######## design 1 ########
**src/rtl/seg_disp_ctrl.sv**
```systemverilog
// Multiplexed 7-segment display controller: scans NDIG digits showing either the live
// operand or a held operation result, with optional leading-zero blanking.
module seg_disp_ctrl #(
   parameter int NDIG        = 4,
   parameter int NOPS        = 4,
   parameter int REFRESH_DIV = 100000,
   parameter bit BLANK_LZ    = 1'b0
) (
   input  logic                                      clk,
   input  logic                                      rst,
   input  logic [NOPS-1:0]                           op_sel,
   input  logic [NOPS*NDIG*7-1:0]                    op_seg,
   input  logic [NOPS-1:0]                           op_neg,
   input  logic [NDIG*7-1:0]                         num_seg,
   input  logic                                      num_load,
   output logic [6:0]                                seg,
   output logic [NDIG-1:0]                           an,
   output logic [((NDIG > 1) ? $clog2(NDIG) : 1)-1:0] digit_idx,
   output logic                                      is_original
);

   localparam int IW = (NDIG > 1) ? $clog2(NDIG) : 1;
   localparam int PW = (REFRESH_DIV > 2) ? $clog2(REFRESH_DIV) : 1;

   localparam logic [6:0] SEG_ZERO  = 7'b1000000;
   localparam logic [6:0] SEG_MINUS = 7'b0111111;
   localparam logic [6:0] SEG_BLANK = 7'b1111111;

   logic [PW-1:0] prescale;
   logic          refresh_wrap;
   logic [6:0]    hold_buf  [NDIG];
   logic [6:0]    op_digits [NDIG];
   logic          op_hit;
   logic [6:0]    live      [NDIG];
   logic [6:0]    shown     [NDIG];
   logic          lead_zero;

   assign refresh_wrap = (prescale == PW'(REFRESH_DIV - 1));

   // Scanning channels downward lets the lowest requesting index overwrite any higher one.
   always_comb begin
      op_hit = 1'b0;
      for (int d = 0; d < NDIG; d++) begin
         op_digits[d] = SEG_BLANK;
      end
      for (int k = NOPS - 1; k >= 0; k--) begin
         if (op_sel[k]) begin
            op_hit = 1'b1;
            for (int d = 0; d < NDIG; d++) begin
               op_digits[d] = op_seg[(k*NDIG + d)*7 +: 7];
            end
            if (op_neg[k]) begin
               op_digits[NDIG-1] = SEG_MINUS;
            end
         end
      end
   end

   always_comb begin
      for (int d = 0; d < NDIG; d++) begin
         if (op_hit) begin
            live[d] = op_digits[d];
         end else if (num_load || is_original) begin
            live[d] = num_seg[d*7 +: 7];
         end else begin
            live[d] = hold_buf[d];
         end
      end
   end

   // Blanking runs from the most significant digit down until a non-zero, non-blank digit.
   always_comb begin
      lead_zero = 1'b1;
      for (int d = NDIG - 1; d >= 0; d--) begin
         shown[d] = live[d];
         if (BLANK_LZ && (d != 0) && lead_zero && (live[d] == SEG_ZERO)) begin
            shown[d] = SEG_BLANK;
         end
         if ((live[d] != SEG_ZERO) && (live[d] != SEG_BLANK)) begin
            lead_zero = 1'b0;
         end
      end
   end

   always_ff @(posedge clk) begin
      if (rst) begin
         prescale  <= '0;
         digit_idx <= '0;
      end else if (refresh_wrap) begin
         prescale  <= '0;
         digit_idx <= (digit_idx == IW'(NDIG - 1)) ? '0 : digit_idx + IW'(1);
      end else begin
         prescale  <= prescale + PW'(1);
      end
   end

   always_ff @(posedge clk) begin
      if (rst) begin
         for (int d = 0; d < NDIG; d++) begin
            hold_buf[d] <= SEG_BLANK;
         end
         is_original <= 1'b1;
      end else if (op_hit) begin
         for (int d = 0; d < NDIG; d++) begin
            hold_buf[d] <= op_digits[d];
         end
         is_original <= 1'b0;
      end else if (num_load) begin
         is_original <= 1'b1;
      end
   end

   always_ff @(posedge clk) begin
      if (rst) begin
         seg <= SEG_BLANK;
         an  <= '1;
      end else begin
         seg <= shown[digit_idx];
         an  <= ~(NDIG'(1) << digit_idx);
      end
   end

endmodule

```
**config.mk**
```make
export PLATFORM = sky130hd
export DESIGN_NAME = seg_disp_ctrl
export DESIGN_NICKNAME = d
export VERILOG_FILES = /design/src/rtl/seg_disp_ctrl.sv
export SDC_FILE = /design/constraint.sdc
export NUM_CORES = 1
export LEC_CHECK = 0
export ABC_CLOCK_PERIOD_IN_PS = 3750
export CORE_ASPECT_RATIO = 0.9
export CORE_MARGIN = 4
export CORE_UTILIZATION = 55
export CTS_CLUSTER_SIZE = 20
export DETAILED_ROUTE_END_ITERATION = 10
export DONT_BUFFER_PORTS = 1
export PLACE_DENSITY = 0.8
export SLEW_MARGIN = 20
export SYNTH_ARGS = -nofsm -noshare
export SYNTH_HDL_FRONTEND = slang
export SYNTH_SLANG_ARGS = --single-unit
```
**constraint.sdc**
```tcl
create_clock -name clk -period 3.75 [get_ports clk]
set_input_delay 0.75 -clock clk [delete_from_list [all_inputs] [get_ports clk]]
set_output_delay 0.75 -clock clk [all_outputs]
set_load 0.01 [all_outputs]
```
Design 1, met1 routing:
Drawn at 4 px/µm. Supply wires on this layer in gray.
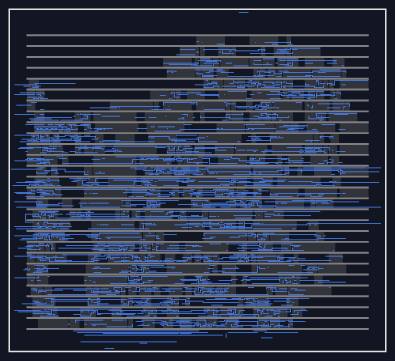
The layer carries 4200 µm of wire. The longest straight run is 34.5 µm.
via count: 3216
total wire length: 11.0 mm
met1 Usage GRT: 0.363

==> flow_summary.json <==
{
  "status": "finished clean",
  "fp_util": 0.579,
  "gp_congestion": 0.948,
  "top_register": "hold_buf",
  "postSynthSeqShare": 0.402,
  "largest_area_cell": "edfxtp_1",
  "endpoint_kind": "flop",
  "clk_pin_slew_worst_paths_ns": 0.06,
  "cts_buffer_depth": 2,
  "synthAoiAreaFrac": 0.214,
  "drive_gt1_frac": 0.0892,
  "slowest_stage": "clkinv_1",
  "synth_top_area_share": 0.231,
  "critPathLaunchType": "input port",
  "rsz0062_at_grt": "false",
  "cts_root_buf": "clkbuf_8",
  "r2r_start": "is_original$_SDFFE_PP1P_",
  "ys_warn_count": 0,
  "ys_sh_simple": 0.205,
  "place_area_um2": 3620,
  "instances_no_fill": 458,
  "most_common_cell": "nor2_1",
  "ys_types": 54,
  "area_leaders": "edfxtp_1, dfxtp_1, o221ai_1, nand3_1, a22oi_1",
  "viasPerCell": 7.02,
  "setup_viol": 0,
  "peakVddDrop_uv": 157,
  "yosys_area_um2": 3640,
  "min_from": "prescale[0]$_SDFF_PP0_",
  "use_met2": 0.436,
  "track_usage": 0.281,
  "mostFrequentLayoutCell": "nor2_1",
  "cts.sinks": 59,
  "synthAdderAreaFrac": 0.0172,
  "skew_ns": 0.00643,
  "final_area_um2": 3800,
  "highest-signal-layer": "met5",
  "ff2ff_path_depth": 6,
  "path_max_fanout": 26,
  "dr.pass1.iters": 7,
  "finalHoldViolations": 0,
  "edf_count": 28,
  "route.met3.wl_mm": 1.22,
  "final_antenna_net_count": 0,
  "power_mw": 1.43,
  "n_fill_cell": 535,
  "min_period_ns": 2.29,
  "syn_area_per_cell_um2": 9.63,
  "layout_top_cells": "nor2_1, dfxtp_1, nand3_1",
  "coreArea_um2": 6280,
  "wl_met1_mm": 4.20,
  "top_usage_layer": "met2",
  "power_leakage_nw": 1.25
}
-- final cells by class --
type / count / area (µm²) / share of cell area
antenna: 1 / 2.50 / 0.000659
tap: 87 / 109 / 0.0287
sequential: 59 / 1460 / 0.385
multi-input combinational: 281 / 1980 / 0.520
clock buffer: 16 / 170 / 0.0448
inverter: 7 / 26.3 / 0.00692
timing repair buffer: 7 / 52.6 / 0.0138
-- power breakdown --
group | total, mW | switching [mW] | internal [mW]
Combinational | 0.175 | 0.0976 | 0.0772
Sequential | 0.737 | 0.0214 | 0.716
Clock | 0.518 | 0.240 | 0.278
Total | 1.43 | 0.359 | 1.07

######## design 2 ########
Design 2, met1 routing:
Drawn at 2 px/µm. Supply wires on this layer in gray.
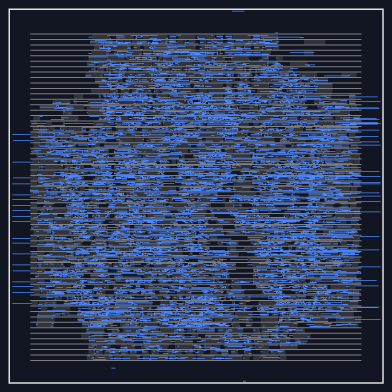
**config.mk**
```make
export PLATFORM = sky130hd
export DESIGN_NAME = chirp_sequencer
export DESIGN_NICKNAME = d
export VERILOG_FILES = /design/src/rtl/chirp_seq_pkg.sv /design/src/rtl/adc_window_gen.sv /design/src/rtl/chirp_sequencer.sv
export SDC_FILE = /design/constraint.sdc
export NUM_CORES = 1
export LEC_CHECK = 0
export ABC_AREA = 0
export CORE_MARGIN = 10
export CORE_UTILIZATION = 60
export CTS_BUF_LIST = sky130_fd_sc_hd__clkbuf_8
export CTS_CLUSTER_DIAMETER = 120
export DETAILED_ROUTE_END_ITERATION = 16
export PLACE_DENSITY = 0.91
export SYNTH_ARGS = -nofsm -noshare
export SYNTH_HDL_FRONTEND = slang
export SYNTH_SLANG_ARGS = --single-unit
```
**constraint.sdc**
```tcl
create_clock -name clk_100Mhz -period 12.2 [get_ports clk_100Mhz]
set_clock_uncertainty 0.15 [all_clocks]
set_input_delay 2.44 -clock clk_100Mhz [delete_from_list [all_inputs] [get_ports clk_100Mhz]]
set_output_delay 2.44 -clock clk_100Mhz [all_outputs]
set_load 0.01 [all_outputs]
```
**src/rtl/chirp_seq_pkg.sv**
```systemverilog
// rtl/chirp_seq_pkg.sv - shared state encoding and parameter defaults for the chirp sequencer
package chirp_seq_pkg;

  localparam int DEF_CNT_WIDTH      = 32;
  localparam int DEF_TIMEOUT_CYCLES = 1_000_000;

  typedef enum logic [2:0] {
    IDLE,
    INIT,
    FIRE,
    ACTIVE,
    PRI_WAIT,
    FINISH
  } seq_state_e;

endpackage

```
**src/rtl/adc_window_gen.sv**
```systemverilog
// rtl/adc_window_gen.sv - per-pulse ADC capture gate driven by a saturating window counter
module adc_window_gen #(
  parameter int CNT_WIDTH = 32
) (
  input  logic                 clk_i,
  input  logic                 rst_i,
  input  logic                 restart_i,
  input  logic                 clear_i,
  input  logic [CNT_WIDTH-1:0] delay_i,
  input  logic [CNT_WIDTH-1:0] len_i,
  output logic                 adc_enable_o,
  output logic                 window_done_o
);

  logic [CNT_WIDTH-1:0] cnt_q, cnt_d;
  logic                 run_q, run_d;
  logic                 adc_q, adc_d;
  logic [CNT_WIDTH:0]   win_end;
  logic [CNT_WIDTH:0]   cnt_ext;

  // One extra bit so delay+len can never wrap back into the window.
  assign win_end = {1'b0, delay_i} + {1'b0, len_i};
  assign cnt_ext = {1'b0, cnt_q};

  always_comb begin
    cnt_d = cnt_q;
    run_d = run_q;
    if (clear_i) begin
      run_d = 1'b0;
    end else if (restart_i) begin
      cnt_d = '0;
      run_d = 1'b1;
    end else if (run_q && (cnt_q != '1)) begin
      cnt_d = cnt_q + CNT_WIDTH'(1);
    end
    adc_d = run_q && !clear_i && (cnt_q >= delay_i) && (cnt_ext < win_end);
  end

  assign window_done_o = !run_q || (len_i == '0) || (cnt_ext >= win_end);
  assign adc_enable_o  = adc_q;

  always_ff @(posedge clk_i or posedge rst_i) begin
    if (rst_i) begin
      cnt_q <= '0;
      run_q <= 1'b0;
      adc_q <= 1'b0;
    end else begin
      cnt_q <= cnt_d;
      run_q <= run_d;
      adc_q <= adc_d;
    end
  end

endmodule

```
**src/rtl/chirp_sequencer.sv**
```systemverilog
// rtl/chirp_sequencer.sv - multi-pulse radar acquisition sequencer (chirp handshake, PRI, ADC gate)
module chirp_sequencer
  import chirp_seq_pkg::*;
#(
  parameter int CNT_WIDTH      = DEF_CNT_WIDTH,
  parameter int TIMEOUT_CYCLES = DEF_TIMEOUT_CYCLES
) (
  input  logic                 clk_100Mhz,
  input  logic                 clk_100Mhz_rst,
  input  logic                 seq_start,
  input  logic                 seq_abort,
  input  logic [CNT_WIDTH-1:0] cfg_num_pulses,
  input  logic [CNT_WIDTH-1:0] cfg_adc_delay,
  input  logic [CNT_WIDTH-1:0] cfg_capture_len,
  input  logic [CNT_WIDTH-1:0] cfg_pri,
  input  logic                 chirp_ready,
  input  logic                 chirp_active,
  output logic                 chirp_init,
  output logic                 chirp_enable,
  output logic                 adc_enable,
  output logic                 seq_busy,
  output logic                 seq_done,
  output logic                 seq_error,
  output logic [CNT_WIDTH-1:0] pulse_count
);

  localparam int              TO_W    = $clog2(TIMEOUT_CYCLES + 1);
  localparam logic [TO_W-1:0] TO_LAST = TO_W'(TIMEOUT_CYCLES - 1);

  seq_state_e           state_q, state_d;
  logic                 ready_meta_q, ready_s_q;
  logic                 active_meta_q, active_s_q, active_prev_q;
  logic                 start_prev_q;
  logic [CNT_WIDTH-1:0] num_q, num_d, delay_q, delay_d, len_q, len_d, pri_q, pri_d;
  logic [CNT_WIDTH-1:0] pulse_cnt_q, pulse_cnt_d, new_count;
  logic [CNT_WIDTH-1:0] pri_cnt_q, pri_cnt_d;
  logic [TO_W-1:0]      to_cnt_q, to_cnt_d;
  logic                 err_q, err_d, done_q, done_d;
  logic                 init_q, init_d, enable_q, enable_d, busy_q, busy_d;
  logic                 start_edge, active_fall, to_expired, pri_reached;
  logic                 fire_entry, win_clear, win_done;

  assign start_edge  = seq_start & ~start_prev_q;
  assign active_fall = active_prev_q & ~active_s_q;
  assign to_expired  = (to_cnt_q == TO_LAST);
  assign pri_reached = ({1'b0, pri_cnt_q} + (CNT_WIDTH+1)'(1)) >= {1'b0, pri_q};
  assign new_count   = pulse_cnt_q + CNT_WIDTH'(1);
  assign fire_entry  = (state_d == FIRE) && (state_q != FIRE);
  assign win_clear   = (state_d == IDLE);

  always_comb begin
    state_d     = state_q;
    num_d       = num_q;
    delay_d     = delay_q;
    len_d       = len_q;
    pri_d       = pri_q;
    pulse_cnt_d = pulse_cnt_q;
    err_d       = err_q;
    done_d      = 1'b0;
    case (state_q)
      IDLE: begin
        if (start_edge) begin
          state_d     = INIT;
          pulse_cnt_d = '0;
          err_d       = 1'b0;
          num_d       = cfg_num_pulses;
          delay_d     = cfg_adc_delay;
          len_d       = cfg_capture_len;
          pri_d       = cfg_pri;
        end
      end
      INIT: begin
        if (ready_s_q) begin
          state_d = FIRE;
        end else if (to_expired) begin
          state_d = IDLE;
          err_d   = 1'b1;
        end
      end
      FIRE: begin
        if (active_s_q) begin
          state_d = ACTIVE;
        end else if (to_expired) begin
          state_d = IDLE;
          err_d   = 1'b1;
        end
      end
      ACTIVE: begin
        if (active_fall) begin
          pulse_cnt_d = new_count;
          state_d     = ((num_q != '0) && (new_count == num_q)) ? FINISH : PRI_WAIT;
        end else if (to_expired) begin
          state_d = IDLE;
          err_d   = 1'b1;
        end
      end
      PRI_WAIT: begin
        if (pri_reached && win_done && ready_s_q) state_d = FIRE;
      end
      FINISH: begin
        if (win_done) begin
          state_d = IDLE;
          done_d  = 1'b1;
        end
      end
      default: state_d = IDLE;
    endcase
    // Abort overrides everything decided above, including a same-cycle start.
    if (seq_abort) begin
      state_d     = IDLE;
      num_d       = num_q;
      delay_d     = delay_q;
      len_d       = len_q;
      pri_d       = pri_q;
      pulse_cnt_d = pulse_cnt_q;
      err_d       = err_q;
      done_d      = 1'b0;
    end
  end

  always_comb begin
    pri_cnt_d = pri_cnt_q;
    if (fire_entry) pri_cnt_d = '0;
    else if (pri_cnt_q != '1) pri_cnt_d = pri_cnt_q + CNT_WIDTH'(1);

    to_cnt_d = to_cnt_q + TO_W'(1);
    if ((state_d != state_q) || !(state_q inside {INIT, FIRE, ACTIVE})) to_cnt_d = '0;

    init_d   = (state_q == INIT) && !seq_abort;
    enable_d = (state_q == FIRE) && !seq_abort;
    busy_d   = (state_q != IDLE) && !seq_abort;
  end

  adc_window_gen #(
    .CNT_WIDTH(CNT_WIDTH)
  ) u_window (
    .clk_i        (clk_100Mhz),
    .rst_i        (clk_100Mhz_rst),
    .restart_i    (fire_entry),
    .clear_i      (win_clear),
    .delay_i      (delay_q),
    .len_i        (len_q),
    .adc_enable_o (adc_enable),
    .window_done_o(win_done)
  );

  always_ff @(posedge clk_100Mhz or posedge clk_100Mhz_rst) begin
    if (clk_100Mhz_rst) begin
      ready_meta_q  <= 1'b0;
      ready_s_q     <= 1'b0;
      active_meta_q <= 1'b0;
      active_s_q    <= 1'b0;
      active_prev_q <= 1'b0;
      start_prev_q  <= 1'b0;
      state_q       <= IDLE;
      num_q         <= '0;
      delay_q       <= '0;
      len_q         <= '0;
      pri_q         <= '0;
      pulse_cnt_q   <= '0;
      pri_cnt_q     <= '0;
      to_cnt_q      <= '0;
      err_q         <= 1'b0;
      done_q        <= 1'b0;
      init_q        <= 1'b0;
      enable_q      <= 1'b0;
      busy_q        <= 1'b0;
    end else begin
      ready_meta_q  <= chirp_ready;
      ready_s_q     <= ready_meta_q;
      active_meta_q <= chirp_active;
      active_s_q    <= active_meta_q;
      active_prev_q <= active_s_q;
      start_prev_q  <= seq_start;
      state_q       <= state_d;
      num_q         <= num_d;
      delay_q       <= delay_d;
      len_q         <= len_d;
      pri_q         <= pri_d;
      pulse_cnt_q   <= pulse_cnt_d;
      pri_cnt_q     <= pri_cnt_d;
      to_cnt_q      <= to_cnt_d;
      err_q         <= err_d;
      done_q        <= done_d;
      init_q        <= init_d;
      enable_q      <= enable_d;
      busy_q        <= busy_d;
    end
  end

  assign chirp_init   = init_q;
  assign chirp_enable = enable_q;
  assign seq_busy     = busy_q;
  assign seq_done     = done_q;
  assign seq_error    = err_q;
  assign pulse_count  = pulse_cnt_q;

endmodule

```
==> flow_summary.json <==
{
  "pin_count": 172,
  "path_cells": "ha_1 > fa_1 > a211oi_1 > nor3_1 > a2bb2oi_1 > nor4_1 > o31ai_2 > a21oi_1 > o21bai_1 > a21oi_1 > o21bai_1 > a21oi_1 > xor2_1 > ha_1 > nand3_1 > nor4_1 > nand2_1 > o21ai_0 > a21o_2 > a21o_2 > buf_4 > o21ai_2 > or4_1 > a21oi_1",
  "worst_pin_slew_ns": 1.02,
  "timing.critical_path.buf_inv": 1,
  "warnings": 28,
  "rsz0062_at_grt": "false",
  "layout_top_cells": "dfrtp_1, clkdlybuf4s50_1, ha_1",
  "peakVddDrop_uv": 144,
  "syn_area_per_cell_um2": 9.64,
  "worstPathRequired_ns": 12.52,
  "ys_ff": 260,
  "edf_count": 0,
  "drive_gt1_frac": 0.119,
  "worst_r2r_endpoint": "u_window.cnt_q[17]$_DFFE_PP0P_",
  "instances_no_fill": 2243,
  "cts_setup_buffers": 0,
  "chip_area_um2": 34600,
  "crit_start": "delay_q[0]$_DFFE_PP0P_",
  "overflow": 0,
  "route.met3.wl_mm": 3.26,
  "ys_async_sr_fraction": 1.00,
  "use_met2": 0.429,
  "top_usage_layer": "met2",
  "place_area_um2": 18500,
  "grt_pass1_vias": 14571,
  "min_from": "ready_meta_q$_DFF_PP0_",
  "wl_met1_mm": 17.5,
  "insertion_delay_ns": 0.56,
  "cts_buffers": 45,
  "postSynthSeqShare": 0.393,
  "clk_pin_slew_worst_paths_ns": 0.06,
  "flop_cell": "dfrtp_1",
  "syn_area_um2": 16500,
  "nNetsFinal": 2138,
  "worstPathArrival_ns": 7.08,
  "die_h_um": 186,
  "slew_headroom": 0.320,
  "grt_pass1_wl_mm": 72.1,
  "cts.sinks": 260,
  "power_leakage_nw": 8.74,
  "post_cts_resize_count": 0,
  "worst-setup-path-type": "flop to flop",
  "critical_path.top_delay_family": "AND-OR/OR-AND gates",
  "final_area_um2": 19400,
  "tritoncts": "done",
  "synth_top_area_share": 0.393,
  "hold_end": "ready_s_q$_DFF_PP0_",
  "xor_area_frac": 0.0640,
  "dp_slack_ns": 5.58,
  "status": "finished clean",
  "coreArea_um2": 27000,
  "hold_depth": 0,
  "tns_ns": 0,
  "synthAdderAreaFrac": 0.101,
  "mostFrequentLayoutCell": "dfrtp_1",
  "whs_ns": 0.206,
  "most_common_cell": "dfrtp_1",
  "setup_ws_ns": 5.45,
  "max_stage_delay_ns": 0.62
}
Notes on 'met1 routing' of design 2 above:
The wires run mostly horizontal. The longest straight run is 33.1 µm. The layer holds 40% of the routed length. The layer carries 17500 µm of wire. 2029 nets have wire on it.
met1 Usage GRT: 0.309
via count: 14158
total wire length: 43.4 mm

==> power breakdown <==
group	leakage [nW]	switching (mW)	internal, mW
Sequential	3.31	0.147	1.00
Combinational	4.91	0.577	0.510
Clock	0.525	0.354	0.458
Total	8.74	1.08	1.97
==> cell type report <==
cell class | count | area, µm² | area share
clock inverters | 20 | 135 | 0.00696
inverters | 109 | 417 | 0.0215
clock buffers | 57 | 785 | 0.0404
well taps | 341 | 427 | 0.0220
diodes | 1 | 2.50 | 0.000129
repair buffers | 178 | 1760 | 0.0909
flip-flops and latches | 260 | 6510 | 0.335
multi-input cells | 1277 | 9370 | 0.483

######## design 3 ########
--- config.mk ---
export PLATFORM = sky130hd
export DESIGN_NAME = seconds_to_bcd_seq
export DESIGN_NICKNAME = d
export VERILOG_FILES = /design/src/rtl/time_pkg.sv /design/src/rtl/divmod60_seq.sv /design/src/rtl/seconds_to_bcd_seq.sv
export SDC_FILE = /design/constraint.sdc
export NUM_CORES = 1
export LEC_CHECK = 0
export ABC_AREA = 1
export CAP_MARGIN = 20
export CORE_ASPECT_RATIO = 0.7
export CORE_UTILIZATION = 40
export CTS_BUF_LIST = sky130_fd_sc_hd__clkbuf_2
export CTS_CLUSTER_DIAMETER = 50
export DETAILED_ROUTE_END_ITERATION = 16
export PLACE_DENSITY = 0.69
export SYNTH_ARGS = -nofsm -noshare
export SYNTH_HDL_FRONTEND = slang
export SYNTH_HIERARCHICAL = 1
export SYNTH_SLANG_ARGS = --single-unit
--- constraint.sdc ---
create_clock -name clk -period 5 [get_ports clk]
set_input_delay 1.25 -clock clk [delete_from_list [all_inputs] [get_ports clk]]
set_output_delay 1.25 -clock clk [all_outputs]
set_load 0.1 [all_outputs]
--- src/rtl/time_pkg.sv ---
// Shared types and constants for the seconds-to-BCD time converter.
package time_pkg;
  typedef enum logic [1:0] {IDLE, DIV_S, DIV_M, FORMAT} state_e;

  localparam int SECS_PER_MIN = 60;
  localparam int BCD_DIGIT_W  = 4;
  localparam int FIELD_MAX    = 99;
  localparam int REM_W        = 6;

  localparam logic [15:0] SAT_MMSS   = 16'h9959;
  localparam logic [23:0] SAT_HHMMSS = 24'h995959;

  // Two-digit BCD of a value known to be below 100.
  function automatic logic [2*BCD_DIGIT_W-1:0] bin_to_bcd2(input logic [6:0] v);
    return {4'(v / 7'd10), 4'(v % 7'd10)};
  endfunction
endpackage

--- src/rtl/divmod60_seq.sv ---
// Sequential restoring divide-by-60, one quotient bit per clock.
module divmod60_seq
  import time_pkg::*;
#(
  parameter int WIDTH = 12
) (
  input  logic             clk,
  input  logic             rst_n,
  input  logic             start,
  input  logic [WIDTH-1:0] din,
  output logic             busy,
  output logic             done,
  output logic [WIDTH-1:0] quotient,
  output logic [REM_W-1:0] remainder
);
  localparam int CNT_W = $clog2(WIDTH + 1);
  localparam logic [REM_W:0] DIVISOR = SECS_PER_MIN[REM_W:0];

  logic [WIDTH-1:0] quo_q, quo_d, quo_step;
  logic [REM_W-1:0] rem_q, rem_d, rem_sub, rem_step;
  logic [REM_W:0]   rem_shift;
  logic [CNT_W-1:0] cnt_q, cnt_d;
  logic             busy_q, busy_d;
  logic             ge;
  logic             last;

  always_comb begin
    rem_shift = {rem_q, quo_q[WIDTH-1]};
    ge        = (rem_shift >= DIVISOR);
    // rem_shift < 120, so the 6-bit wrapped difference is exact whenever ge
    rem_sub   = rem_shift[REM_W-1:0] - DIVISOR[REM_W-1:0];
    rem_step  = ge ? rem_sub : rem_shift[REM_W-1:0];
    quo_step  = {quo_q[WIDTH-2:0], ge};
    last      = busy_q && (cnt_q == CNT_W'(WIDTH - 1));

    quo_d  = quo_q;
    rem_d  = rem_q;
    cnt_d  = cnt_q;
    busy_d = busy_q;
    if (start) begin
      quo_d  = din;
      rem_d  = '0;
      cnt_d  = '0;
      busy_d = 1'b1;
    end else if (busy_q) begin
      quo_d = quo_step;
      rem_d = rem_step;
      cnt_d = cnt_q + 1'b1;
      if (last) busy_d = 1'b0;
    end
  end

  always_ff @(posedge clk or negedge rst_n) begin
    if (!rst_n) begin
      quo_q  <= '0;
      rem_q  <= '0;
      cnt_q  <= '0;
      busy_q <= 1'b0;
    end else begin
      quo_q  <= quo_d;
      rem_q  <= rem_d;
      cnt_q  <= cnt_d;
      busy_q <= busy_d;
    end
  end

  // Results are final (combinationally) in the cycle done is high, so a
  // caller can chain a second division on the very same edge.
  assign busy      = busy_q;
  assign done      = last;
  assign quotient  = quo_step;
  assign remainder = rem_step;
endmodule

--- src/rtl/seconds_to_bcd_seq.sv ---
// Converts a binary seconds count to packed BCD MM:SS or HH:MM:SS with
// valid/ready handshakes on both sides and saturation of the top field.
module seconds_to_bcd_seq
  import time_pkg::*;
#(
  parameter  int COUNT_W  = 12,
  parameter  int HOURS_EN = 0,
  localparam int TIME_W   = (HOURS_EN != 0) ? 24 : 16
) (
  input  logic               clk,
  input  logic               rst_n,
  input  logic               in_valid,
  output logic               in_ready,
  input  logic [COUNT_W-1:0] count,
  output logic               out_valid,
  input  logic               out_ready,
  output logic [TIME_W-1:0]  time_out,
  output logic               ovf
);
  state_e              state_q, state_d;
  logic                out_valid_q, out_valid_d;
  logic [TIME_W-1:0]   time_q, time_d;
  logic                ovf_q, ovf_d;
  logic [REM_W-1:0]    secs_q, secs_d, mins_q, mins_d;
  logic [COUNT_W-1:0]  top_q, top_d;
  logic                accept;
  logic                div_start, div_busy, div_done, div_last;
  logic [COUNT_W-1:0]  div_din, div_quo;
  logic [REM_W-1:0]    div_rem;

  // Returns {ovf, time}; the top field (minutes or hours) may exceed 99.
  function automatic logic [TIME_W:0] format_time(input logic [COUNT_W-1:0] top,
                                                  input logic [REM_W-1:0]   mins,
                                                  input logic [REM_W-1:0]   secs);
    logic              sat;
    logic [TIME_W-1:0] t;
    sat = (top > COUNT_W'(FIELD_MAX));
    if (HOURS_EN != 0)
      t = sat ? TIME_W'(SAT_HHMMSS)
              : TIME_W'({bin_to_bcd2(top[6:0]), bin_to_bcd2({1'b0, mins}),
                         bin_to_bcd2({1'b0, secs})});
    else
      t = sat ? TIME_W'(SAT_MMSS)
              : TIME_W'({bin_to_bcd2(top[6:0]), bin_to_bcd2({1'b0, secs})});
    return {sat, t};
  endfunction

  divmod60_seq #(.WIDTH(COUNT_W)) u_div (
    .clk       (clk),
    .rst_n     (rst_n),
    .start     (div_start),
    .din       (div_din),
    .busy      (div_busy),
    .done      (div_done),
    .quotient  (div_quo),
    .remainder (div_rem)
  );

  assign in_ready = (state_q == IDLE) && (!out_valid_q || out_ready);
  assign accept   = in_valid && in_ready;
  assign div_last = div_busy && div_done;

  always_comb begin
    state_d     = state_q;
    out_valid_d = out_valid_q;
    time_d      = time_q;
    ovf_d       = ovf_q;
    secs_d      = secs_q;
    mins_d      = mins_q;
    top_d       = top_q;
    div_start   = 1'b0;
    div_din     = count;

    if (out_valid_q && out_ready) out_valid_d = 1'b0;

    case (state_q)
      IDLE: begin
        if (accept) begin
          div_start   = 1'b1;
          out_valid_d = 1'b0;
          state_d     = DIV_S;
        end
      end
      DIV_S: begin
        if (div_last) begin
          secs_d = div_rem;
          top_d  = div_quo;
          if (HOURS_EN != 0) begin
            div_start = 1'b1;
            div_din   = div_quo;
            state_d   = DIV_M;
          end else begin
            state_d = FORMAT;
          end
        end
      end
      DIV_M: begin
        if (div_last) begin
          mins_d  = div_rem;
          top_d   = div_quo;
          state_d = FORMAT;
        end
      end
      FORMAT: begin
        {ovf_d, time_d} = format_time(top_q, mins_q, secs_q);
        out_valid_d     = 1'b1;
        state_d         = IDLE;
      end
      default: state_d = IDLE;
    endcase
  end

  always_ff @(posedge clk or negedge rst_n) begin
    if (!rst_n) begin
      state_q     <= IDLE;
      out_valid_q <= 1'b0;
      time_q      <= '0;
      ovf_q       <= 1'b0;
      secs_q      <= '0;
      mins_q      <= '0;
      top_q       <= '0;
    end else begin
      state_q     <= state_d;
      out_valid_q <= out_valid_d;
      time_q      <= time_d;
      ovf_q       <= ovf_d;
      secs_q      <= secs_d;
      mins_q      <= mins_d;
      top_q       <= top_d;
    end
  end

  assign out_valid = out_valid_q;
  assign time_out  = time_q;
  assign ovf       = ovf_q;
endmodule

==> flow_summary.json <==
{
  "worstPathArrival_ns": 2.15,
  "wl_met1_mm": 3.15,
  "ys_types": 44,
  "whs_ns": 0.504,
  "track_usage": 0.180,
  "ys_sh_simple": 0.254,
  "skew_ns": 0.0178,
  "postSynthSeqShare": 0.478,
  "wl_met2_mm": 3.09,
  "nClkBuffers": 10,
  "path_cells": "clkdlybuf4s50_1 > nor2_1 > nor2_1 > buf_4",
  "cp.depth": 4,
  "setup_viol": 0,
  "buffer_area_frac": 0.0924,
  "cts.sinks": 60,
  "comb_area_um2": 1390,
  "inv_count": 54,
  "dominant_cells": "sequential cells",
  "comb_area_frac": 0.379,
  "dr.pass1.iters": 4,
  "worst-setup-path-type": "input port to primary output",
  "endpoint_kind": "primary output",
  "clock_area_frac": 0.0287,
  "portBuffers": 33,
  "num_antenna_cells": 0,
  "flop_cell": "dfrtp_1",
  "crit_start": "out_ready",
  "chip_area_um2": 8220,
  "netlist_logic_family_top": "simple AND/OR/NAND/NOR gates",
  "ys_cells": 361,
  "fin_crit_sh": 0.680,
  "cap_violations": 0,
  "overflow": 0,
  "drv_slew": 0,
  "fp-row-count": 26,
  "path_max_fanout": 3,
  "rsz0062_at_grt": "false",
  "max_freq_mhz": 294,
  "instances_no_fill": 501,
  "cts_setup_buffers": 0,
  "yosys_area_um2": 3140,
  "muxShareOfSynthArea": 0.0287,
  "cts_buffer_depth": 2,
  "critPathLaunchType": "input port",
  "max_stage_delay_ns": 0.45,
  "pin_count": 35,
  "status": "finished clean",
  "hold_buffers": 0,
  "critical_path.top_delay_family": "buffers and inverters",
  "largest_area_cell": "dfrtp_1",
  "finalHoldViolations": 0,
  "gp_congestion": 0.862,
  "hold_end": "time_out[14]$_DFFE_PN0P_"
}
==> through the flow <==
| stage | utilization | setup WS, ns | cell area (µm²) |
|---|---|---|---|
| 3_3_place_gp | 0.477 | 1.61 | 3550 |
| 2_1_floorplan | - | 1.20 | 3140 |
| 4_1_cts | 0.491 | 1.59 | 3660 |
| 3_5_place_dp | 0.477 | 1.59 | 3550 |
| 5_1_grt | 0.491 | 1.56 | 3660 |
| 6_report | 0.491 | 1.60 | 3660 |
Design 3, met1 routing:
Drawn at 4 px/µm. Supply wires on this layer in gray.
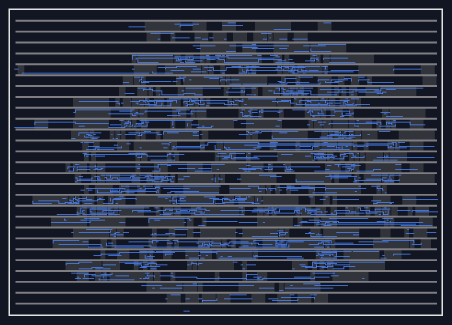
The layer carries 3150 µm of wire. 384 nets have wire on it. The longest straight run is 48.8 µm.
met1 Usage GRT: 0.239
total wire length: 6.54 mm
via count: 2542

Design 3, metal 2:
Drawn at 4 px/µm.
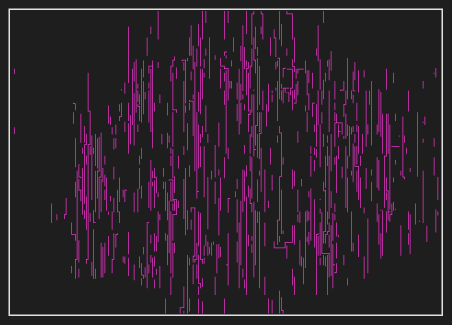
357 nets have wire on it. The wires run mostly vertical. The layer carries 3090 µm of wire. The layer holds 47% of the routed length. The longest straight run is 28.7 µm.
M2 GR Usage: 0.290

Design 3, M3 wires:
Drawn at 6 px/µm.
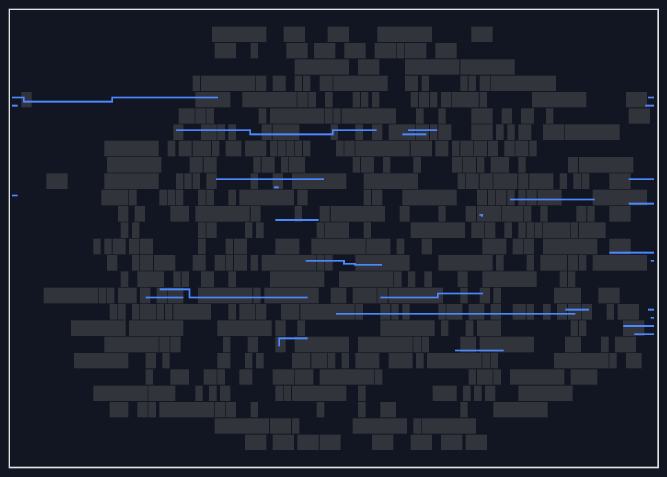
The longest straight run is 39.6 µm. The layer carries 264 µm of wire. 21 nets have wire on it.
met3 Resource Use GR: 0.0513


######## design 4 ########
Design 4, met1 routing:
Drawn at 2 px/µm. Supply wires on this layer in gray.
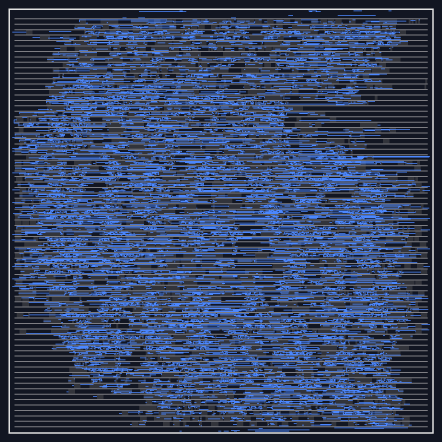
--- config.mk ---
export PLATFORM = sky130hd
export DESIGN_NAME = pf_mem_request_handler
export DESIGN_NICKNAME = d
export VERILOG_FILES = /design/src/rtl/pf_mem_request_handler.sv
export SDC_FILE = /design/constraint.sdc
export NUM_CORES = 1
export LEC_CHECK = 0
export ABC_AREA = 1
export CAP_MARGIN = 40
export CORE_MARGIN = 2
export CORE_UTILIZATION = 45
export DETAILED_ROUTE_END_ITERATION = 10
export PLACE_DENSITY = 0.71
export SYNTH_ARGS = -nofsm -noshare
export SYNTH_HDL_FRONTEND = slang
export SYNTH_SLANG_ARGS = --single-unit
--- constraint.sdc ---
create_clock -name clk -period 2.8 [get_ports clk]
set_clock_uncertainty 0.15 [all_clocks]
set_input_delay 0.28 -clock clk [delete_from_list [all_inputs] [get_ports clk]]
set_output_delay 0.28 -clock clk [all_outputs]
set_load 0.02 [all_outputs]
--- src/rtl/pf_mem_request_handler.sv ---
// Prefetch request handler: filters prefetches, tracks them in an MSHR table, issues BUS_LOADs, returns fills.
// Optional PF_DUP_FILTER_EN drops requests whose aligned address is already tracked by a live entry.
module pf_mem_request_handler #(
  parameter int NUM_MSHR = 4
) (
  input  logic        clk,
  input  logic        reset,
  input  logic        pf_request_valid,
  input  logic [63:0] pf_requested_addr,
  input  logic        pf_addr_in_cache,
  input  logic        br_pred_wrong,
  input  logic        icache_demand_busy,
  output logic        icache_pf_stall,
  output logic [1:0]  pf2mem_command,
  output logic [63:0] pf2mem_addr,
  input  logic [3:0]  mem2pf_response,
  input  logic [3:0]  mem2pf_tag,
  input  logic [63:0] mem2pf_data,
  output logic        pf_fill_valid,
  output logic [63:0] pf_fill_addr,
  output logic [63:0] pf_fill_data
);
  localparam int IW = (NUM_MSHR > 1) ? $clog2(NUM_MSHR) : 1;

  typedef enum logic [1:0] {
    FREE       = 2'd0,
    WAIT_ISSUE = 2'd1,
    WAIT_DATA  = 2'd2
  } entry_state_t;

  entry_state_t state_reg [NUM_MSHR];
  entry_state_t state_next[NUM_MSHR];
  logic [63:3]  addr_reg  [NUM_MSHR];
  logic [63:3]  addr_next [NUM_MSHR];
  logic [3:0]   tag_reg   [NUM_MSHR];
  logic [3:0]   tag_next  [NUM_MSHR];

  logic          free_found, issue_found, ret_hit, dup_hit;
  logic [IW-1:0] free_idx, issue_idx, ret_idx;
  logic          issue_go, issue_ok, accept, alloc;
  logic          unused_offset;

  assign unused_offset = ^pf_requested_addr[2:0];

  // Scan downwards so the lowest matching index wins
  always_comb begin
    free_found  = 1'b0;
    free_idx    = '0;
    issue_found = 1'b0;
    issue_idx   = '0;
    ret_hit     = 1'b0;
    ret_idx     = '0;
    dup_hit     = 1'b0;
    for (int i = NUM_MSHR - 1; i >= 0; i--) begin
      if (state_reg[i] == FREE) begin
        free_found = 1'b1;
        free_idx   = IW'(i);
      end
      if (state_reg[i] == WAIT_ISSUE) begin
        issue_found = 1'b1;
        issue_idx   = IW'(i);
      end
      if (state_reg[i] == WAIT_DATA && mem2pf_tag != 4'd0 && tag_reg[i] == mem2pf_tag) begin
        ret_hit = 1'b1;
        ret_idx = IW'(i);
      end
`ifdef PF_DUP_FILTER_EN
      if (state_reg[i] != FREE && addr_reg[i] == pf_requested_addr[63:3])
        dup_hit = 1'b1;
`endif
    end
  end

  assign icache_pf_stall = !free_found;
  assign issue_go        = issue_found && !icache_demand_busy;
  assign issue_ok        = issue_go && (mem2pf_response != 4'd0);
  assign pf2mem_command  = issue_go ? 2'd1 : 2'd0;
  assign pf2mem_addr     = issue_go ? {addr_reg[issue_idx], 3'b000} : 64'd0;
  assign accept          = pf_request_valid && free_found && !br_pred_wrong;
  assign alloc           = accept && !pf_addr_in_cache && !dup_hit;

  // A memory-accepted issue wins over a flush: that transaction is already real
  always_comb begin
    for (int i = 0; i < NUM_MSHR; i++) begin
      state_next[i] = state_reg[i];
      addr_next[i]  = addr_reg[i];
      tag_next[i]   = tag_reg[i];
      case (state_reg[i])
        FREE: begin
          if (alloc && free_idx == IW'(i)) begin
            state_next[i] = WAIT_ISSUE;
            addr_next[i]  = pf_requested_addr[63:3];
          end
        end
        WAIT_ISSUE: begin
          if (issue_ok && issue_idx == IW'(i)) begin
            state_next[i] = WAIT_DATA;
            tag_next[i]   = mem2pf_response;
          end else if (br_pred_wrong) begin
            state_next[i] = FREE;
          end
        end
        WAIT_DATA: begin
          if (ret_hit && ret_idx == IW'(i))
            state_next[i] = FREE;
        end
        default: state_next[i] = FREE;
      endcase
    end
  end

  always_ff @(posedge clk or negedge reset) begin
    if (!reset) begin
      for (int i = 0; i < NUM_MSHR; i++) begin
        state_reg[i] <= FREE;
        addr_reg[i]  <= '0;
        tag_reg[i]   <= '0;
      end
      pf_fill_valid <= 1'b0;
      pf_fill_addr  <= '0;
      pf_fill_data  <= '0;
    end else begin
      for (int i = 0; i < NUM_MSHR; i++) begin
        state_reg[i] <= state_next[i];
        addr_reg[i]  <= addr_next[i];
        tag_reg[i]   <= tag_next[i];
      end
      pf_fill_valid <= ret_hit;
      if (ret_hit) begin
        pf_fill_addr <= {addr_reg[ret_idx], 3'b000};
        pf_fill_data <= mem2pf_data;
      end
    end
  end
endmodule

==> flow_summary.json <==
{
  "xor_area_frac": 0,
  "drv_slew": 0,
  "synthAoiAreaFrac": 0.0763,
  "cts_root_buf": "clkbuf_16",
  "worst_pin_slew_ns": 0.729,
  "setup_ws_ns": -0.00783,
  "ys_types": 27,
  "die_h_um": 211,
  "syn_area_per_cell_um2": 7.45,
  "grt_max_degree": 77,
  "violations": "negative setup slack",
  "hpwlAfterDp_mm": 41.6,
  "max_freq_mhz": 356,
  "ff2ff_setup_slack_ns": 0.30,
  "n_fill_cell": 3639,
  "slowest_stage": "dfrtp_1",
  "p_clk_mw": 5.74,
  "fp-row-count": 75,
  "cts.sinks": 394,
  "status": "complete, but fails checks",
  "crit_start": "state_reg[1]$_DFFE_PN0P_",
  "regArea_um2": 9860,
  "cap_violations": 0,
  "power_mw": 25.2,
  "syn_area_um2": 19300,
  "largestPowerGroup": "registers",
  "min_path_type": "input port to async pin",
  "portBuffers": 327,
  "instances_no_fill": 3491,
  "num_tap_cells": 539,
  "crit_end": "pf2mem_addr[34]",
  "worstPathArrival_ns": 2.38,
  "common_cells": "nand2_1, dfrtp_1, o21ai_0",
  "ff_count": 394,
  "inv_count": 215,
  "use_met2": 0.473,
  "cts_buffer_depth": 3,
  "endpoint_kind": "primary output",
  "grt_pass1_vias": 18714,
  "whs_ns": 0.108,
  "drt_iter0_markers": 1802,
  "power.density_nw_per_um2": 982,
  "setup_viol": 2,
  "swShare": 0.378,
  "comb_cell_power_mw": 9.36,
  "p_seq_frac": 0.400,
  "peakVddDrop_uv": 479,
  "max_stage_delay_ns": 0.38,
  "comb_area_um2": 7980,
  "top_usage_layer": "met2",
  "nNetsFinal": 3058,
  "dp.cells": 3371,
  "ys_sh_simple": 0.327,
  "syn2layout_area_growth_pct": 32.8,
  "viasPerCell": 5.54,
  "edf_count": 0,
  "synth_top_area_share": 0.511,
  "largest_area_cell": "dfrtp_1",
  "worst_r2r_endpoint": "addr_reg[233]$_DFFE_PN0P_",
  "coreArea_um2": 42100,
  "wl_per_cell_um": 19.4,
  "flop_cell": "dfrtp_1",
  "min_period_ns": 2.81,
  "buffer_area_frac": 0.190,
  "post-route-util": 0.608
}
## Picture notes: 'met1 routing' of design 4
The layer carries 27.2 mm of wire. 2791 nets have wire on it. The wires run mostly horizontal. The longest straight run is 63.5 µm.
met1 Usage GRT: 0.393
via count: 19335
total wire length: 67.7 mm

-- routing by layer --
metal / share of wire / wire, µm
met1: 0.40 / 27200
met2: 0.47 / 31700
met3: 0.099 / 6690
met4: 0.031 / 2100
met5: 0 / 0
-- what timing repair did --
item / in CTS / in global routing
resized: 248 / 127
gates cloned: 2 / 10
endpoints found under the hold margin: 120 / 0
hold buffers: 1 / 0
setup endpoints to repair: 62 / 61
buffers inserted: 7 / 17
pin swaps: 3 / 26
-- worst register-to-register path: cells and delay by family (launching register included) --
family | cells | cell delay, ns
flops | 1 | 0.39
simple gates | 5 | 0.83
buf+inv | 4 | 0.77
compound gates | 1 | 0.25

######## design 5 ########
`config.mk`:
```
export PLATFORM = sky130hd
export DESIGN_NAME = sel_arbiter
export DESIGN_NICKNAME = d
export VERILOG_FILES = /design/src/rtl/sel_arbiter.sv
export SDC_FILE = /design/constraint.sdc
export NUM_CORES = 1
export LEC_CHECK = 0
export CAP_MARGIN = 20
export CELL_PAD_IN_SITES_DETAIL_PLACEMENT = 0
export CELL_PAD_IN_SITES_GLOBAL_PLACEMENT = 2
export CORE_MARGIN = 10
export CORE_UTILIZATION = 33
export DETAILED_ROUTE_END_ITERATION = 8
export PLACE_DENSITY = 0.72
export REMOVE_ABC_BUFFERS = 1
export SLEW_MARGIN = 40
export SYNTH_ARGS = -nofsm -noshare
export SYNTH_HDL_FRONTEND = slang
export SYNTH_SLANG_ARGS = --single-unit
```
`constraint.sdc`:
```
create_clock -name clk -period 2.2 [get_ports clk]
set_clock_uncertainty 0.2 [all_clocks]
set_input_delay 0.44 -clock clk [delete_from_list [all_inputs] [get_ports clk]]
set_output_delay 0.44 -clock clk [all_outputs]
set_load 0.03 [all_outputs]
```
`src/rtl/sel_arbiter.sv`:
```
// Round-robin arbiter over 4 request lines: grants one channel at a time via a registered
// select index, releases on done or after MAX_HOLD cycles (pulsing timeout on forced release).
module sel_arbiter #(
  parameter int MAX_HOLD = 8
) (
  input  logic       clk,
  input  logic       rst,
  input  logic [3:0] req,
  input  logic       done,
  output logic [1:0] sel,
  output logic       sel_valid,
  output logic       timeout
);

  typedef enum logic [1:0] {IDLE, GRANT, RELEASE} state_t;

  localparam logic [7:0] HOLD_LAST = 8'(MAX_HOLD - 1);

  state_t     state, state_nxt;
  logic [1:0] ptr, ptr_nxt;
  logic [7:0] cnt, cnt_nxt;
  logic [1:0] sel_nxt;
  logic       valid_nxt;
  logic       timeout_nxt;

  logic [1:0] pick_idx;
  logic       pick_ok;
  logic [1:0] scan_idx;
  logic       hold_hit;

  // Circular scan starting at ptr; the first set request bit wins.
  always_comb begin
    pick_idx = ptr;
    pick_ok  = 1'b0;
    scan_idx = ptr;
    for (int i = 0; i < 4; i++) begin
      scan_idx = ptr + 2'(i);
      if (!pick_ok && req[scan_idx]) begin
        pick_idx = scan_idx;
        pick_ok  = 1'b1;
      end
    end
  end

  assign hold_hit = (cnt == HOLD_LAST);

  always_comb begin
    state_nxt   = state;
    sel_nxt     = sel;
    valid_nxt   = sel_valid;
    timeout_nxt = 1'b0;
    ptr_nxt     = ptr;
    cnt_nxt     = cnt;
    case (state)
      IDLE: begin
        valid_nxt = 1'b0;
        if (pick_ok) begin
          sel_nxt   = pick_idx;
          valid_nxt = 1'b1;
          cnt_nxt   = 8'd0;
          state_nxt = GRANT;
        end
      end
      GRANT: begin
        if (done || hold_hit) begin
          valid_nxt   = 1'b0;
          ptr_nxt     = sel + 2'd1;
          // A done that coincides with the hold limit counts as a normal release.
          timeout_nxt = hold_hit && !done;
          state_nxt   = RELEASE;
        end else begin
          cnt_nxt = cnt + 8'd1;
        end
      end
      RELEASE: begin
        valid_nxt = 1'b0;
        state_nxt = IDLE;
      end
      default: begin
        valid_nxt = 1'b0;
        state_nxt = IDLE;
      end
    endcase
  end

  always_ff @(posedge clk or posedge rst) begin
    if (rst) begin
      state     <= IDLE;
      sel       <= 2'd0;
      sel_valid <= 1'b0;
      timeout   <= 1'b0;
      ptr       <= 2'd0;
      cnt       <= 8'd0;
    end else begin
      state     <= state_nxt;
      sel       <= sel_nxt;
      sel_valid <= valid_nxt;
      timeout   <= timeout_nxt;
      ptr       <= ptr_nxt;
      cnt       <= cnt_nxt;
    end
  end

endmodule

```
Design 5, met1 routing:
Drawn at 6 px/µm. Supply wires on this layer in gray.
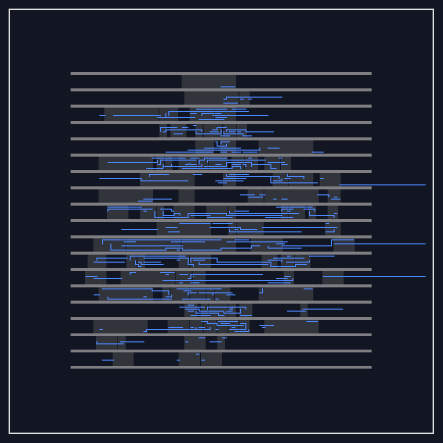
99 nets have wire on it. The layer holds 51% of the routed length. The wires run mostly horizontal. The longest straight run is 21.6 µm.
via count: 647
total wire length: 1.75 mm
met1 Usage GRT: 0.0948

==> flow_summary.json <==
{
  "antenna_found_initial": 0,
  "ys_cells": 83,
  "dominant_cells": "combinational gates",
  "clock_area_frac": 0.0222,
  "ys_sh_simple": 0.282,
  "endpoint_kind": "primary output",
  "wl_met2_um": 728,
  "critical_path.top_delay_family": "buffers and inverters",
  "num-multi-input-gates": 63,
  "seq_share": 0.394,
  "synth_top_area_share": 0.477,
  "crit_start": "sel[0]$_DFFE_PP0P_",
  "highest-signal-layer": "met4",
  "grt_pass1_vias": 633,
  "ys_warn_count": 0,
  "fp_util": 0.342,
  "status": "finished clean",
  "gp_congestion": 0.801,
  "track_usage": 0.0746
}
## final timing paths
path                                    endpoint  slack, ns  cells past startpoint
setup / recovery                          sel[0]       0.17                      1
setup reg to reg              ptr[1]$_DFFE_PP0P_       0.27                      4
hold / removal             sel_valid$_DFFE_PP0P_       0.30                      1
max in group asynchronous     cnt[0]$_DFFE_PP0P_       1.08                      2
hold reg to reg            sel_valid$_DFFE_PP0P_       0.30                      1
min in group asynchronous   state[1]$_DFFE_PP0P_       0.33                      2
## layer usage
metal,global-route usage,vias to the layer above
met1,0.0948,301
met2,0.106,13
met4,0.0395,0
met5,0,-
li1,-,328
met3,0.0268,5

######## design 6 ########
Design 6, met1 routing:
Drawn at 8 px/µm. Supply wires on this layer in gray.
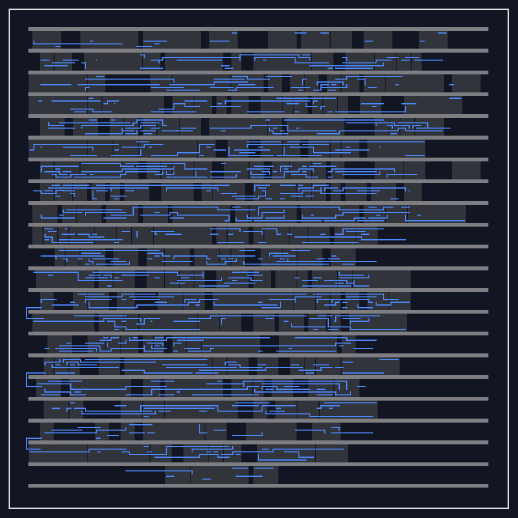
Design 6, metal 2:
Drawn at 8 px/µm.
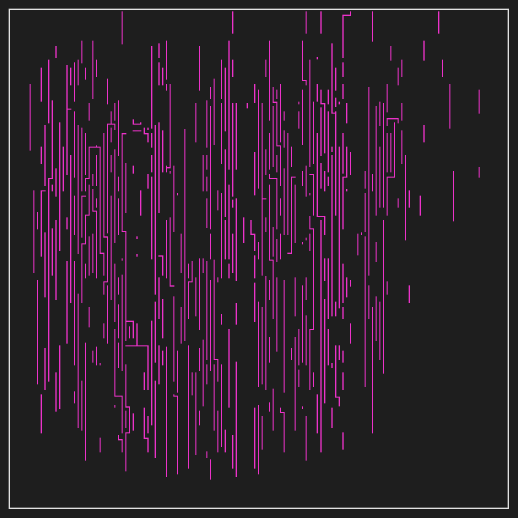
### src/rtl/ov5640_pkg.sv
// rtl/ov5640_pkg.sv - shared types and default delays for the OV5640 power-down sequencer
package ov5640_pkg;

  typedef enum logic [2:0] {
    IDLE,
    WAIT_FRAME,
    RST_LOW,
    PWDN_HI,
    DONE
  } pd_state_t;

  // Default delays in sys_clk cycles at 100 MHz
  localparam int DLY_1MS   = 100000;
  localparam int DLY_2MS   = 200000;
  localparam int DLY_100MS = 10000000;

  // Wide enough for DLY_100MS-1
  localparam int CNT_W_DEF = 24;

endpackage

### src/rtl/ov5640_sync_fall.sv
// rtl/ov5640_sync_fall.sv - two-flop synchronizer with registered falling-edge pulse
module ov5640_sync_fall (
  input  logic sys_clk,
  input  logic sys_rst,
  input  logic async_in,
  output logic fall_pulse
);

  logic sync_meta;
  logic sync_q;
  logic sync_d;

  // Resynchronize the input and flag a 1->0 transition of the synchronized level
  always_ff @(posedge sys_clk) begin
    if (sys_rst) begin
      sync_meta  <= 1'b0;
      sync_q     <= 1'b0;
      sync_d     <= 1'b0;
      fall_pulse <= 1'b0;
    end else begin
      sync_meta  <= async_in;
      sync_q     <= sync_meta;
      sync_d     <= sync_q;
      fall_pulse <= sync_d & ~sync_q;
    end
  end

endmodule

### src/rtl/ov5640_power_down.sv
// rtl/ov5640_power_down.sv - frame-aligned RESETB/PWDN shutdown sequencer for the OV5640
module ov5640_power_down
  import ov5640_pkg::*;
#(
  parameter int T_FRAME_TO  = DLY_100MS,
  parameter int T_RST_PWDN  = DLY_1MS,
  parameter int T_PWDN_HOLD = DLY_2MS,
  parameter int CNT_W       = CNT_W_DEF
) (
  input  logic sys_clk,
  input  logic sys_rst,
  input  logic pd_start,
  input  logic cam_vsync,
  output logic pd_active,
  output logic pd_busy,
  output logic pd_done,
  output logic pd_timeout,
  output logic ov5640_rstb,
  output logic ov5640_pwdn
);

  localparam logic [CNT_W-1:0] FRAME_LAST = CNT_W'(T_FRAME_TO - 1);
  localparam logic [CNT_W-1:0] RST_LAST   = CNT_W'(T_RST_PWDN - 1);
  localparam logic [CNT_W-1:0] HOLD_LAST  = CNT_W'(T_PWDN_HOLD - 1);
  localparam logic [CNT_W-1:0] CNT_ONE    = CNT_W'(1);

  pd_state_t        state;
  logic [CNT_W-1:0] cnt;
  logic             vs_fall;

  ov5640_sync_fall u_vsync_fall (
    .sys_clk    (sys_clk),
    .sys_rst    (sys_rst),
    .async_in   (cam_vsync),
    .fall_pulse (vs_fall)
  );

  // Sequencer: every pin change is registered on the same edge as its state change
  always_ff @(posedge sys_clk) begin
    if (sys_rst) begin
      state       <= IDLE;
      cnt         <= '0;
      pd_active   <= 1'b0;
      pd_busy     <= 1'b0;
      pd_done     <= 1'b0;
      pd_timeout  <= 1'b0;
      ov5640_rstb <= 1'b1;
      ov5640_pwdn <= 1'b0;
    end else begin
      case (state)
        IDLE: begin
          cnt <= '0;
          if (pd_start) begin
            state     <= WAIT_FRAME;
            pd_busy   <= 1'b1;
            pd_active <= 1'b1;
          end
        end

        WAIT_FRAME: begin
          // A VSYNC edge on the terminal count still counts as a clean frame end
          if (vs_fall) begin
            state       <= RST_LOW;
            cnt         <= '0;
            ov5640_rstb <= 1'b0;
          end else if (cnt == FRAME_LAST) begin
            state       <= RST_LOW;
            cnt         <= '0;
            ov5640_rstb <= 1'b0;
            pd_timeout  <= 1'b1;
          end else begin
            cnt <= cnt + CNT_ONE;
          end
        end

        RST_LOW: begin
          if (cnt == RST_LAST) begin
            state       <= PWDN_HI;
            cnt         <= '0;
            ov5640_pwdn <= 1'b1;
          end else begin
            cnt <= cnt + CNT_ONE;
          end
        end

        PWDN_HI: begin
          if (cnt == HOLD_LAST) begin
            state   <= DONE;
            cnt     <= '0;
            pd_done <= 1'b1;
            pd_busy <= 1'b0;
          end else begin
            cnt <= cnt + CNT_ONE;
          end
        end

        DONE: begin
          cnt         <= '0;
          pd_active   <= 1'b1;
          pd_busy     <= 1'b0;
          pd_done     <= 1'b1;
          ov5640_rstb <= 1'b0;
          ov5640_pwdn <= 1'b1;
        end

        default: begin
          state <= IDLE;
          cnt   <= '0;
        end
      endcase
    end
  end

endmodule
### config.mk
export PLATFORM = sky130hd
export DESIGN_NAME = ov5640_power_down
export DESIGN_NICKNAME = d
export VERILOG_FILES = /design/src/rtl/ov5640_pkg.sv /design/src/rtl/ov5640_sync_fall.sv /design/src/rtl/ov5640_power_down.sv
export SDC_FILE = /design/constraint.sdc
export NUM_CORES = 1
export LEC_CHECK = 0
export CORE_MARGIN = 2
export CORE_UTILIZATION = 52
export DETAILED_ROUTE_END_ITERATION = 6
export HOLD_SLACK_MARGIN = 0.03
export PLACE_DENSITY = 0.81
export SYNTH_ARGS = -nofsm -noshare
export SYNTH_HDL_FRONTEND = slang
export SYNTH_SLANG_ARGS = --single-unit
export TNS_END_PERCENT = 50
### constraint.sdc
create_clock -name sys_clk -period 2.12 [get_ports sys_clk]
set_clock_uncertainty 0.05 [all_clocks]
set_input_delay 0.424 -clock sys_clk [delete_from_list [all_inputs] [get_ports sys_clk]]
set_output_delay 0.424 -clock sys_clk [all_outputs]
set_load 0.05 [all_outputs]
==> flow_summary.json <==
{
  "status": "complete, but fails checks",
  "violations": "negative setup slack",
  "die_w_um": 62.2,
  "syn_inst": 203,
  "ys_sh_simple": 0.332,
  "setup_viol": 24,
  "crit_top_cell": "or4_4",
  "buffers": 45,
  "route.detailed.drc": 0,
  "max_stage_delay_ns": 0.50,
  "ys_ff": 37,
  "setup_ws_ns": -0.105,
  "cts_buffer_depth": 2,
  "worstPathArrival_ns": 2.42,
  "hold_depth": 1,
  "pin_count": 10,
  "num-multi-input-gates": 150,
  "cp.depth": 7,
  "layout_top_cells": "nor3_1, dfxtp_1, buf_4",
  "wl_met1_mm": 1.92,
  "worst-setup-path-type": "flop to flop",
  "flop_cell": "dfxtp_1",
  "crit_end": "cnt[16]$_SDFF_PP0_",
  "area_leaders": "dfxtp_1, nor3_1, xnor2_1, xor2_1, nand3_1"
}
About 'met1 routing' of design 6:
The layer carries 1920 µm of wire. The wires run mostly horizontal. 233 nets have wire on it.
total wire length: 4.45 mm
via count: 1651
met1 Usage GRT: 0.296

About 'metal 2' of design 6:
The longest straight run is 28.9 µm. 220 nets have wire on it. The layer carries 2100 µm of wire.
M2 GR Usage: 0.375

power breakdown:
part / internal, mW / total [mW] / switching [mW]
combinational: 0.104 / 0.262 / 0.157
sequential: 0.712 / 0.723 / 0.0112
clock: 0.249 / 0.507 / 0.258
state kept, by name, summed over array words and instances (netlist names):
register                 flops
pd_busy                      1
pd_active                    1
pd_timeout                   1
u_vsync_fall.sync_d          1
cnt                         24
u_vsync_fall.sync_q          1
u_vsync_fall.fall_pulse      1
u_vsync_fall.sync_meta       1
state                        3
pd_done                      1
ov5640_rstb                  1
ov5640_pwdn                  1

######## design 7 ########
Design 7, clock distribution:
Drawn at 3 px/µm.
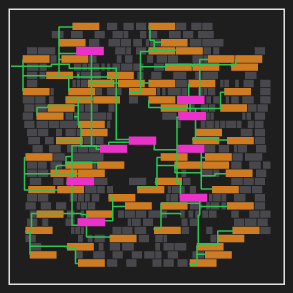
File: src/rtl/io_bank_pkg.sv
// io_bank_pkg: shared constants for the parametrised edge IO bank.
//   CFG_W          width of one channel's config byte
//   CFG_*          bit positions inside a channel config byte
//   nframes()      number of frame words needed to hold nch config bytes
package io_bank_pkg;

    localparam int CFG_W = 8;

    localparam int CFG_I_REG   = 0;  // O taken from the registered path
    localparam int CFG_SYNC2   = 1;  // two-flop synchroniser on O_top
    localparam int CFG_O_REG   = 2;  // register I_top
    localparam int CFG_T_REG   = 3;  // register T_top
    localparam int CFG_O_INV   = 4;  // invert fabric data towards the pad
    localparam int CFG_T_INV   = 5;  // invert fabric tristate towards the pad
    localparam int CFG_FILT_EN = 6;  // glitch filter on the input path
    localparam int CFG_CH_EN   = 7;  // channel enable

    function automatic int nframes(input int nch, input int fbits);
        return (nch * CFG_W + fbits - 1) / fbits;
    endfunction

endpackage

File: src/rtl/io_bank_channel.sv
// io_bank_channel: one bidirectional pad channel.
//   UserCLK, Reset   clock and asynchronous active-high reset
//   cfg              this channel's config byte (see io_bank_pkg bit map)
//   I, T             fabric data / tristate towards the pad
//   O_top            pad input value
//   O                pad-to-fabric data, combinational or registered
//   Q                pad-to-fabric data, always registered
//   I_top, T_top     pad output value / tristate (1 = high-Z)
module io_bank_channel
    import io_bank_pkg::*;
#(
    parameter int FILT_LEN = 4
) (
    input  logic             UserCLK,
    input  logic             Reset,
    input  logic [CFG_W-1:0] cfg,
    input  logic             I,
    input  logic             T,
    input  logic             O_top,
    output logic             O,
    output logic             Q,
    output logic             I_top,
    output logic             T_top
);

    localparam int CNT_W = $clog2(FILT_LEN + 1);
    localparam logic [CNT_W-1:0] CNT_LAST = CNT_W'(FILT_LEN - 1);

    logic             ch_en;
    logic             filt_en;
    logic             sync_1;
    logic             sync_2;
    logic             s;
    logic             f;
    logic             filt_q;
    logic [CNT_W-1:0] cnt;
    logic             q_r;
    logic             ov_q;
    logic             tv_q;

    assign ch_en   = cfg[CFG_CH_EN];
    assign filt_en = cfg[CFG_FILT_EN];
    assign s       = cfg[CFG_SYNC2] ? sync_2 : O_top;
    assign f       = filt_en ? filt_q : s;

    // A disabled channel holds every flop at its reset value, so
    // re-enabling it always starts from a known state.
    always_ff @(posedge UserCLK or posedge Reset) begin
        if (Reset) begin
            sync_1 <= 1'b0;
            sync_2 <= 1'b0;
            filt_q <= 1'b0;
            cnt    <= '0;
            q_r    <= 1'b0;
            ov_q   <= 1'b0;
            tv_q   <= 1'b0;
        end else if (!ch_en) begin
            sync_1 <= 1'b0;
            sync_2 <= 1'b0;
            filt_q <= 1'b0;
            cnt    <= '0;
            q_r    <= 1'b0;
            ov_q   <= 1'b0;
            tv_q   <= 1'b0;
        end else begin
            sync_1 <= O_top;
            sync_2 <= sync_1;
            // With the filter off, filt_q tracks s so that turning the
            // filter on never releases a stale level.
            if (!filt_en) begin
                filt_q <= s;
                cnt    <= '0;
            end else if (s == filt_q) begin
                cnt <= '0;
            end else if (cnt == CNT_LAST) begin
                filt_q <= s;
                cnt    <= '0;
            end else begin
                cnt <= cnt + CNT_W'(1);
            end
            q_r  <= f;
            ov_q <= I ^ cfg[CFG_O_INV];
            tv_q <= T ^ cfg[CFG_T_INV];
        end
    end

    assign Q     = q_r;
    assign O     = ch_en & (cfg[CFG_I_REG] ? q_r : f);
    assign I_top = ch_en & (cfg[CFG_O_REG] ? ov_q : (I ^ cfg[CFG_O_INV]));
    assign T_top = ~ch_en | (cfg[CFG_T_REG] ? tv_q : (T ^ cfg[CFG_T_INV]));

endmodule

File: src/rtl/io_bank_nch.sv
// io_bank_nch: NCH-channel bidirectional IO bank between the tile switch
// matrix and the pads, configured through the FrameData/FrameStrobe bus.
//   UserCLK, Reset        clock and asynchronous active-high reset
//   I, T                  fabric data / tristate (1 = high-Z), per channel
//   O, Q                  pad-to-fabric data (configurable / registered)
//   O_top                 pad input values
//   I_top, T_top          pad output values / tristates
//   FrameData             config write data word
//   FrameStrobe           per-frame write select
//   ConfigBits            readback of all channel config bytes
module io_bank_nch
    import io_bank_pkg::*;
#(
    parameter int NCH             = 4,
    parameter int FrameBitsPerRow = 32,
    parameter int MaxFramesPerCol = 20,
    parameter int FILT_LEN        = 4
) (
    input  logic                       UserCLK,
    input  logic                       Reset,
    input  logic [NCH-1:0]             I,
    input  logic [NCH-1:0]             T,
    output logic [NCH-1:0]             O,
    output logic [NCH-1:0]             Q,
    input  logic [NCH-1:0]             O_top,
    output logic [NCH-1:0]             I_top,
    output logic [NCH-1:0]             T_top,
    input  logic [FrameBitsPerRow-1:0] FrameData,
    input  logic [MaxFramesPerCol-1:0] FrameStrobe,
    output logic [NCH*CFG_W-1:0]       ConfigBits
);

    localparam int CFG_BITS = NCH * CFG_W;
    localparam int NFRAMES  = nframes(NCH, FrameBitsPerRow);

    logic [CFG_BITS-1:0] cfg_q;
    logic [CFG_BITS-1:0] cfg_d;
    logic                unused_frame_bits;

    // Each stored config bit belongs to exactly one frame word; bits of the
    // last word beyond CFG_BITS and strobes at or above NFRAMES have no
    // destination and simply drop out.
    always_comb begin
        cfg_d = cfg_q;
        for (int b = 0; b < CFG_BITS; b++) begin
            if (FrameStrobe[b / FrameBitsPerRow]) begin
                cfg_d[b] = FrameData[b % FrameBitsPerRow];
            end
        end
    end

    always_ff @(posedge UserCLK or posedge Reset) begin
        if (Reset) begin
            cfg_q <= '0;
        end else begin
            cfg_q <= cfg_d;
        end
    end

    // Frame bus bits that some parameterisations never consume.
    assign unused_frame_bits = ^{FrameStrobe, FrameData, NFRAMES[0]};

    assign ConfigBits = cfg_q;

    for (genvar n = 0; n < NCH; n++) begin : g_ch
        io_bank_channel #(
            .FILT_LEN(FILT_LEN)
        ) u_ch (
            .UserCLK (UserCLK),
            .Reset   (Reset),
            .cfg     (cfg_q[n*CFG_W +: CFG_W]),
            .I       (I[n]),
            .T       (T[n]),
            .O_top   (O_top[n]),
            .O       (O[n]),
            .Q       (Q[n]),
            .I_top   (I_top[n]),
            .T_top   (T_top[n])
        );
    end

endmodule

File: config.mk
export PLATFORM = sky130hd
export DESIGN_NAME = io_bank_nch
export DESIGN_NICKNAME = d
export VERILOG_FILES = /design/src/rtl/io_bank_pkg.sv /design/src/rtl/io_bank_channel.sv /design/src/rtl/io_bank_nch.sv
export SDC_FILE = /design/constraint.sdc
export NUM_CORES = 1
export LEC_CHECK = 0
export CAP_MARGIN = 40
export CORE_MARGIN = 4
export CORE_UTILIZATION = 44
export CTS_BUF_LIST = sky130_fd_sc_hd__clkbuf_16
export CTS_CLUSTER_SIZE = 28
export DETAILED_ROUTE_END_ITERATION = 7
export PLACE_DENSITY = 0.83
export SLEW_MARGIN = 20
export SYNTH_ARGS = -nofsm -noshare
export SYNTH_HDL_FRONTEND = slang
export SYNTH_SLANG_ARGS = --single-unit
File: constraint.sdc
create_clock -name UserCLK -period 3.2 [get_ports UserCLK]
set_clock_uncertainty 0.1 [all_clocks]
set_input_delay 0.96 -clock UserCLK [delete_from_list [all_inputs] [get_ports UserCLK]]
set_output_delay 0.96 -clock UserCLK [all_outputs]
set_load 0.01 [all_outputs]
==> flow_summary.json <==
{
  "status": "finished clean",
  "ys_cells": 252,
  "use_met2": 0.277,
  "finalHoldViolations": 0,
  "drive_gt1_frac": 0.221,
  "r2r_start": "ConfigBits[9]$_DFFE_PP0P_",
  "cts_buffers": 9,
  "syn_area_per_cell_um2": 12.1,
  "portBuffers": 94,
  "ys_async_sr_fraction": 1.00,
  "overflow": 0,
  "comb_cell_power_uw": 420,
  "postSynthSeqShare": 0.559,
  "top_usage_layer": "met2",
  "muxShareOfSynthArea": 0.159,
  "grt_pass1_vias": 2304,
  "largestPowerGroup": "registers",
  "critPathLaunchType": "input port",
  "max_stage_delay_ns": 0.52,
  "pin_count": 114
}
## Picture notes: 'clock distribution' of design 7
clock wires: in green, length 849 µm. clock-net drivers: in magenta, count 9. flip-flops: in orange, count 68.
Position of the flops: spread over the die. There are 10 routed clock nets.
clock share of power: 0.415
Latency at later pin: 0.32 ns

## synthesized netlist by cell type, types with 6 or more instances
| master | instances | area share |
|---|---|---|
| nor3b_1 | 6 | 0.015 |
| nor2b_1 | 7 | 0.014 |
| nand2b_1 | 7 | 0.014 |
| mux2i_1 | 7 | 0.023 |
| o21ai_0 | 10 | 0.016 |
| nand3b_1 | 9 | 0.022 |
| dfrtp_1 | 68 | 0.56 |
| nor2_1 | 10 | 0.012 |
| buf_4 | 16 | 0.039 |
| nand3_1 | 8 | 0.013 |
| nand2_1 | 16 | 0.020 |
| and2_1 | 16 | 0.033 |
| mux2_2 | 34 | 0.13 |

######## design 8 ########
File: config.mk
export PLATFORM = sky130hd
export DESIGN_NAME = nn_vector_engine_flat
export DESIGN_NICKNAME = d
export VERILOG_FILES = /design/src/rtl/nn_pkg.sv /design/src/rtl/nn_vector_engine_if.sv /design/src/rtl/nn_lane_mac.sv /design/src/rtl/nn_vector_engine.sv /design/src/flat_wrapper.sv
export SDC_FILE = /design/constraint.sdc
export NUM_CORES = 1
export LEC_CHECK = 0
export ABC_AREA = 1
export ABC_CLOCK_PERIOD_IN_PS = 15200
export CORE_ASPECT_RATIO = 2
export CORE_UTILIZATION = 45
export CTS_BUF_LIST = sky130_fd_sc_hd__clkbuf_8
export CTS_CLUSTER_DIAMETER = 200
export DETAILED_ROUTE_END_ITERATION = 8
export PLACE_DENSITY_LB_ADDON = 0.08
export SETUP_SLACK_MARGIN = 0.2
export SYNTH_ARGS = -nofsm -noshare
export SYNTH_HDL_FRONTEND = slang
export SYNTH_SLANG_ARGS = --single-unit
export TNS_END_PERCENT = 20
File: constraint.sdc
create_clock -name clk_i -period 15.2 [get_ports clk_i]
set_clock_uncertainty 0.15 [all_clocks]
set_input_delay 2.28 -clock clk_i [delete_from_list [all_inputs] [get_ports clk_i]]
set_output_delay 2.28 -clock clk_i [all_outputs]
set_load 0.02 [all_outputs]
File: src/rtl/nn_pkg.sv
//------------------------------------------------------------------------------
// nn_pkg : opcodes, FSM state encoding and saturation limits for nn_vector_engine
// Rev 1.0
//------------------------------------------------------------------------------
`default_nettype none

package nn_pkg;

  typedef enum logic [1:0] {
    OP_DOT  = 2'b00,
    OP_MAX  = 2'b01,
    OP_SUM  = 2'b10,
    OP_RSVD = 2'b11
  } op_e;

  typedef enum logic [1:0] {
    ST_IDLE   = 2'b00,
    ST_ACCUM  = 2'b01,
    ST_OUTPUT = 2'b10
  } state_e;

  // Signed range of a w-bit two's complement result.
  function automatic longint sat_hi(input int w);
    return (64'sd1 <<< (w - 1)) - 64'sd1;
  endfunction

  function automatic longint sat_lo(input int w);
    return -(64'sd1 <<< (w - 1));
  endfunction

endpackage

`default_nettype wire

File: src/rtl/nn_vector_engine_if.sv
//------------------------------------------------------------------------------
// nn_vector_engine_if : command, input-beat and result handshake bundle
// Rev 1.0
//------------------------------------------------------------------------------
`default_nettype none

interface nn_vector_engine_if #(
  parameter int DATA_W  = 8,
  parameter int LANES   = 4,
  parameter int ACC_W   = 24,
  parameter int MAX_LEN = 16,
  parameter int LEN_W   = $clog2(MAX_LEN + 1)
);
  logic                      start_i;
  logic [1:0]                op_i;
  logic [LEN_W-1:0]          len_i;
  logic signed [DATA_W-1:0]  bias_i;
  logic [4:0]                shift_i;
  logic                      relu_en_i;
  logic                      busy_o;
  logic                      in_valid_i;
  logic                      in_ready_o;
  logic [DATA_W*LANES-1:0]   data_i;
  logic [DATA_W*LANES-1:0]   weight_i;
  logic                      out_valid_o;
  logic                      out_ready_i;
  logic signed [DATA_W-1:0]  result_o;
  logic signed [ACC_W-1:0]   acc_o;
  logic                      err_o;

  modport slave (
    input  start_i, op_i, len_i, bias_i, shift_i, relu_en_i,
    input  in_valid_i, data_i, weight_i, out_ready_i,
    output busy_o, in_ready_o, out_valid_o, result_o, acc_o, err_o
  );

  modport master (
    output start_i, op_i, len_i, bias_i, shift_i, relu_en_i,
    output in_valid_i, data_i, weight_i, out_ready_i,
    input  busy_o, in_ready_o, out_valid_o, result_o, acc_o, err_o
  );
endinterface

`default_nettype wire

File: src/rtl/nn_lane_mac.sv
//------------------------------------------------------------------------------
// nn_lane_mac : per-beat LANES-wide dot/sum/max reduction to an ACC_W value
// Rev 1.0
//------------------------------------------------------------------------------
`default_nettype none

module nn_lane_mac
  import nn_pkg::*;
#(
  parameter int DATA_W = 8,
  parameter int LANES  = 4,
  parameter int ACC_W  = 24
) (
  input  wire [1:0]                op_i,
  input  wire [DATA_W*LANES-1:0]   data_i,
  input  wire [DATA_W*LANES-1:0]   weight_i,
  output logic signed [ACC_W-1:0]  beat_o
);

  logic signed [ACC_W-1:0] prod_ext [LANES];
  logic signed [ACC_W-1:0] data_ext [LANES];
  logic signed [ACC_W-1:0] sum_v;
  logic signed [ACC_W-1:0] max_v;

  for (genvar l = 0; l < LANES; l++) begin : g_lane
    logic signed [DATA_W-1:0]   d_v;
    logic signed [DATA_W-1:0]   w_v;
    logic signed [2*DATA_W-1:0] p_v;
    assign d_v         = data_i[l*DATA_W +: DATA_W];
    assign w_v         = weight_i[l*DATA_W +: DATA_W];
    assign p_v         = d_v * w_v;
    assign prod_ext[l] = ACC_W'(p_v);
    assign data_ext[l] = ACC_W'(d_v);
  end

  always_comb begin
    sum_v = '0;
    max_v = data_ext[0];
    for (int l = 0; l < LANES; l++) begin
      sum_v = sum_v + ((op_e'(op_i) == OP_DOT) ? prod_ext[l] : data_ext[l]);
      if (data_ext[l] > max_v) max_v = data_ext[l];
    end
    beat_o = (op_e'(op_i) == OP_MAX) ? max_v : sum_v;
  end

endmodule

`default_nettype wire

File: src/rtl/nn_vector_engine.sv
//------------------------------------------------------------------------------
// nn_vector_engine : streaming DOT/MAX/SUM vector engine with requantised output
// Rev 1.0
//------------------------------------------------------------------------------
`default_nettype none

module nn_vector_engine
  import nn_pkg::*;
#(
  parameter int DATA_W  = 8,
  parameter int LANES   = 4,
  parameter int ACC_W   = 24,
  parameter int MAX_LEN = 16,
  localparam int LEN_W  = $clog2(MAX_LEN + 1)
) (
  input wire clk_i,
  input wire rst_n_i,
  nn_vector_engine_if.slave bus
);

  // Finalise width holds acc plus a bias shifted by up to 31 without loss.
  localparam int FIN_W = ACC_W + DATA_W + 32;
  localparam logic signed [FIN_W-1:0]  SAT_HI   = FIN_W'(sat_hi(DATA_W));
  localparam logic signed [FIN_W-1:0]  SAT_LO   = FIN_W'(sat_lo(DATA_W));
  localparam logic signed [ACC_W-1:0]  MAX_INIT = ACC_W'(sat_lo(DATA_W));

  state_e                   state_q, state_d;
  op_e                      op_q, op_d;
  logic [LEN_W-1:0]         len_q, len_d;
  logic [LEN_W-1:0]         cnt_q, cnt_d;
  logic signed [DATA_W-1:0] bias_q, bias_d;
  logic [4:0]               shift_q, shift_d;
  logic                     relu_q, relu_d;
  logic signed [ACC_W-1:0]  acc_q, acc_d;
  logic signed [ACC_W-1:0]  acc_out_q, acc_out_d;
  logic signed [DATA_W-1:0] result_q, result_d;
  logic                     err_q, err_d;

  logic signed [ACC_W-1:0]  beat_val;
  logic signed [ACC_W-1:0]  acc_nxt;
  logic signed [FIN_W-1:0]  fin_acc, fin_bias, fin_sum, fin_t;
  logic signed [DATA_W-1:0] fin_res;
  logic                     cmd_legal;
  logic [LEN_W-1:0]         cnt_inc;

  nn_lane_mac #(
    .DATA_W (DATA_W),
    .LANES  (LANES),
    .ACC_W  (ACC_W)
  ) u_lane_mac (
    .op_i     (op_q),
    .data_i   (bus.data_i),
    .weight_i (bus.weight_i),
    .beat_o   (beat_val)
  );

  always_comb begin
    acc_nxt = (op_q == OP_MAX) ? ((beat_val > acc_q) ? beat_val : acc_q)
                               : (acc_q + beat_val);
  end

  // Finalise is taken from acc_nxt so the result registers on the last beat.
  always_comb begin
    fin_acc  = FIN_W'(acc_nxt);
    fin_bias = FIN_W'(bias_q);
    fin_sum  = fin_acc + (fin_bias <<< shift_q);
    fin_t    = (op_q == OP_MAX) ? fin_acc : (fin_sum >>> shift_q);
    if (relu_q && (fin_t < 0)) fin_t = '0;
    if (fin_t > SAT_HI)      fin_res = SAT_HI[DATA_W-1:0];
    else if (fin_t < SAT_LO) fin_res = SAT_LO[DATA_W-1:0];
    else                     fin_res = fin_t[DATA_W-1:0];
  end

  assign cmd_legal = (op_e'(bus.op_i) != OP_RSVD) && (bus.len_i != '0) &&
                     (bus.len_i <= LEN_W'(MAX_LEN));
  assign cnt_inc   = cnt_q + LEN_W'(1);

  always_comb begin
    state_d   = state_q;
    op_d      = op_q;
    len_d     = len_q;
    cnt_d     = cnt_q;
    bias_d    = bias_q;
    shift_d   = shift_q;
    relu_d    = relu_q;
    acc_d     = acc_q;
    acc_out_d = acc_out_q;
    result_d  = result_q;
    err_d     = err_q;
    case (state_q)
      ST_IDLE: begin
        if (bus.start_i) begin
          op_d    = op_e'(bus.op_i);
          len_d   = bus.len_i;
          bias_d  = bus.bias_i;
          shift_d = bus.shift_i;
          relu_d  = bus.relu_en_i;
          cnt_d   = '0;
          acc_d   = (op_e'(bus.op_i) == OP_MAX) ? MAX_INIT : '0;
          if (cmd_legal) begin
            state_d = ST_ACCUM;
          end else begin
            state_d   = ST_OUTPUT;
            result_d  = '0;
            acc_out_d = '0;
            err_d     = 1'b1;
          end
        end
      end
      ST_ACCUM: begin
        if (bus.in_valid_i) begin
          acc_d = acc_nxt;
          cnt_d = cnt_inc;
          if (cnt_inc == len_q) begin
            state_d   = ST_OUTPUT;
            result_d  = fin_res;
            acc_out_d = acc_nxt;
            err_d     = 1'b0;
          end
        end
      end
      ST_OUTPUT: begin
        if (bus.out_ready_i) state_d = ST_IDLE;
      end
      default: state_d = ST_IDLE;
    endcase
  end

  always_ff @(posedge clk_i) begin
    if (!rst_n_i) begin
      state_q   <= ST_IDLE;
      op_q      <= OP_DOT;
      len_q     <= '0;
      cnt_q     <= '0;
      bias_q    <= '0;
      shift_q   <= '0;
      relu_q    <= 1'b0;
      acc_q     <= '0;
      acc_out_q <= '0;
      result_q  <= '0;
      err_q     <= 1'b0;
    end else begin
      state_q   <= state_d;
      op_q      <= op_d;
      len_q     <= len_d;
      cnt_q     <= cnt_d;
      bias_q    <= bias_d;
      shift_q   <= shift_d;
      relu_q    <= relu_d;
      acc_q     <= acc_d;
      acc_out_q <= acc_out_d;
      result_q  <= result_d;
      err_q     <= err_d;
    end
  end

  assign bus.busy_o      = (state_q != ST_IDLE);
  assign bus.in_ready_o  = (state_q == ST_ACCUM);
  assign bus.out_valid_o = (state_q == ST_OUTPUT);
  assign bus.result_o    = result_q;
  assign bus.acc_o       = acc_out_q;
  assign bus.err_o       = err_q;

endmodule

`default_nettype wire

File: src/flat_wrapper.sv
// flat-port wrapper written by rule: the top's interface ports become plain ports
module nn_vector_engine_flat import nn_pkg::*;
#(
  parameter int DATA_W  = 8,
  parameter int LANES   = 4,
  parameter int ACC_W   = 24,
  parameter int MAX_LEN = 16,
  localparam int LEN_W  = $clog2(MAX_LEN + 1)
)
  (clk_i, rst_n_i, bus_start_i, bus_op_i, bus_len_i, bus_bias_i, bus_shift_i, bus_relu_en_i, bus_in_valid_i, bus_data_i, bus_weight_i, bus_out_ready_i, bus_busy_o, bus_in_ready_o, bus_out_valid_o, bus_result_o, bus_acc_o, bus_err_o);
  nn_vector_engine_if #(.DATA_W(DATA_W), .LANES(LANES), .ACC_W(ACC_W), .MAX_LEN(MAX_LEN)) bus_i ();
  input wire clk_i;
  input wire rst_n_i;
  input wire logic [$bits(bus_i.start_i)-1:0] bus_start_i;
  input wire logic [$bits(bus_i.op_i)-1:0] bus_op_i;
  input wire logic [$bits(bus_i.len_i)-1:0] bus_len_i;
  input wire logic [$bits(bus_i.bias_i)-1:0] bus_bias_i;
  input wire logic [$bits(bus_i.shift_i)-1:0] bus_shift_i;
  input wire logic [$bits(bus_i.relu_en_i)-1:0] bus_relu_en_i;
  input wire logic [$bits(bus_i.in_valid_i)-1:0] bus_in_valid_i;
  input wire logic [$bits(bus_i.data_i)-1:0] bus_data_i;
  input wire logic [$bits(bus_i.weight_i)-1:0] bus_weight_i;
  input wire logic [$bits(bus_i.out_ready_i)-1:0] bus_out_ready_i;
  output wire logic [$bits(bus_i.busy_o)-1:0] bus_busy_o;
  output wire logic [$bits(bus_i.in_ready_o)-1:0] bus_in_ready_o;
  output wire logic [$bits(bus_i.out_valid_o)-1:0] bus_out_valid_o;
  output wire logic [$bits(bus_i.result_o)-1:0] bus_result_o;
  output wire logic [$bits(bus_i.acc_o)-1:0] bus_acc_o;
  output wire logic [$bits(bus_i.err_o)-1:0] bus_err_o;
  assign bus_i.start_i = bus_start_i;
  assign bus_i.op_i = bus_op_i;
  assign bus_i.len_i = bus_len_i;
  assign bus_i.bias_i = bus_bias_i;
  assign bus_i.shift_i = bus_shift_i;
  assign bus_i.relu_en_i = bus_relu_en_i;
  assign bus_i.in_valid_i = bus_in_valid_i;
  assign bus_i.data_i = bus_data_i;
  assign bus_i.weight_i = bus_weight_i;
  assign bus_i.out_ready_i = bus_out_ready_i;
  assign bus_busy_o = bus_i.busy_o;
  assign bus_in_ready_o = bus_i.in_ready_o;
  assign bus_out_valid_o = bus_i.out_valid_o;
  assign bus_result_o = bus_i.result_o;
  assign bus_acc_o = bus_i.acc_o;
  assign bus_err_o = bus_i.err_o;
  nn_vector_engine #(.DATA_W(DATA_W), .LANES(LANES), .ACC_W(ACC_W), .MAX_LEN(MAX_LEN)) u_core (.clk_i(clk_i), .rst_n_i(rst_n_i), .bus(bus_i));
endmodule
Design 8, met1 routing:
Drawn at 2 px/µm. Supply wires on this layer in gray.
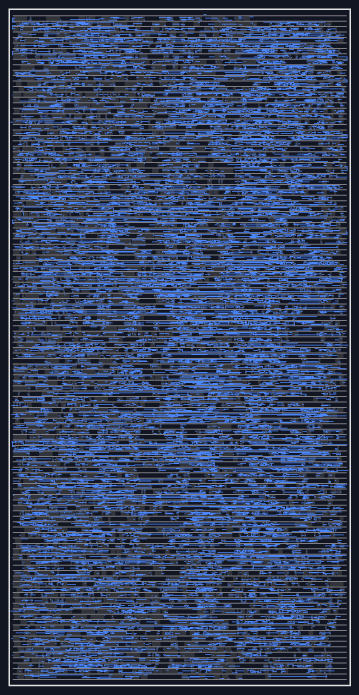
The longest straight run is 75.0 µm. The layer carries 34.3 mm of wire. The wires run mostly horizontal. The layer holds 29% of the routed length. 5018 nets have wire on it.
via count: 29045
met1 Usage GRT: 0.339
total wire length: 117 mm

Design 8, metal 2:
Drawn at 2 px/µm.
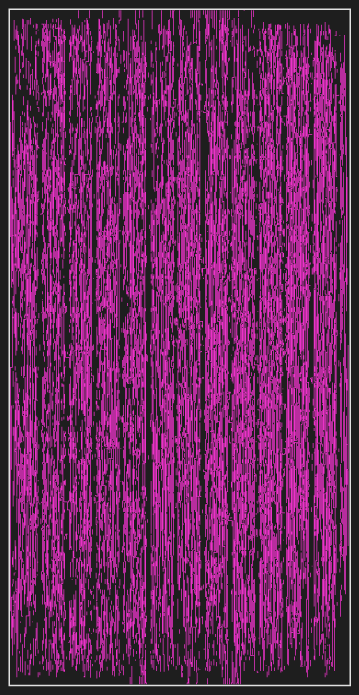
The wires run mostly vertical. 4390 nets have wire on it. The layer carries 60.1 mm of wire. The layer holds 51% of the routed length. The longest straight run is 154 µm.
M2 GR Usage: 0.764

Design 8, M3 wires:
Drawn at 2 px/µm.
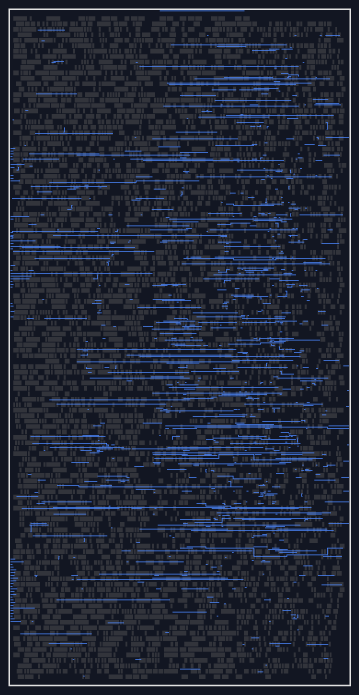
The layer holds 6.2% of the routed length. The layer carries 7300 µm of wire. 417 nets have wire on it.
met3 Resource Use GR: 0.153

==> flow_summary.json <==
{
  "status": "complete, but fails checks",
  "violations": "max-capacitance violations",
  "seq_share": 0.0523,
  "htreeDepth": 3,
  "clk_pin_slew_worst_paths_ns": 0.10,
  "num-multi-input-gates": 2952,
  "hold_end": "u_core.bias_q[6]$_SDFFE_PN0P_",
  "fp_util": 0.457,
  "tritoncts": "done",
  "cap_violations": 1,
  "slew_headroom": 0.0146,
  "drive_gt1_frac": 0.169,
  "largest_area_cell": "fa_1",
  "worst-setup-path-type": "input port to flop",
  "place_area_um2": 31900,
  "slowest_stage": "fa_1",
  "timing.critical_path.buf_inv": 16,
  "xor_area_frac": 0.0318,
  "tns_ns": 0,
  "edf_count": 0,
  "die_h_um": 337,
  "top_usage_layer": "met2",
  "fp-row-count": 122,
  "regArea_um2": 1710,
  "finalHoldViolations": 0,
  "ys_types": 52,
  "min_period_ns": 15.04,
  "area_leaders": "fa_1, nand2_1, inv_1, ha_1, nand3_1",
  "post_cts_resize_count": 10,
  "path_max_fanout": 8,
  "syn_area_um2": 25300,
  "postSynthSeqShare": 0.0672,
  "buffer_area_frac": 0.196,
  "ff_count": 85,
  "synthAdderAreaFrac": 0.324,
  "most_common_cell": "nand2_1",
  "viasPerCell": 5.28,
  "n_fill_cell": 5790,
  "inv_count": 885,
  "critical_path.top_delay_family": "adder cells",
  "warnings": 51,
  "wl_per_cell_um": 21.3,
  "worstPathRequired_ns": 15.41,
  "instances_no_fill": 5496,
  "min_from": "u_core.bias_q[6]$_SDFFE_PN0P_",
  "syn2layout_area_growth_pct": 28.8,
  "insertion_delay_ns": 0.46,
  "num_tap_cells": 744,
  "setup_viol": 0,
  "synthAoiAreaFrac": 0.122,
  "portBuffers": 125,
  "dr.pass1.iters": 6,
  "hpwlAfterDp_mm": 95.6,
  "overflow": 0,
  "worst_pin_slew_ns": 1.46,
  "common_cells": "nand2_1, inv_1, nand3_1",
  "ys_sh_simple": 0.297,
  "hold_buffers": 0,
  "final_area_um2": 32600,
  "cts.sinks": 85,
  "netlist_logic_family_top": "adder cells",
  "coreArea_um2": 55400,
  "yosys_area_um2": 25300,
  "dp_slack_ns": -0.580
}
cell usage in the layout, fill, tap and decap left out, drive strengths merged, types with 85 or more instances in the layout:
master and count:
a21oi 274, buf 671, clkdlybuf4s50 110, dfxtp 85
fa 255, ha 247, inv 880, nand2 1014
nand3 452, nor2 260, o21ai 205
layer usage:
layer  up-vias  routed length [µm]
li1      13999                   -
met3       546                7300
met5         -                  69
met4        10               15100
met2       950               60100
met1     13540               34300

######## design 9 ########
Design 9, met1 routing:
Drawn at 4 px/µm. Supply wires on this layer in gray.
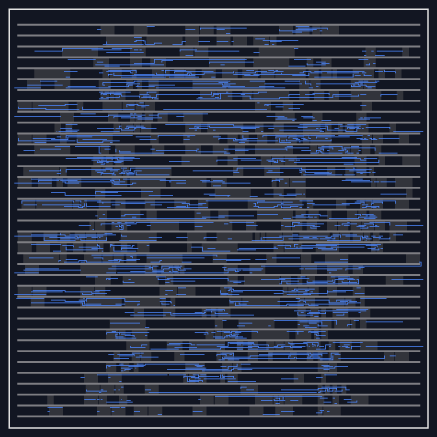
Design 9, metal 2:
Drawn at 4 px/µm.
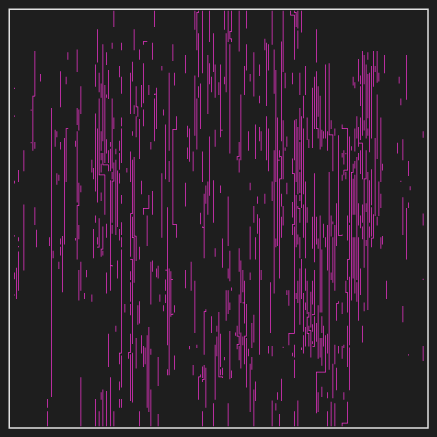
[src/rtl/fpg8_trap_sequencer.sv]
// FPG8 trap entry sequencer: pushes PSW/PC, then loads PSW/PC from the vector slot
// of the highest-priority eligible source, with wait-state handshaking and bus timeout.
module fpg8_trap_sequencer #(
    parameter int unsigned       NUM_SRC    = 4,
    parameter int unsigned       ADDR_W     = 16,
    parameter logic [ADDR_W-1:0] VEC_BASE   = 16'h0010,
    parameter int unsigned       WAIT_LIMIT = 8,
    localparam int unsigned      CAUSE_W    = (NUM_SRC > 1) ? $clog2(NUM_SRC) : 1
) (
    input  logic               clk,
    input  logic               reset_n,
    input  logic               boundary,
    input  logic               privileged,
    input  logic [NUM_SRC-1:0] src_req,
    input  logic [NUM_SRC-1:0] src_mask,
    input  logic [ADDR_W-1:0]  sp,
    input  logic               mem_ready,
    output logic               busy,
    output logic [ADDR_W-1:0]  mem_addr,
    output logic               mem_re,
    output logic               mem_we,
    output logic [1:0]         wdata_sel,
    output logic               psw_load,
    output logic               pc_load,
    output logic               sp_load,
    output logic [ADDR_W-1:0]  sp_next,
    output logic [NUM_SRC-1:0] ack,
    output logic [CAUSE_W-1:0] cause,
    output logic               bus_fault
);

    localparam int unsigned WCNT_W = (WAIT_LIMIT > 2) ? $clog2(WAIT_LIMIT) : 1;
    localparam logic [WCNT_W-1:0] WLAST = WCNT_W'((WAIT_LIMIT == 0) ? 0 : WAIT_LIMIT - 1);

    typedef enum logic [2:0] {
        S_IDLE, S_PUSH_PSW, S_PUSH_PC, S_LOAD_PSW, S_LOAD_PC, S_DONE, S_FAULT
    } state_t;

    state_t              state_q, state_d;
    logic [CAUSE_W-1:0]  cause_q, cause_d;
    logic [ADDR_W-1:0]   sp_l_q, sp_l_d;
    logic [ADDR_W-1:0]   sp_next_q, sp_next_d;
    logic [WCNT_W-1:0]   wcnt_q, wcnt_d;

    logic [NUM_SRC-1:0]  mask_eff, priv_gate, pend;
    logic [CAUSE_W-1:0]  pick_idx;
    logic                found;
    logic                mem_state;
    state_t              mem_nxt;
    logic [ADDR_W-1:0]   vec_addr;

    // Source 0 is non-maskable and survives the privileged gate.
    always_comb begin
        mask_eff    = src_mask;
        mask_eff[0] = 1'b0;
        priv_gate   = privileged ? NUM_SRC'(1) : '1;
        pend        = src_req & ~mask_eff & priv_gate;
        pick_idx    = '0;
        found       = 1'b0;
        for (int unsigned i = 0; i < NUM_SRC; i++) begin
            if (pend[i] && !found) begin
                pick_idx = CAUSE_W'(i);
                found    = 1'b1;
            end
        end
    end

    always_comb begin
        state_d   = state_q;
        cause_d   = cause_q;
        sp_l_d    = sp_l_q;
        sp_next_d = sp_next_q;
        wcnt_d    = wcnt_q;
        mem_state = 1'b0;
        mem_nxt   = S_IDLE;
        case (state_q)
            S_IDLE: begin
                if (boundary && found) begin
                    state_d   = S_PUSH_PSW;
                    cause_d   = pick_idx;
                    sp_l_d    = sp;
                    sp_next_d = sp - ADDR_W'(4);
                    wcnt_d    = '0;
                end
            end
            S_PUSH_PSW: begin mem_state = 1'b1; mem_nxt = S_PUSH_PC;  end
            S_PUSH_PC:  begin mem_state = 1'b1; mem_nxt = S_LOAD_PSW; end
            S_LOAD_PSW: begin mem_state = 1'b1; mem_nxt = S_LOAD_PC;  end
            S_LOAD_PC:  begin mem_state = 1'b1; mem_nxt = S_DONE;     end
            S_DONE:     state_d = S_IDLE;
            S_FAULT:    state_d = S_IDLE;
            default:    state_d = S_IDLE;
        endcase
        // Shared handshake/timeout handling for the four memory states.
        if (mem_state) begin
            if (mem_ready) begin
                state_d = mem_nxt;
                wcnt_d  = '0;
            end else if ((WAIT_LIMIT != 0) && (wcnt_q == WLAST)) begin
                state_d = S_FAULT;
                wcnt_d  = '0;
            end else begin
                wcnt_d = wcnt_q + 1'b1;
            end
        end
    end

    always_ff @(posedge clk or negedge reset_n) begin
        if (!reset_n) begin
            state_q   <= S_IDLE;
            cause_q   <= '0;
            sp_l_q    <= '0;
            sp_next_q <= '0;
            wcnt_q    <= '0;
        end else begin
            state_q   <= state_d;
            cause_q   <= cause_d;
            sp_l_q    <= sp_l_d;
            sp_next_q <= sp_next_d;
            wcnt_q    <= wcnt_d;
        end
    end

    assign vec_addr = VEC_BASE + (ADDR_W'(cause_q) << 2);

    always_comb begin
        busy      = (state_q != S_IDLE);
        mem_addr  = '0;
        mem_re    = 1'b0;
        mem_we    = 1'b0;
        wdata_sel = 2'd0;
        psw_load  = 1'b0;
        pc_load   = 1'b0;
        sp_load   = 1'b0;
        ack       = '0;
        bus_fault = 1'b0;
        sp_next   = sp_next_q;
        cause     = cause_q;
        case (state_q)
            S_PUSH_PSW: begin
                mem_we = 1'b1; wdata_sel = 2'd1; mem_addr = sp_l_q - ADDR_W'(2);
            end
            S_PUSH_PC: begin
                mem_we = 1'b1; wdata_sel = 2'd2; mem_addr = sp_l_q - ADDR_W'(4);
            end
            S_LOAD_PSW: begin
                mem_re = 1'b1; mem_addr = vec_addr; psw_load = mem_ready;
            end
            S_LOAD_PC: begin
                mem_re = 1'b1; mem_addr = vec_addr + ADDR_W'(2); pc_load = mem_ready;
            end
            S_DONE: begin
                sp_load = 1'b1;
                ack     = NUM_SRC'(1) << cause_q;
            end
            S_FAULT:  bus_fault = 1'b1;
            default: ;
        endcase
    end

endmodule

[config.mk]
export PLATFORM = sky130hd
export DESIGN_NAME = fpg8_trap_sequencer
export DESIGN_NICKNAME = d
export VERILOG_FILES = /design/src/rtl/fpg8_trap_sequencer.sv
export SDC_FILE = /design/constraint.sdc
export NUM_CORES = 1
export LEC_CHECK = 0
export CAP_MARGIN = 20
export CELL_PAD_IN_SITES_DETAIL_PLACEMENT = 0
export CELL_PAD_IN_SITES_GLOBAL_PLACEMENT = 2
export CORE_MARGIN = 1.5
export CORE_UTILIZATION = 25
export CTS_CLUSTER_SIZE = 20
export DETAILED_ROUTE_END_ITERATION = 8
export PLACE_DENSITY_LB_ADDON = 0.1
export SKIP_CTS_REPAIR_TIMING = 1
export SYNTH_ARGS = -nofsm -noshare
export SYNTH_HDL_FRONTEND = slang
export SYNTH_SLANG_ARGS = --single-unit
export TNS_END_PERCENT = 30
[constraint.sdc]
create_clock -name clk -period 2.19 [get_ports clk]
set_clock_uncertainty 0.05 [all_clocks]
set_input_delay 0.3285 -clock clk [delete_from_list [all_inputs] [get_ports clk]]
set_output_delay 0.3285 -clock clk [all_outputs]
set_load 0.01 [all_outputs]
==> flow_summary.json <==
{
  "status": "complete, but fails checks",
  "violations": "negative setup slack",
  "whs_ns": 0.415,
  "pin_count": 76,
  "top_register": "sp_l_q",
  "buffer_area_frac": 0.328,
  "crit_end": "mem_addr[10]",
  "mostFrequentLayoutCell": "buf_4",
  "worst_pin_slew_ns": 0.362,
  "slew_headroom": 0.758,
  "regArea_um2": 955,
  "setup_ws_ns": -0.286,
  "min_period_ns": 2.48,
  "setup_viol": 11,
  "max_freq_mhz": 404,
  "crit_start": "sp_l_q[3]$_DFFE_PN0P_",
  "grt_pass1_vias": 2643,
  "finalHoldViolations": 0,
  "cts_buffers": 5,
  "n_fill_cell": 1002,
  "layout_top_cells": "buf_4, clkdlybuf4s50_1, dfrtp_1",
  "buffers": 164,
  "nNetsFinal": 468,
  "place_area_um2": 4040,
  "syn_inst": 279,
  "num_antenna_cells": 0,
  "swShare": 0.406,
  "largestPowerGroup": "combinational cells",
  "path_max_fanout": 3,
  "fp-row-count": 36
}
About 'met1 routing' of design 9:
The wires run mostly horizontal. The longest straight run is 41.9 µm. The layer carries 4260 µm of wire.
total wire length: 8.62 mm
via count: 2664

About 'metal 2' of design 9:
The wires run mostly vertical. 390 nets have wire on it. The layer holds 47% of the routed length. The longest straight run is 72.1 µm. The layer carries 4080 µm of wire.
M2 GR Usage: 0.248

## logic make-up (layout without fill, tap and decap cells)
| kind of cell | count (synthesis) | after routing | synth area share |
|---|---|---|---|
| buffers and inverters | 31 | 187 | 0.0609 |
| and+or+nand+nor | 92 | 92 | 0.203 |
| AOI/OAI and AO/OA | 78 | 78 | 0.200 |
| adders and majority gates | 5 | 5 | 0.0244 |
| xor gates and xnor gates | 11 | 11 | 0.0375 |
| DFF | 38 | 38 | 0.371 |
| muxes | 24 | 24 | 0.104 |
## layer usage
metal,part of all wire,wire length (µm)
met1,0.49,4260
met3,0.027,232
met5,0,0
met2,0.47,4080
met4,0.0057,49

######## design 10 ########
File: src/rtl/ram_port_arbiter_pkg.sv
// ram_port_arbiter_pkg: shared widths, state encoding and port ids for the RAM port arbiter
package ram_port_arbiter_pkg;
    localparam int ADDR_W_DEF = 12;
    localparam int DATA_W_DEF = 16;
    localparam int CNT_W      = 4;
    localparam logic [CNT_W-1:0] CNT_MAX = 4'd15;
    typedef enum logic [1:0] {
        IDLE   = 2'd0,
        XFER_A = 2'd1,
        XFER_B = 2'd2,
        DONE   = 2'd3
    } state_t;
    typedef enum logic {
        PORT_A = 1'b0,
        PORT_B = 1'b1
    } port_t;
endpackage

File: src/rtl/ram_port_arbiter_starve_cnt.sv
// ram_port_arbiter_starve_cnt: saturating count of port B's lost arbitrations
//   clk, reset_n : clock, async active-low reset
//   inc          : A won while B was requesting
//   clr          : B won
//   starved      : count has reached LIMIT
module ram_port_arbiter_starve_cnt
    import ram_port_arbiter_pkg::*;
#(
    parameter int LIMIT = 4
) (
    input  logic clk,
    input  logic reset_n,
    input  logic inc,
    input  logic clr,
    output logic starved
);
    logic [CNT_W-1:0] cnt;
    always_ff @(posedge clk or negedge reset_n) begin
        if (!reset_n)
            cnt <= '0;
        else if (clr)
            cnt <= '0;
        else if (inc && cnt != CNT_MAX)
            cnt <= cnt + 1'b1;
    end
    assign starved = cnt >= CNT_W'(LIMIT);
endmodule

File: src/rtl/ram_port_arbiter.sv
// ram_port_arbiter: shares one single-port RAM between CPU port A (priority) and aux port B
//   clk, reset_n                         : clock, async active-low reset
//   a_req/a_we/a_addr/a_wdata -> a_ack   : port A request, ack pulses one cycle when done
//   b_req/b_we/b_addr/b_wdata -> b_ack   : port B, same protocol
//   rdata                                : registered read data, valid in the read's ack cycle
//   ram_addr/ram_wdata/ram_rd/ram_wr     : RAM pins, zero outside a transfer
//   ram_rdata                            : combinational RAM read data
module ram_port_arbiter
    import ram_port_arbiter_pkg::*;
#(
    parameter int ADDR_W       = ADDR_W_DEF,
    parameter int DATA_W       = DATA_W_DEF,
    parameter int STARVE_LIMIT = 4
) (
    input  logic              clk,
    input  logic              reset_n,
    input  logic              a_req,
    input  logic              a_we,
    input  logic [ADDR_W-1:0] a_addr,
    input  logic [DATA_W-1:0] a_wdata,
    output logic              a_ack,
    input  logic              b_req,
    input  logic              b_we,
    input  logic [ADDR_W-1:0] b_addr,
    input  logic [DATA_W-1:0] b_wdata,
    output logic              b_ack,
    output logic [DATA_W-1:0] rdata,
    output logic [ADDR_W-1:0] ram_addr,
    output logic [DATA_W-1:0] ram_wdata,
    output logic              ram_rd,
    output logic              ram_wr,
    input  logic [DATA_W-1:0] ram_rdata
);
    state_t state, state_nx;
    port_t  last, last_nx;
    logic   arb, a_cand, b_cand, a_wins, b_wins, starved, xa, xb, we;

    ram_port_arbiter_starve_cnt #(.LIMIT(STARVE_LIMIT)) u_starve (
        .clk     (clk),
        .reset_n (reset_n),
        .inc     (a_wins & b_req),
        .clr     (b_wins),
        .starved (starved)
    );

    // In DONE the port being acked must not win again straight away.
    always_comb begin
        arb      = state == IDLE || state == DONE;
        a_cand   = a_req && !(state == DONE && last == PORT_A);
        b_cand   = b_req && !(state == DONE && last == PORT_B);
        b_wins   = arb && b_cand && (starved || !a_cand);
        a_wins   = arb && a_cand && !b_wins;
        state_nx = b_wins ? XFER_B : a_wins ? XFER_A : arb ? IDLE : DONE;
        last_nx  = b_wins ? PORT_B : a_wins ? PORT_A : last;
        xa       = state == XFER_A;
        xb       = state == XFER_B;
        we       = xa ? a_we : xb & b_we;
        ram_addr  = xa ? a_addr : xb ? b_addr : '0;
        ram_wdata = xa ? a_wdata : xb ? b_wdata : '0;
        ram_wr    = we;
        ram_rd    = (xa | xb) & ~we;
    end

    always_ff @(posedge clk or negedge reset_n) begin
        if (!reset_n) begin
            state <= IDLE;
            last  <= PORT_A;
            a_ack <= 1'b0;
            b_ack <= 1'b0;
            rdata <= '0;
        end else begin
            state <= state_nx;
            last  <= last_nx;
            a_ack <= xa;
            b_ack <= xb;
            if (ram_rd)
                rdata <= ram_rdata;
        end
    end
endmodule

File: config.mk
export PLATFORM = sky130hd
export DESIGN_NAME = ram_port_arbiter
export DESIGN_NICKNAME = d
export VERILOG_FILES = /design/src/rtl/ram_port_arbiter_pkg.sv /design/src/rtl/ram_port_arbiter_starve_cnt.sv /design/src/rtl/ram_port_arbiter.sv
export SDC_FILE = /design/constraint.sdc
export NUM_CORES = 1
export LEC_CHECK = 0
export ABC_CLOCK_PERIOD_IN_PS = 2710
export CORE_ASPECT_RATIO = 0.75
export CORE_MARGIN = 5
export CORE_UTILIZATION = 31
export CTS_BUF_LIST = sky130_fd_sc_hd__clkbuf_4 sky130_fd_sc_hd__clkbuf_8
export CTS_CLUSTER_SIZE = 12
export DETAILED_ROUTE_END_ITERATION = 6
export PLACE_DENSITY = 0.82
export REMOVE_ABC_BUFFERS = 1
export SYNTH_ARGS = -nofsm -noshare
export SYNTH_HDL_FRONTEND = slang
export SYNTH_SLANG_ARGS = --single-unit
File: constraint.sdc
create_clock -name clk -period 2.71 [get_ports clk]
set_clock_uncertainty 0.15 [all_clocks]
set_input_delay 0.542 -clock clk [delete_from_list [all_inputs] [get_ports clk]]
set_output_delay 0.542 -clock clk [all_outputs]
set_load 0.02 [all_outputs]
Design 10, met1 routing:
Drawn at 6 px/µm. Supply wires on this layer in gray.
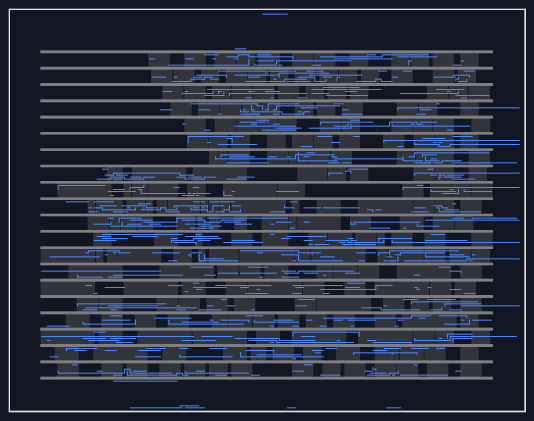
280 nets have wire on it. The layer holds 40% of the routed length. The wires run mostly horizontal. The longest straight run is 25.3 µm.
met1 Usage GRT: 0.204
total wire length: 4.98 mm
via count: 1426

Design 10, metal 2:
Drawn at 6 px/µm.
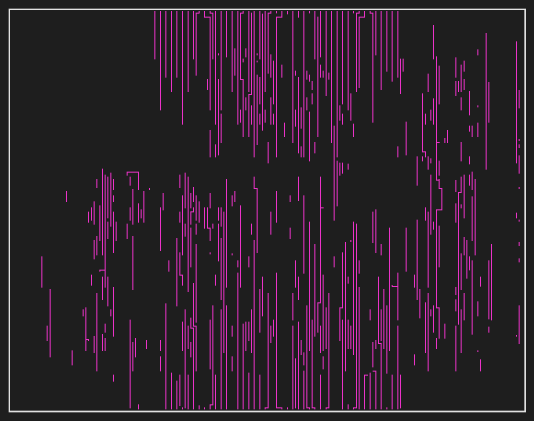
280 nets have wire on it. The longest straight run is 30.6 µm. The wires run mostly vertical. The layer carries 2530 µm of wire. The layer holds 51% of the routed length.
M2 GR Usage: 0.304

Design 10, M3 wires:
Drawn at 6 px/µm.
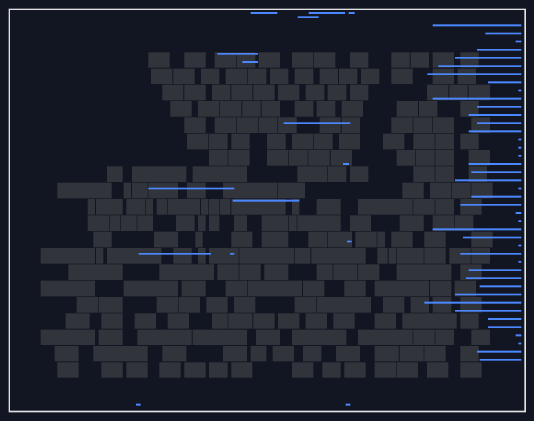
The longest straight run is 15.9 µm. 51 nets have wire on it. The layer carries 359 µm of wire. The wires run mostly horizontal. The layer holds 7.2% of the routed length.
met3 Resource Use GR: 0.0371

==> flow_summary.json <==
{
  "min_path_type": "flop to flop",
  "slowest_stage": "dfrtp_1",
  "tns_ns": 0,
  "cts_setup_buffers": 0,
  "flop_cell": "dfrtp_1",
  "largest_reg_flops": 16,
  "rsz0062_at_grt": "false",
  "num_tap_cells": 55,
  "regArea_um2": 626,
  "overflow": 0,
  "peakVddDrop_uv": 659,
  "syn_area_um2": 1330,
  "clk_pin_slew_worst_paths_ns": 0.08,
  "wl_met2_mm": 2.53,
  "cts_buffers": 3,
  "buffer_area_frac": 0.475,
  "syn_area_per_cell_um2": 11.9,
  "area_leaders": "dfrtp_1, a22o_1, mux2_2, mux2_1, ha_1",
  "cts_root_buf": "clkbuf_8",
  "max_stage_delay_ns": 0.40,
  "hold_depth": 1,
  "status": "finished clean",
  "fp_util": 0.325,
  "largest_area_cell": "dfrtp_1",
  "finalHoldViolations": 0,
  "fin_crit_sh": 0.936,
  "path_cells": "inv_1 > ha_1 > nor2b_2 > buf_12 > a22o_1 > dlygate4sd2_1",
  "top_usage_layer": "met2",
  "final_area_um2": 2690,
  "warnings": 27,
  "ys_async_sr_fraction": 1.00,
  "power_mw": 3.01,
  "cap_violations": 0,
  "setup_viol": 0,
  "insertion_delay_ns": 0.26,
  "worst_r2r_endpoint": "u_starve.cnt[3]$_DFFE_PN0P_",
  "worst_pin_slew_ns": 0.331,
  "post_cts_resize_count": 30,
  "route.met3.wl_um": 359,
  "die_w_um": 85.7,
  "comb_area_um2": 653,
  "grt_max_degree": 29,
  "coreArea_um2": 4100,
  "worst-setup-path-type": "flop to primary output",
  "postSynthSeqShare": 0.469,
  "cts_buffer_depth": 2,
  "track_usage": 0.169,
  "viasPerCell": 4.85,
  "post-route-util": 0.655,
  "endpoint_kind": "primary output",
  "route.detailed.drc": 0,
  "setup_ws_ns": 0.174,
  "inv_count": 4,
  "edf_count": 0,
  "mostFrequentLayoutCell": "clkdlybuf4s50_1"
}
cell families (layout without fill, tap and decap cells):
group           count (synthesis)  in the layout  synth area share
simple gates                   16             16            0.0713
flops                          25             25             0.469
fa+ha+maj                       4              4            0.0375
xor+xnor                        1              1           0.00657
buf+inv                        12            139            0.0431
mux                            17             17             0.143
compound gates                 37             37             0.230
report_power, final:
group          total (mW)  switching [mW]  internal [mW]
registers           0.648          0.0948          0.554
clock network       0.226           0.111          0.115
logic                2.13            1.10           1.04
total                3.01            1.30           1.70

######## design 11 ########
**src/rtl/dma_cmd_sequencer_if.sv**
```systemverilog
// Command, burst-handshake and status bundle of the DMA command sequencer.
// DMA_SEQ_ABORT_EN adds the ch_abort / aborted pair.
interface dma_cmd_sequencer_if;
  logic        ch_start;
  logic [31:0] rd_start_addr;
  logic [31:0] wr_start_addr;
  logic [31:0] buffer_size;
  logic        set_int;
  logic        cmd_last;
  logic [27:0] next_addr;

  logic        rd_req;
  logic [31:0] rd_addr;
  logic [7:0]  rd_len;
  logic        rd_ack;

  logic        wr_req;
  logic [31:0] wr_addr;
  logic [7:0]  wr_len;
  logic        wr_ack;

  logic        desc_req;
  logic [31:0] desc_addr;
  logic        desc_ack;
  logic [31:0] desc_rd_addr;
  logic [31:0] desc_wr_addr;
  logic [31:0] desc_size;
  logic        desc_set_int;
  logic        desc_last;
  logic [27:0] desc_next;

  logic [15:0] buffer_count;
  logic [15:0] int_count;
  logic        irq;
  logic        busy;

`ifdef DMA_SEQ_ABORT_EN
  logic        ch_abort;
  logic        aborted;

  modport master (
    input  ch_start, rd_start_addr, wr_start_addr, buffer_size, set_int, cmd_last, next_addr,
    output rd_req, rd_addr, rd_len, input rd_ack,
    output wr_req, wr_addr, wr_len, input wr_ack,
    output desc_req, desc_addr,
    input  desc_ack, desc_rd_addr, desc_wr_addr, desc_size, desc_set_int, desc_last, desc_next,
    output buffer_count, int_count, irq, busy,
    input  ch_abort, output aborted
  );

  modport slave (
    output ch_start, rd_start_addr, wr_start_addr, buffer_size, set_int, cmd_last, next_addr,
    input  rd_req, rd_addr, rd_len, output rd_ack,
    input  wr_req, wr_addr, wr_len, output wr_ack,
    input  desc_req, desc_addr,
    output desc_ack, desc_rd_addr, desc_wr_addr, desc_size, desc_set_int, desc_last, desc_next,
    input  buffer_count, int_count, irq, busy,
    output ch_abort, input aborted
  );
`else
  modport master (
    input  ch_start, rd_start_addr, wr_start_addr, buffer_size, set_int, cmd_last, next_addr,
    output rd_req, rd_addr, rd_len, input rd_ack,
    output wr_req, wr_addr, wr_len, input wr_ack,
    output desc_req, desc_addr,
    input  desc_ack, desc_rd_addr, desc_wr_addr, desc_size, desc_set_int, desc_last, desc_next,
    output buffer_count, int_count, irq, busy
  );

  modport slave (
    output ch_start, rd_start_addr, wr_start_addr, buffer_size, set_int, cmd_last, next_addr,
    input  rd_req, rd_addr, rd_len, output rd_ack,
    input  wr_req, wr_addr, wr_len, output wr_ack,
    input  desc_req, desc_addr,
    output desc_ack, desc_rd_addr, desc_wr_addr, desc_size, desc_set_int, desc_last, desc_next,
    input  buffer_count, int_count, irq, busy
  );
`endif
endinterface

```
**src/rtl/dma_cmd_sequencer.sv**
```systemverilog
// DMA command sequencer: splits a command into read/write burst pairs and follows descriptor chains.
// Define DMA_SEQ_ABORT_EN to add the ch_abort input and aborted status output.
//
// state | meaning
// IDLE  | waiting for ch_start
// RD    | read-burst handshake
// WR    | write-burst handshake, advances addresses on ack
// DONE  | one-cycle command completion, counters and irq
// FETCH | descriptor-fetch handshake
module dma_cmd_sequencer #(
  parameter int BURST_MAX = 64
) (
  input  logic                clk,
  input  logic                rst_n,
  dma_cmd_sequencer_if.master io_dma
);

  localparam logic [31:0] BURST_W = 32'(BURST_MAX);
  localparam logic [7:0]  BURST_L = 8'(BURST_MAX);

  typedef enum logic [2:0] {
    S_IDLE  = 3'd0,
    S_RD    = 3'd1,
    S_WR    = 3'd2,
    S_DONE  = 3'd3,
    S_FETCH = 3'd4
  } state_t;

  state_t      r_state, w_state_nxt;
  logic [31:0] r_src, w_src_nxt;
  logic [31:0] r_dst, w_dst_nxt;
  logic [31:0] r_rem, w_rem_nxt;
  logic [7:0]  r_len, w_len_nxt;
  logic        r_set_int, w_set_int_nxt;
  logic        r_last, w_last_nxt;
  logic [27:0] r_next, w_next_nxt;
  logic        r_rd_req, w_rd_req_nxt;
  logic        r_wr_req, w_wr_req_nxt;
  logic        r_desc_req, w_desc_req_nxt;
  logic [15:0] r_buf_cnt, w_buf_cnt_nxt;
  logic [15:0] r_int_cnt, w_int_cnt_nxt;
  logic        r_irq, w_irq_nxt;
  logic        r_busy, w_busy_nxt;

  logic        w_load;
  logic        w_enter_done;
  logic [31:0] w_ld_src, w_ld_dst, w_ld_size;
  logic        w_ld_int, w_ld_last;
  logic [27:0] w_ld_next;
  logic [31:0] w_rem_left;
  logic        w_abort_now;

  function automatic logic [7:0] f_burst(input logic [31:0] rem);
    return (rem >= BURST_W) ? BURST_L : rem[7:0];
  endfunction

  assign w_rem_left = r_rem - {24'd0, r_len};

  always_comb begin
    w_state_nxt    = r_state;
    w_src_nxt      = r_src;
    w_dst_nxt      = r_dst;
    w_rem_nxt      = r_rem;
    w_len_nxt      = r_len;
    w_set_int_nxt  = r_set_int;
    w_last_nxt     = r_last;
    w_next_nxt     = r_next;
    w_rd_req_nxt   = r_rd_req;
    w_wr_req_nxt   = r_wr_req;
    w_desc_req_nxt = r_desc_req;
    w_buf_cnt_nxt  = r_buf_cnt;
    w_int_cnt_nxt  = r_int_cnt;
    w_irq_nxt      = 1'b0;
    w_load         = 1'b0;
    w_enter_done   = 1'b0;
    w_ld_src       = io_dma.rd_start_addr;
    w_ld_dst       = io_dma.wr_start_addr;
    w_ld_size      = io_dma.buffer_size;
    w_ld_int       = io_dma.set_int;
    w_ld_last      = io_dma.cmd_last;
    w_ld_next      = io_dma.next_addr;

    case (r_state)
      S_IDLE: begin
        if (io_dma.ch_start) w_load = 1'b1;
      end
      S_RD: begin
        if (!r_rd_req) begin
          w_rd_req_nxt = 1'b1;
        end else if (io_dma.rd_ack) begin
          w_rd_req_nxt = 1'b0;
          w_state_nxt  = w_abort_now ? S_IDLE : S_WR;
        end
      end
      S_WR: begin
        if (!r_wr_req) begin
          w_wr_req_nxt = 1'b1;
        end else if (io_dma.wr_ack) begin
          w_wr_req_nxt = 1'b0;
          w_src_nxt    = r_src + {24'd0, r_len};
          w_dst_nxt    = r_dst + {24'd0, r_len};
          w_rem_nxt    = w_rem_left;
          if (w_abort_now) begin
            w_state_nxt = S_IDLE;
          end else if (w_rem_left != 32'd0) begin
            w_state_nxt = S_RD;
            w_len_nxt   = f_burst(w_rem_left);
          end else begin
            w_enter_done = 1'b1;
          end
        end
      end
      S_DONE: begin
        w_state_nxt = r_last ? S_IDLE : S_FETCH;
      end
      S_FETCH: begin
        if (!r_desc_req) begin
          w_desc_req_nxt = 1'b1;
        end else if (io_dma.desc_ack) begin
          w_desc_req_nxt = 1'b0;
          if (w_abort_now) begin
            w_state_nxt = S_IDLE;
          end else begin
            w_load    = 1'b1;
            w_ld_src  = io_dma.desc_rd_addr;
            w_ld_dst  = io_dma.desc_wr_addr;
            w_ld_size = io_dma.desc_size;
            w_ld_int  = io_dma.desc_set_int;
            w_ld_last = io_dma.desc_last;
            w_ld_next = io_dma.desc_next;
          end
        end
      end
      default: begin
        w_state_nxt = S_IDLE;
      end
    endcase

    // Shared by a fresh start and an accepted descriptor.
    if (w_load) begin
      w_src_nxt     = w_ld_src;
      w_dst_nxt     = w_ld_dst;
      w_rem_nxt     = w_ld_size;
      w_set_int_nxt = w_ld_int;
      w_last_nxt    = w_ld_last;
      w_next_nxt    = w_ld_next;
      if (w_ld_size == 32'd0) begin
        w_enter_done = 1'b1;
      end else begin
        w_state_nxt = S_RD;
        w_len_nxt   = f_burst(w_ld_size);
      end
    end

    // Counters and irq are registered on entry so they line up with the DONE cycle.
    if (w_enter_done) begin
      w_state_nxt   = S_DONE;
      w_buf_cnt_nxt = r_buf_cnt + 16'd1;
      if (w_set_int_nxt) begin
        w_int_cnt_nxt = r_int_cnt + 16'd1;
        w_irq_nxt     = 1'b1;
      end
    end

    w_busy_nxt = (w_state_nxt != S_IDLE);
  end

  always_ff @(posedge clk or negedge rst_n) begin
    if (!rst_n) begin
      r_state    <= S_IDLE;
      r_src      <= 32'd0;
      r_dst      <= 32'd0;
      r_rem      <= 32'd0;
      r_len      <= 8'd0;
      r_set_int  <= 1'b0;
      r_last     <= 1'b0;
      r_next     <= 28'd0;
      r_rd_req   <= 1'b0;
      r_wr_req   <= 1'b0;
      r_desc_req <= 1'b0;
      r_buf_cnt  <= 16'd0;
      r_int_cnt  <= 16'd0;
      r_irq      <= 1'b0;
      r_busy     <= 1'b0;
    end else begin
      r_state    <= w_state_nxt;
      r_src      <= w_src_nxt;
      r_dst      <= w_dst_nxt;
      r_rem      <= w_rem_nxt;
      r_len      <= w_len_nxt;
      r_set_int  <= w_set_int_nxt;
      r_last     <= w_last_nxt;
      r_next     <= w_next_nxt;
      r_rd_req   <= w_rd_req_nxt;
      r_wr_req   <= w_wr_req_nxt;
      r_desc_req <= w_desc_req_nxt;
      r_buf_cnt  <= w_buf_cnt_nxt;
      r_int_cnt  <= w_int_cnt_nxt;
      r_irq      <= w_irq_nxt;
      r_busy     <= w_busy_nxt;
    end
  end

`ifdef DMA_SEQ_ABORT_EN
  logic r_abort_pend;
  logic r_aborted;
  logic w_hs_state;

  assign w_hs_state  = (r_state == S_RD) || (r_state == S_WR) || (r_state == S_FETCH);
  // An abort is remembered until the outstanding handshake completes.
  assign w_abort_now = w_hs_state && (r_abort_pend || io_dma.ch_abort);

  always_ff @(posedge clk or negedge rst_n) begin
    if (!rst_n) begin
      r_abort_pend <= 1'b0;
      r_aborted    <= 1'b0;
    end else begin
      if (w_state_nxt == S_IDLE) begin
        r_abort_pend <= 1'b0;
      end else if (w_hs_state && io_dma.ch_abort) begin
        r_abort_pend <= 1'b1;
      end
      if ((r_state == S_IDLE) && io_dma.ch_start) begin
        r_aborted <= 1'b0;
      end else if (w_abort_now && (w_state_nxt == S_IDLE)) begin
        r_aborted <= 1'b1;
      end
    end
  end

  assign io_dma.aborted = r_aborted;
`else
  assign w_abort_now = 1'b0;
`endif

  assign io_dma.rd_req       = r_rd_req;
  assign io_dma.rd_addr      = r_src;
  assign io_dma.rd_len       = r_len;
  assign io_dma.wr_req       = r_wr_req;
  assign io_dma.wr_addr      = r_dst;
  assign io_dma.wr_len       = r_len;
  assign io_dma.desc_req     = r_desc_req;
  assign io_dma.desc_addr    = {r_next, 4'b0000};
  assign io_dma.buffer_count = r_buf_cnt;
  assign io_dma.int_count    = r_int_cnt;
  assign io_dma.irq          = r_irq;
  assign io_dma.busy         = r_busy;

endmodule

```
**src/flat_wrapper.sv**
```systemverilog
// flat-port wrapper written by rule: the top's interface ports become plain ports
module dma_cmd_sequencer_flat 
#(
  parameter int BURST_MAX = 64
)
  (clk, rst_n, io_dma_ch_start, io_dma_rd_start_addr, io_dma_wr_start_addr, io_dma_buffer_size, io_dma_set_int, io_dma_cmd_last, io_dma_next_addr, io_dma_rd_req, io_dma_rd_addr, io_dma_rd_len, io_dma_rd_ack, io_dma_wr_req, io_dma_wr_addr, io_dma_wr_len, io_dma_wr_ack, io_dma_desc_req, io_dma_desc_addr, io_dma_desc_ack, io_dma_desc_rd_addr, io_dma_desc_wr_addr, io_dma_desc_size, io_dma_desc_set_int, io_dma_desc_last, io_dma_desc_next, io_dma_buffer_count, io_dma_int_count, io_dma_irq, io_dma_busy);
  dma_cmd_sequencer_if io_dma_i ();
  input  logic clk;
  input  logic rst_n;
  input wire logic [$bits(io_dma_i.ch_start)-1:0] io_dma_ch_start;
  input wire logic [$bits(io_dma_i.rd_start_addr)-1:0] io_dma_rd_start_addr;
  input wire logic [$bits(io_dma_i.wr_start_addr)-1:0] io_dma_wr_start_addr;
  input wire logic [$bits(io_dma_i.buffer_size)-1:0] io_dma_buffer_size;
  input wire logic [$bits(io_dma_i.set_int)-1:0] io_dma_set_int;
  input wire logic [$bits(io_dma_i.cmd_last)-1:0] io_dma_cmd_last;
  input wire logic [$bits(io_dma_i.next_addr)-1:0] io_dma_next_addr;
  output wire logic [$bits(io_dma_i.rd_req)-1:0] io_dma_rd_req;
  output wire logic [$bits(io_dma_i.rd_addr)-1:0] io_dma_rd_addr;
  output wire logic [$bits(io_dma_i.rd_len)-1:0] io_dma_rd_len;
  input wire logic [$bits(io_dma_i.rd_ack)-1:0] io_dma_rd_ack;
  output wire logic [$bits(io_dma_i.wr_req)-1:0] io_dma_wr_req;
  output wire logic [$bits(io_dma_i.wr_addr)-1:0] io_dma_wr_addr;
  output wire logic [$bits(io_dma_i.wr_len)-1:0] io_dma_wr_len;
  input wire logic [$bits(io_dma_i.wr_ack)-1:0] io_dma_wr_ack;
  output wire logic [$bits(io_dma_i.desc_req)-1:0] io_dma_desc_req;
  output wire logic [$bits(io_dma_i.desc_addr)-1:0] io_dma_desc_addr;
  input wire logic [$bits(io_dma_i.desc_ack)-1:0] io_dma_desc_ack;
  input wire logic [$bits(io_dma_i.desc_rd_addr)-1:0] io_dma_desc_rd_addr;
  input wire logic [$bits(io_dma_i.desc_wr_addr)-1:0] io_dma_desc_wr_addr;
  input wire logic [$bits(io_dma_i.desc_size)-1:0] io_dma_desc_size;
  input wire logic [$bits(io_dma_i.desc_set_int)-1:0] io_dma_desc_set_int;
  input wire logic [$bits(io_dma_i.desc_last)-1:0] io_dma_desc_last;
  input wire logic [$bits(io_dma_i.desc_next)-1:0] io_dma_desc_next;
  output wire logic [$bits(io_dma_i.buffer_count)-1:0] io_dma_buffer_count;
  output wire logic [$bits(io_dma_i.int_count)-1:0] io_dma_int_count;
  output wire logic [$bits(io_dma_i.irq)-1:0] io_dma_irq;
  output wire logic [$bits(io_dma_i.busy)-1:0] io_dma_busy;
  assign io_dma_i.ch_start = io_dma_ch_start;
  assign io_dma_i.rd_start_addr = io_dma_rd_start_addr;
  assign io_dma_i.wr_start_addr = io_dma_wr_start_addr;
  assign io_dma_i.buffer_size = io_dma_buffer_size;
  assign io_dma_i.set_int = io_dma_set_int;
  assign io_dma_i.cmd_last = io_dma_cmd_last;
  assign io_dma_i.next_addr = io_dma_next_addr;
  assign io_dma_rd_req = io_dma_i.rd_req;
  assign io_dma_rd_addr = io_dma_i.rd_addr;
  assign io_dma_rd_len = io_dma_i.rd_len;
  assign io_dma_i.rd_ack = io_dma_rd_ack;
  assign io_dma_wr_req = io_dma_i.wr_req;
  assign io_dma_wr_addr = io_dma_i.wr_addr;
  assign io_dma_wr_len = io_dma_i.wr_len;
  assign io_dma_i.wr_ack = io_dma_wr_ack;
  assign io_dma_desc_req = io_dma_i.desc_req;
  assign io_dma_desc_addr = io_dma_i.desc_addr;
  assign io_dma_i.desc_ack = io_dma_desc_ack;
  assign io_dma_i.desc_rd_addr = io_dma_desc_rd_addr;
  assign io_dma_i.desc_wr_addr = io_dma_desc_wr_addr;
  assign io_dma_i.desc_size = io_dma_desc_size;
  assign io_dma_i.desc_set_int = io_dma_desc_set_int;
  assign io_dma_i.desc_last = io_dma_desc_last;
  assign io_dma_i.desc_next = io_dma_desc_next;
  assign io_dma_buffer_count = io_dma_i.buffer_count;
  assign io_dma_int_count = io_dma_i.int_count;
  assign io_dma_irq = io_dma_i.irq;
  assign io_dma_busy = io_dma_i.busy;
  dma_cmd_sequencer #(.BURST_MAX(BURST_MAX)) u_core (.clk(clk), .rst_n(rst_n), .io_dma(io_dma_i));
endmodule
```
**config.mk**
```make
export PLATFORM = sky130hd
export DESIGN_NAME = dma_cmd_sequencer_flat
export DESIGN_NICKNAME = d
export VERILOG_FILES = /design/src/rtl/dma_cmd_sequencer_if.sv /design/src/rtl/dma_cmd_sequencer.sv /design/src/flat_wrapper.sv
export SDC_FILE = /design/constraint.sdc
export NUM_CORES = 1
export LEC_CHECK = 0
export CAP_MARGIN = 20
export CORE_UTILIZATION = 47
export CTS_BUF_LIST = sky130_fd_sc_hd__clkbuf_4
export CTS_CLUSTER_SIZE = 16
export DETAILED_ROUTE_END_ITERATION = 8
export HOLD_SLACK_MARGIN = 0.15
export PLACE_DENSITY_LB_ADDON = 0.05
export SYNTH_ARGS = -nofsm -noshare
export SYNTH_HDL_FRONTEND = slang
export SYNTH_SLANG_ARGS = --single-unit
export TNS_END_PERCENT = 5
```
**constraint.sdc**
```tcl
create_clock -name clk -period 4.7 [get_ports clk]
set_input_delay 0.47 -clock clk [delete_from_list [all_inputs] [get_ports clk]]
set_output_delay 0.47 -clock clk [all_outputs]
set_load 0.02 [all_outputs]
```
==> flow_summary.json <==
{
  "status": "finished clean",
  "nNetsFinal": 1995,
  "wl_met2_mm": 18.7,
  "seq_share": 0.273,
  "critical_path.top_delay_family": "AND-OR/OR-AND gates",
  "pwr-share-clk": 0.103,
  "nClkBuffers": 20,
  "synth_top_area_share": 0.378,
  "grt_use_met3": 0.0694,
  "comb_cell_power_mw": 4.82,
  "regArea_um2": 4350,
  "n_fill_cell": 1983,
  "drt_iter0_markers": 1061,
  "hold_end": "u_core.r_next[15]$_DFFE_PN0P_",
  "setup_viol": 0,
  "final_area_um2": 16000,
  "xor_area_frac": 0.0479,
  "edf_count": 0,
  "flop_cell": "dfrtp_1",
  "worstPathRequired_ns": 5.23,
  "final_antenna_net_count": 0,
  "syn_area_per_cell_um2": 8.45,
  "crit_end": "u_core.io_dma.rd_len[0]$_DFF_PN0_",
  "drive_gt1_frac": 0.0569,
  "largestPowerGroup": "combinational cells",
  "ys_cells": 1363,
  "tns_ns": 0,
  "p_clk_uw": 851,
  "chip_area_um2": 25100,
  "syn_area_um2": 11500,
  "netSwitchingPower_mw": 3.99,
  "min_path_type": "input port to flop",
  "crit_start": "u_core.io_dma.rd_len[2]$_DFF_PN0_",
  "cp.depth": 11,
  "r2r_start": "u_core.io_dma.rd_len[2]$_DFF_PN0_",
  "slowest_stage": "or4b_2",
  "post_cts_resize_count": 0,
  "worst_pin_slew_ns": 0.859,
  "warnings": 26,
  "clk_pin_slew_worst_paths_ns": 0.17,
  "syn2layout_area_growth_pct": 38.6,
  "clock_area_frac": 0.0159,
  "instances_no_fill": 2042,
  "intPower_mw": 4.29,
  "ys_types": 80,
  "overflow": 0,
  "peakVddDrop_uv": 302
}
==> what timing repair did <==
action	4_1_cts	5_1_grt
buffers inserted	0	0
hold buffers	1	0
endpoints found under the hold margin	97	0
==> layout by cell type, fill, tap and decap left out, drive strengths merged, types with 31 or more instances in the layout <==
cell	netlist	layout
a31oi	31	31
xor2	44	44
dfrtp	174	174
a21oi	121	121
clkdlybuf4s50	0	401
a22oi	65	65
nand2	161	161
inv	41	47
nand3	42	42
o21ai	88	88
nor2	98	98
==> worst min-delay path: stages <==
cell and delay (ns):
clkdlybuf4s50_1 0.39, nand2_1 0.06, a31oi_1 0.07
Design 11, met1 routing:
Drawn at 3 px/µm. Supply wires on this layer in gray.
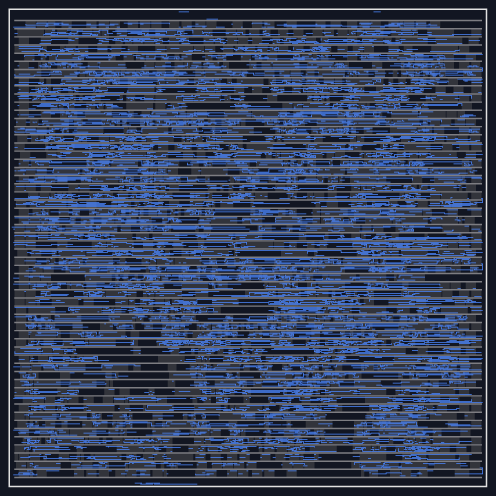
The layer carries 17600 µm of wire. 1747 nets have wire on it.
met1 Usage GRT: 0.444
via count: 12339
total wire length: 41.4 mm


######## design 12 ########
File: config.mk
export PLATFORM = sky130hd
export DESIGN_NAME = image_streamer
export DESIGN_NICKNAME = d
export VERILOG_FILES = /design/src/rtl/image_streamer_pkg.sv /design/src/rtl/image_streamer_issue_pipe.sv /design/src/rtl/image_streamer.sv
export SDC_FILE = /design/constraint.sdc
export NUM_CORES = 1
export LEC_CHECK = 0
export CAP_MARGIN = 20
export CORE_MARGIN = 2
export CORE_UTILIZATION = 35
export DETAILED_ROUTE_END_ITERATION = 7
export HOLD_SLACK_MARGIN = 0.06
export PLACE_DENSITY = 0.63
export SYNTH_ARGS = -nofsm -noshare
export SYNTH_HDL_FRONTEND = slang
export SYNTH_SLANG_ARGS = --single-unit
File: constraint.sdc
create_clock -name i_clk -period 5.8 [get_ports i_clk]
set_clock_uncertainty 0.05 [all_clocks]
set_input_delay 1.16 -clock i_clk [delete_from_list [all_inputs] [get_ports i_clk]]
set_output_delay 1.16 -clock i_clk [all_outputs]
set_load 0.01 [all_outputs]
File: src/rtl/image_streamer_pkg.sv
// Shared definitions for the CNN frame streamer: FSM encoding, width helpers
// and the flush-length formula tied to the window buffer's kernel size.
package image_streamer_pkg;

    typedef enum logic [1:0] {
        ST_IDLE   = 2'd0,
        ST_STREAM = 2'd1,
        ST_FLUSH  = 2'd2,
        ST_DRAIN  = 2'd3
    } stream_state_e;

    localparam int KERNEL_WIDTH  = 5;
    localparam int KERNEL_HEIGHT = 5;

    function automatic int clog2(input int value);
        int result;
        int rem;
        result = 0;
        rem    = value - 1;
        while (rem > 0) begin
            result = result + 1;
            rem    = rem >> 1;
        end
        return result;
    endfunction

    function automatic int frame_pixels(input int width, input int height);
        return width * height;
    endfunction

    // Zeros needed for a kernel_h x kernel_w window to slide past the last pixel.
    function automatic int default_flush(input int kernel_w, input int kernel_h, input int width);
        return (kernel_h + 1) / 2 * width + (kernel_w + 1) / 2;
    endfunction

endpackage

File: src/rtl/image_streamer_issue_pipe.sv
// Two-stage issue-to-output pipeline: each slot's {valid, is_flush, last} tag
// travels with it so RAM data and flush zeros leave in issue order.
module stream_issue_pipe
    import image_streamer_pkg::*;
#(
    parameter int dataWidth = 1
) (
    input  logic                 i_clk,
    input  logic                 i_rst_n,
    input  logic                 i_issue_vld,
    input  logic                 i_issue_flush,
    input  logic                 i_issue_last,
    input  logic [dataWidth-1:0] i_mem_data,
    output logic [dataWidth-1:0] o_pixel_data,
    output logic                 o_pixel_data_valid,
    output logic                 o_done
);

    logic                 vld_p1_q, vld_p1_d;
    logic                 flush_p1_q, flush_p1_d;
    logic                 last_p1_q, last_p1_d;
    logic                 vld_p2_q, vld_p2_d;
    logic                 last_p2_q, last_p2_d;
    logic [dataWidth-1:0] data_p2_q, data_p2_d;

    always_comb begin
        vld_p1_d   = i_issue_vld;
        flush_p1_d = i_issue_vld & i_issue_flush;
        last_p1_d  = i_issue_vld & i_issue_last;
        // Stage 1 -> 2: RAM data for this slot is present now, one cycle after the read.
        vld_p2_d   = vld_p1_q;
        last_p2_d  = last_p1_q;
        data_p2_d  = (vld_p1_q && !flush_p1_q) ? i_mem_data : '0;
    end

    always_ff @(posedge i_clk or negedge i_rst_n) begin
        if (!i_rst_n) begin
            vld_p1_q   <= 1'b0;
            flush_p1_q <= 1'b0;
            last_p1_q  <= 1'b0;
            vld_p2_q   <= 1'b0;
            last_p2_q  <= 1'b0;
            data_p2_q  <= '0;
        end else begin
            vld_p1_q   <= vld_p1_d;
            flush_p1_q <= flush_p1_d;
            last_p1_q  <= last_p1_d;
            vld_p2_q   <= vld_p2_d;
            last_p2_q  <= last_p2_d;
            data_p2_q  <= data_p2_d;
        end
    end

    assign o_pixel_data       = data_p2_q;
    assign o_pixel_data_valid = vld_p2_q;
    assign o_done             = last_p2_q;

endmodule

File: src/rtl/image_streamer.sv
// Frame producer for the sliding-window buffer: reads one image row-major from
// a synchronous RAM, then appends flushPixels zeros so the buffer drains.
module image_streamer
    import image_streamer_pkg::*;
#(
    parameter int dataWidth   = 1,
    parameter int imageWidth  = 256,
    parameter int imageHeight = 256,
    parameter int addrWidth   = 16,
    parameter int baseAddr    = 0,
    parameter int flushPixels = default_flush(KERNEL_WIDTH, KERNEL_HEIGHT, imageWidth)
) (
    input  logic                 i_clk,
    input  logic                 i_rst_n,
    input  logic                 i_start,
    input  logic                 i_hold,
    output logic                 o_mem_rd_en,
    output logic [addrWidth-1:0] o_mem_addr,
    input  logic [dataWidth-1:0] i_mem_data,
    output logic [dataWidth-1:0] o_pixel_data,
    output logic                 o_pixel_data_valid,
    output logic                 o_busy,
    output logic                 o_done
);

    localparam int FRAME_PIXELS = frame_pixels(imageWidth, imageHeight);
    localparam int IDX_W        = clog2(FRAME_PIXELS + 1);
    localparam int FL_W         = (clog2(flushPixels + 1) < 1) ? 1 : clog2(flushPixels + 1);
    localparam logic [IDX_W-1:0] IDX_LAST = IDX_W'(FRAME_PIXELS - 1);
    localparam logic [FL_W-1:0]  FL_LAST  = FL_W'(flushPixels - 1);

    stream_state_e        state_q, state_d;
    logic [IDX_W-1:0]     idx_q, idx_d;
    logic [FL_W-1:0]      fl_q, fl_d;
    logic [addrWidth-1:0] addr_q, addr_d;
    logic [addrWidth-1:0] rd_addr;
    logic                 rd_en;
    logic                 issue_vld;
    logic                 issue_flush;
    logic                 issue_last;
    logic                 pipe_done;

    assign rd_addr = addrWidth'(baseAddr) + addrWidth'(idx_q);

    always_comb begin
        state_d     = state_q;
        idx_d       = idx_q;
        fl_d        = fl_q;
        addr_d      = addr_q;
        rd_en       = 1'b0;
        issue_vld   = 1'b0;
        issue_flush = 1'b0;
        issue_last  = 1'b0;
        case (state_q)
            ST_IDLE: begin
                if (i_start) begin
                    state_d = ST_STREAM;
                    idx_d   = '0;
                    fl_d    = '0;
                end
            end
            ST_STREAM: begin
                if (!i_hold) begin
                    rd_en     = 1'b1;
                    issue_vld = 1'b1;
                    addr_d    = rd_addr;
                    idx_d     = idx_q + IDX_W'(1);
                    if (idx_q == IDX_LAST) begin
                        if (flushPixels > 0) begin
                            state_d = ST_FLUSH;
                        end else begin
                            state_d    = ST_DRAIN;
                            issue_last = 1'b1;
                        end
                    end
                end
            end
            ST_FLUSH: begin
                if (!i_hold) begin
                    issue_vld   = 1'b1;
                    issue_flush = 1'b1;
                    fl_d        = fl_q + FL_W'(1);
                    if (fl_q == FL_LAST) begin
                        state_d    = ST_DRAIN;
                        issue_last = 1'b1;
                    end
                end
            end
            ST_DRAIN: begin
                // The tagged last slot reaching the output means nothing else is in flight.
                if (pipe_done) begin
                    state_d = ST_IDLE;
                end
            end
            default: state_d = ST_IDLE;
        endcase
    end

    always_ff @(posedge i_clk or negedge i_rst_n) begin
        if (!i_rst_n) begin
            state_q <= ST_IDLE;
            idx_q   <= '0;
            fl_q    <= '0;
            addr_q  <= '0;
        end else begin
            state_q <= state_d;
            idx_q   <= idx_d;
            fl_q    <= fl_d;
            addr_q  <= addr_d;
        end
    end

    stream_issue_pipe #(
        .dataWidth(dataWidth)
    ) u_issue_pipe (
        .i_clk              (i_clk),
        .i_rst_n            (i_rst_n),
        .i_issue_vld        (issue_vld),
        .i_issue_flush      (issue_flush),
        .i_issue_last       (issue_last),
        .i_mem_data         (i_mem_data),
        .o_pixel_data       (o_pixel_data),
        .o_pixel_data_valid (o_pixel_data_valid),
        .o_done             (pipe_done)
    );

    assign o_mem_rd_en = rd_en;
    assign o_mem_addr  = rd_en ? rd_addr : addr_q;
    assign o_busy      = (state_q != ST_IDLE);
    assign o_done      = pipe_done;

endmodule

==> flow_summary.json <==
{
  "grt_max_degree": 52,
  "wl_met1_mm": 2.45,
  "top_register": "idx_q",
  "nNetsFinal": 278,
  "tns_ns": 0,
  "antenna_found_initial": 0,
  "rsz0062_at_grt": "false",
  "worst_pin_slew_ns": 0.837,
  "chip_area_um2": 7910,
  "dr.pass1.iters": 4,
  "buffers": 28,
  "swShare": 0.357,
  "max_stage_delay_ns": 0.48,
  "post-route-util": 0.430,
  "tritoncts": "done",
  "cap_violations": 0,
  "muxShareOfSynthArea": 0.0981,
  "min_period_ns": 4.21,
  "fp_util": 0.366,
  "instances_no_fill": 361,
  "top_usage_layer": "met2",
  "dp.cells": 353,
  "reg_top3": "idx_q x17, addr_q x16, fl_q x10",
  "comb_area_frac": 0.396,
  "cts_setup_buffers": 0,
  "gp_congestion": 0.850,
  "insertion_delay_ns": 0.31,
  "power_mw": 1.03,
  "wl_met2_mm": 2.17,
  "largestPowerGroup": "registers",
  "status": "finished clean",
  "clk_pin_slew_worst_paths_ns": 0.08,
  "min_path_type": "flop to flop",
  "hpwlAfterDp_mm": 3.21,
  "hold_depth": 0,
  "fp-row-count": 30,
  "worst_r2r_endpoint": "idx_q[14]$_DFFE_PN0P_",
  "peakVddDrop_uv": 118,
  "warnings": 31,
  "combPwrFrac": 0.357,
  "buffer_area_frac": 0.0902,
  "worst-setup-path-type": "input port to primary output",
  "portBuffers": 25,
  "synthAoiAreaFrac": 0.104,
  "ys_cells": 239,
  "htreeDepth": 2,
  "clock_area_frac": 0.0333,
  "synth_top_area_share": 0.505,
  "min_from": "u_issue_pipe.last_p1_q$_DFF_PN0_",
  "ys_async_sr_fraction": 1.00,
  "nClkBuffers": 6,
  "cts_buffer_depth": 2
}
## layout by cell type, fill, tap and decap left out, drive strengths merged, types with 2 or more instances in the layout
master	n
and3	3
dfrtp	51
buf	4
and4	2
nand4	5
o31ai	4
o211ai	5
a22o	4
o21ai	6
nand2	29
nor3	4
mux2	19
nand3	9
clkbuf	6
nor2b	4
inv	8
mux2i	3
xor2	6
or4	5
nand2b	2
nor4b	3
ha	9
clkdlybuf4s50	24
a21oi	9
and2	2
nor2	17
nor4	2
or3	2
nand4b	2
Design 12, met1 routing:
Drawn at 6 px/µm. Supply wires on this layer in gray.
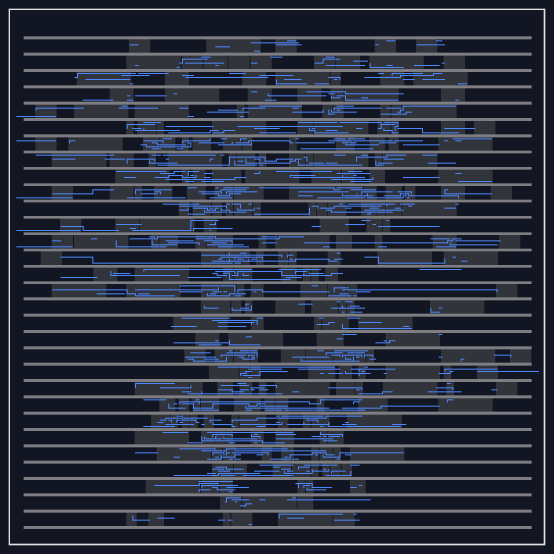
The longest straight run is 25.8 µm. The layer holds 51% of the routed length. The wires run mostly horizontal.
via count: 1819
total wire length: 4.80 mm
met1 Usage GRT: 0.191

Design 12, metal 2:
Drawn at 6 px/µm.
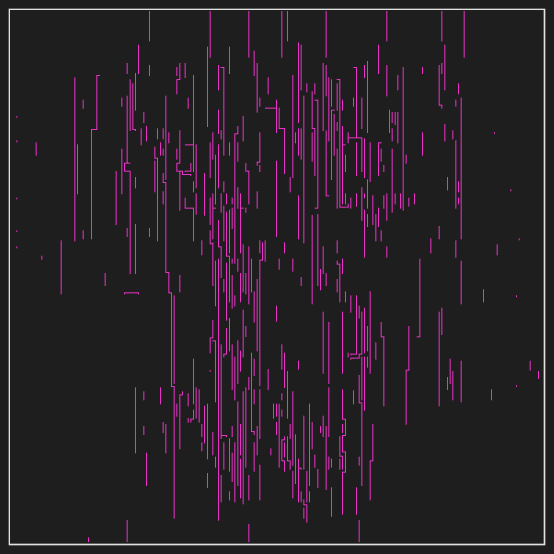
The longest straight run is 43.5 µm. The layer holds 45% of the routed length. 223 nets have wire on it. The layer carries 2170 µm of wire.
M2 GR Usage: 0.204


######## design 13 ########
Design 13, met1 routing:
Drawn at 4 px/µm. Supply wires on this layer in gray.
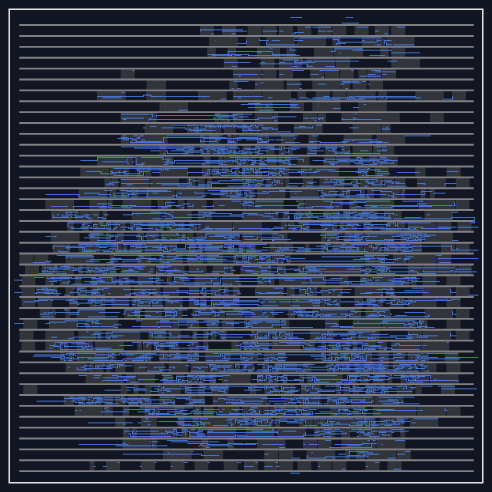
Design 13, metal 2:
Drawn at 4 px/µm.
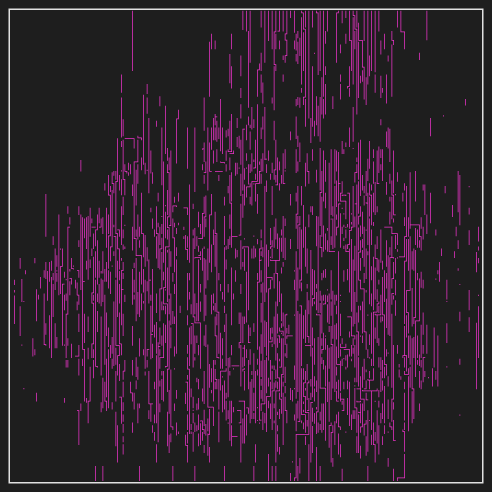
Design 13, M3 wires:
Drawn at 4 px/µm.
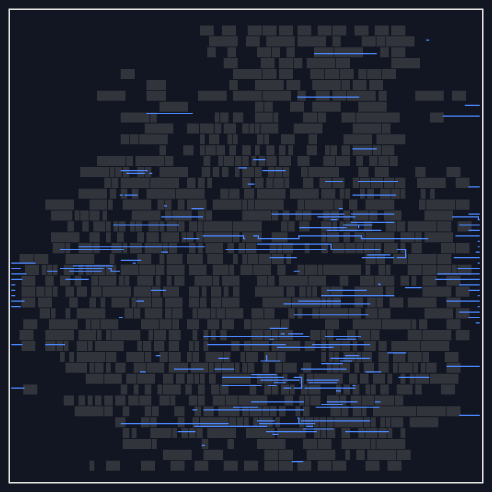
==> src/rtl/sdram_pkg.sv <==
// Shared definitions for the SDRAM write path: command encodings, idle pin
// values and the write sequencer state type.
package sdram_pkg;

   // {cs_n, ras_n, cas_n, we_n}
   localparam logic [3:0] CMD_NOP   = 4'b0111;
   localparam logic [3:0] CMD_ACT   = 4'b0011;
   localparam logic [3:0] CMD_WRITE = 4'b0100;
   localparam logic [3:0] CMD_BST   = 4'b0110;
   localparam logic [3:0] CMD_PRE   = 4'b0010;

   // Wide all-ones patterns, sliced to the bank/address width by users.
   localparam logic [31:0] IDLE_BANK = '1;
   localparam logic [31:0] IDLE_ADDR = '1;
   localparam int          A10_BIT   = 10;

   typedef enum logic [3:0] {
      S_IDLE,
      S_ACT,
      S_TRCD,
      S_WRITE,
      S_DATA,
      S_BST,
      S_TWR,
      S_PRE,
      S_TRP,
      S_END
   } wr_state_t;

endpackage

==> src/rtl/sdram_wait_cnt.sv <==
// Loadable down-counter; done is high whenever the count has reached zero,
// so loading zero makes done true in the very next cycle.
module sdram_wait_cnt #(
   parameter int W = 2
) (
   input  logic         clk,
   input  logic         rstn,
   input  logic         load,
   input  logic [W-1:0] load_val,
   output logic         done
);

   logic [W-1:0] count;

   always_ff @(posedge clk) begin
      if (!rstn) begin
         count <= '0;
      end else if (load) begin
         count <= load_val;
      end else if (count != '0) begin
         count <= count - 1'b1;
      end
   end

   assign done = (count == '0);

endmodule

==> src/rtl/sdram_write_seg.sv <==
// SDRAM write sequencer: splits a linear write request into full-page bursts,
// one per row, each closed with BURST STOP and a precharge.
module sdram_write_seg
   import sdram_pkg::*;
#(
   parameter int DW     = 16,
   parameter int BANK_W = 2,
   parameter int ROW_W  = 13,
   parameter int COL_W  = 9,
   parameter int LEN_W  = 10,
   parameter int T_RCD  = 2,
   parameter int T_WR   = 2,
   parameter int T_RP   = 2
) (
   input  logic                          clk,
   input  logic                          rstn,
   input  logic                          init_end,
   input  logic                          wr_en,
   input  logic [BANK_W+ROW_W+COL_W-1:0] wr_addr,
   input  logic [LEN_W-1:0]              wr_len,
   input  logic [DW-1:0]                 wr_data,
   output logic                          wr_ack,
   output logic                          wr_busy,
   output logic                          wr_end,
   output logic [3:0]                    wr_sdram_cmd,
   output logic [BANK_W-1:0]             wr_sdram_bank,
   output logic [ROW_W-1:0]              wr_sdram_addr,
   output logic                          wr_sdram_en,
   output logic [DW-1:0]                 wr_sdram_data
);

   localparam int A_W   = BANK_W + ROW_W + COL_W;
   localparam int CW    = (LEN_W > COL_W + 1) ? LEN_W : COL_W + 1;
   localparam int T_MAX = (T_RCD > T_WR) ? ((T_RCD > T_RP) ? T_RCD : T_RP)
                                         : ((T_WR > T_RP) ? T_WR : T_RP);
   localparam int CNT_W = $clog2(T_MAX + 1);
   localparam logic [ROW_W-1:0] PRE_ADDR = ROW_W'(1) << A10_BIT;

   wr_state_t         state;
   logic [A_W-1:0]    cur_addr;
   logic [LEN_W-1:0]  remain;
   logic [LEN_W-1:0]  seg_len;
   logic [LEN_W-1:0]  seg_left;

   logic [COL_W-1:0]  cur_col;
   logic [ROW_W-1:0]  cur_row;
   logic [BANK_W-1:0] cur_bank;
   logic [CW-1:0]     room;
   logic [CW-1:0]     seg;

   logic              accept, into_write, go_bst, go_pre, go_act;
   logic              cnt_load, cnt_done;
   logic [CNT_W-1:0]  cnt_val;

   assign cur_col  = cur_addr[COL_W-1:0];
   assign cur_row  = cur_addr[COL_W +: ROW_W];
   assign cur_bank = cur_addr[COL_W+ROW_W +: BANK_W];

   // Words left in the current page bound the burst length.
   always_comb begin
      room = CW'(2 ** COL_W) - CW'(cur_col);
      seg  = (CW'(remain) < room) ? CW'(remain) : room;
   end

   always_comb begin
      accept     = (state == S_IDLE) && wr_en && init_end && (wr_len != '0);
      into_write = ((state == S_ACT) || (state == S_TRCD)) && cnt_done;
      go_bst     = ((state == S_WRITE) || (state == S_DATA)) && (seg_left <= LEN_W'(1));
      go_pre     = ((state == S_BST) || (state == S_TWR)) && cnt_done;
      go_act     = ((state == S_PRE) || (state == S_TRP)) && cnt_done && (remain != '0);
      cnt_load   = accept || go_bst || go_pre || go_act;
      if (go_bst) begin
         cnt_val = CNT_W'(T_WR - 1);
      end else if (go_pre) begin
         cnt_val = CNT_W'(T_RP - 1);
      end else begin
         cnt_val = CNT_W'(T_RCD - 1);
      end
      // Pop one word per cycle ahead of the edge that puts it on DQ.
      wr_ack = into_write ||
               (((state == S_WRITE) || (state == S_DATA)) && (seg_left > LEN_W'(1)));
   end

   sdram_wait_cnt #(
      .W (CNT_W)
   ) u_wait_cnt (
      .clk      (clk),
      .rstn     (rstn),
      .load     (cnt_load),
      .load_val (cnt_val),
      .done     (cnt_done)
   );

   always_ff @(posedge clk) begin
      if (!rstn) begin
         state         <= S_IDLE;
         cur_addr      <= '0;
         remain        <= '0;
         seg_len       <= '0;
         seg_left      <= '0;
         wr_busy       <= 1'b0;
         wr_end        <= 1'b0;
         wr_sdram_cmd  <= CMD_NOP;
         wr_sdram_bank <= IDLE_BANK[BANK_W-1:0];
         wr_sdram_addr <= IDLE_ADDR[ROW_W-1:0];
         wr_sdram_en   <= 1'b0;
         wr_sdram_data <= '0;
      end else begin
         wr_sdram_cmd  <= CMD_NOP;
         wr_sdram_bank <= IDLE_BANK[BANK_W-1:0];
         wr_sdram_addr <= IDLE_ADDR[ROW_W-1:0];
         wr_sdram_en   <= wr_ack;
         wr_sdram_data <= wr_ack ? wr_data : '0;
         wr_end        <= 1'b0;
         case (state)
            S_IDLE: begin
               if (accept) begin
                  state         <= S_ACT;
                  cur_addr      <= wr_addr;
                  remain        <= wr_len;
                  wr_busy       <= 1'b1;
                  wr_sdram_cmd  <= CMD_ACT;
                  wr_sdram_bank <= wr_addr[COL_W+ROW_W +: BANK_W];
                  wr_sdram_addr <= wr_addr[COL_W +: ROW_W];
               end
            end
            S_ACT, S_TRCD: begin
               if (into_write) begin
                  state         <= S_WRITE;
                  seg_len       <= LEN_W'(seg);
                  seg_left      <= LEN_W'(seg);
                  wr_sdram_cmd  <= CMD_WRITE;
                  wr_sdram_bank <= cur_bank;
                  wr_sdram_addr <= ROW_W'(cur_col);
               end else begin
                  state <= S_TRCD;
               end
            end
            S_WRITE, S_DATA: begin
               if (go_bst) begin
                  state        <= S_BST;
                  wr_sdram_cmd <= CMD_BST;
               end else begin
                  state    <= S_DATA;
                  seg_left <= seg_left - 1'b1;
               end
            end
            S_BST, S_TWR: begin
               // PRE still names the bank just written; the address advances on the same edge.
               if (go_pre) begin
                  state         <= S_PRE;
                  remain        <= remain - seg_len;
                  cur_addr      <= cur_addr + A_W'(seg_len);
                  wr_sdram_cmd  <= CMD_PRE;
                  wr_sdram_bank <= cur_bank;
                  wr_sdram_addr <= PRE_ADDR;
               end else begin
                  state <= S_TWR;
               end
            end
            S_PRE, S_TRP: begin
               if (go_act) begin
                  state         <= S_ACT;
                  wr_sdram_cmd  <= CMD_ACT;
                  wr_sdram_bank <= cur_bank;
                  wr_sdram_addr <= cur_row;
               end else if (cnt_done) begin
                  state  <= S_END;
                  wr_end <= 1'b1;
               end else begin
                  state <= S_TRP;
               end
            end
            S_END: begin
               state   <= S_IDLE;
               wr_busy <= 1'b0;
            end
            default: begin
               state   <= S_IDLE;
               wr_busy <= 1'b0;
            end
         endcase
      end
   end

endmodule

==> config.mk <==
export PLATFORM = sky130hd
export DESIGN_NAME = sdram_write_seg
export DESIGN_NICKNAME = d
export VERILOG_FILES = /design/src/rtl/sdram_pkg.sv /design/src/rtl/sdram_wait_cnt.sv /design/src/rtl/sdram_write_seg.sv
export SDC_FILE = /design/constraint.sdc
export NUM_CORES = 1
export LEC_CHECK = 0
export CAP_MARGIN = 20
export CORE_MARGIN = 2
export CORE_UTILIZATION = 45
export CTS_BUF_LIST = sky130_fd_sc_hd__clkbuf_2 sky130_fd_sc_hd__clkbuf_4 sky130_fd_sc_hd__clkbuf_8
export DETAILED_ROUTE_END_ITERATION = 12
export GPL_ROUTABILITY_DRIVEN = 0
export PLACE_DENSITY = 0.81
export SKIP_CTS_REPAIR_TIMING = 1
export SKIP_LAST_GASP = 1
export SYNTH_ARGS = -nofsm -noshare
export SYNTH_HDL_FRONTEND = slang
export SYNTH_SLANG_ARGS = --single-unit
==> constraint.sdc <==
create_clock -name clk -period 4.32 [get_ports clk]
set_clock_uncertainty 0.1 [all_clocks]
set_input_delay 0.432 -clock clk [delete_from_list [all_inputs] [get_ports clk]]
set_output_delay 0.432 -clock clk [all_outputs]
set_load 0.02 [all_outputs]
==> flow_summary.json <==
{
  "status": "finished clean",
  "hold_depth": 2,
  "slowest_stage": "clkdlybuf4s50_1",
  "viasPerCell": 6.04,
  "warnings": 27,
  "r2r_start": "cur_addr[0]$_SDFFE_PN0P_",
  "htreeDepth": 3,
  "wl_met1_mm": 7.42,
  "intPower_mw": 2.49,
  "cts_buffers": 9,
  "die_w_um": 118,
  "min_from": "wr_busy$_SDFFE_PN0P_",
  "syn2layout_area_growth_pct": 21.3,
  "ys_sh_simple": 0.223,
  "flop_cell": "dfxtp_1",
  "track_usage": 0.231,
  "clk_pin_slew_worst_paths_ns": 0.09,
  "ys_warn_count": 0,
  "pin_count": 93,
  "fp_util": 0.462,
  "xor_area_frac": 0.0255,
  "regArea_um2": 1940,
  "combPwrFrac": 0.538,
  "mostFrequentLayoutCell": "dfxtp_1",
  "slew_headroom": 0.227,
  "largest_area_cell": "dfxtp_1",
  "critPathLaunchType": "flop",
  "rsz0062_at_grt": "false",
  "worstPathRequired_ns": 3.79,
  "synth_top_area_share": 0.332,
  "cp.depth": 6,
  "crit_end": "wr_ack",
  "swShare": 0.440,
  "chip_area_um2": 13900,
  "peakVddDrop_uv": 238,
  "syn_nets": 813,
  "common_cells": "dfxtp_1, nand2_1, a21oi_1",
  "path_max_fanout": 25,
  "dp.cells": 953,
  "edf_count": 0,
  "min_period_ns": 3.76,
  "p_seq_frac": 0.308,
  "ys_async_sr_fraction": 0,
  "finalHoldViolations": 0,
  "final_antenna_net_count": 0,
  "ys_types": 72,
  "seq_cell_power_mw": 1.37,
  "setup_viol": 0,
  "ys_ff": 97,
  "route.detailed.drc": 0,
  "final_area_um2": 7100,
  "fp-row-count": 41,
  "wl_per_cell_um": 16.8,
  "area_leaders": "dfxtp_1, ha_1, a21oi_1, nand2_1, o21ai_0",
  "overflow": 0,
  "num_antenna_cells": 0,
  "ff2ff_setup_slack_ns": 1.10,
  "largestPowerGroup": "combinational cells",
  "power_leakage_nw": 2.70,
  "pwr-share-clk": 0.154,
  "cap_violations": 0
}
About 'met1 routing' of design 13:
The wires run mostly horizontal. The layer carries 7420 µm of wire.
met1 Usage GRT: 0.310
total wire length: 16.3 mm
via count: 5850

About 'metal 2' of design 13:
731 nets have wire on it. The wires run mostly vertical. The layer holds 44% of the routed length.
M2 GR Usage: 0.359

About 'M3 wires' of design 13:
The layer holds 6.8% of the routed length. 108 nets have wire on it. The wires run mostly horizontal. The layer carries 1120 µm of wire. The longest straight run is 31.3 µm.
met3 Resource Use GR: 0.0383

-- cell type report --
cell class | instances | area share
Multi-Input combinational cell | 550 | 0.509
Sequential cell | 97 | 0.274
Timing Repair Buffer | 100 | 0.137
Tap cell | 172 | 0.0303
Clock buffer | 11 | 0.0213
Inverter | 34 | 0.0180
Clock inverter | 4 | 0.0108
-- stage by stage --
stage,total power [mW],setup WS (ns)
CTS,4.43,0.615
global placement,3.71,0.740
floorplan,3.02,1.37
finish,4.45,0.558
global route,4.77,0.431
detailed placement,3.74,0.689

######## design 14 ########
Design 14, met1 routing:
Drawn at 4 px/µm. Supply wires on this layer in gray.
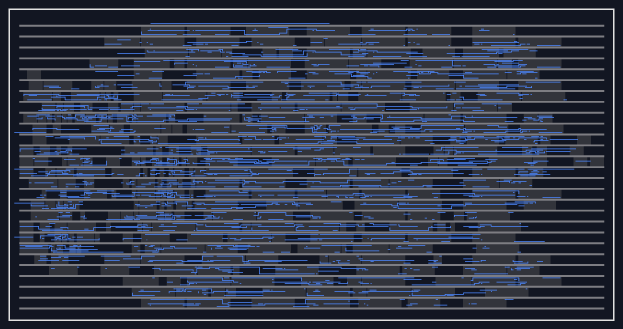
`config.mk`:
```
export PLATFORM = sky130hd
export DESIGN_NAME = uart_rx_fifo_flat
export DESIGN_NICKNAME = d
export VERILOG_FILES = /design/src/rtl/uart_rx_fifo_if.sv /design/src/rtl/uart_rx_fifo.sv /design/src/flat_wrapper.sv
export SDC_FILE = /design/constraint.sdc
export NUM_CORES = 1
export LEC_CHECK = 0
export CAP_MARGIN = 20
export CORE_ASPECT_RATIO = 0.5
export CORE_MARGIN = 2
export CORE_UTILIZATION = 55
export DETAILED_ROUTE_END_ITERATION = 8
export PLACE_DENSITY = 0.76
export SYNTH_ARGS = -nofsm -noshare
export SYNTH_HDL_FRONTEND = slang
export SYNTH_SLANG_ARGS = --single-unit
```
`constraint.sdc`:
```
create_clock -name clk -period 4 [get_ports clk]
set_clock_uncertainty 0.1 [all_clocks]
set_input_delay 0.6 -clock clk [delete_from_list [all_inputs] [get_ports clk]]
set_output_delay 0.6 -clock clk [all_outputs]
set_load 0.02 [all_outputs]
```
`src/rtl/uart_rx_fifo_if.sv`:
```
// Receive-FIFO bus: receiver handshake on one side, controller read port on the other.
// Signal directions are named from the FIFO's point of view.
interface uart_rx_fifo_if #(
  parameter int unsigned WORD_SIZE = 8,
  parameter int unsigned DEPTH     = 16
) ();
  localparam int unsigned CntW = $clog2(DEPTH) + 1;

  logic [WORD_SIZE-1:0] i_rx_data;
  logic                 i_rx_irq;
  logic                 o_rx_ack;
  logic                 i_rd_en;
  logic [WORD_SIZE-1:0] o_rd_data;
  logic                 o_empty;
  logic                 o_full;
  logic [CntW-1:0]      o_count;
  logic                 o_overflow;
  logic                 i_clr_overflow;

  // Environment side: receiver plus controller.
  modport master (
    output i_rx_data, i_rx_irq, i_rd_en, i_clr_overflow,
    input  o_rx_ack, o_rd_data, o_empty, o_full, o_count, o_overflow
  );

  // FIFO side.
  modport slave (
    input  i_rx_data, i_rx_irq, i_rd_en, i_clr_overflow,
    output o_rx_ack, o_rd_data, o_empty, o_full, o_count, o_overflow
  );
endinterface

```
`src/rtl/uart_rx_fifo.sv`:
```
// Receive-side buffer behind the UART receiver: captures one word per rx_irq level,
// acknowledges it, and queues it in a show-ahead FIFO. Words that find the FIFO full
// are dropped and flagged in a sticky overflow bit.
module uart_rx_fifo #(
  parameter int unsigned WORD_SIZE = 8,
  parameter int unsigned DEPTH     = 16
) (
  input logic            clk,
  input logic            rst,
  uart_rx_fifo_if.slave  bus
);
  localparam int unsigned AddrW = $clog2(DEPTH);
  localparam int unsigned CntW  = AddrW + 1;
  localparam logic [CntW-1:0] FullCnt = CntW'(DEPTH);

  typedef enum logic [0:0] {StIdle, StAck} state_e;

  state_e               r_state;
  state_e               w_state_next;
  logic                 r_rx_ack;
  logic [AddrW-1:0]     r_wr_ptr;
  logic [AddrW-1:0]     r_rd_ptr;
  logic [CntW-1:0]      r_count;
  logic                 r_overflow;
  logic [WORD_SIZE-1:0] r_mem [DEPTH];

  logic w_capture;
  logic w_pop;
  logic w_write;
  logic w_drop;

  // Capture FSM next state: one capture per rx_irq level, then wait for the level to drop.
  always_comb begin
    w_state_next = r_state;
    w_capture    = 1'b0;
    unique case (r_state)
      StIdle: begin
        if (bus.i_rx_irq) begin
          w_capture    = 1'b1;
          w_state_next = StAck;
        end
      end
      StAck: begin
        if (!bus.i_rx_irq) begin
          w_state_next = StIdle;
        end
      end
    endcase
  end

  // A full FIFO still accepts a word when the same-cycle pop frees the head slot.
  always_comb begin
    w_pop   = bus.i_rd_en && (r_count != '0);
    w_write = w_capture && ((r_count != FullCnt) || w_pop);
    w_drop  = w_capture && !w_write;
  end

  // FSM state and registered acknowledge.
  always_ff @(posedge clk) begin
    if (rst) begin
      r_state  <= StIdle;
      r_rx_ack <= 1'b0;
    end else begin
      r_state  <= w_state_next;
      r_rx_ack <= (w_state_next == StAck);
    end
  end

  // Pointers and occupancy; count moves only when exactly one of write/pop happens.
  always_ff @(posedge clk) begin
    if (rst) begin
      r_wr_ptr <= '0;
      r_rd_ptr <= '0;
      r_count  <= '0;
    end else begin
      if (w_write) begin
        r_wr_ptr <= r_wr_ptr + AddrW'(1);
      end
      if (w_pop) begin
        r_rd_ptr <= r_rd_ptr + AddrW'(1);
      end
      if (w_write && !w_pop) begin
        r_count <= r_count + CntW'(1);
      end else if (w_pop && !w_write) begin
        r_count <= r_count - CntW'(1);
      end
    end
  end

  // Storage array; contents are intentionally left unreset.
  always_ff @(posedge clk) begin
    if (!rst && w_write) begin
      r_mem[r_wr_ptr] <= bus.i_rx_data;
    end
  end

  // Sticky overflow; a drop in the same cycle wins over a clear.
  always_ff @(posedge clk) begin
    if (rst) begin
      r_overflow <= 1'b0;
    end else if (w_drop) begin
      r_overflow <= 1'b1;
    end else if (bus.i_clr_overflow) begin
      r_overflow <= 1'b0;
    end
  end

  assign bus.o_rx_ack   = r_rx_ack;
  assign bus.o_rd_data  = (r_count != '0) ? r_mem[r_rd_ptr] : '0;
  assign bus.o_empty    = (r_count == '0);
  assign bus.o_full     = (r_count == FullCnt);
  assign bus.o_count    = r_count;
  assign bus.o_overflow = r_overflow;
endmodule

```
`src/flat_wrapper.sv`:
```
// flat-port wrapper written by rule: the top's interface ports become plain ports
module uart_rx_fifo_flat 
#(
  parameter int unsigned WORD_SIZE = 8,
  parameter int unsigned DEPTH     = 16
)
  (clk, rst, bus_i_rx_data, bus_i_rx_irq, bus_i_rd_en, bus_i_clr_overflow, bus_o_rx_ack, bus_o_rd_data, bus_o_empty, bus_o_full, bus_o_count, bus_o_overflow);
  uart_rx_fifo_if #(.WORD_SIZE(WORD_SIZE), .DEPTH(DEPTH)) bus_i ();
  input logic clk;
  input logic rst;
  input wire logic [$bits(bus_i.i_rx_data)-1:0] bus_i_rx_data;
  input wire logic [$bits(bus_i.i_rx_irq)-1:0] bus_i_rx_irq;
  input wire logic [$bits(bus_i.i_rd_en)-1:0] bus_i_rd_en;
  input wire logic [$bits(bus_i.i_clr_overflow)-1:0] bus_i_clr_overflow;
  output wire logic [$bits(bus_i.o_rx_ack)-1:0] bus_o_rx_ack;
  output wire logic [$bits(bus_i.o_rd_data)-1:0] bus_o_rd_data;
  output wire logic [$bits(bus_i.o_empty)-1:0] bus_o_empty;
  output wire logic [$bits(bus_i.o_full)-1:0] bus_o_full;
  output wire logic [$bits(bus_i.o_count)-1:0] bus_o_count;
  output wire logic [$bits(bus_i.o_overflow)-1:0] bus_o_overflow;
  assign bus_i.i_rx_data = bus_i_rx_data;
  assign bus_i.i_rx_irq = bus_i_rx_irq;
  assign bus_i.i_rd_en = bus_i_rd_en;
  assign bus_i.i_clr_overflow = bus_i_clr_overflow;
  assign bus_o_rx_ack = bus_i.o_rx_ack;
  assign bus_o_rd_data = bus_i.o_rd_data;
  assign bus_o_empty = bus_i.o_empty;
  assign bus_o_full = bus_i.o_full;
  assign bus_o_count = bus_i.o_count;
  assign bus_o_overflow = bus_i.o_overflow;
  uart_rx_fifo #(.WORD_SIZE(WORD_SIZE), .DEPTH(DEPTH)) u_core (.clk(clk), .rst(rst), .bus(bus_i));
endmodule
```
==> flow_summary.json <==
{
  "power.density_nw_per_um2": 608,
  "portBuffers": 29,
  "largest_reg_flops": 128,
  "syn_nets": 356,
  "slew_headroom": 0.422,
  "wl_met1_mm": 5.03,
  "hpwlAfterDp_mm": 7.36,
  "pin_count": 30,
  "endpoint_kind": "primary output",
  "rsz0062_at_grt": "false",
  "hold_depth": 2,
  "whs_ns": 0.419,
  "worstPathArrival_ns": 2.91,
  "slowest_stage": "dfxtp_2",
  "status": "finished clean",
  "dr.pass1.iters": 5,
  "wl_met2_mm": 5.47,
  "comb_cell_power_mw": 1.01,
  "viasPerCell": 5.84,
  "warnings": 30
}
About 'met1 routing' of design 14:
The layer carries 5030 µm of wire. The layer holds 45% of the routed length. The longest straight run is 44.6 µm. 378 nets have wire on it. The wires run mostly horizontal.
via count: 3107
met1 Usage GRT: 0.281
total wire length: 11.3 mm

==> cells by family after synthesis <==
logic type / share of synthesized area
AND-OR/OR-AND: 0.0382
XOR/XNOR: 0.0104
adder cells (fa/ha/maj): 0.0245
buffers and inverters: 0.0205
flip-flops: 0.713
multiplexers: 0.141
AND/OR/NAND/NOR: 0.0522
==> per-stage QoR <==
step / setup WS, ns / total power [mW] / instance area [µm²]
after detailed placement: 0.409 / 2.84 / 6440
after global placement: 0.592 / 2.80 / 6440
after CTS: 0.328 / 4.29 / 6990
final: 0.395 / 4.25 / 6990
after global routing: 0.236 / 4.43 / 6990
after floorplan: 1.07 / 2.48 / 5920

######## design 15 ########
Design 15, met1 routing:
Drawn at 3 px/µm. Supply wires on this layer in gray.
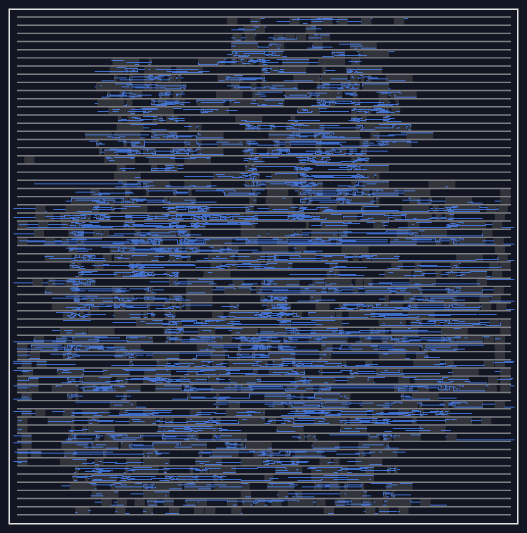
Design 15, metal 2:
Drawn at 3 px/µm.
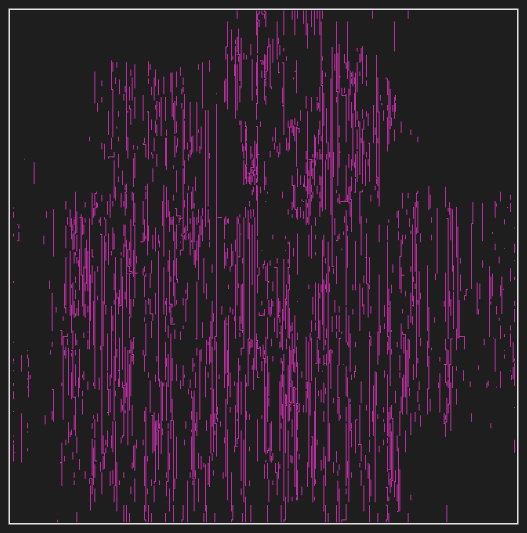
===== src/rtl/cmd_frame_decoder.sv =====
`default_nettype none
// ============================================================================
// cmd_frame_decoder : framed ground-command parser with byte/link watchdogs
// Rev 1.0
// ============================================================================
module cmd_frame_decoder #(
  parameter int         N_CH         = 4,
  parameter int         W            = 24,
  parameter logic [7:0] SOF          = 8'h0A,
  parameter logic [7:0] EOF          = 8'h08,
  parameter int         H_SET        = 32767,
  parameter int         STEP         = 500,
  parameter int         BYTE_TIMEOUT = 50000,
  parameter int         LINK_TIMEOUT = 25000000
) (
  input  logic              clk,
  input  logic              rst_n,
  input  logic              rx_valid,
  input  logic [7:0]        rx_data,
  output logic [N_CH*W-1:0] target,
  output logic              target_renew,
  output logic              frame_err,
  output logic              link_lost,
  output logic [7:0]        err_cnt
);

  localparam int NB    = 2 * N_CH;
  localparam int CNT_W = $clog2(NB);
  localparam int BT_W  = $clog2(BYTE_TIMEOUT + 1);
  localparam int LT_W  = $clog2(LINK_TIMEOUT + 1);

  localparam logic [CNT_W-1:0] CNT_LAST = CNT_W'(NB - 1);
  localparam logic [BT_W-1:0]  BT_LAST  = BT_W'(BYTE_TIMEOUT - 1);
  localparam logic [LT_W-1:0]  LT_LAST  = LT_W'(LINK_TIMEOUT - 1);
  localparam logic [7:0]       CMD_PAYLOAD = 8'h10;

  localparam logic [2:0] ST_IDLE    = 3'd0;
  localparam logic [2:0] ST_CMD     = 3'd1;
  localparam logic [2:0] ST_PAYLOAD = 3'd2;
  localparam logic [2:0] ST_CHK     = 3'd3;
  localparam logic [2:0] ST_EOF     = 3'd4;

  logic [2:0]        state_q, state_d;
  logic [7:0]        cmd_q, cmd_d;
  logic [7:0]        chk_q, chk_d;
  logic [CNT_W-1:0]  byte_cnt_q, byte_cnt_d;
  logic [7:0]        pay_q [NB];
  logic [7:0]        pay_d [NB];
  logic [BT_W-1:0]   byte_timer_q, byte_timer_d;
  logic [LT_W-1:0]   link_timer_q, link_timer_d;
  logic [N_CH*W-1:0] target_q, target_d;
  logic              target_renew_q, target_renew_d;
  logic              frame_err_q, frame_err_d;
  logic              link_lost_q, link_lost_d;
  logic [7:0]        err_cnt_q, err_cnt_d;

  logic              w_err;
  logic              w_commit;
  logic              w_byte_tmo;
  logic              w_is_preset;
  logic [N_CH*W-1:0] w_pay_val;
  logic [N_CH*W-1:0] w_frame_val;

  function automatic logic [N_CH*W-1:0] preset_val(input logic [7:0] c);
    logic [N_CH*W-1:0] v;
    logic [W-1:0]      h;
    logic [W-1:0]      s;
    h = W'(H_SET);
    s = W'(STEP);
    v = '0;
    case (c)
      8'h01, 8'h02: v[0 +: W] = h;
      8'h04: begin v[0 +: W] = h; v[W +: W] = s;  end
      8'h05: begin v[0 +: W] = h; v[W +: W] = -s; end
      8'h06: begin v[0 +: W] = h; v[2*W +: W] = s;  end
      8'h07: begin v[0 +: W] = h; v[2*W +: W] = -s; end
      8'h08: begin v[0 +: W] = h; v[3*W +: W] = s;  end
      8'h09: begin v[0 +: W] = h; v[3*W +: W] = -s; end
      default: v = '0;
    endcase
    return v;
  endfunction

  // Little-endian 16-bit payload words, sign-extended to the setpoint width
  for (genvar k = 0; k < N_CH; k++) begin : g_ch
    assign w_pay_val[k*W +: W] = W'($signed({pay_q[2*k+1], pay_q[2*k]}));
  end

  assign w_frame_val = (cmd_q == CMD_PAYLOAD) ? w_pay_val : preset_val(cmd_q);
  assign w_is_preset = (rx_data >= 8'h01) && (rx_data <= 8'h09);
  assign w_byte_tmo  = (state_q != ST_IDLE) && !rx_valid && (byte_timer_q == BT_LAST);

  always_ff @(posedge clk or negedge rst_n) begin
    if (!rst_n) state_q <= ST_IDLE;
    else        state_q <= state_d;
  end

  always_comb begin
    state_d  = state_q;
    w_err    = 1'b0;
    w_commit = 1'b0;
    if (w_byte_tmo) begin
      state_d = ST_IDLE;
      w_err   = 1'b1;
    end else if (rx_valid) begin
      case (state_q)
        ST_IDLE: if (rx_data == SOF) state_d = ST_CMD;
        ST_CMD: begin
          if (w_is_preset)                  state_d = ST_CHK;
          else if (rx_data == CMD_PAYLOAD)  state_d = ST_PAYLOAD;
          else begin
            state_d = ST_IDLE;
            w_err   = 1'b1;
          end
        end
        ST_PAYLOAD: if (byte_cnt_q == CNT_LAST) state_d = ST_CHK;
        ST_CHK: begin
          if (rx_data == chk_q) state_d = ST_EOF;
          else begin
            state_d = ST_IDLE;
            w_err   = 1'b1;
          end
        end
        ST_EOF: begin
          state_d = ST_IDLE;
          if (rx_data == EOF) w_commit = 1'b1;
          else                w_err    = 1'b1;
        end
        default: state_d = ST_IDLE;
      endcase
    end
  end

  always_comb begin
    cmd_d          = cmd_q;
    chk_d          = chk_q;
    byte_cnt_d     = byte_cnt_q;
    pay_d          = pay_q;
    link_timer_d   = link_timer_q;
    link_lost_d    = link_lost_q;
    target_d       = target_q;
    target_renew_d = 1'b0;
    frame_err_d    = w_err;
    err_cnt_d      = err_cnt_q;

    if ((state_d == ST_IDLE) || rx_valid) byte_timer_d = '0;
    else                                  byte_timer_d = byte_timer_q + BT_W'(1);

    if (rx_valid && !w_byte_tmo) begin
      case (state_q)
        ST_CMD: begin
          cmd_d      = rx_data;
          chk_d      = rx_data;
          byte_cnt_d = '0;
        end
        ST_PAYLOAD: begin
          pay_d[byte_cnt_q] = rx_data;
          chk_d             = chk_q ^ rx_data;
          byte_cnt_d        = byte_cnt_q + CNT_W'(1);
        end
        default: ;
      endcase
    end

    if (w_err && (err_cnt_q != 8'hFF)) err_cnt_d = err_cnt_q + 8'd1;

    // A commit in the watchdog expiry cycle takes priority over failsafe entry
    if (w_commit) begin
      target_d       = w_frame_val;
      target_renew_d = 1'b1;
      link_lost_d    = 1'b0;
      link_timer_d   = '0;
    end else if (!link_lost_q) begin
      if (link_timer_q == LT_LAST) begin
        target_d       = '0;
        target_renew_d = 1'b1;
        link_lost_d    = 1'b1;
        link_timer_d   = '0;
      end else begin
        link_timer_d = link_timer_q + LT_W'(1);
      end
    end
  end

  always_ff @(posedge clk or negedge rst_n) begin
    if (!rst_n) begin
      cmd_q          <= '0;
      chk_q          <= '0;
      byte_cnt_q     <= '0;
      for (int i = 0; i < NB; i++) pay_q[i] <= '0;
      byte_timer_q   <= '0;
      link_timer_q   <= '0;
      target_q       <= '0;
      target_renew_q <= 1'b0;
      frame_err_q    <= 1'b0;
      link_lost_q    <= 1'b0;
      err_cnt_q      <= '0;
    end else begin
      cmd_q          <= cmd_d;
      chk_q          <= chk_d;
      byte_cnt_q     <= byte_cnt_d;
      pay_q          <= pay_d;
      byte_timer_q   <= byte_timer_d;
      link_timer_q   <= link_timer_d;
      target_q       <= target_d;
      target_renew_q <= target_renew_d;
      frame_err_q    <= frame_err_d;
      link_lost_q    <= link_lost_d;
      err_cnt_q      <= err_cnt_d;
    end
  end

  assign target       = target_q;
  assign target_renew = target_renew_q;
  assign frame_err    = frame_err_q;
  assign link_lost    = link_lost_q;
  assign err_cnt      = err_cnt_q;

endmodule
`default_nettype wire

===== config.mk =====
export PLATFORM = sky130hd
export DESIGN_NAME = cmd_frame_decoder
export DESIGN_NICKNAME = d
export VERILOG_FILES = /design/src/rtl/cmd_frame_decoder.sv
export SDC_FILE = /design/constraint.sdc
export NUM_CORES = 1
export LEC_CHECK = 0
export CORE_AREA = 2 2 167 169
export DETAILED_ROUTE_END_ITERATION = 8
export DIE_AREA = 0 0 169 171
export PLACE_DENSITY = 0.51
export SLEW_MARGIN = 5
export SYNTH_ARGS = -nofsm -noshare
export SYNTH_HDL_FRONTEND = slang
export SYNTH_SLANG_ARGS = --single-unit

===== constraint.sdc =====
create_clock -name clk -period 4.4 [get_ports clk]
set_input_delay 0.44 -clock clk [delete_from_list [all_inputs] [get_ports clk]]
set_output_delay 0.44 -clock clk [all_outputs]
set_load 0.01 [all_outputs]

==> flow_summary.json <==
{
  "fp_util": 0.343,
  "n_fill_cell": 2614,
  "portBuffers": 117,
  "slew_headroom": 0.336,
  "die_h_um": 171,
  "netlist_logic_family_top": "simple AND/OR/NAND/NOR gates",
  "hpwlAfterDp_mm": 14.5,
  "rsz0062_at_grt": "false",
  "crit_end": "target[37]$_DFFE_PN0P_",
  "worstPathArrival_ns": 3.18,
  "wl_met2_mm": 9.88,
  "syn_nets": 892,
  "mostFrequentLayoutCell": "dfrtp_1",
  "worst-setup-path-type": "input port to flop",
  "crit_start": "rx_data[5]",
  "whs_ns": 0.0468,
  "post-route-util": 0.418,
  "route.met3.wl_um": 864,
  "worst_r2r_endpoint": "target[81]$_DFFE_PN0P_",
  "min_path_type": "input port to async pin",
  "syn_area_um2": 9370,
  "die_w_um": 169,
  "peakVddDrop_uv": 233,
  "tns_ns": 0,
  "cts_setup_buffers": 0,
  "power_leakage_nw": 5.03,
  "path_max_fanout": 37,
  "path_cells": "clkdlybuf4s50_1 > nor4_2 > nand3_1 > nor2_4 > a21oi_4 > buf_4 > a22o_1",
  "route.detailed.drc": 0,
  "synth_top_area_share": 0.539,
  "cap_violations": 0,
  "largest_area_cell": "dfrtp_1",
  "pin_count": 118,
  "coreArea_um2": 27300,
  "min_period_ns": 2.78,
  "fin_crit_sh": 0.632,
  "overflow": 0,
  "grt_pass1_wl_mm": 36.3,
  "antenna_found_initial": 0,
  "dr.pass1.iters": 4,
  "final_area_um2": 11400,
  "clk_pin_slew_worst_paths_ns": 0.06,
  "critPathLaunchType": "input port",
  "power.density_nw_per_um2": 348,
  "status": "finished clean",
  "chip_area_um2": 28900,
  "ys_async_sr_fraction": 1.00,
  "final_antenna_net_count": 0,
  "dp_slack_ns": 1.08,
  "drt_iter0_markers": 434,
  "yosys_area_um2": 9370,
  "area_leaders": "dfrtp_1, mux2_2, nor2_1, o21ai_0, nand2_1",
  "grt_max_degree": 122,
  "most_common_cell": "dfrtp_1",
  "grt_use_met3": 0.0222
}
Notes on 'met1 routing' of design 15 above:
The wires run mostly horizontal. The longest straight run is 53.8 µm. The layer holds 50% of the routed length. The layer carries 11000 µm of wire.
total wire length: 22.0 mm
via count: 6587
met1 Usage GRT: 0.231

Notes on 'metal 2' of design 15 above:
The longest straight run is 77.5 µm. The layer holds 45% of the routed length. The layer carries 9880 µm of wire. The wires run mostly vertical. 782 nets have wire on it.
M2 GR Usage: 0.239

cell type report:
class                           instances  area (µm²)  area share
Clock buffer                           35         681      0.0596
Clock inverter                          5        40.0     0.00351
Inverter                                8        30.0     0.00263
Multi-Input combinational cell        587        3870       0.339
Sequential cell                       202        5050       0.443
Tap cell                              346         433      0.0379
Timing Repair Buffer                  133        1310       0.115
power breakdown:
part	switching, mW	total, mW	internal (mW)
sequential	0.0472	1.95	1.90
clock	0.743	1.81	1.07
combinational	0.119	0.208	0.0886

######## design 16 ########
Design 16, met1 routing:
Drawn at 6 px/µm. Supply wires on this layer in gray.
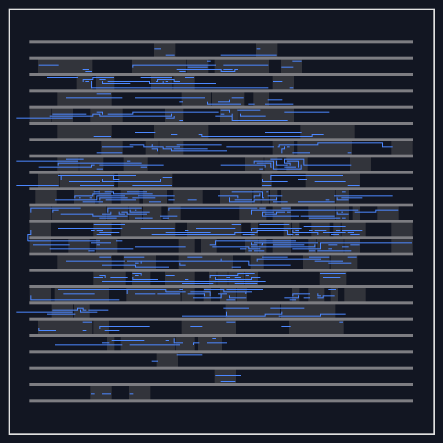
--- config.mk ---
export PLATFORM = sky130hd
export DESIGN_NAME = rgmii_rx_decode_flat
export DESIGN_NICKNAME = d
export VERILOG_FILES = /design/src/rtl/rgmii_rx_decode_if.sv /design/src/rtl/rgmii_rx_decode.sv /design/src/flat_wrapper.sv
export SDC_FILE = /design/constraint.sdc
export NUM_CORES = 1
export LEC_CHECK = 0
export CORE_MARGIN = 3
export CORE_UTILIZATION = 30
export CTS_CLUSTER_DIAMETER = 150
export DETAILED_ROUTE_END_ITERATION = 6
export PLACE_DENSITY = 0.57
export SYNTH_ARGS = -nofsm -noshare
export SYNTH_HDL_FRONTEND = slang
export SYNTH_SLANG_ARGS = --single-unit
--- constraint.sdc ---
create_clock -name clk -period 4.73 [get_ports clk]
set_input_delay 0.473 -clock clk [delete_from_list [all_inputs] [get_ports clk]]
set_output_delay 0.473 -clock clk [all_outputs]
set_load 0.02 [all_outputs]
--- src/rtl/rgmii_rx_decode_if.sv ---
// rgmii_rx_decode_if: GMII receive beat bus; rxd/dv/er are qualified by valid.
//   master: drives gmii_rxd[7:0], gmii_rx_dv, gmii_rx_er, gmii_rx_valid
//   slave:  observes the same signals
interface rgmii_rx_decode_if;
   logic [7:0] gmii_rxd;
   logic       gmii_rx_dv;
   logic       gmii_rx_er;
   logic       gmii_rx_valid;
   modport master (output gmii_rxd, gmii_rx_dv, gmii_rx_er, gmii_rx_valid);
   modport slave  (input  gmii_rxd, gmii_rx_dv, gmii_rx_er, gmii_rx_valid);
endinterface

--- src/rtl/rgmii_rx_decode.sv ---
// rgmii_rx_decode: turns RGMII DDR captures into GMII beats and latches in-band link status.
//   q1/q2: rising/falling captures {rx_ctl, rxd[3:0]}; speed: 00=10M, 01=100M, 1x=1000M
//   gmii: registered beat bus; link_*: in-band status; nibble_err: truncated 10/100 byte pulse
module rgmii_rx_decode #(
   parameter int ENABLE_INBAND = 1
) (
   input  logic              clk,
   input  logic              rst,
   input  logic [4:0]        q1,
   input  logic [4:0]        q2,
   input  logic [1:0]        speed,
   rgmii_rx_decode_if.master gmii,
   output logic              link_up,
   output logic [1:0]        link_speed,
   output logic              link_full_duplex,
   output logic              nibble_err
);
   typedef enum logic [1:0] {IDLE, HIGH, LOW} state_t;
   state_t     state_q, state_d;
   logic [3:0] nib_q, nib_d;
   logic [7:0] rxd_q, rxd_d;
   logic [1:0] speed_q, speed_d, lspd_q, lspd_d;
   logic       nib_er_q, nib_er_d, tail_q, tail_d, armed_q, armed_d;
   logic       dv_q, dv_d, er_q, er_d, valid_q, valid_d, nerr_q, nerr_d;
   logic       up_q, up_d, fd_q, fd_d;
   logic       dv, er, upd;
   // tail_q: second beat owed after a truncated byte; armed_q: dv seen low since reset
   always_comb begin
      dv = q1[4];
      er = q1[4] ^ q2[4];
      upd = ENABLE_INBAND != 0 && !q1[4] && !q2[4] && q1[3:0] == q2[3:0];
      up_d = upd ? q1[0] : up_q;
      lspd_d = upd ? q1[2:1] : lspd_q;
      fd_d = upd ? q1[3] : fd_q;
      speed_d = speed;
      armed_d = armed_q | ~dv;
      state_d = state_q;
      nib_d = nib_q;
      nib_er_d = nib_er_q;
      tail_d = 1'b0;
      nerr_d = 1'b0;
      valid_d = 1'b0;
      rxd_d = rxd_q;
      dv_d = dv_q;
      er_d = er_q;
      if (speed_q[1]) begin
         state_d = IDLE;
         valid_d = 1'b1;
         rxd_d = {q2[3:0], q1[3:0]};
         dv_d = dv;
         er_d = er;
      end else if (speed != speed_q) begin
         state_d = IDLE;
      end else begin
         if (tail_q) begin
            valid_d = 1'b1;
            rxd_d = 8'h00;
            dv_d = 1'b0;
            er_d = 1'b0;
         end
         case (state_q)
            IDLE: if (dv && armed_q) begin
               state_d = HIGH;
               nib_d = q1[3:0];
               nib_er_d = er;
            end
            HIGH: begin
               valid_d = 1'b1;
               dv_d = 1'b1;
               rxd_d = {dv ? q1[3:0] : 4'h0, nib_q};
               er_d = dv ? nib_er_q | er : 1'b1;
               nerr_d = ~dv;
               tail_d = ~dv;
               state_d = dv ? LOW : IDLE;
            end
            LOW: if (dv) begin
               state_d = HIGH;
               nib_d = q1[3:0];
               nib_er_d = er;
            end else begin
               valid_d = 1'b1;
               rxd_d = 8'h00;
               dv_d = 1'b0;
               er_d = 1'b0;
               state_d = IDLE;
            end
            default: state_d = IDLE;
         endcase
      end
   end
   always_ff @(posedge clk or posedge rst) begin
      if (rst) begin
         state_q <= IDLE;
         nib_q <= '0;
         nib_er_q <= 1'b0;
         tail_q <= 1'b0;
         armed_q <= 1'b0;
         speed_q <= '0;
         rxd_q <= '0;
         dv_q <= 1'b0;
         er_q <= 1'b0;
         valid_q <= 1'b0;
         nerr_q <= 1'b0;
         up_q <= 1'b0;
         lspd_q <= '0;
         fd_q <= 1'b0;
      end else begin
         state_q <= state_d;
         nib_q <= nib_d;
         nib_er_q <= nib_er_d;
         tail_q <= tail_d;
         armed_q <= armed_d;
         speed_q <= speed_d;
         rxd_q <= rxd_d;
         dv_q <= dv_d;
         er_q <= er_d;
         valid_q <= valid_d;
         nerr_q <= nerr_d;
         up_q <= up_d;
         lspd_q <= lspd_d;
         fd_q <= fd_d;
      end
   end
   assign gmii.gmii_rxd = rxd_q;
   assign gmii.gmii_rx_dv = dv_q;
   assign gmii.gmii_rx_er = er_q;
   assign gmii.gmii_rx_valid = valid_q;
   assign link_up = up_q;
   assign link_speed = lspd_q;
   assign link_full_duplex = fd_q;
   assign nibble_err = nerr_q;
endmodule

--- src/flat_wrapper.sv ---
// flat-port wrapper written by rule: the top's interface ports become plain ports
module rgmii_rx_decode_flat 
#(
   parameter int ENABLE_INBAND = 1
)
  (clk, rst, q1, q2, speed, link_up, link_speed, link_full_duplex, nibble_err, gmii_gmii_rxd, gmii_gmii_rx_dv, gmii_gmii_rx_er, gmii_gmii_rx_valid);
  rgmii_rx_decode_if gmii_i ();
  input  logic clk;
  input  logic rst;
  input  logic [4:0] q1;
  input  logic [4:0] q2;
  input  logic [1:0] speed;
  output logic link_up;
  output logic [1:0] link_speed;
  output logic link_full_duplex;
  output logic nibble_err;
  output wire logic [$bits(gmii_i.gmii_rxd)-1:0] gmii_gmii_rxd;
  output wire logic [$bits(gmii_i.gmii_rx_dv)-1:0] gmii_gmii_rx_dv;
  output wire logic [$bits(gmii_i.gmii_rx_er)-1:0] gmii_gmii_rx_er;
  output wire logic [$bits(gmii_i.gmii_rx_valid)-1:0] gmii_gmii_rx_valid;
  assign gmii_gmii_rxd = gmii_i.gmii_rxd;
  assign gmii_gmii_rx_dv = gmii_i.gmii_rx_dv;
  assign gmii_gmii_rx_er = gmii_i.gmii_rx_er;
  assign gmii_gmii_rx_valid = gmii_i.gmii_rx_valid;
  rgmii_rx_decode #(.ENABLE_INBAND(ENABLE_INBAND)) u_core (.clk(clk), .rst(rst), .q1(q1), .q2(q2), .speed(speed), .gmii(gmii_i), .link_up(link_up), .link_speed(link_speed), .link_full_duplex(link_full_duplex), .nibble_err(nibble_err));
endmodule
==> flow_summary.json <==
{
  "status": "finished clean",
  "common_cells": "dfrtp_1, inv_1, ha_1",
  "min_path_type": "flop to flop",
  "rsz0062_at_grt": "false",
  "r2r_start": "u_core.state_q[1]$_DFFE_PP0P_",
  "tritoncts": "done",
  "die_h_um": 70.6,
  "ys_cells": 101,
  "clk_pin_slew_worst_paths_ns": 0.08,
  "finalHoldViolations": 0,
  "drt_iter0_markers": 41,
  "ys_ff": 26,
  "cap_violations": 0,
  "min_period_ns": 2.35,
  "skew_ns": 0.00221,
  "num-multi-input-gates": 65,
  "hold_buffers": 0,
  "route.met3.wl_um": 137,
  "grt_use_met3": 0.0270,
  "path_max_fanout": 11,
  "grt_max_degree": 27,
  "power_leakage_nw": 0.747,
  "top_usage_layer": "met2",
  "p_clk_uw": 122,
  "combPwrFrac": 0.264,
  "route.detailed.drc": 0,
  "whs_ns": 0.488
}
About 'met1 routing' of design 16:
The wires run mostly horizontal. The longest straight run is 29.4 µm. 133 nets have wire on it. The layer holds 50% of the routed length.
total wire length: 2.81 mm
via count: 884
met1 Usage GRT: 0.159

logic make-up after synthesis:
family | synth area share
buffers and inverters | 0.0370
DFF | 0.520
adders and majority gates | 0.0600
and+or+nand+nor | 0.0910
xor gates and xnor gates | 0.0350
AOI/OAI and AO/OA | 0.152
muxes | 0.105
critical path, stage by stage:
cell and delay [ns]:
clkdlybuf4s50_1 0.61, inv_1 0.22, ha_1 0.16, nand2_1 0.06, nor4_1 0.57, mux2_2 0.41

######## design 17 ########
Design 17, met1 routing:
Drawn at 6 px/µm. Supply wires on this layer in gray.
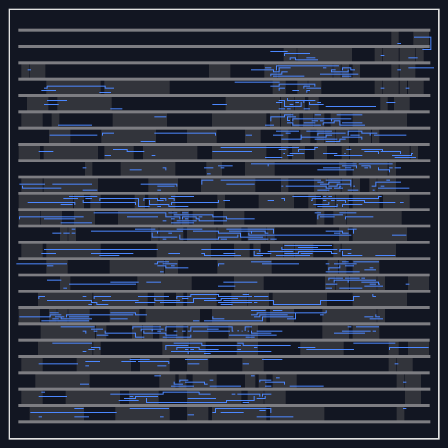
**src/rtl/arm_irq_pkg.sv**
```systemverilog
// Shared definitions for the ARM interrupt acknowledge controller:
// register map, IRQ state encoding and source bit positions.
package arm_irq_pkg;

  // Register map on the 16-bit FPGA register bus
  localparam logic [1:0] ADDR_STATUS = 2'd0;
  localparam logic [1:0] ADDR_MASK   = 2'd1;
  localparam logic [1:0] ADDR_RAW    = 2'd2;
  localparam logic [1:0] ADDR_VECTOR = 2'd3;

  // Interrupt source bit positions
  localparam int SRC_CAN_A_U = 0;
  localparam int SRC_CAN_A_S = 1;
  localparam int SRC_CAN_B_U = 2;
  localparam int SRC_CAN_B_S = 3;
  localparam int SRC_BUS1553 = 4;

  // IRQ line state machine
  typedef enum logic [1:0] {
    ST_IDLE    = 2'd0,
    ST_ASSERT  = 2'd1,
    ST_HOLDOFF = 2'd2
  } irq_state_e;

endpackage

```
**src/rtl/irq_sync_edge.sv**
```systemverilog
// Two-flop synchronizer for one asynchronous interrupt level, plus a
// third flop holding the previous synchronized level so a one-cycle
// rising-edge pulse can be produced.
module irq_sync_edge (
  input  logic clk,
  input  logic rst_n,
  input  logic src,
  output logic level,
  output logic rise
);

  logic meta_r;
  logic sync_r;
  logic prev_r;

  // Metastability stages followed by the edge-detect history flop
  always_ff @(posedge clk or negedge rst_n) begin
    if (!rst_n) begin
      meta_r <= 1'b0;
      sync_r <= 1'b0;
      prev_r <= 1'b0;
    end else begin
      meta_r <= src;
      sync_r <= meta_r;
      prev_r <= sync_r;
    end
  end

  assign level = sync_r;
  assign rise  = sync_r & ~prev_r;

endmodule

```
**src/rtl/arm_irq_ack_ctrl.sv**
```systemverilog
// ARM-side end of the peripheral interrupt vector. Latches CAN A/B and
// 1553 interrupt edges into PENDING, masks them, and drives one level
// IRQ to the ARM with a guaranteed minimum deassert time so every
// reassertion is a fresh edge.
// Optional feature: define IRQ_VECTOR_EN to build the VECTOR register
// (lowest pending+enabled source index + 1, with read-to-acknowledge).
module arm_irq_ack_ctrl
  import arm_irq_pkg::*;
#(
  parameter int                N_SRC       = 5,
  parameter int                DATA_W      = 16,
  parameter int                HOLDOFF_CYC = 8,
  parameter logic [N_SRC-1:0]  MASK_RST    = 5'h00
) (
  input  logic              clk,
  input  logic              rst_n,
  input  logic [N_SRC-1:0]  src_irq,
  input  logic [1:0]        bus_addr,
  input  logic              bus_wr,
  input  logic              bus_rd,
  input  logic [DATA_W-1:0] bus_wdata,
  output logic [DATA_W-1:0] bus_rdata,
  output logic              bus_rvalid,
  output logic              arm_irq
);

  // HOLDOFF lasts HOLDOFF_CYC-1 cycles; together with the mandatory IDLE
  // cycle the line is low for HOLDOFF_CYC clocks before it can rise again.
  localparam logic [7:0] CNT_LOAD = 8'(HOLDOFF_CYC - 1);

  logic [N_SRC-1:0]  raw_s;
  logic [N_SRC-1:0]  rise_s;
  logic [N_SRC-1:0]  pending_r;
  logic [N_SRC-1:0]  mask_r;
  logic [N_SRC-1:0]  w1c_s;
  logic [N_SRC-1:0]  ack_s;
  logic [DATA_W-1:0] vec_code_s;
  logic [DATA_W-1:0] rd_data_s;
  logic              active_s;
  irq_state_e        state_r;
  irq_state_e        state_s;
  logic [7:0]        cnt_r;
  logic [7:0]        cnt_s;
  logic              unused_wdata_s;

  assign unused_wdata_s = ^bus_wdata[DATA_W-1:N_SRC];

  for (genvar i = 0; i < N_SRC; i++) begin : g_sync
    irq_sync_edge u_sync (
      .clk   (clk),
      .rst_n (rst_n),
      .src   (src_irq[i]),
      .level (raw_s[i]),
      .rise  (rise_s[i])
    );
  end

`ifdef IRQ_VECTOR_EN
  function automatic logic [DATA_W-1:0] vec_code(input logic [N_SRC-1:0] v);
    logic [DATA_W-1:0] code;
    code = {DATA_W{1'b0}};
    for (int i = N_SRC - 1; i >= 0; i--) begin
      if (v[i]) code = DATA_W'(i + 1);
      else      code = code;
    end
    return code;
  endfunction

  function automatic logic [N_SRC-1:0] lowest_onehot(input logic [N_SRC-1:0] v);
    return v & (~v + {{(N_SRC-1){1'b0}}, 1'b1});
  endfunction

  assign vec_code_s = vec_code(pending_r & mask_r);
  assign ack_s      = (bus_rd && (bus_addr == ADDR_VECTOR)) ?
                      lowest_onehot(pending_r & mask_r) : {N_SRC{1'b0}};
`else
  assign vec_code_s = {DATA_W{1'b0}};
  assign ack_s      = {N_SRC{1'b0}};
`endif

  assign w1c_s    = (bus_wr && (bus_addr == ADDR_STATUS)) ? bus_wdata[N_SRC-1:0] : {N_SRC{1'b0}};
  assign active_s = |(pending_r & mask_r);

  // Pending latch (new edge beats any clear) and mask register
  always_ff @(posedge clk or negedge rst_n) begin
    if (!rst_n) begin
      pending_r <= {N_SRC{1'b0}};
      mask_r    <= MASK_RST;
    end else begin
      pending_r <= (pending_r & ~(w1c_s | ack_s)) | rise_s;
      if (bus_wr && (bus_addr == ADDR_MASK)) mask_r <= bus_wdata[N_SRC-1:0];
    end
  end

  // Read mux, evaluated on pre-write register contents
  always_comb begin
    rd_data_s = {DATA_W{1'b0}};
    case (bus_addr)
      ADDR_STATUS: rd_data_s = {{(DATA_W-N_SRC){1'b0}}, pending_r};
      ADDR_MASK:   rd_data_s = {{(DATA_W-N_SRC){1'b0}}, mask_r};
      ADDR_RAW:    rd_data_s = {{(DATA_W-N_SRC){1'b0}}, raw_s};
      ADDR_VECTOR: rd_data_s = vec_code_s;
      default:     rd_data_s = {DATA_W{1'b0}};
    endcase
  end

  // Registered read port; data holds until the next read strobe
  always_ff @(posedge clk or negedge rst_n) begin
    if (!rst_n) begin
      bus_rdata  <= {DATA_W{1'b0}};
      bus_rvalid <= 1'b0;
    end else begin
      bus_rvalid <= bus_rd;
      if (bus_rd) bus_rdata <= rd_data_s;
    end
  end

  // IRQ line next-state and holdoff counter
  always_comb begin
    state_s = state_r;
    cnt_s   = cnt_r;
    case (state_r)
      ST_IDLE: begin
        if (active_s) state_s = ST_ASSERT;
        else          state_s = ST_IDLE;
      end
      ST_ASSERT: begin
        if (!active_s) begin
          state_s = ST_HOLDOFF;
          cnt_s   = CNT_LOAD;
        end else begin
          state_s = ST_ASSERT;
        end
      end
      ST_HOLDOFF: begin
        if (cnt_r <= 8'd1) begin
          state_s = ST_IDLE;
          cnt_s   = 8'd0;
        end else begin
          state_s = ST_HOLDOFF;
          cnt_s   = cnt_r - 8'd1;
        end
      end
      default: begin
        state_s = ST_IDLE;
        cnt_s   = 8'd0;
      end
    endcase
  end

  // IRQ state register; arm_irq is registered from the next state
  always_ff @(posedge clk or negedge rst_n) begin
    if (!rst_n) begin
      state_r <= ST_IDLE;
      cnt_r   <= 8'd0;
      arm_irq <= 1'b0;
    end else begin
      state_r <= state_s;
      cnt_r   <= cnt_s;
      arm_irq <= (state_s == ST_ASSERT);
    end
  end

endmodule
```
**config.mk**
```make
export PLATFORM = sky130hd
export DESIGN_NAME = arm_irq_ack_ctrl
export DESIGN_NICKNAME = d
export VERILOG_FILES = /design/src/rtl/arm_irq_pkg.sv /design/src/rtl/irq_sync_edge.sv /design/src/rtl/arm_irq_ack_ctrl.sv
export SDC_FILE = /design/constraint.sdc
export NUM_CORES = 1
export LEC_CHECK = 0
export CORE_UTILIZATION = 40
export DETAILED_ROUTE_END_ITERATION = 8
export GPL_TIMING_DRIVEN = 0
export PLACE_DENSITY_LB_ADDON = 0.15
export SLEW_MARGIN = 5
export SYNTH_ARGS = -nofsm -noshare
export SYNTH_HDL_FRONTEND = slang
export SYNTH_HIERARCHICAL = 1
export SYNTH_SLANG_ARGS = --single-unit
```
**constraint.sdc**
```tcl
create_clock -name clk -period 2.2 [get_ports clk]
set_input_delay 0.44 -clock clk [delete_from_list [all_inputs] [get_ports clk]]
set_output_delay 0.44 -clock clk [all_outputs]
set_load 0.005 [all_outputs]
```
==> flow_summary.json <==
{
  "critical_path.top_delay_family": "AND-OR/OR-AND gates",
  "skew_ns": 0.00833,
  "instances_no_fill": 264,
  "ys_types": 32,
  "syn_area_per_cell_um2": 11.3,
  "inv_count": 13,
  "cts_buffer_depth": 2,
  "coreArea_um2": 4470,
  "post-route-util": 0.531,
  "layout_top_cells": "dfrtp_1, clkdlybuf4s50_1, a21oi_1",
  "comb_area_um2": 771,
  "syn_area_um2": 1920,
  "status": "complete, but fails checks",
  "clock_area_frac": 0.0479,
  "buffer_area_frac": 0.137,
  "power.density_nw_per_um2": 959,
  "dp.cells": 255,
  "violations": "design-rule violations",
  "netSwitchingPower_uw": 735,
  "cts.sinks": 42,
  "setup_viol": 0,
  "grt_use_met3": 0.0436,
  "largest_area_cell": "dfrtp_1",
  "yosys_area_um2": 1920,
  "route.detailed.drc": 3,
  "swShare": 0.322,
  "rsz0062_at_grt": "false",
  "combPwrFrac": 0.319,
  "comb_area_frac": 0.324,
  "drt_iter0_markers": 44,
  "p_seq_frac": 0.417,
  "min_from": "g_sync[2].u_sync/meta_r$_DFF_PN0_",
  "setup_ws_ns": 0.455
}
Notes on 'met1 routing' of design 17 above:
The wires run mostly horizontal. 191 nets have wire on it. The layer holds 46% of the routed length. The longest straight run is 18.9 µm.
total wire length: 3.39 mm
via count: 1311
met1 Usage GRT: 0.187

cells by family (layout without fill, tap and decap cells):
group | count (synthesis) | after routing | share of synthesized area
simple gates | 47 | 47 | 0.146
flops | 42 | 42 | 0.546
compound gates | 39 | 39 | 0.138
buf+inv | 26 | 57 | 0.0728
mux | 10 | 10 | 0.0553
fa+ha+maj | 6 | 6 | 0.0390
other cells | 1 | 11 | 0.00195
power groups by stage:
stage	Sequential (mW)	Clock (mW)	Combinational, mW
floorplan	0.952	0	0.524
global placement	0.960	0	0.695
detailed placement	0.965	0	0.725
CTS	0.951	0.625	0.732
global route	0.963	0.656	0.824
finish	0.949	0.601	0.727

######## design 18 ########
Design 18, met1 routing:
Drawn at 4 px/µm. Supply wires on this layer in gray.
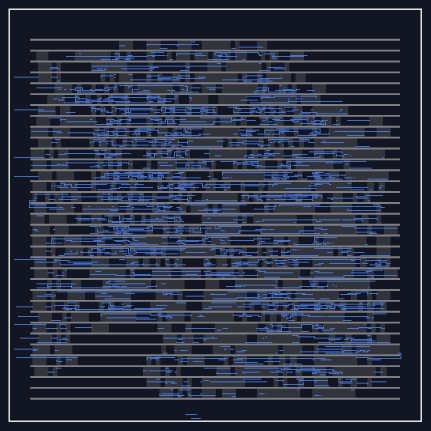
Design 18, metal 2:
Drawn at 4 px/µm.
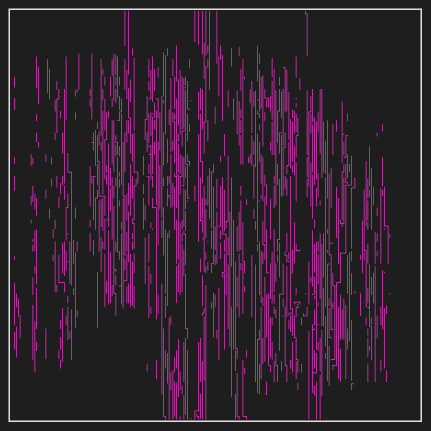
===== config.mk =====
export PLATFORM = sky130hd
export DESIGN_NAME = fb_access_arbiter_flat
export DESIGN_NICKNAME = d
export VERILOG_FILES = /design/src/rtl/fb_pkg.sv /design/src/rtl/fb_access_arbiter_if.sv /design/src/rtl/fb_prefetch_fifo.sv /design/src/rtl/fb_access_arbiter.sv /design/src/flat_wrapper.sv
export SDC_FILE = /design/constraint.sdc
export NUM_CORES = 1
export LEC_CHECK = 0
export ABC_AREA = 1
export CAP_MARGIN = 20
export CELL_PAD_IN_SITES_DETAIL_PLACEMENT = 1
export CELL_PAD_IN_SITES_GLOBAL_PLACEMENT = 1
export CORE_MARGIN = 5
export CORE_UTILIZATION = 38
export DETAILED_ROUTE_END_ITERATION = 8
export HOLD_SLACK_MARGIN = 0.08
export PLACE_DENSITY = 0.87
export REMOVE_ABC_BUFFERS = 1
export SLEW_MARGIN = 10
export SYNTH_ARGS = -nofsm -noshare
export SYNTH_HDL_FRONTEND = slang
export SYNTH_SLANG_ARGS = --single-unit

===== constraint.sdc =====
create_clock -name clk -period 2.7 [get_ports clk]
set_clock_uncertainty 0.15 [all_clocks]
set_input_delay 0.405 -clock clk [delete_from_list [all_inputs] [get_ports clk]]
set_output_delay 0.405 -clock clk [all_outputs]
set_load 0.005 [all_outputs]

===== src/rtl/fb_pkg.sv =====
`default_nettype none
// +----------------------------------------------------------------------------+
// | Module   : fb_pkg                                                          |
// | Purpose  : Shared constants and helpers for the framebuffer access path.   |
// |            PIXEL_WIDTH is the nibble pixel size; word_width() returns the  |
// |            packed memory word width for a given pixels-per-word count.     |
// | Ports    : none (package)                                                  |
// | Revision : 1.0  initial release                                            |
// +----------------------------------------------------------------------------+
package fb_pkg;

   localparam int PIXEL_WIDTH = 4;

   function automatic int word_width(input int pixels_per_word);
      return PIXEL_WIDTH * pixels_per_word;
   endfunction

endpackage
`default_nettype wire


===== src/rtl/fb_access_arbiter_if.sv =====
`default_nettype none
// +----------------------------------------------------------------------------+
// | Module   : fb_access_arbiter_if                                            |
// | Purpose  : Bundles the scanout, GPU write and framebuffer SRAM signals of  |
// |            fb_access_arbiter.                                              |
// | Modports : master - the arbiter (drives the SRAM bus, pixel, grants)       |
// |            slave  - the environment (VGA driver, GPU, SRAM macro)          |
// | Signals  : frame_next_pixel_in, frame_reset_in, frame_pixel_out,           |
// |            wr_valid_in, wr_ready_out, wr_addr_in, wr_data_in, wr_mask_in,  |
// |            mem_en_out, mem_we_out, mem_addr_out, mem_wdata_out,            |
// |            mem_wmask_out, mem_rdata_in, underflow_out                      |
// |            underflow_count_out only when FB_UNDERFLOW_COUNT_EN is defined  |
// | Revision : 1.0  initial release                                            |
// +----------------------------------------------------------------------------+
interface fb_access_arbiter_if
   import fb_pkg::*;
#(
   parameter int ADDR_WIDTH      = 15,
   parameter int PIXELS_PER_WORD = 2
);
   localparam int c_WORD_W = word_width(PIXELS_PER_WORD);

   logic                       frame_next_pixel_in;
   logic                       frame_reset_in;
   logic [PIXEL_WIDTH-1:0]     frame_pixel_out;

   logic                       wr_valid_in;
   logic                       wr_ready_out;
   logic [ADDR_WIDTH-1:0]      wr_addr_in;
   logic [c_WORD_W-1:0]        wr_data_in;
   logic [PIXELS_PER_WORD-1:0] wr_mask_in;

   logic                       mem_en_out;
   logic                       mem_we_out;
   logic [ADDR_WIDTH-1:0]      mem_addr_out;
   logic [c_WORD_W-1:0]        mem_wdata_out;
   logic [PIXELS_PER_WORD-1:0] mem_wmask_out;
   logic [c_WORD_W-1:0]        mem_rdata_in;

   logic                       underflow_out;
`ifdef FB_UNDERFLOW_COUNT_EN
   logic [7:0]                 underflow_count_out;
`endif

   modport master (
      input  frame_next_pixel_in, frame_reset_in,
      output frame_pixel_out,
      input  wr_valid_in, wr_addr_in, wr_data_in, wr_mask_in,
      output wr_ready_out,
      output mem_en_out, mem_we_out, mem_addr_out, mem_wdata_out, mem_wmask_out,
      input  mem_rdata_in,
`ifdef FB_UNDERFLOW_COUNT_EN
      output underflow_count_out,
`endif
      output underflow_out
   );

   modport slave (
      output frame_next_pixel_in, frame_reset_in,
      input  frame_pixel_out,
      output wr_valid_in, wr_addr_in, wr_data_in, wr_mask_in,
      input  wr_ready_out,
      input  mem_en_out, mem_we_out, mem_addr_out, mem_wdata_out, mem_wmask_out,
      output mem_rdata_in,
`ifdef FB_UNDERFLOW_COUNT_EN
      input  underflow_count_out,
`endif
      input  underflow_out
   );

endinterface
`default_nettype wire


===== src/rtl/fb_prefetch_fifo.sv =====
`default_nettype none
// +----------------------------------------------------------------------------+
// | Module   : fb_prefetch_fifo                                                |
// | Purpose  : Small synchronous FIFO holding prefetched framebuffer words.    |
// |            Flush has priority over push/pop; pop on empty and push on a    |
// |            full FIFO (without a matching pop) are ignored.                 |
// | Ports    : clk, rst_n       clock, async active-low reset                  |
// |            i_flush          discard all contents                           |
// |            i_push, i_data   write a word at the tail                       |
// |            i_pop            remove the head word                           |
// |            o_head           word at the head (undefined when empty)        |
// |            o_count          number of stored words                         |
// | Revision : 1.0  initial release                                            |
// +----------------------------------------------------------------------------+
module fb_prefetch_fifo #(
   parameter int DEPTH   = 4,
   parameter int WIDTH   = 8,
   parameter int COUNT_W = $clog2(DEPTH) + 1
) (
   input  wire logic               clk,
   input  wire logic               rst_n,
   input  wire logic               i_flush,
   input  wire logic               i_push,
   input  wire logic [WIDTH-1:0]   i_data,
   input  wire logic               i_pop,
   output logic      [WIDTH-1:0]   o_head,
   output logic      [COUNT_W-1:0] o_count
);
   localparam int                 c_PTR_W = $clog2(DEPTH);
   localparam logic [COUNT_W-1:0] c_DEPTH = COUNT_W'(DEPTH);

   logic [WIDTH-1:0]   r_mem [DEPTH];
   logic [c_PTR_W-1:0] r_wr_ptr;
   logic [c_PTR_W-1:0] r_rd_ptr;
   logic [COUNT_W-1:0] r_count;

   logic w_pop;
   logic w_push;

   assign w_pop  = i_pop && (r_count != '0);
   // A push into a full FIFO is only safe when the head leaves in the same cycle.
   assign w_push = i_push && ((r_count != c_DEPTH) || w_pop);

   always_ff @(posedge clk or negedge rst_n) begin
      if (!rst_n) begin
         r_wr_ptr <= '0;
         r_rd_ptr <= '0;
         r_count  <= '0;
      end else if (i_flush) begin
         r_wr_ptr <= '0;
         r_rd_ptr <= '0;
         r_count  <= '0;
      end else begin
         if (w_push) r_wr_ptr <= r_wr_ptr + c_PTR_W'(1);
         if (w_pop)  r_rd_ptr <= r_rd_ptr + c_PTR_W'(1);
         if (w_push && !w_pop)      r_count <= r_count + COUNT_W'(1);
         else if (!w_push && w_pop) r_count <= r_count - COUNT_W'(1);
      end
   end

   // Storage needs no reset: count gates every use of the contents.
   always_ff @(posedge clk) begin
      if (w_push && !i_flush) r_mem[r_wr_ptr] <= i_data;
   end

   assign o_head  = r_mem[r_rd_ptr];
   assign o_count = r_count;

endmodule
`default_nettype wire


===== src/rtl/fb_access_arbiter.sv =====
`default_nettype none
// +----------------------------------------------------------------------------+
// | Module   : fb_access_arbiter                                               |
// | Purpose  : Shares the single-port framebuffer SRAM between scanout reads   |
// |            (prefetched into a small FIFO and unpacked to nibble pixels)    |
// |            and GPU draw writes. Reads always win; writes take the idle     |
// |            slots.                                                          |
// | Ports    : clk, rst_n   clock, async active-low reset                      |
// |            bus          fb_access_arbiter_if.master: VGA pixel interface,  |
// |                         GPU write request, SRAM bus, underflow flag        |
// | Options  : FB_UNDERFLOW_COUNT_EN adds bus.underflow_count_out, an 8-bit    |
// |            saturating count of consumes seen with an empty FIFO.           |
// | Revision : 1.0  initial release                                            |
// +----------------------------------------------------------------------------+
module fb_access_arbiter
   import fb_pkg::*;
#(
   parameter int ADDR_WIDTH      = 15,
   parameter int PIXELS_PER_WORD = 2,
   parameter int FIFO_DEPTH      = 4,
   parameter int FRAME_WORDS     = 15000
) (
   input wire logic             clk,
   input wire logic             rst_n,
   fb_access_arbiter_if.master  bus
);
   localparam int c_WORD_W = word_width(PIXELS_PER_WORD);
   localparam int c_CNT_W  = $clog2(FIFO_DEPTH) + 1;
   localparam int c_PIX_W  = (PIXELS_PER_WORD > 1) ? $clog2(PIXELS_PER_WORD) : 1;

   localparam logic [c_PIX_W-1:0]    c_LAST_PIX  = c_PIX_W'(PIXELS_PER_WORD - 1);
   localparam logic [ADDR_WIDTH-1:0] c_LAST_ADDR = ADDR_WIDTH'(FRAME_WORDS - 1);
   localparam logic [c_CNT_W-1:0]    c_DEPTH     = c_CNT_W'(FIFO_DEPTH);

   // r_active holds the memory bus idle until the first clock after reset release.
   logic                  r_active;
   logic                  r_inflight;
   logic [ADDR_WIDTH-1:0] r_rd_addr;
   logic [c_PIX_W-1:0]    r_pix_idx;
   logic                  r_next_q;
   logic                  r_underflow;

   logic [c_CNT_W-1:0]    w_count;
   logic [c_WORD_W-1:0]   w_head;
   logic [c_CNT_W-1:0]    w_occupancy;
   logic                  w_empty;
   logic                  w_rd_req;
   logic                  w_wr_ready;
   logic                  w_wr_xfer;
   logic                  w_push;
   logic                  w_pop;
   logic                  w_consume;
   logic [PIXEL_WIDTH-1:0] w_pixel;

   // Occupancy counts the word still in flight so the FIFO can never overflow.
   assign w_occupancy = w_count + c_CNT_W'(r_inflight);
   assign w_empty     = (w_count == '0);
   assign w_rd_req    = r_active && !bus.frame_reset_in && (w_occupancy < c_DEPTH);
   assign w_wr_ready  = r_active && !w_rd_req;
   assign w_wr_xfer   = bus.wr_valid_in && w_wr_ready;

   // Read data arriving during a frame reset belongs to the old frame.
   assign w_push      = r_inflight && !bus.frame_reset_in;
   assign w_consume   = bus.frame_next_pixel_in && !r_next_q && !bus.frame_reset_in;
   assign w_pop       = w_consume && !w_empty && (r_pix_idx == c_LAST_PIX);

   fb_prefetch_fifo #(
      .DEPTH   (FIFO_DEPTH),
      .WIDTH   (c_WORD_W),
      .COUNT_W (c_CNT_W)
   ) u_fifo (
      .clk     (clk),
      .rst_n   (rst_n),
      .i_flush (bus.frame_reset_in),
      .i_push  (w_push),
      .i_data  (bus.mem_rdata_in),
      .i_pop   (w_pop),
      .o_head  (w_head),
      .o_count (w_count)
   );

   always_comb begin
      bus.mem_en_out    = 1'b0;
      bus.mem_we_out    = 1'b0;
      bus.mem_addr_out  = '0;
      bus.mem_wdata_out = '0;
      bus.mem_wmask_out = '0;
      if (w_rd_req) begin
         bus.mem_en_out   = 1'b1;
         bus.mem_addr_out = r_rd_addr;
      end else if (w_wr_xfer) begin
         bus.mem_en_out    = 1'b1;
         bus.mem_we_out    = 1'b1;
         bus.mem_addr_out  = bus.wr_addr_in;
         bus.mem_wdata_out = bus.wr_data_in;
         bus.mem_wmask_out = bus.wr_mask_in;
      end
   end

   always_comb begin
      w_pixel = '0;
      for (int i = 0; i < PIXELS_PER_WORD; i++) begin
         if (!w_empty && (r_pix_idx == c_PIX_W'(i))) begin
            w_pixel = w_head[i*PIXEL_WIDTH +: PIXEL_WIDTH];
         end
      end
   end

   assign bus.frame_pixel_out = w_pixel;
   assign bus.wr_ready_out    = w_wr_ready;
   assign bus.underflow_out   = r_underflow;

   always_ff @(posedge clk or negedge rst_n) begin
      if (!rst_n) begin
         r_active    <= 1'b0;
         r_inflight  <= 1'b0;
         r_rd_addr   <= '0;
         r_pix_idx   <= '0;
         r_next_q    <= 1'b0;
         r_underflow <= 1'b0;
      end else begin
         r_active   <= 1'b1;
         r_next_q   <= bus.frame_next_pixel_in;
         r_inflight <= w_rd_req;
         if (bus.frame_reset_in) begin
            r_rd_addr   <= '0;
            r_pix_idx   <= '0;
            r_underflow <= 1'b0;
         end else begin
            if (w_rd_req) begin
               r_rd_addr <= (r_rd_addr == c_LAST_ADDR) ? '0 : r_rd_addr + ADDR_WIDTH'(1);
            end
            if (w_consume) begin
               if (w_empty) begin
                  r_underflow <= 1'b1;
               end else begin
                  r_pix_idx <= (r_pix_idx == c_LAST_PIX) ? '0 : r_pix_idx + c_PIX_W'(1);
               end
            end
         end
      end
   end

`ifdef FB_UNDERFLOW_COUNT_EN
   logic [7:0] r_uf_count;

   always_ff @(posedge clk or negedge rst_n) begin
      if (!rst_n) begin
         r_uf_count <= '0;
      end else if (bus.frame_reset_in) begin
         r_uf_count <= '0;
      end else if (w_consume && w_empty && (r_uf_count != 8'hFF)) begin
         r_uf_count <= r_uf_count + 8'd1;
      end
   end

   assign bus.underflow_count_out = r_uf_count;
`endif

endmodule
`default_nettype wire


===== src/flat_wrapper.sv =====
// flat-port wrapper written by rule: the top's interface ports become plain ports
module fb_access_arbiter_flat import fb_pkg::*;
#(
   parameter int ADDR_WIDTH      = 15,
   parameter int PIXELS_PER_WORD = 2,
   parameter int FIFO_DEPTH      = 4,
   parameter int FRAME_WORDS     = 15000
)
  (clk, rst_n, bus_frame_next_pixel_in, bus_frame_reset_in, bus_frame_pixel_out, bus_wr_valid_in, bus_wr_addr_in, bus_wr_data_in, bus_wr_mask_in, bus_wr_ready_out, bus_mem_en_out, bus_mem_we_out, bus_mem_addr_out, bus_mem_wdata_out, bus_mem_wmask_out, bus_mem_rdata_in, bus_underflow_out);
  fb_access_arbiter_if #(.ADDR_WIDTH(ADDR_WIDTH), .PIXELS_PER_WORD(PIXELS_PER_WORD)) bus_i ();
  input wire logic clk;
  input wire logic rst_n;
  input wire logic [$bits(bus_i.frame_next_pixel_in)-1:0] bus_frame_next_pixel_in;
  input wire logic [$bits(bus_i.frame_reset_in)-1:0] bus_frame_reset_in;
  output wire logic [$bits(bus_i.frame_pixel_out)-1:0] bus_frame_pixel_out;
  input wire logic [$bits(bus_i.wr_valid_in)-1:0] bus_wr_valid_in;
  input wire logic [$bits(bus_i.wr_addr_in)-1:0] bus_wr_addr_in;
  input wire logic [$bits(bus_i.wr_data_in)-1:0] bus_wr_data_in;
  input wire logic [$bits(bus_i.wr_mask_in)-1:0] bus_wr_mask_in;
  output wire logic [$bits(bus_i.wr_ready_out)-1:0] bus_wr_ready_out;
  output wire logic [$bits(bus_i.mem_en_out)-1:0] bus_mem_en_out;
  output wire logic [$bits(bus_i.mem_we_out)-1:0] bus_mem_we_out;
  output wire logic [$bits(bus_i.mem_addr_out)-1:0] bus_mem_addr_out;
  output wire logic [$bits(bus_i.mem_wdata_out)-1:0] bus_mem_wdata_out;
  output wire logic [$bits(bus_i.mem_wmask_out)-1:0] bus_mem_wmask_out;
  input wire logic [$bits(bus_i.mem_rdata_in)-1:0] bus_mem_rdata_in;
  output wire logic [$bits(bus_i.underflow_out)-1:0] bus_underflow_out;
  assign bus_i.frame_next_pixel_in = bus_frame_next_pixel_in;
  assign bus_i.frame_reset_in = bus_frame_reset_in;
  assign bus_frame_pixel_out = bus_i.frame_pixel_out;
  assign bus_i.wr_valid_in = bus_wr_valid_in;
  assign bus_i.wr_addr_in = bus_wr_addr_in;
  assign bus_i.wr_data_in = bus_wr_data_in;
  assign bus_i.wr_mask_in = bus_wr_mask_in;
  assign bus_wr_ready_out = bus_i.wr_ready_out;
  assign bus_mem_en_out = bus_i.mem_en_out;
  assign bus_mem_we_out = bus_i.mem_we_out;
  assign bus_mem_addr_out = bus_i.mem_addr_out;
  assign bus_mem_wdata_out = bus_i.mem_wdata_out;
  assign bus_mem_wmask_out = bus_i.mem_wmask_out;
  assign bus_i.mem_rdata_in = bus_mem_rdata_in;
  assign bus_underflow_out = bus_i.underflow_out;
  fb_access_arbiter #(.ADDR_WIDTH(ADDR_WIDTH), .PIXELS_PER_WORD(PIXELS_PER_WORD), .FIFO_DEPTH(FIFO_DEPTH), .FRAME_WORDS(FRAME_WORDS)) u_core (.clk(clk), .rst_n(rst_n), .bus(bus_i));
endmodule

==> flow_summary.json <==
{
  "die_w_um": 103,
  "syn_inst": 389,
  "hold_buffers": 0,
  "cts.sinks": 59,
  "grt_use_met3": 0.0447,
  "dp_slack_ns": -0.0277,
  "setup_ws_ns": 0.114,
  "max_stage_delay_ns": 0.49,
  "endpoint_kind": "primary output",
  "seq_cell_power_mw": 1.06,
  "power_mw": 2.68,
  "max_freq_mhz": 387,
  "regArea_um2": 1640,
  "yosys_area_um2": 3260,
  "p_seq_frac": 0.397,
  "syn_area_um2": 3260,
  "muxShareOfSynthArea": 0,
  "die_h_um": 103,
  "antenna_found_initial": 0,
  "seq_share": 0.363,
  "intPower_mw": 1.85,
  "crit_top_cell": "nor2_1",
  "num_tap_cells": 105,
  "comb_area_um2": 1320,
  "syn2layout_area_growth_pct": 38.6,
  "status": "finished clean",
  "ys_sh_simple": 0.245,
  "comb_cell_power_uw": 732,
  "warnings": 29,
  "min_path_type": "input port to async pin",
  "num_antenna_cells": 0,
  "chip_area_um2": 10500
}
About 'met1 routing' of design 18:
481 nets have wire on it. The layer holds 39% of the routed length. The longest straight run is 35.4 µm. The wires run mostly horizontal. The layer carries 3930 µm of wire.
total wire length: 10.2 mm
via count: 3074
met1 Usage GRT: 0.228

About 'metal 2' of design 18:
462 nets have wire on it. The layer carries 5560 µm of wire.
M2 GR Usage: 0.366

-- cells in the mapped netlist (all sizes together) --
library cell,n,area (µm²)
edfxtp,32,961
dfrtp,27,676
nor2,65,249
o21ai,37,185
xnor2,1,8.76
clkbuf,2,7.51
ha,5,62.6
conb,1,3.75
buf,9,62.6
nand3,31,173
a21oi,2,10.0
o31ai,1,7.51
fa,1,20.0
o22ai,17,163
a31oi,2,12.5
xor2,4,35.0
nand2,68,270
nor3,5,25.0
inv,66,248
nand4,13,81.3

######## design 19 ########
Design 19, met1 routing:
Drawn at 2 px/µm. Supply wires on this layer in gray.
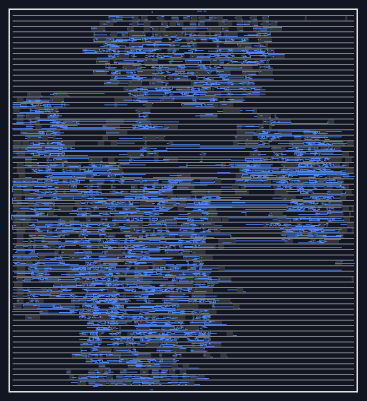
Design 19, metal 2:
Drawn at 2 px/µm.
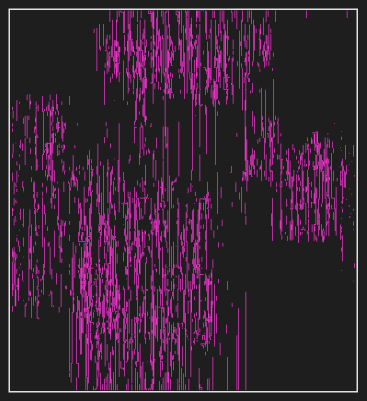
<file path="config.mk">
export PLATFORM = sky130hd
export DESIGN_NAME = if_pc_stage_flat
export DESIGN_NICKNAME = d
export VERILOG_FILES = /design/src/rtl/if_pkg.sv /design/src/rtl/if_pc_stage_if.sv /design/src/rtl/ifid_reg.sv /design/src/rtl/if_pc_stage.sv /design/src/flat_wrapper.sv
export SDC_FILE = /design/constraint.sdc
export NUM_CORES = 1
export LEC_CHECK = 0
export ABC_AREA = 1
export CAP_MARGIN = 15
export CORE_ASPECT_RATIO = 1.1
export CORE_MARGIN = 1
export CORE_UTILIZATION = 25
export CTS_BUF_LIST = sky130_fd_sc_hd__clkbuf_16
export DETAILED_ROUTE_END_ITERATION = 12
export SKIP_CTS_REPAIR_TIMING = 1
export SLEW_MARGIN = 20
export SYNTH_ARGS = -nofsm -noshare
export SYNTH_HDL_FRONTEND = slang
export SYNTH_SLANG_ARGS = --single-unit
</file>
<file path="constraint.sdc">
create_clock -name clk -period 1.8 [get_ports clk]
set_input_delay 0.36 -clock clk [delete_from_list [all_inputs] [get_ports clk]]
set_output_delay 0.36 -clock clk [all_outputs]
set_load 0.01 [all_outputs]
</file>
<file path="src/rtl/if_pkg.sv">
// Shared types and constants for the instruction-fetch PC stage.
package if_pkg;

  typedef enum logic {
    FETCH = 1'b0,
    HOLD  = 1'b1
  } state_e;

  localparam int unsigned INSTR_W = 32;
  localparam logic [INSTR_W-1:0] NOP_INSTR_DEFAULT = 32'h0000_0000;

  function automatic logic [31:0] align_pc(input logic [31:0] addr);
    return {addr[31:2], 2'b00};
  endfunction

endpackage

</file>
<file path="src/rtl/if_pc_stage_if.sv">
// Fetch-stage bus: address-generator inputs, instruction memory and IF/ID outputs.
interface if_pc_stage_if;
  import if_pkg::*;

  logic [31:0]        next_pc;
  logic               flush;
  logic               stall;
  logic               imem_ready;
  logic [INSTR_W-1:0] imem_rdata;
  logic [31:0]        pc;
  logic               imem_req;
  logic [31:0]        imem_addr;
  logic [INSTR_W-1:0] ifid_instr;
  logic [31:0]        ifid_pc4;
  logic               ifid_valid;
  logic [15:0]        miss_count;

  modport master (
    output next_pc, flush, stall, imem_ready, imem_rdata,
    input  pc, imem_req, imem_addr, ifid_instr, ifid_pc4, ifid_valid, miss_count
  );

  modport slave (
    input  next_pc, flush, stall, imem_ready, imem_rdata,
    output pc, imem_req, imem_addr, ifid_instr, ifid_pc4, ifid_valid, miss_count
  );
endinterface

</file>
<file path="src/rtl/ifid_reg.sv">
// IF/ID pipeline register; clear wins over load and forces the NOP word.
module ifid_reg
  import if_pkg::*;
#(
  parameter logic [INSTR_W-1:0] NOP_INSTR = NOP_INSTR_DEFAULT
) (
  input  logic               clk,
  input  logic               rst,
  input  logic               load_i,
  input  logic               clear_i,
  input  logic [INSTR_W-1:0] instr_i,
  input  logic [31:0]        pc4_i,
  output logic [INSTR_W-1:0] instr_o,
  output logic [31:0]        pc4_o,
  output logic               valid_o
);

  logic [INSTR_W-1:0] instr_q;
  logic [31:0]        pc4_q;
  logic               valid_q;

  always_ff @(posedge clk) begin
    if (rst) begin
      instr_q <= NOP_INSTR;
      pc4_q   <= '0;
      valid_q <= 1'b0;
    end else if (clear_i) begin
      instr_q <= NOP_INSTR;
      valid_q <= 1'b0;
    end else if (load_i) begin
      instr_q <= instr_i;
      pc4_q   <= pc4_i;
      valid_q <= 1'b1;
    end
  end

  assign instr_o = instr_q;
  assign pc4_o   = pc4_q;
  assign valid_o = valid_q;

endmodule

</file>
<file path="src/rtl/if_pc_stage.sv">
// PC register, fetch/hold FSM and miss counter feeding the IF/ID register.
module if_pc_stage
  import if_pkg::*;
#(
  parameter logic [31:0]        RESET_PC  = 32'h0000_0000,
  parameter logic [INSTR_W-1:0] NOP_INSTR = NOP_INSTR_DEFAULT
) (
  input logic          clk,
  input logic          rst,
  if_pc_stage_if.slave bus
);

  state_e             state_q, state_d;
  logic [31:0]        pc_q, pc_d;
  logic [INSTR_W-1:0] buf_instr_q, buf_instr_d;
  logic [31:0]        buf_pc4_q, buf_pc4_d;
  logic [15:0]        miss_q, miss_d;

  logic               ld;
  logic               clr;
  logic [INSTR_W-1:0] ld_instr;
  logic [31:0]        ld_pc4;
  logic [31:0]        pc_plus4;

  assign pc_plus4 = pc_q + 32'd4;

  always_comb begin
    state_d     = state_q;
    pc_d        = pc_q;
    buf_instr_d = buf_instr_q;
    buf_pc4_d   = buf_pc4_q;
    miss_d      = miss_q;
    ld          = 1'b0;
    clr         = 1'b0;
    ld_instr    = bus.imem_rdata;
    ld_pc4      = pc_plus4;

    unique case (state_q)
      FETCH: begin
        if (!bus.imem_ready && (miss_q != 16'hFFFF)) miss_d = miss_q + 16'd1;
        if (bus.flush) begin
          clr  = 1'b1;
          pc_d = align_pc(bus.next_pc);
        end else if (bus.imem_ready && !bus.stall) begin
          ld   = 1'b1;
          pc_d = align_pc(bus.next_pc);
        end else if (bus.imem_ready) begin
          buf_instr_d = bus.imem_rdata;
          buf_pc4_d   = pc_plus4;
          state_d     = HOLD;
        end else if (!bus.stall) begin
          clr = 1'b1;
        end
      end
      HOLD: begin
        // The word already returned for pc; no refetch, just release or drop it.
        if (bus.flush) begin
          clr     = 1'b1;
          pc_d    = align_pc(bus.next_pc);
          state_d = FETCH;
        end else if (!bus.stall) begin
          ld       = 1'b1;
          ld_instr = buf_instr_q;
          ld_pc4   = buf_pc4_q;
          pc_d     = align_pc(bus.next_pc);
          state_d  = FETCH;
        end
      end
      default: state_d = FETCH;
    endcase
  end

  always_ff @(posedge clk) begin
    if (rst) begin
      state_q     <= FETCH;
      pc_q        <= align_pc(RESET_PC);
      buf_instr_q <= NOP_INSTR;
      buf_pc4_q   <= '0;
      miss_q      <= '0;
    end else begin
      state_q     <= state_d;
      pc_q        <= pc_d;
      buf_instr_q <= buf_instr_d;
      buf_pc4_q   <= buf_pc4_d;
      miss_q      <= miss_d;
    end
  end

  ifid_reg #(.NOP_INSTR(NOP_INSTR)) u_ifid_reg (
    .clk     (clk),
    .rst     (rst),
    .load_i  (ld),
    .clear_i (clr),
    .instr_i (ld_instr),
    .pc4_i   (ld_pc4),
    .instr_o (bus.ifid_instr),
    .pc4_o   (bus.ifid_pc4),
    .valid_o (bus.ifid_valid)
  );

  assign bus.pc         = pc_q;
  assign bus.imem_addr  = pc_q;
  assign bus.imem_req   = (state_q == FETCH) && !rst;
  assign bus.miss_count = miss_q;

endmodule

</file>
<file path="src/flat_wrapper.sv">
// flat-port wrapper written by rule: the top's interface ports become plain ports
module if_pc_stage_flat import if_pkg::*;
#(
  parameter logic [31:0]        RESET_PC  = 32'h0000_0000,
  parameter logic [INSTR_W-1:0] NOP_INSTR = NOP_INSTR_DEFAULT
)
  (clk, rst, bus_next_pc, bus_flush, bus_stall, bus_imem_ready, bus_imem_rdata, bus_pc, bus_imem_req, bus_imem_addr, bus_ifid_instr, bus_ifid_pc4, bus_ifid_valid, bus_miss_count);
  if_pc_stage_if bus_i ();
  input logic clk;
  input logic rst;
  input wire logic [$bits(bus_i.next_pc)-1:0] bus_next_pc;
  input wire logic [$bits(bus_i.flush)-1:0] bus_flush;
  input wire logic [$bits(bus_i.stall)-1:0] bus_stall;
  input wire logic [$bits(bus_i.imem_ready)-1:0] bus_imem_ready;
  input wire logic [$bits(bus_i.imem_rdata)-1:0] bus_imem_rdata;
  output wire logic [$bits(bus_i.pc)-1:0] bus_pc;
  output wire logic [$bits(bus_i.imem_req)-1:0] bus_imem_req;
  output wire logic [$bits(bus_i.imem_addr)-1:0] bus_imem_addr;
  output wire logic [$bits(bus_i.ifid_instr)-1:0] bus_ifid_instr;
  output wire logic [$bits(bus_i.ifid_pc4)-1:0] bus_ifid_pc4;
  output wire logic [$bits(bus_i.ifid_valid)-1:0] bus_ifid_valid;
  output wire logic [$bits(bus_i.miss_count)-1:0] bus_miss_count;
  assign bus_i.next_pc = bus_next_pc;
  assign bus_i.flush = bus_flush;
  assign bus_i.stall = bus_stall;
  assign bus_i.imem_ready = bus_imem_ready;
  assign bus_i.imem_rdata = bus_imem_rdata;
  assign bus_pc = bus_i.pc;
  assign bus_imem_req = bus_i.imem_req;
  assign bus_imem_addr = bus_i.imem_addr;
  assign bus_ifid_instr = bus_i.ifid_instr;
  assign bus_ifid_pc4 = bus_i.ifid_pc4;
  assign bus_ifid_valid = bus_i.ifid_valid;
  assign bus_miss_count = bus_i.miss_count;
  if_pc_stage #(.RESET_PC(RESET_PC), .NOP_INSTR(NOP_INSTR)) u_core (.clk(clk), .rst(rst), .bus(bus_i));
endmodule
</file>
==> flow_summary.json <==
{
  "synthAdderAreaFrac": 0.00310,
  "largestPowerGroup": "registers",
  "viasPerCell": 4.46,
  "clock_area_frac": 0.0516,
  "cts_buffer_depth": 2,
  "hold_end": "u_core.buf_instr_q[0]$_SDFFE_PP0P_",
  "n_fill_cell": 3255,
  "finalHoldViolations": 0,
  "seq_cell_power_mw": 4.14,
  "top_usage_layer": "met2",
  "ys_async_sr_fraction": 0,
  "hpwlAfterDp_mm": 17.9,
  "cap_violations": 0,
  "gp_congestion": 0.858,
  "insertion_delay_ns": 0.43,
  "drive_gt1_frac": 0.111,
  "syn2layout_area_growth_pct": 43.0,
  "tritoncts": "done",
  "comb_cell_power_mw": 1.35,
  "inv_count": 130,
  "ys_ff": 172,
  "dr.pass1.iters": 5,
  "nClkBuffers": 17,
  "path_cells": "clkdlybuf4s50_1",
  "ff2ff_setup_slack_ns": 0.12,
  "fin_crit_sh": 0.975,
  "xor_area_frac": 0.0260,
  "ys_cells": 1152,
  "buffers": 267,
  "dp_slack_ns": -0.256,
  "yosys_area_um2": 8070,
  "peakVddDrop_uv": 520,
  "min_path_type": "flop to flop",
  "power.density_nw_per_um2": 806,
  "swShare": 0.263,
  "tns_ns": 0,
  "grt_use_met3": 0.0391,
  "intPower_mw": 6.85,
  "critical_path.top_delay_family": "buffers and inverters",
  "power_leakage_nw": 5.37,
  "grt_pass1_wl_mm": 39.4,
  "antenna_found_initial": 0,
  "route.met3.wl_mm": 1.61,
  "most_common_cell": "nand2_1",
  "buffer_area_frac": 0.242,
  "netlist_logic_family_top": "AND-OR/OR-AND gates",
  "muxShareOfSynthArea": 0,
  "skew_ns": 0.0139,
  "nNetsFinal": 1413,
  "crit_end": "bus_pc[15]",
  "clk_pin_slew_worst_paths_ns": 0.07,
  "worstPathRequired_ns": 1.44,
  "cts_root_buf": "clkbuf_16",
  "timing.critical_path.buf_inv": 1,
  "status": "finished clean",
  "warnings": 28,
  "common_cells": "nand2_1, dfxtp_1, nor2_1",
  "min_from": "u_core.buf_instr_q[0]$_SDFFE_PP0P_",
  "endpoint_kind": "primary output",
  "flop_cell": "dfxtp_1"
}
## Picture notes: 'met1 routing' of design 19
The wires run mostly horizontal. The layer holds 47% of the routed length. 1291 nets have wire on it. The layer carries 11800 µm of wire.
via count: 7920
total wire length: 25.2 mm

## Picture notes: 'metal 2' of design 19
The longest straight run is 62.0 µm. The wires run mostly vertical. 1083 nets have wire on it.
M2 GR Usage: 0.239

metrics by stage:
step                      power (mW)  area [µm²]  cells  hold slack [ns]
after detailed placement        5.60       10800   1743            0.439
after global routing            9.71       11500   1775            0.464
final                           9.30       11500   1775            0.452
after CTS                       9.42       11400   1775            0.451
after floorplan                 4.86        8090   1157            0.425
after global placement          5.58       10800   1743            0.435
tightest hold or removal path: stages (launching register included):
cell	delay, ns
dfxtp_1	0.30
inv_1	0.06
a21oi_1	0.05

######## design 20 ########
Design 20, met1 routing:
Drawn at 8 px/µm. Supply wires on this layer in gray.
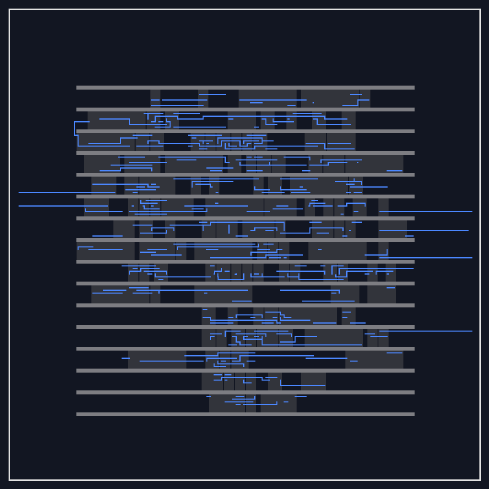
Design 20, clock distribution:
Drawn at 4 px/µm.
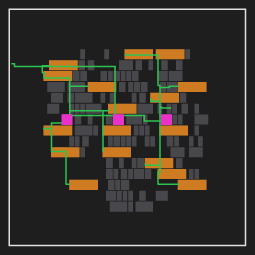
Design 20, metal 2:
Drawn at 8 px/µm.
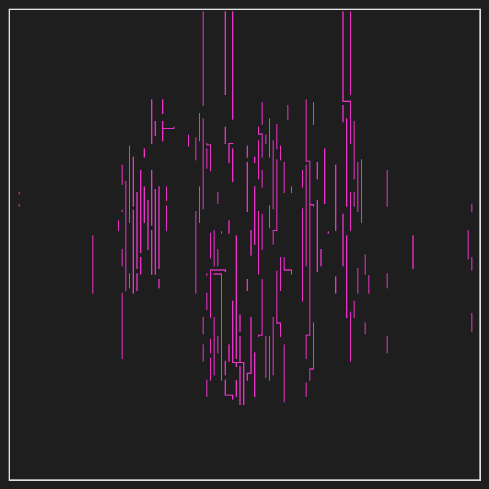
==> config.mk <==
export PLATFORM = sky130hd
export DESIGN_NAME = mux_scan_capture
export DESIGN_NICKNAME = d
export VERILOG_FILES = /design/src/rtl/mux_scan_capture.sv
export SDC_FILE = /design/constraint.sdc
export NUM_CORES = 1
export LEC_CHECK = 0
export ABC_AREA = 1
export CAP_MARGIN = 15
export CORE_MARGIN = 8
export CORE_UTILIZATION = 45
export DETAILED_ROUTE_END_ITERATION = 8
export PLACE_DENSITY = 0.69
export RECOVER_POWER = 50
export SLEW_MARGIN = 20
export SYNTH_ARGS = -nofsm -noshare
export SYNTH_HDL_FRONTEND = slang
export SYNTH_SLANG_ARGS = --single-unit
==> constraint.sdc <==
create_clock -name clk -period 1.4 [get_ports clk]
set_input_delay 0.14 -clock clk [delete_from_list [all_inputs] [get_ports clk]]
set_output_delay 0.14 -clock clk [all_outputs]
set_load 0.02 [all_outputs]
==> src/rtl/mux_scan_capture.sv <==
// ============================================================================
// Module   : mux_scan_capture
// Brief    : Scans an external 4:1 mux, captures one bit per channel into a
//            4-bit word, hands it downstream over valid/ready.
//            Optional MUX_SCAN_CAPTURE_PARITY_EN adds registered data_par.
// Revision : 1.0
// ============================================================================
`default_nettype none

module mux_scan_capture #(
  parameter int SETTLE_CYCLES = 2
) (
  input  logic       clk,
  input  logic       rst_n,
  input  logic       start,
  output logic [1:0] mux_s,
  input  logic       mux_out,
  output logic       busy,
  output logic [3:0] data,
  output logic       data_valid,
  input  logic       data_ready
`ifdef MUX_SCAN_CAPTURE_PARITY_EN
  ,
  output logic       data_par
`endif
);

  localparam logic [3:0] C_SETTLE_LAST = 4'(SETTLE_CYCLES - 1);

  typedef enum logic [1:0] {
    IDLE   = 2'd0,
    SETTLE = 2'd1,
    SAMPLE = 2'd2
  } state_t;

  state_t     r_state,   w_state_nxt;
  logic [1:0] r_mux_s,   w_mux_s_nxt;
  logic [3:0] r_cnt,     w_cnt_nxt;
  logic [3:0] r_partial, w_partial_nxt;
  logic [3:0] r_data,    w_data_nxt;
  logic       r_valid,   w_valid_nxt;
  logic       r_busy,    w_busy_nxt;
  logic       w_slot_free;

  // The output slot counts as free if it is empty or is being drained this edge.
  assign w_slot_free = ~r_valid | data_ready;

  always_comb begin
    w_state_nxt   = r_state;
    w_mux_s_nxt   = r_mux_s;
    w_cnt_nxt     = r_cnt;
    w_partial_nxt = r_partial;
    w_data_nxt    = r_data;
    w_valid_nxt   = r_valid & ~data_ready;
    w_busy_nxt    = r_busy;
    case (r_state)
      IDLE: begin
        if (start && w_slot_free) begin
          w_state_nxt   = SETTLE;
          w_mux_s_nxt   = 2'b00;
          w_cnt_nxt     = 4'd0;
          w_busy_nxt    = 1'b1;
          w_partial_nxt = 4'b0000;
        end
      end
      SETTLE: begin
        if (r_cnt == C_SETTLE_LAST) begin
          w_state_nxt = SAMPLE;
          w_cnt_nxt   = 4'd0;
        end else begin
          w_cnt_nxt = r_cnt + 4'd1;
        end
      end
      SAMPLE: begin
        w_partial_nxt[r_mux_s] = mux_out;
        if (r_mux_s != 2'b11) begin
          w_mux_s_nxt = r_mux_s + 2'b01;
          w_state_nxt = SETTLE;
        end else begin
          w_data_nxt  = {mux_out, r_partial[2:0]};
          w_valid_nxt = 1'b1;
          w_busy_nxt  = 1'b0;
          w_mux_s_nxt = 2'b00;
          w_state_nxt = IDLE;
        end
      end
      default: begin
        w_state_nxt = IDLE;
        w_mux_s_nxt = 2'b00;
        w_cnt_nxt   = 4'd0;
        w_busy_nxt  = 1'b0;
      end
    endcase
  end

  always_ff @(posedge clk) begin
    if (!rst_n) begin
      r_state   <= IDLE;
      r_mux_s   <= 2'b00;
      r_cnt     <= 4'd0;
      r_partial <= 4'b0000;
      r_data    <= 4'b0000;
      r_valid   <= 1'b0;
      r_busy    <= 1'b0;
    end else begin
      r_state   <= w_state_nxt;
      r_mux_s   <= w_mux_s_nxt;
      r_cnt     <= w_cnt_nxt;
      r_partial <= w_partial_nxt;
      r_data    <= w_data_nxt;
      r_valid   <= w_valid_nxt;
      r_busy    <= w_busy_nxt;
    end
  end

  assign mux_s      = r_mux_s;
  assign busy       = r_busy;
  assign data       = r_data;
  assign data_valid = r_valid;

`ifdef MUX_SCAN_CAPTURE_PARITY_EN
  logic r_par;

  // Parity follows the next data value so both change on the same edge.
  always_ff @(posedge clk) begin
    if (!rst_n) begin
      r_par <= 1'b0;
    end else begin
      r_par <= ^w_data_nxt;
    end
  end

  assign data_par = r_par;
`endif

endmodule

`default_nettype wire

==> flow_summary.json <==
{
  "status": "finished clean",
  "ys_types": 18,
  "top_usage_layer": "met2",
  "drt_iter0_markers": 6,
  "ys_warn_count": 0,
  "dominant_cells": "combinational gates",
  "min_from": "busy$_SDFFE_PN0P_",
  "peakVddDrop_uv": 699,
  "postSynthSeqShare": 0.415,
  "synth_top_area_share": 0.415,
  "swShare": 0.252,
  "warnings": 30,
  "final_antenna_net_count": 0,
  "fp_util": 0.475,
  "nClkBuffers": 4
}
Notes on 'met1 routing' of design 20 above:
The layer holds 50% of the routed length. The wires run mostly horizontal. 125 nets have wire on it. The layer carries 820 µm of wire. The longest straight run is 15.2 µm.
via count: 706
met1 Usage GRT: 0.127
total wire length: 1.63 mm

Notes on 'clock distribution' of design 20 above:
flip-flops: in orange, count 17. clock wires: in green, length 208 µm. clock-net drivers: in magenta, count 3.
There are 4 routed clock nets.
clock share of power: 0.296
clk_skew: 0.00207 ns
Latency at later pin: 0.29 ns

Notes on 'metal 2' of design 20 above:
The longest straight run is 21.8 µm. The wires run mostly vertical. The layer carries 710 µm of wire. 101 nets have wire on it.
M2 GR Usage: 0.162

## through the flow
step	utilization	power, mW
floorplan	-	0.589
global placement	0.563	0.622
detailed placement	0.563	0.624
CTS	0.577	0.881
global route	0.555	0.912
finish	0.555	0.865
## what timing repair did
| action | in CTS | in global routing |
|---|---|---|
| hold buffers | 0 | 0 |
| gates resized | 2 | 6 |
| endpoints found under the setup margin | 2 | 6 |
| pin swaps | 0 | 0 |

######## design 21 ########
[config.mk]
export PLATFORM = sky130hd
export DESIGN_NAME = raster_addr_gen
export DESIGN_NICKNAME = d
export VERILOG_FILES = /design/src/rtl/raster_addr_gen.sv
export SDC_FILE = /design/constraint.sdc
export NUM_CORES = 1
export LEC_CHECK = 0
export ABC_AREA = 1
export CORE_MARGIN = 1
export CORE_UTILIZATION = 48
export CTS_CLUSTER_DIAMETER = 80
export DETAILED_ROUTE_END_ITERATION = 12
export PLACE_DENSITY = 0.77
export SLEW_MARGIN = 20
export SYNTH_ARGS = -nofsm -noshare
export SYNTH_HDL_FRONTEND = slang
export SYNTH_SLANG_ARGS = --single-unit
[constraint.sdc]
create_clock -name clk -period 2 [get_ports clk]
set_input_delay 0.4 -clock clk [delete_from_list [all_inputs] [get_ports clk]]
set_output_delay 0.4 -clock clk [all_outputs]
set_load 0.02 [all_outputs]
[src/rtl/raster_addr_gen.sv]
// Raster-scan X/Y and linear address generator with valid/ready output and single/continuous frame modes.
// Optional sol/eol/sof/eof beat flags are compiled in when RASTER_ADDR_GEN_FLAGS_EN is defined.
module raster_addr_gen #(
  parameter int X_W = 10,
  parameter int Y_W = 10,
  parameter int A_W = X_W + Y_W
) (
  input  logic           clk,
  input  logic           rst,
  input  logic           start,
  input  logic           cont,
  input  logic           stop,
  input  logic [X_W-1:0] h_last,
  input  logic [Y_W-1:0] v_last,
  output logic           out_valid,
  input  logic           out_ready,
  output logic [X_W-1:0] x,
  output logic [Y_W-1:0] y,
  output logic [A_W-1:0] addr,
  output logic           busy,
  output logic           done
`ifdef RASTER_ADDR_GEN_FLAGS_EN
  ,
  output logic           sol,
  output logic           eol,
  output logic           sof,
  output logic           eof
`endif
);

  typedef enum logic {IDLE, SCAN} state_t;

  state_t         state, state_n;
  logic [X_W-1:0] h_lim, h_n, x_n;
  logic [Y_W-1:0] v_lim, v_n, y_n;
  logic [A_W-1:0] addr_n;
  logic           cont_q, cont_n, done_n, valid_n;

  // Handshake: a beat transfers on a rising edge where out_valid && out_ready;
  // out_valid never drops and x/y/addr/flags never change until that happens.
  always_comb begin
    state_n = state;
    x_n     = x;
    y_n     = y;
    addr_n  = addr;
    h_n     = h_lim;
    v_n     = v_lim;
    cont_n  = cont_q;
    done_n  = 1'b0;
    case (state)
      IDLE: begin
        if (start) begin
          state_n = SCAN;
          h_n     = h_last;
          v_n     = v_last;
          cont_n  = cont;
          x_n     = '0;
          y_n     = '0;
          addr_n  = '0;
        end
      end
      SCAN: begin
        if (out_ready) begin
          if (x != h_lim) begin
            x_n    = x + 1'b1;
            addr_n = addr + 1'b1;
          end else if (y != v_lim) begin
            x_n    = '0;
            y_n    = y + 1'b1;
            addr_n = addr + 1'b1;
          end else if (cont_q && !stop) begin
            // back-to-back frame: new geometry is taken on the last beat, no bubble
            h_n    = h_last;
            v_n    = v_last;
            x_n    = '0;
            y_n    = '0;
            addr_n = '0;
          end else begin
            state_n = IDLE;
            done_n  = 1'b1;
            x_n     = '0;
            y_n     = '0;
            addr_n  = '0;
          end
        end
      end
      default: state_n = IDLE;
    endcase
    valid_n = (state_n == SCAN);
  end

  always_ff @(posedge clk or posedge rst) begin
    if (rst) begin
      state     <= IDLE;
      h_lim     <= '0;
      v_lim     <= '0;
      cont_q    <= 1'b0;
      x         <= '0;
      y         <= '0;
      addr      <= '0;
      out_valid <= 1'b0;
      busy      <= 1'b0;
      done      <= 1'b0;
    end else begin
      state     <= state_n;
      h_lim     <= h_n;
      v_lim     <= v_n;
      cont_q    <= cont_n;
      x         <= x_n;
      y         <= y_n;
      addr      <= addr_n;
      out_valid <= valid_n;
      busy      <= valid_n;
      done      <= done_n;
    end
  end

`ifdef RASTER_ADDR_GEN_FLAGS_EN
  // Flags are computed from the next beat so they register together with x/y/addr.
  always_ff @(posedge clk or posedge rst) begin
    if (rst) begin
      sol <= 1'b0;
      eol <= 1'b0;
      sof <= 1'b0;
      eof <= 1'b0;
    end else begin
      sol <= valid_n && (x_n == '0);
      eol <= valid_n && (x_n == h_n);
      sof <= valid_n && (x_n == '0) && (y_n == '0);
      eof <= valid_n && (x_n == h_n) && (y_n == v_n);
    end
  end
`endif

endmodule
Design 21, met1 routing:
Drawn at 6 px/µm. Supply wires on this layer in gray.
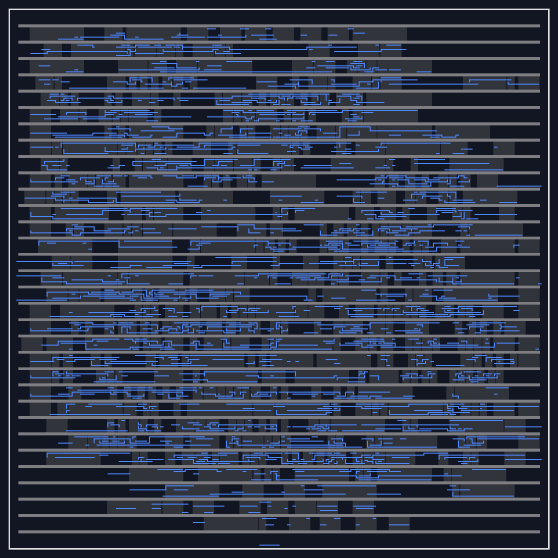
The layer carries 4170 µm of wire. The wires run mostly horizontal. The longest straight run is 28.5 µm.
met1 Usage GRT: 0.316
via count: 3395
total wire length: 8.96 mm

Design 21, metal 2:
Drawn at 6 px/µm.
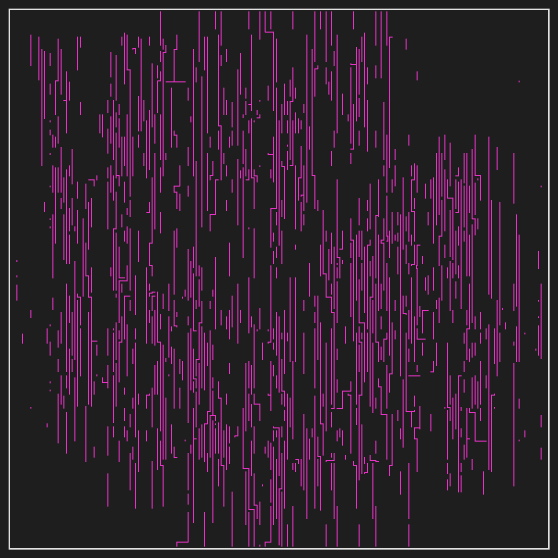
The wires run mostly vertical. 474 nets have wire on it.
M2 GR Usage: 0.393

==> flow_summary.json <==
{
  "status": "finished clean",
  "track_usage": 0.238,
  "route.detailed.drc": 0,
  "hpwlAfterDp_mm": 6.46,
  "xor_area_frac": 0.0759,
  "gp_congestion": 0.938,
  "cts_buffers": 9,
  "crit_end": "addr[3]",
  "intPower_mw": 2.72,
  "worst_pin_slew_ns": 0.563,
  "swShare": 0.346,
  "netlist_logic_family_top": "simple AND/OR/NAND/NOR gates",
  "regArea_um2": 1580,
  "instances_no_fill": 670,
  "post_cts_resize_count": 0,
  "edf_count": 0,
  "num_antenna_cells": 0,
  "synth_top_area_share": 0.427,
  "cap_violations": 0,
  "final_area_um2": 4730,
  "n_fill_cell": 619,
  "timing.critical_path.buf_inv": 1,
  "comb_area_um2": 1790,
  "die_h_um": 89.7,
  "min_period_ns": 1.91,
  "dp_slack_ns": 0.0419,
  "dominant_cells": "combinational gates",
  "cts.sinks": 63,
  "peakVddDrop_uv": 715,
  "endpoint_kind": "primary output",
  "post-route-util": 0.646,
  "max_stage_delay_ns": 0.66,
  "pwr-share-clk": 0.301,
  "netSwitchingPower_mw": 1.44,
  "postSynthSeqShare": 0.427,
  "place_area_um2": 4510,
  "nNetsFinal": 595,
  "ys_types": 29,
  "chip_area_um2": 8040,
  "coreArea_um2": 7330,
  "drv_slew": 0,
  "grt_max_degree": 64,
  "syn_nets": 518,
  "top_register": "addr",
  "die_w_um": 89.7,
  "finalHoldViolations": 0,
  "path_cells": "clkdlybuf4s50_1",
  "worstPathArrival_ns": 1.51,
  "pin_count": 69,
  "setup_ws_ns": 0.0870,
  "worstPathRequired_ns": 1.60,
  "power_mw": 4.16,
  "portBuffers": 68,
  "num-multi-input-gates": 354,
  "htreeDepth": 3,
  "slew_headroom": 0.622,
  "nClkBuffers": 11
}
routing by layer:
layer / routed length, µm / GRT usage / share of wire
met1: 4170 / 0.316 / 0.47
met2: 4320 / 0.393 / 0.48
met3: 347 / 0.0338 / 0.039
met4: 118 / 0.0924 / 0.013
met5: 0 / 0 / 0
power by group through the flow:
stage               Combinational [mW]  Clock (mW)  Sequential [mW]
floorplan                        0.622           0             1.79
global placement                  1.18           0             1.69
detailed placement                1.21           0             1.70
CTS                               1.23        1.26             1.68
global route                      1.34        1.33             1.71
finish                            1.22        1.25             1.69

######## design 22 ########
`src/rtl/flow_install_ctrl.sv`:
```
// Flow install controller: arbitrates CPU/RX install requests, writes lookup then state tables, tracks active flows.
// Latency: accept T, check T+1, lookup write T+2, state write T+3, done/err report T+4, next accept T+5.
// Backpressure: requests accepted only in IDLE; lookup/state writes hold val and payload until the sink is ready.
module flow_install_ctrl #(
  parameter int FLOW_ID_W = 6,
  parameter int ENTRY_W   = 96,
  parameter int ACK_W     = 32
) (
  input  logic                 clk,
  input  logic                 rst,
  input  logic                 src0_req_val,
  output logic                 src0_req_rdy,
  input  logic [FLOW_ID_W-1:0] src0_req_flowid,
  input  logic [ENTRY_W-1:0]   src0_req_entry,
  input  logic [ACK_W-1:0]     src0_req_ack,
  input  logic                 src1_req_val,
  output logic                 src1_req_rdy,
  input  logic [FLOW_ID_W-1:0] src1_req_flowid,
  input  logic [ENTRY_W-1:0]   src1_req_entry,
  input  logic [ACK_W-1:0]     src1_req_ack,
  output logic                 lookup_wr_val,
  input  logic                 lookup_wr_rdy,
  output logic [FLOW_ID_W-1:0] lookup_wr_flowid,
  output logic [ENTRY_W-1:0]   lookup_wr_entry,
  output logic                 state_init_val,
  input  logic                 state_init_rdy,
  output logic [FLOW_ID_W-1:0] state_init_flowid,
  output logic [ACK_W-1:0]     state_init_ack,
  input  logic                 flow_free_val,
  input  logic [FLOW_ID_W-1:0] flow_free_flowid,
  output logic                 install_done_val,
  output logic                 install_err_val,
  output logic [FLOW_ID_W-1:0] install_flowid,
  output logic                 install_src,
  output logic [FLOW_ID_W:0]   active_cnt
);

  localparam int NUM_FLOWS = 2 ** FLOW_ID_W;
  localparam logic [FLOW_ID_W:0] CNT_ONE = {{FLOW_ID_W{1'b0}}, 1'b1};

  typedef enum logic [2:0] {IDLE, CHECK, WR_LOOKUP, WR_STATE, DONE, ERR} state_t;

  state_t                 state, state_nxt;
  logic                   ptr;
  logic                   grant;
  logic                   accept;
  logic [NUM_FLOWS-1:0]   bitmap;
  logic [FLOW_ID_W-1:0]   hold_flowid;
  logic [ENTRY_W-1:0]     hold_entry;
  logic [ACK_W-1:0]       hold_ack;
  logic                   hold_src;
  logic                   do_set;
  logic                   do_clr;

  // Round-robin pick: a lone requester wins, a tie goes to the pointer; idle default is the pointer.
  always_comb begin
    grant = ptr;
    if (src0_req_val && !src1_req_val) grant = 1'b0;
    else if (src1_req_val && !src0_req_val) grant = 1'b1;
  end

  assign accept = grant ? (src1_req_val && src1_req_rdy) : (src0_req_val && src0_req_rdy);
  assign do_set = (state == DONE);
  // Only a currently-set bit can be freed; CHECK sees the registered (pre-free) bitmap.
  assign do_clr = flow_free_val && bitmap[flow_free_flowid];

  // State register.
  always_ff @(posedge clk) begin
    if (rst) state <= IDLE;
    else     state <= state_nxt;
  end

  // Next-state logic.
  always_comb begin
    state_nxt = state;
    case (state)
      IDLE:      if (accept) state_nxt = CHECK;
      CHECK:     state_nxt = bitmap[hold_flowid] ? ERR : WR_LOOKUP;
      WR_LOOKUP: if (lookup_wr_rdy) state_nxt = WR_STATE;
      WR_STATE:  if (state_init_rdy) state_nxt = DONE;
      DONE:      state_nxt = IDLE;
      ERR:       state_nxt = IDLE;
      default:   state_nxt = IDLE;
    endcase
  end

  // Outputs decoded from state; payloads are zero whenever their valid is low.
  always_comb begin
    src0_req_rdy      = (state == IDLE) && !rst && !grant;
    src1_req_rdy      = (state == IDLE) && !rst && grant;
    lookup_wr_val     = (state == WR_LOOKUP);
    lookup_wr_flowid  = lookup_wr_val ? hold_flowid : '0;
    lookup_wr_entry   = lookup_wr_val ? hold_entry : '0;
    state_init_val    = (state == WR_STATE);
    state_init_flowid = state_init_val ? hold_flowid : '0;
    state_init_ack    = state_init_val ? hold_ack : '0;
    install_done_val  = (state == DONE);
    install_err_val   = (state == ERR);
    install_flowid    = (install_done_val || install_err_val) ? hold_flowid : '0;
    install_src       = (install_done_val || install_err_val) ? hold_src : 1'b0;
  end

  // Capture the granted request and advance the arbitration pointer past it.
  always_ff @(posedge clk) begin
    if (rst) begin
      ptr         <= 1'b0;
      hold_flowid <= '0;
      hold_entry  <= '0;
      hold_ack    <= '0;
      hold_src    <= 1'b0;
    end else if (accept) begin
      ptr         <= ~grant;
      hold_src    <= grant;
      hold_flowid <= grant ? src1_req_flowid : src0_req_flowid;
      hold_entry  <= grant ? src1_req_entry : src0_req_entry;
      hold_ack    <= grant ? src1_req_ack : src0_req_ack;
    end
  end

  // Active bitmap and count; a same-id free during DONE is a no-op because that bit is still clear.
  always_ff @(posedge clk) begin
    if (rst) begin
      bitmap     <= '0;
      active_cnt <= '0;
    end else begin
      if (do_clr) bitmap[flow_free_flowid] <= 1'b0;
      if (do_set) bitmap[hold_flowid] <= 1'b1;
      case ({do_set, do_clr})
        2'b10:   active_cnt <= active_cnt + CNT_ONE;
        2'b01:   active_cnt <= active_cnt - CNT_ONE;
        default: active_cnt <= active_cnt;
      endcase
    end
  end

endmodule

```
`config.mk`:
```
export PLATFORM = sky130hd
export DESIGN_NAME = flow_install_ctrl
export DESIGN_NICKNAME = d
export VERILOG_FILES = /design/src/rtl/flow_install_ctrl.sv
export SDC_FILE = /design/constraint.sdc
export NUM_CORES = 1
export LEC_CHECK = 0
export ABC_AREA = 0
export CAP_MARGIN = 20
export CORE_AREA = 2 2 171 173
export CTS_BUF_LIST = sky130_fd_sc_hd__clkbuf_4
export CTS_CLUSTER_SIZE = 28
export DETAILED_ROUTE_END_ITERATION = 8
export DIE_AREA = 0 0 173 175
export PLACE_DENSITY_LB_ADDON = 0.05
export SYNTH_ARGS = -nofsm -noshare
export SYNTH_HDL_FRONTEND = slang
export SYNTH_SLANG_ARGS = --single-unit
```
`constraint.sdc`:
```
create_clock -name clk -period 5.6 [get_ports clk]
set_input_delay 0.56 -clock clk [delete_from_list [all_inputs] [get_ports clk]]
set_output_delay 0.56 -clock clk [all_outputs]
set_load 0.05 [all_outputs]
```
Design 22, met1 routing:
Drawn at 3 px/µm. Supply wires on this layer in gray.
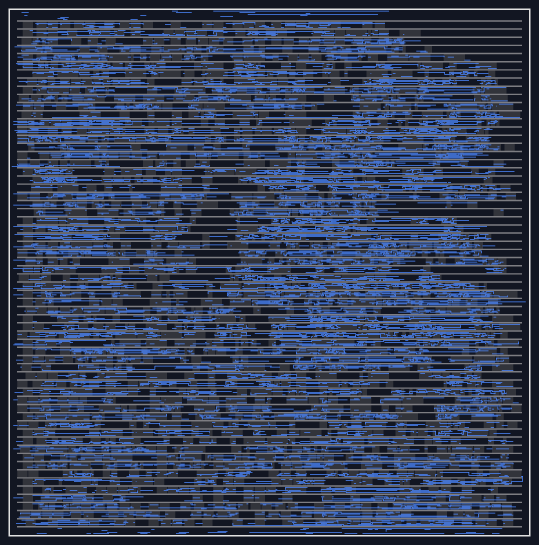
1973 nets have wire on it. The layer carries 19000 µm of wire. The wires run mostly horizontal.
total wire length: 47.1 mm
met1 Usage GRT: 0.379

Design 22, metal 2:
Drawn at 3 px/µm.
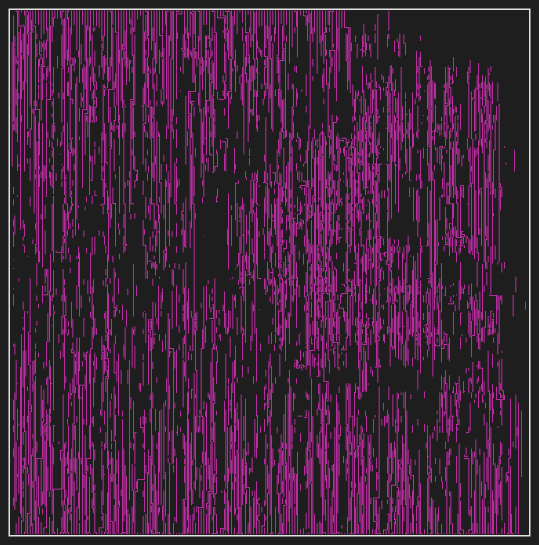
1692 nets have wire on it. The wires run mostly vertical.
via count: 12360
M2 GR Usage: 0.503

==> flow_summary.json <==
{
  "inv_count": 9,
  "worst_pin_slew_ns": 1.17,
  "antenna_found_initial": 8,
  "insertion_delay_ns": 0.71,
  "comb_cell_power_mw": 2.09,
  "num_tap_cells": 384,
  "cap_violations": 0,
  "drt_iter0_markers": 1165,
  "ys_async_sr_fraction": 0,
  "ys_types": 59,
  "top_register": "hold_entry",
  "status": "finished clean",
  "final_antenna_net_count": 0,
  "r2r_start": "state[1]$_SDFFE_PP0P_",
  "post-route-util": 0.607,
  "intPower_mw": 3.31,
  "regArea_um2": 4210,
  "crit_start": "flow_free_flowid[0]",
  "largestPowerGroup": "combinational cells",
  "hold_buffers": 0,
  "track_usage": 0.301,
  "syn2layout_area_growth_pct": 44.3,
  "grt_max_degree": 136,
  "syn_nets": 1740,
  "min_path_type": "input port to flop",
  "path_max_fanout": 20,
  "combPwrFrac": 0.383,
  "yosys_area_um2": 11900,
  "wl_met2_mm": 22.9,
  "grt_pass1_wl_mm": 71.1,
  "wl_met1_mm": 19.0,
  "top_usage_layer": "met2",
  "power_leakage_nw": 6.13,
  "drive_gt1_frac": 0.0794,
  "skew_ns": 0.0426,
  "buffers": 468,
  "cts_setup_buffers": 0,
  "whs_ns": 0.277,
  "dp_slack_ns": 0.729,
  "cts.sinks": 210,
  "ys_warn_count": 0,
  "layout_top_cells": "clkdlybuf4s50_1, dfxtp_1, a211oi_1",
  "seq_share": 0.244,
  "largest_reg_flops": 96,
  "warnings": 30,
  "die_h_um": 175,
  "common_cells": "dfxtp_1, a211oi_1, nor2_1",
  "edf_count": 0,
  "portBuffers": 440,
  "n_fill_cell": 2553,
  "area_leaders": "dfxtp_1, mux2i_1, a211oi_1, and2_1, nor2_1",
  "max_stage_delay_ns": 0.64,
  "dp.cells": 2171,
  "drv_slew": 0,
  "comb_area_um2": 7150,
  "final_area_um2": 17200,
  "p_seq_frac": 0.365,
  "netSwitchingPower_mw": 2.14,
  "worst-setup-path-type": "input port to flop",
  "syn_area_per_cell_um2": 8.20,
  "buffer_area_frac": 0.269,
  "cts_root_buf": "clkbuf_4"
}
Design 22, M3 wires:
Drawn at 3 px/µm.
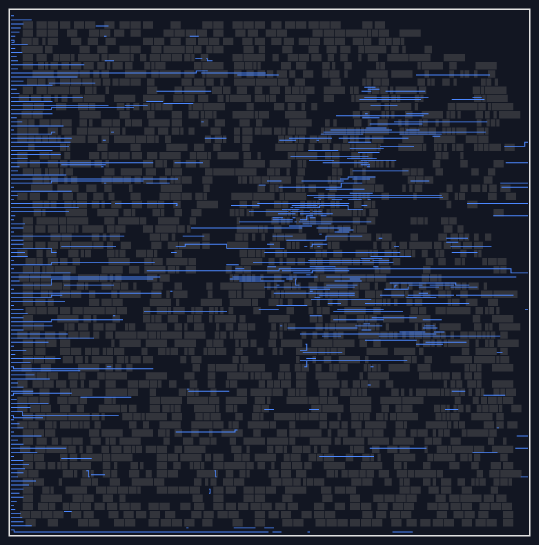
253 nets have wire on it. The longest straight run is 84.6 µm.
met3 Resource Use GR: 0.0849

==> logic make-up after synthesis <==
logic type                 after synthesis  synth area share
DFF                                    210             0.352
and+or+nand+nor                        567             0.232
xor gates and xnor gates                 7           0.00514
buffers and inverters                  146            0.0512
AOI/OAI and AO/OA                      354             0.205
adders and majority gates                4           0.00398
muxes                                  168             0.150
==> worst paths after layout <==
kind                                 endpoint  cells past startpoint
setup / recovery   active_cnt[6]$_SDFFE_PP0P_                     18
hold / removal    hold_entry[61]$_SDFFE_PP0P_                      2
setup reg to reg   active_cnt[6]$_SDFFE_PP0P_                     12
hold reg to reg         hold_src$_SDFFE_PP0P_                      2


==> gallery <==
Clock distribution.
Plate I
Drawn at 4 px/µm.
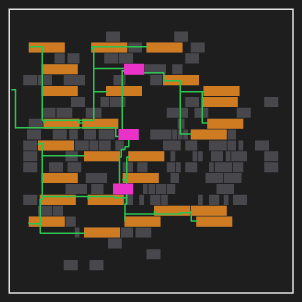
Plate II
Drawn at 3 px/µm.
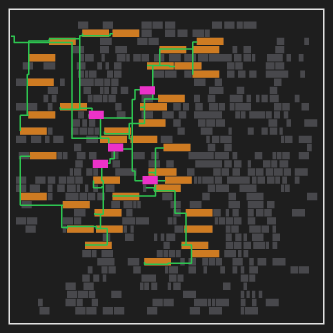
Plate III
Drawn at 4 px/µm.
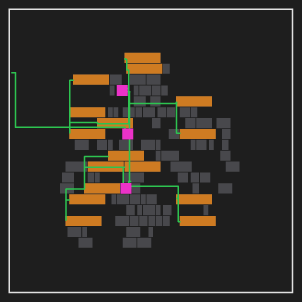
Plate IV
Drawn at 2 px/µm.
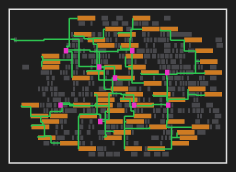
Plate V
Drawn at 3 px/µm.
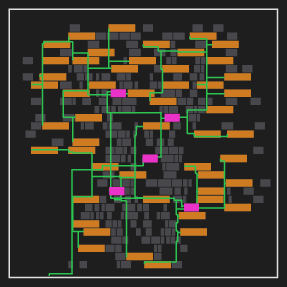
Plate VI
Drawn at 3 px/µm.
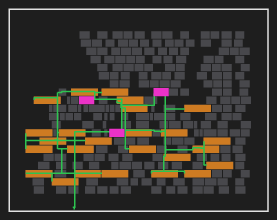
- design 10 = Plate VI
- design 16 = Plate I
- design 9 = Plate II
- design 5 = Plate III
- design 12 = Plate V
- design 3 = Plate IV
The one with the fewest sequential cells is Plate III.
The one with the largest die is Plate II.


==> screenshots <==
M3 wires.
shot_01.png
Drawn at 8 px/µm.
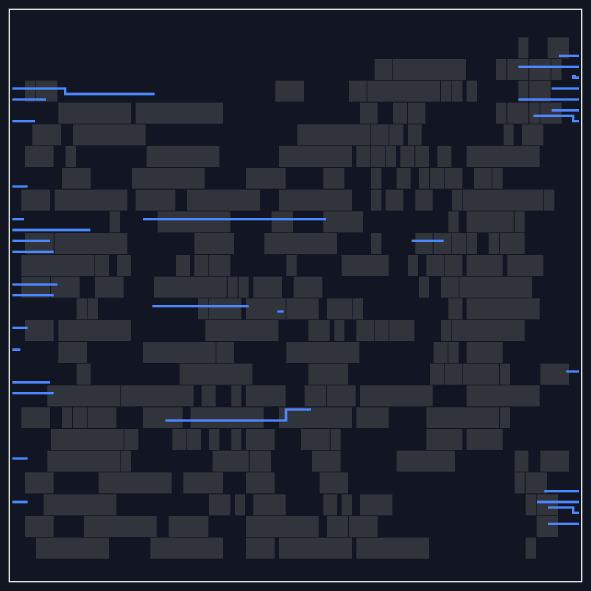
shot_02.png
Drawn at 8 px/µm.
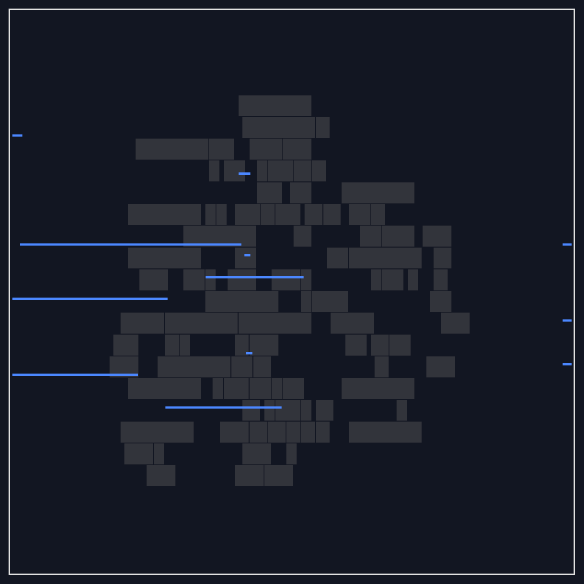
shot_03.png
Drawn at 3 px/µm.
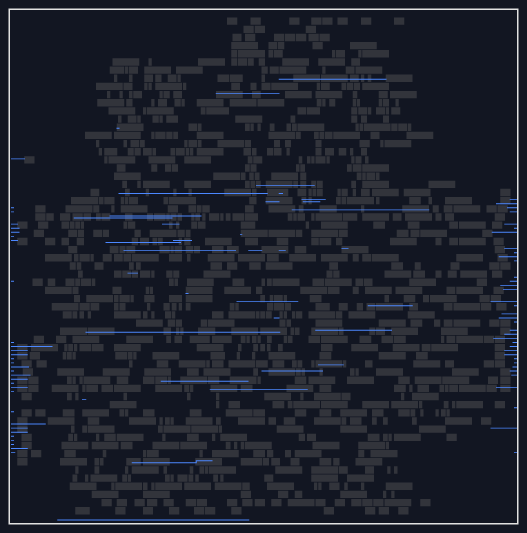
shot_04.png
Drawn at 10 px/µm.
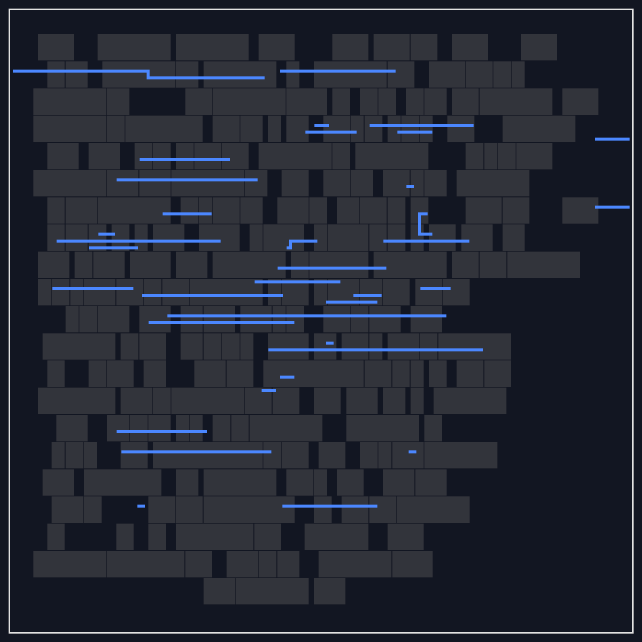
shot_05.png
Drawn at 4 px/µm.
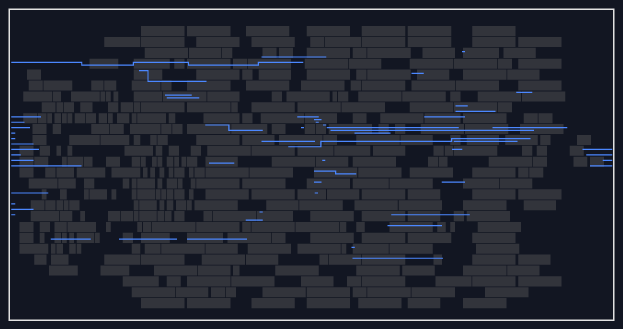
shot_06.png
Drawn at 6 px/µm.
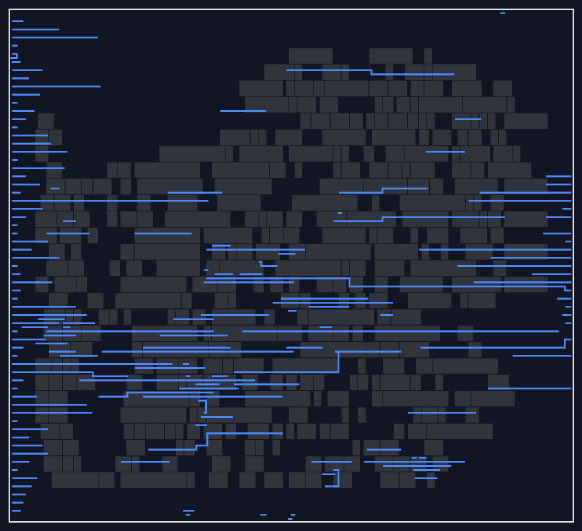
shot_05.png: design 14
shot_01.png: design 17
shot_02.png: design 5
shot_04.png: design 6
shot_03.png: design 15
shot_06.png: design 1
The one with the smallest die is shot_04.png.

Power is estimated from default activity; no workload was simulated.
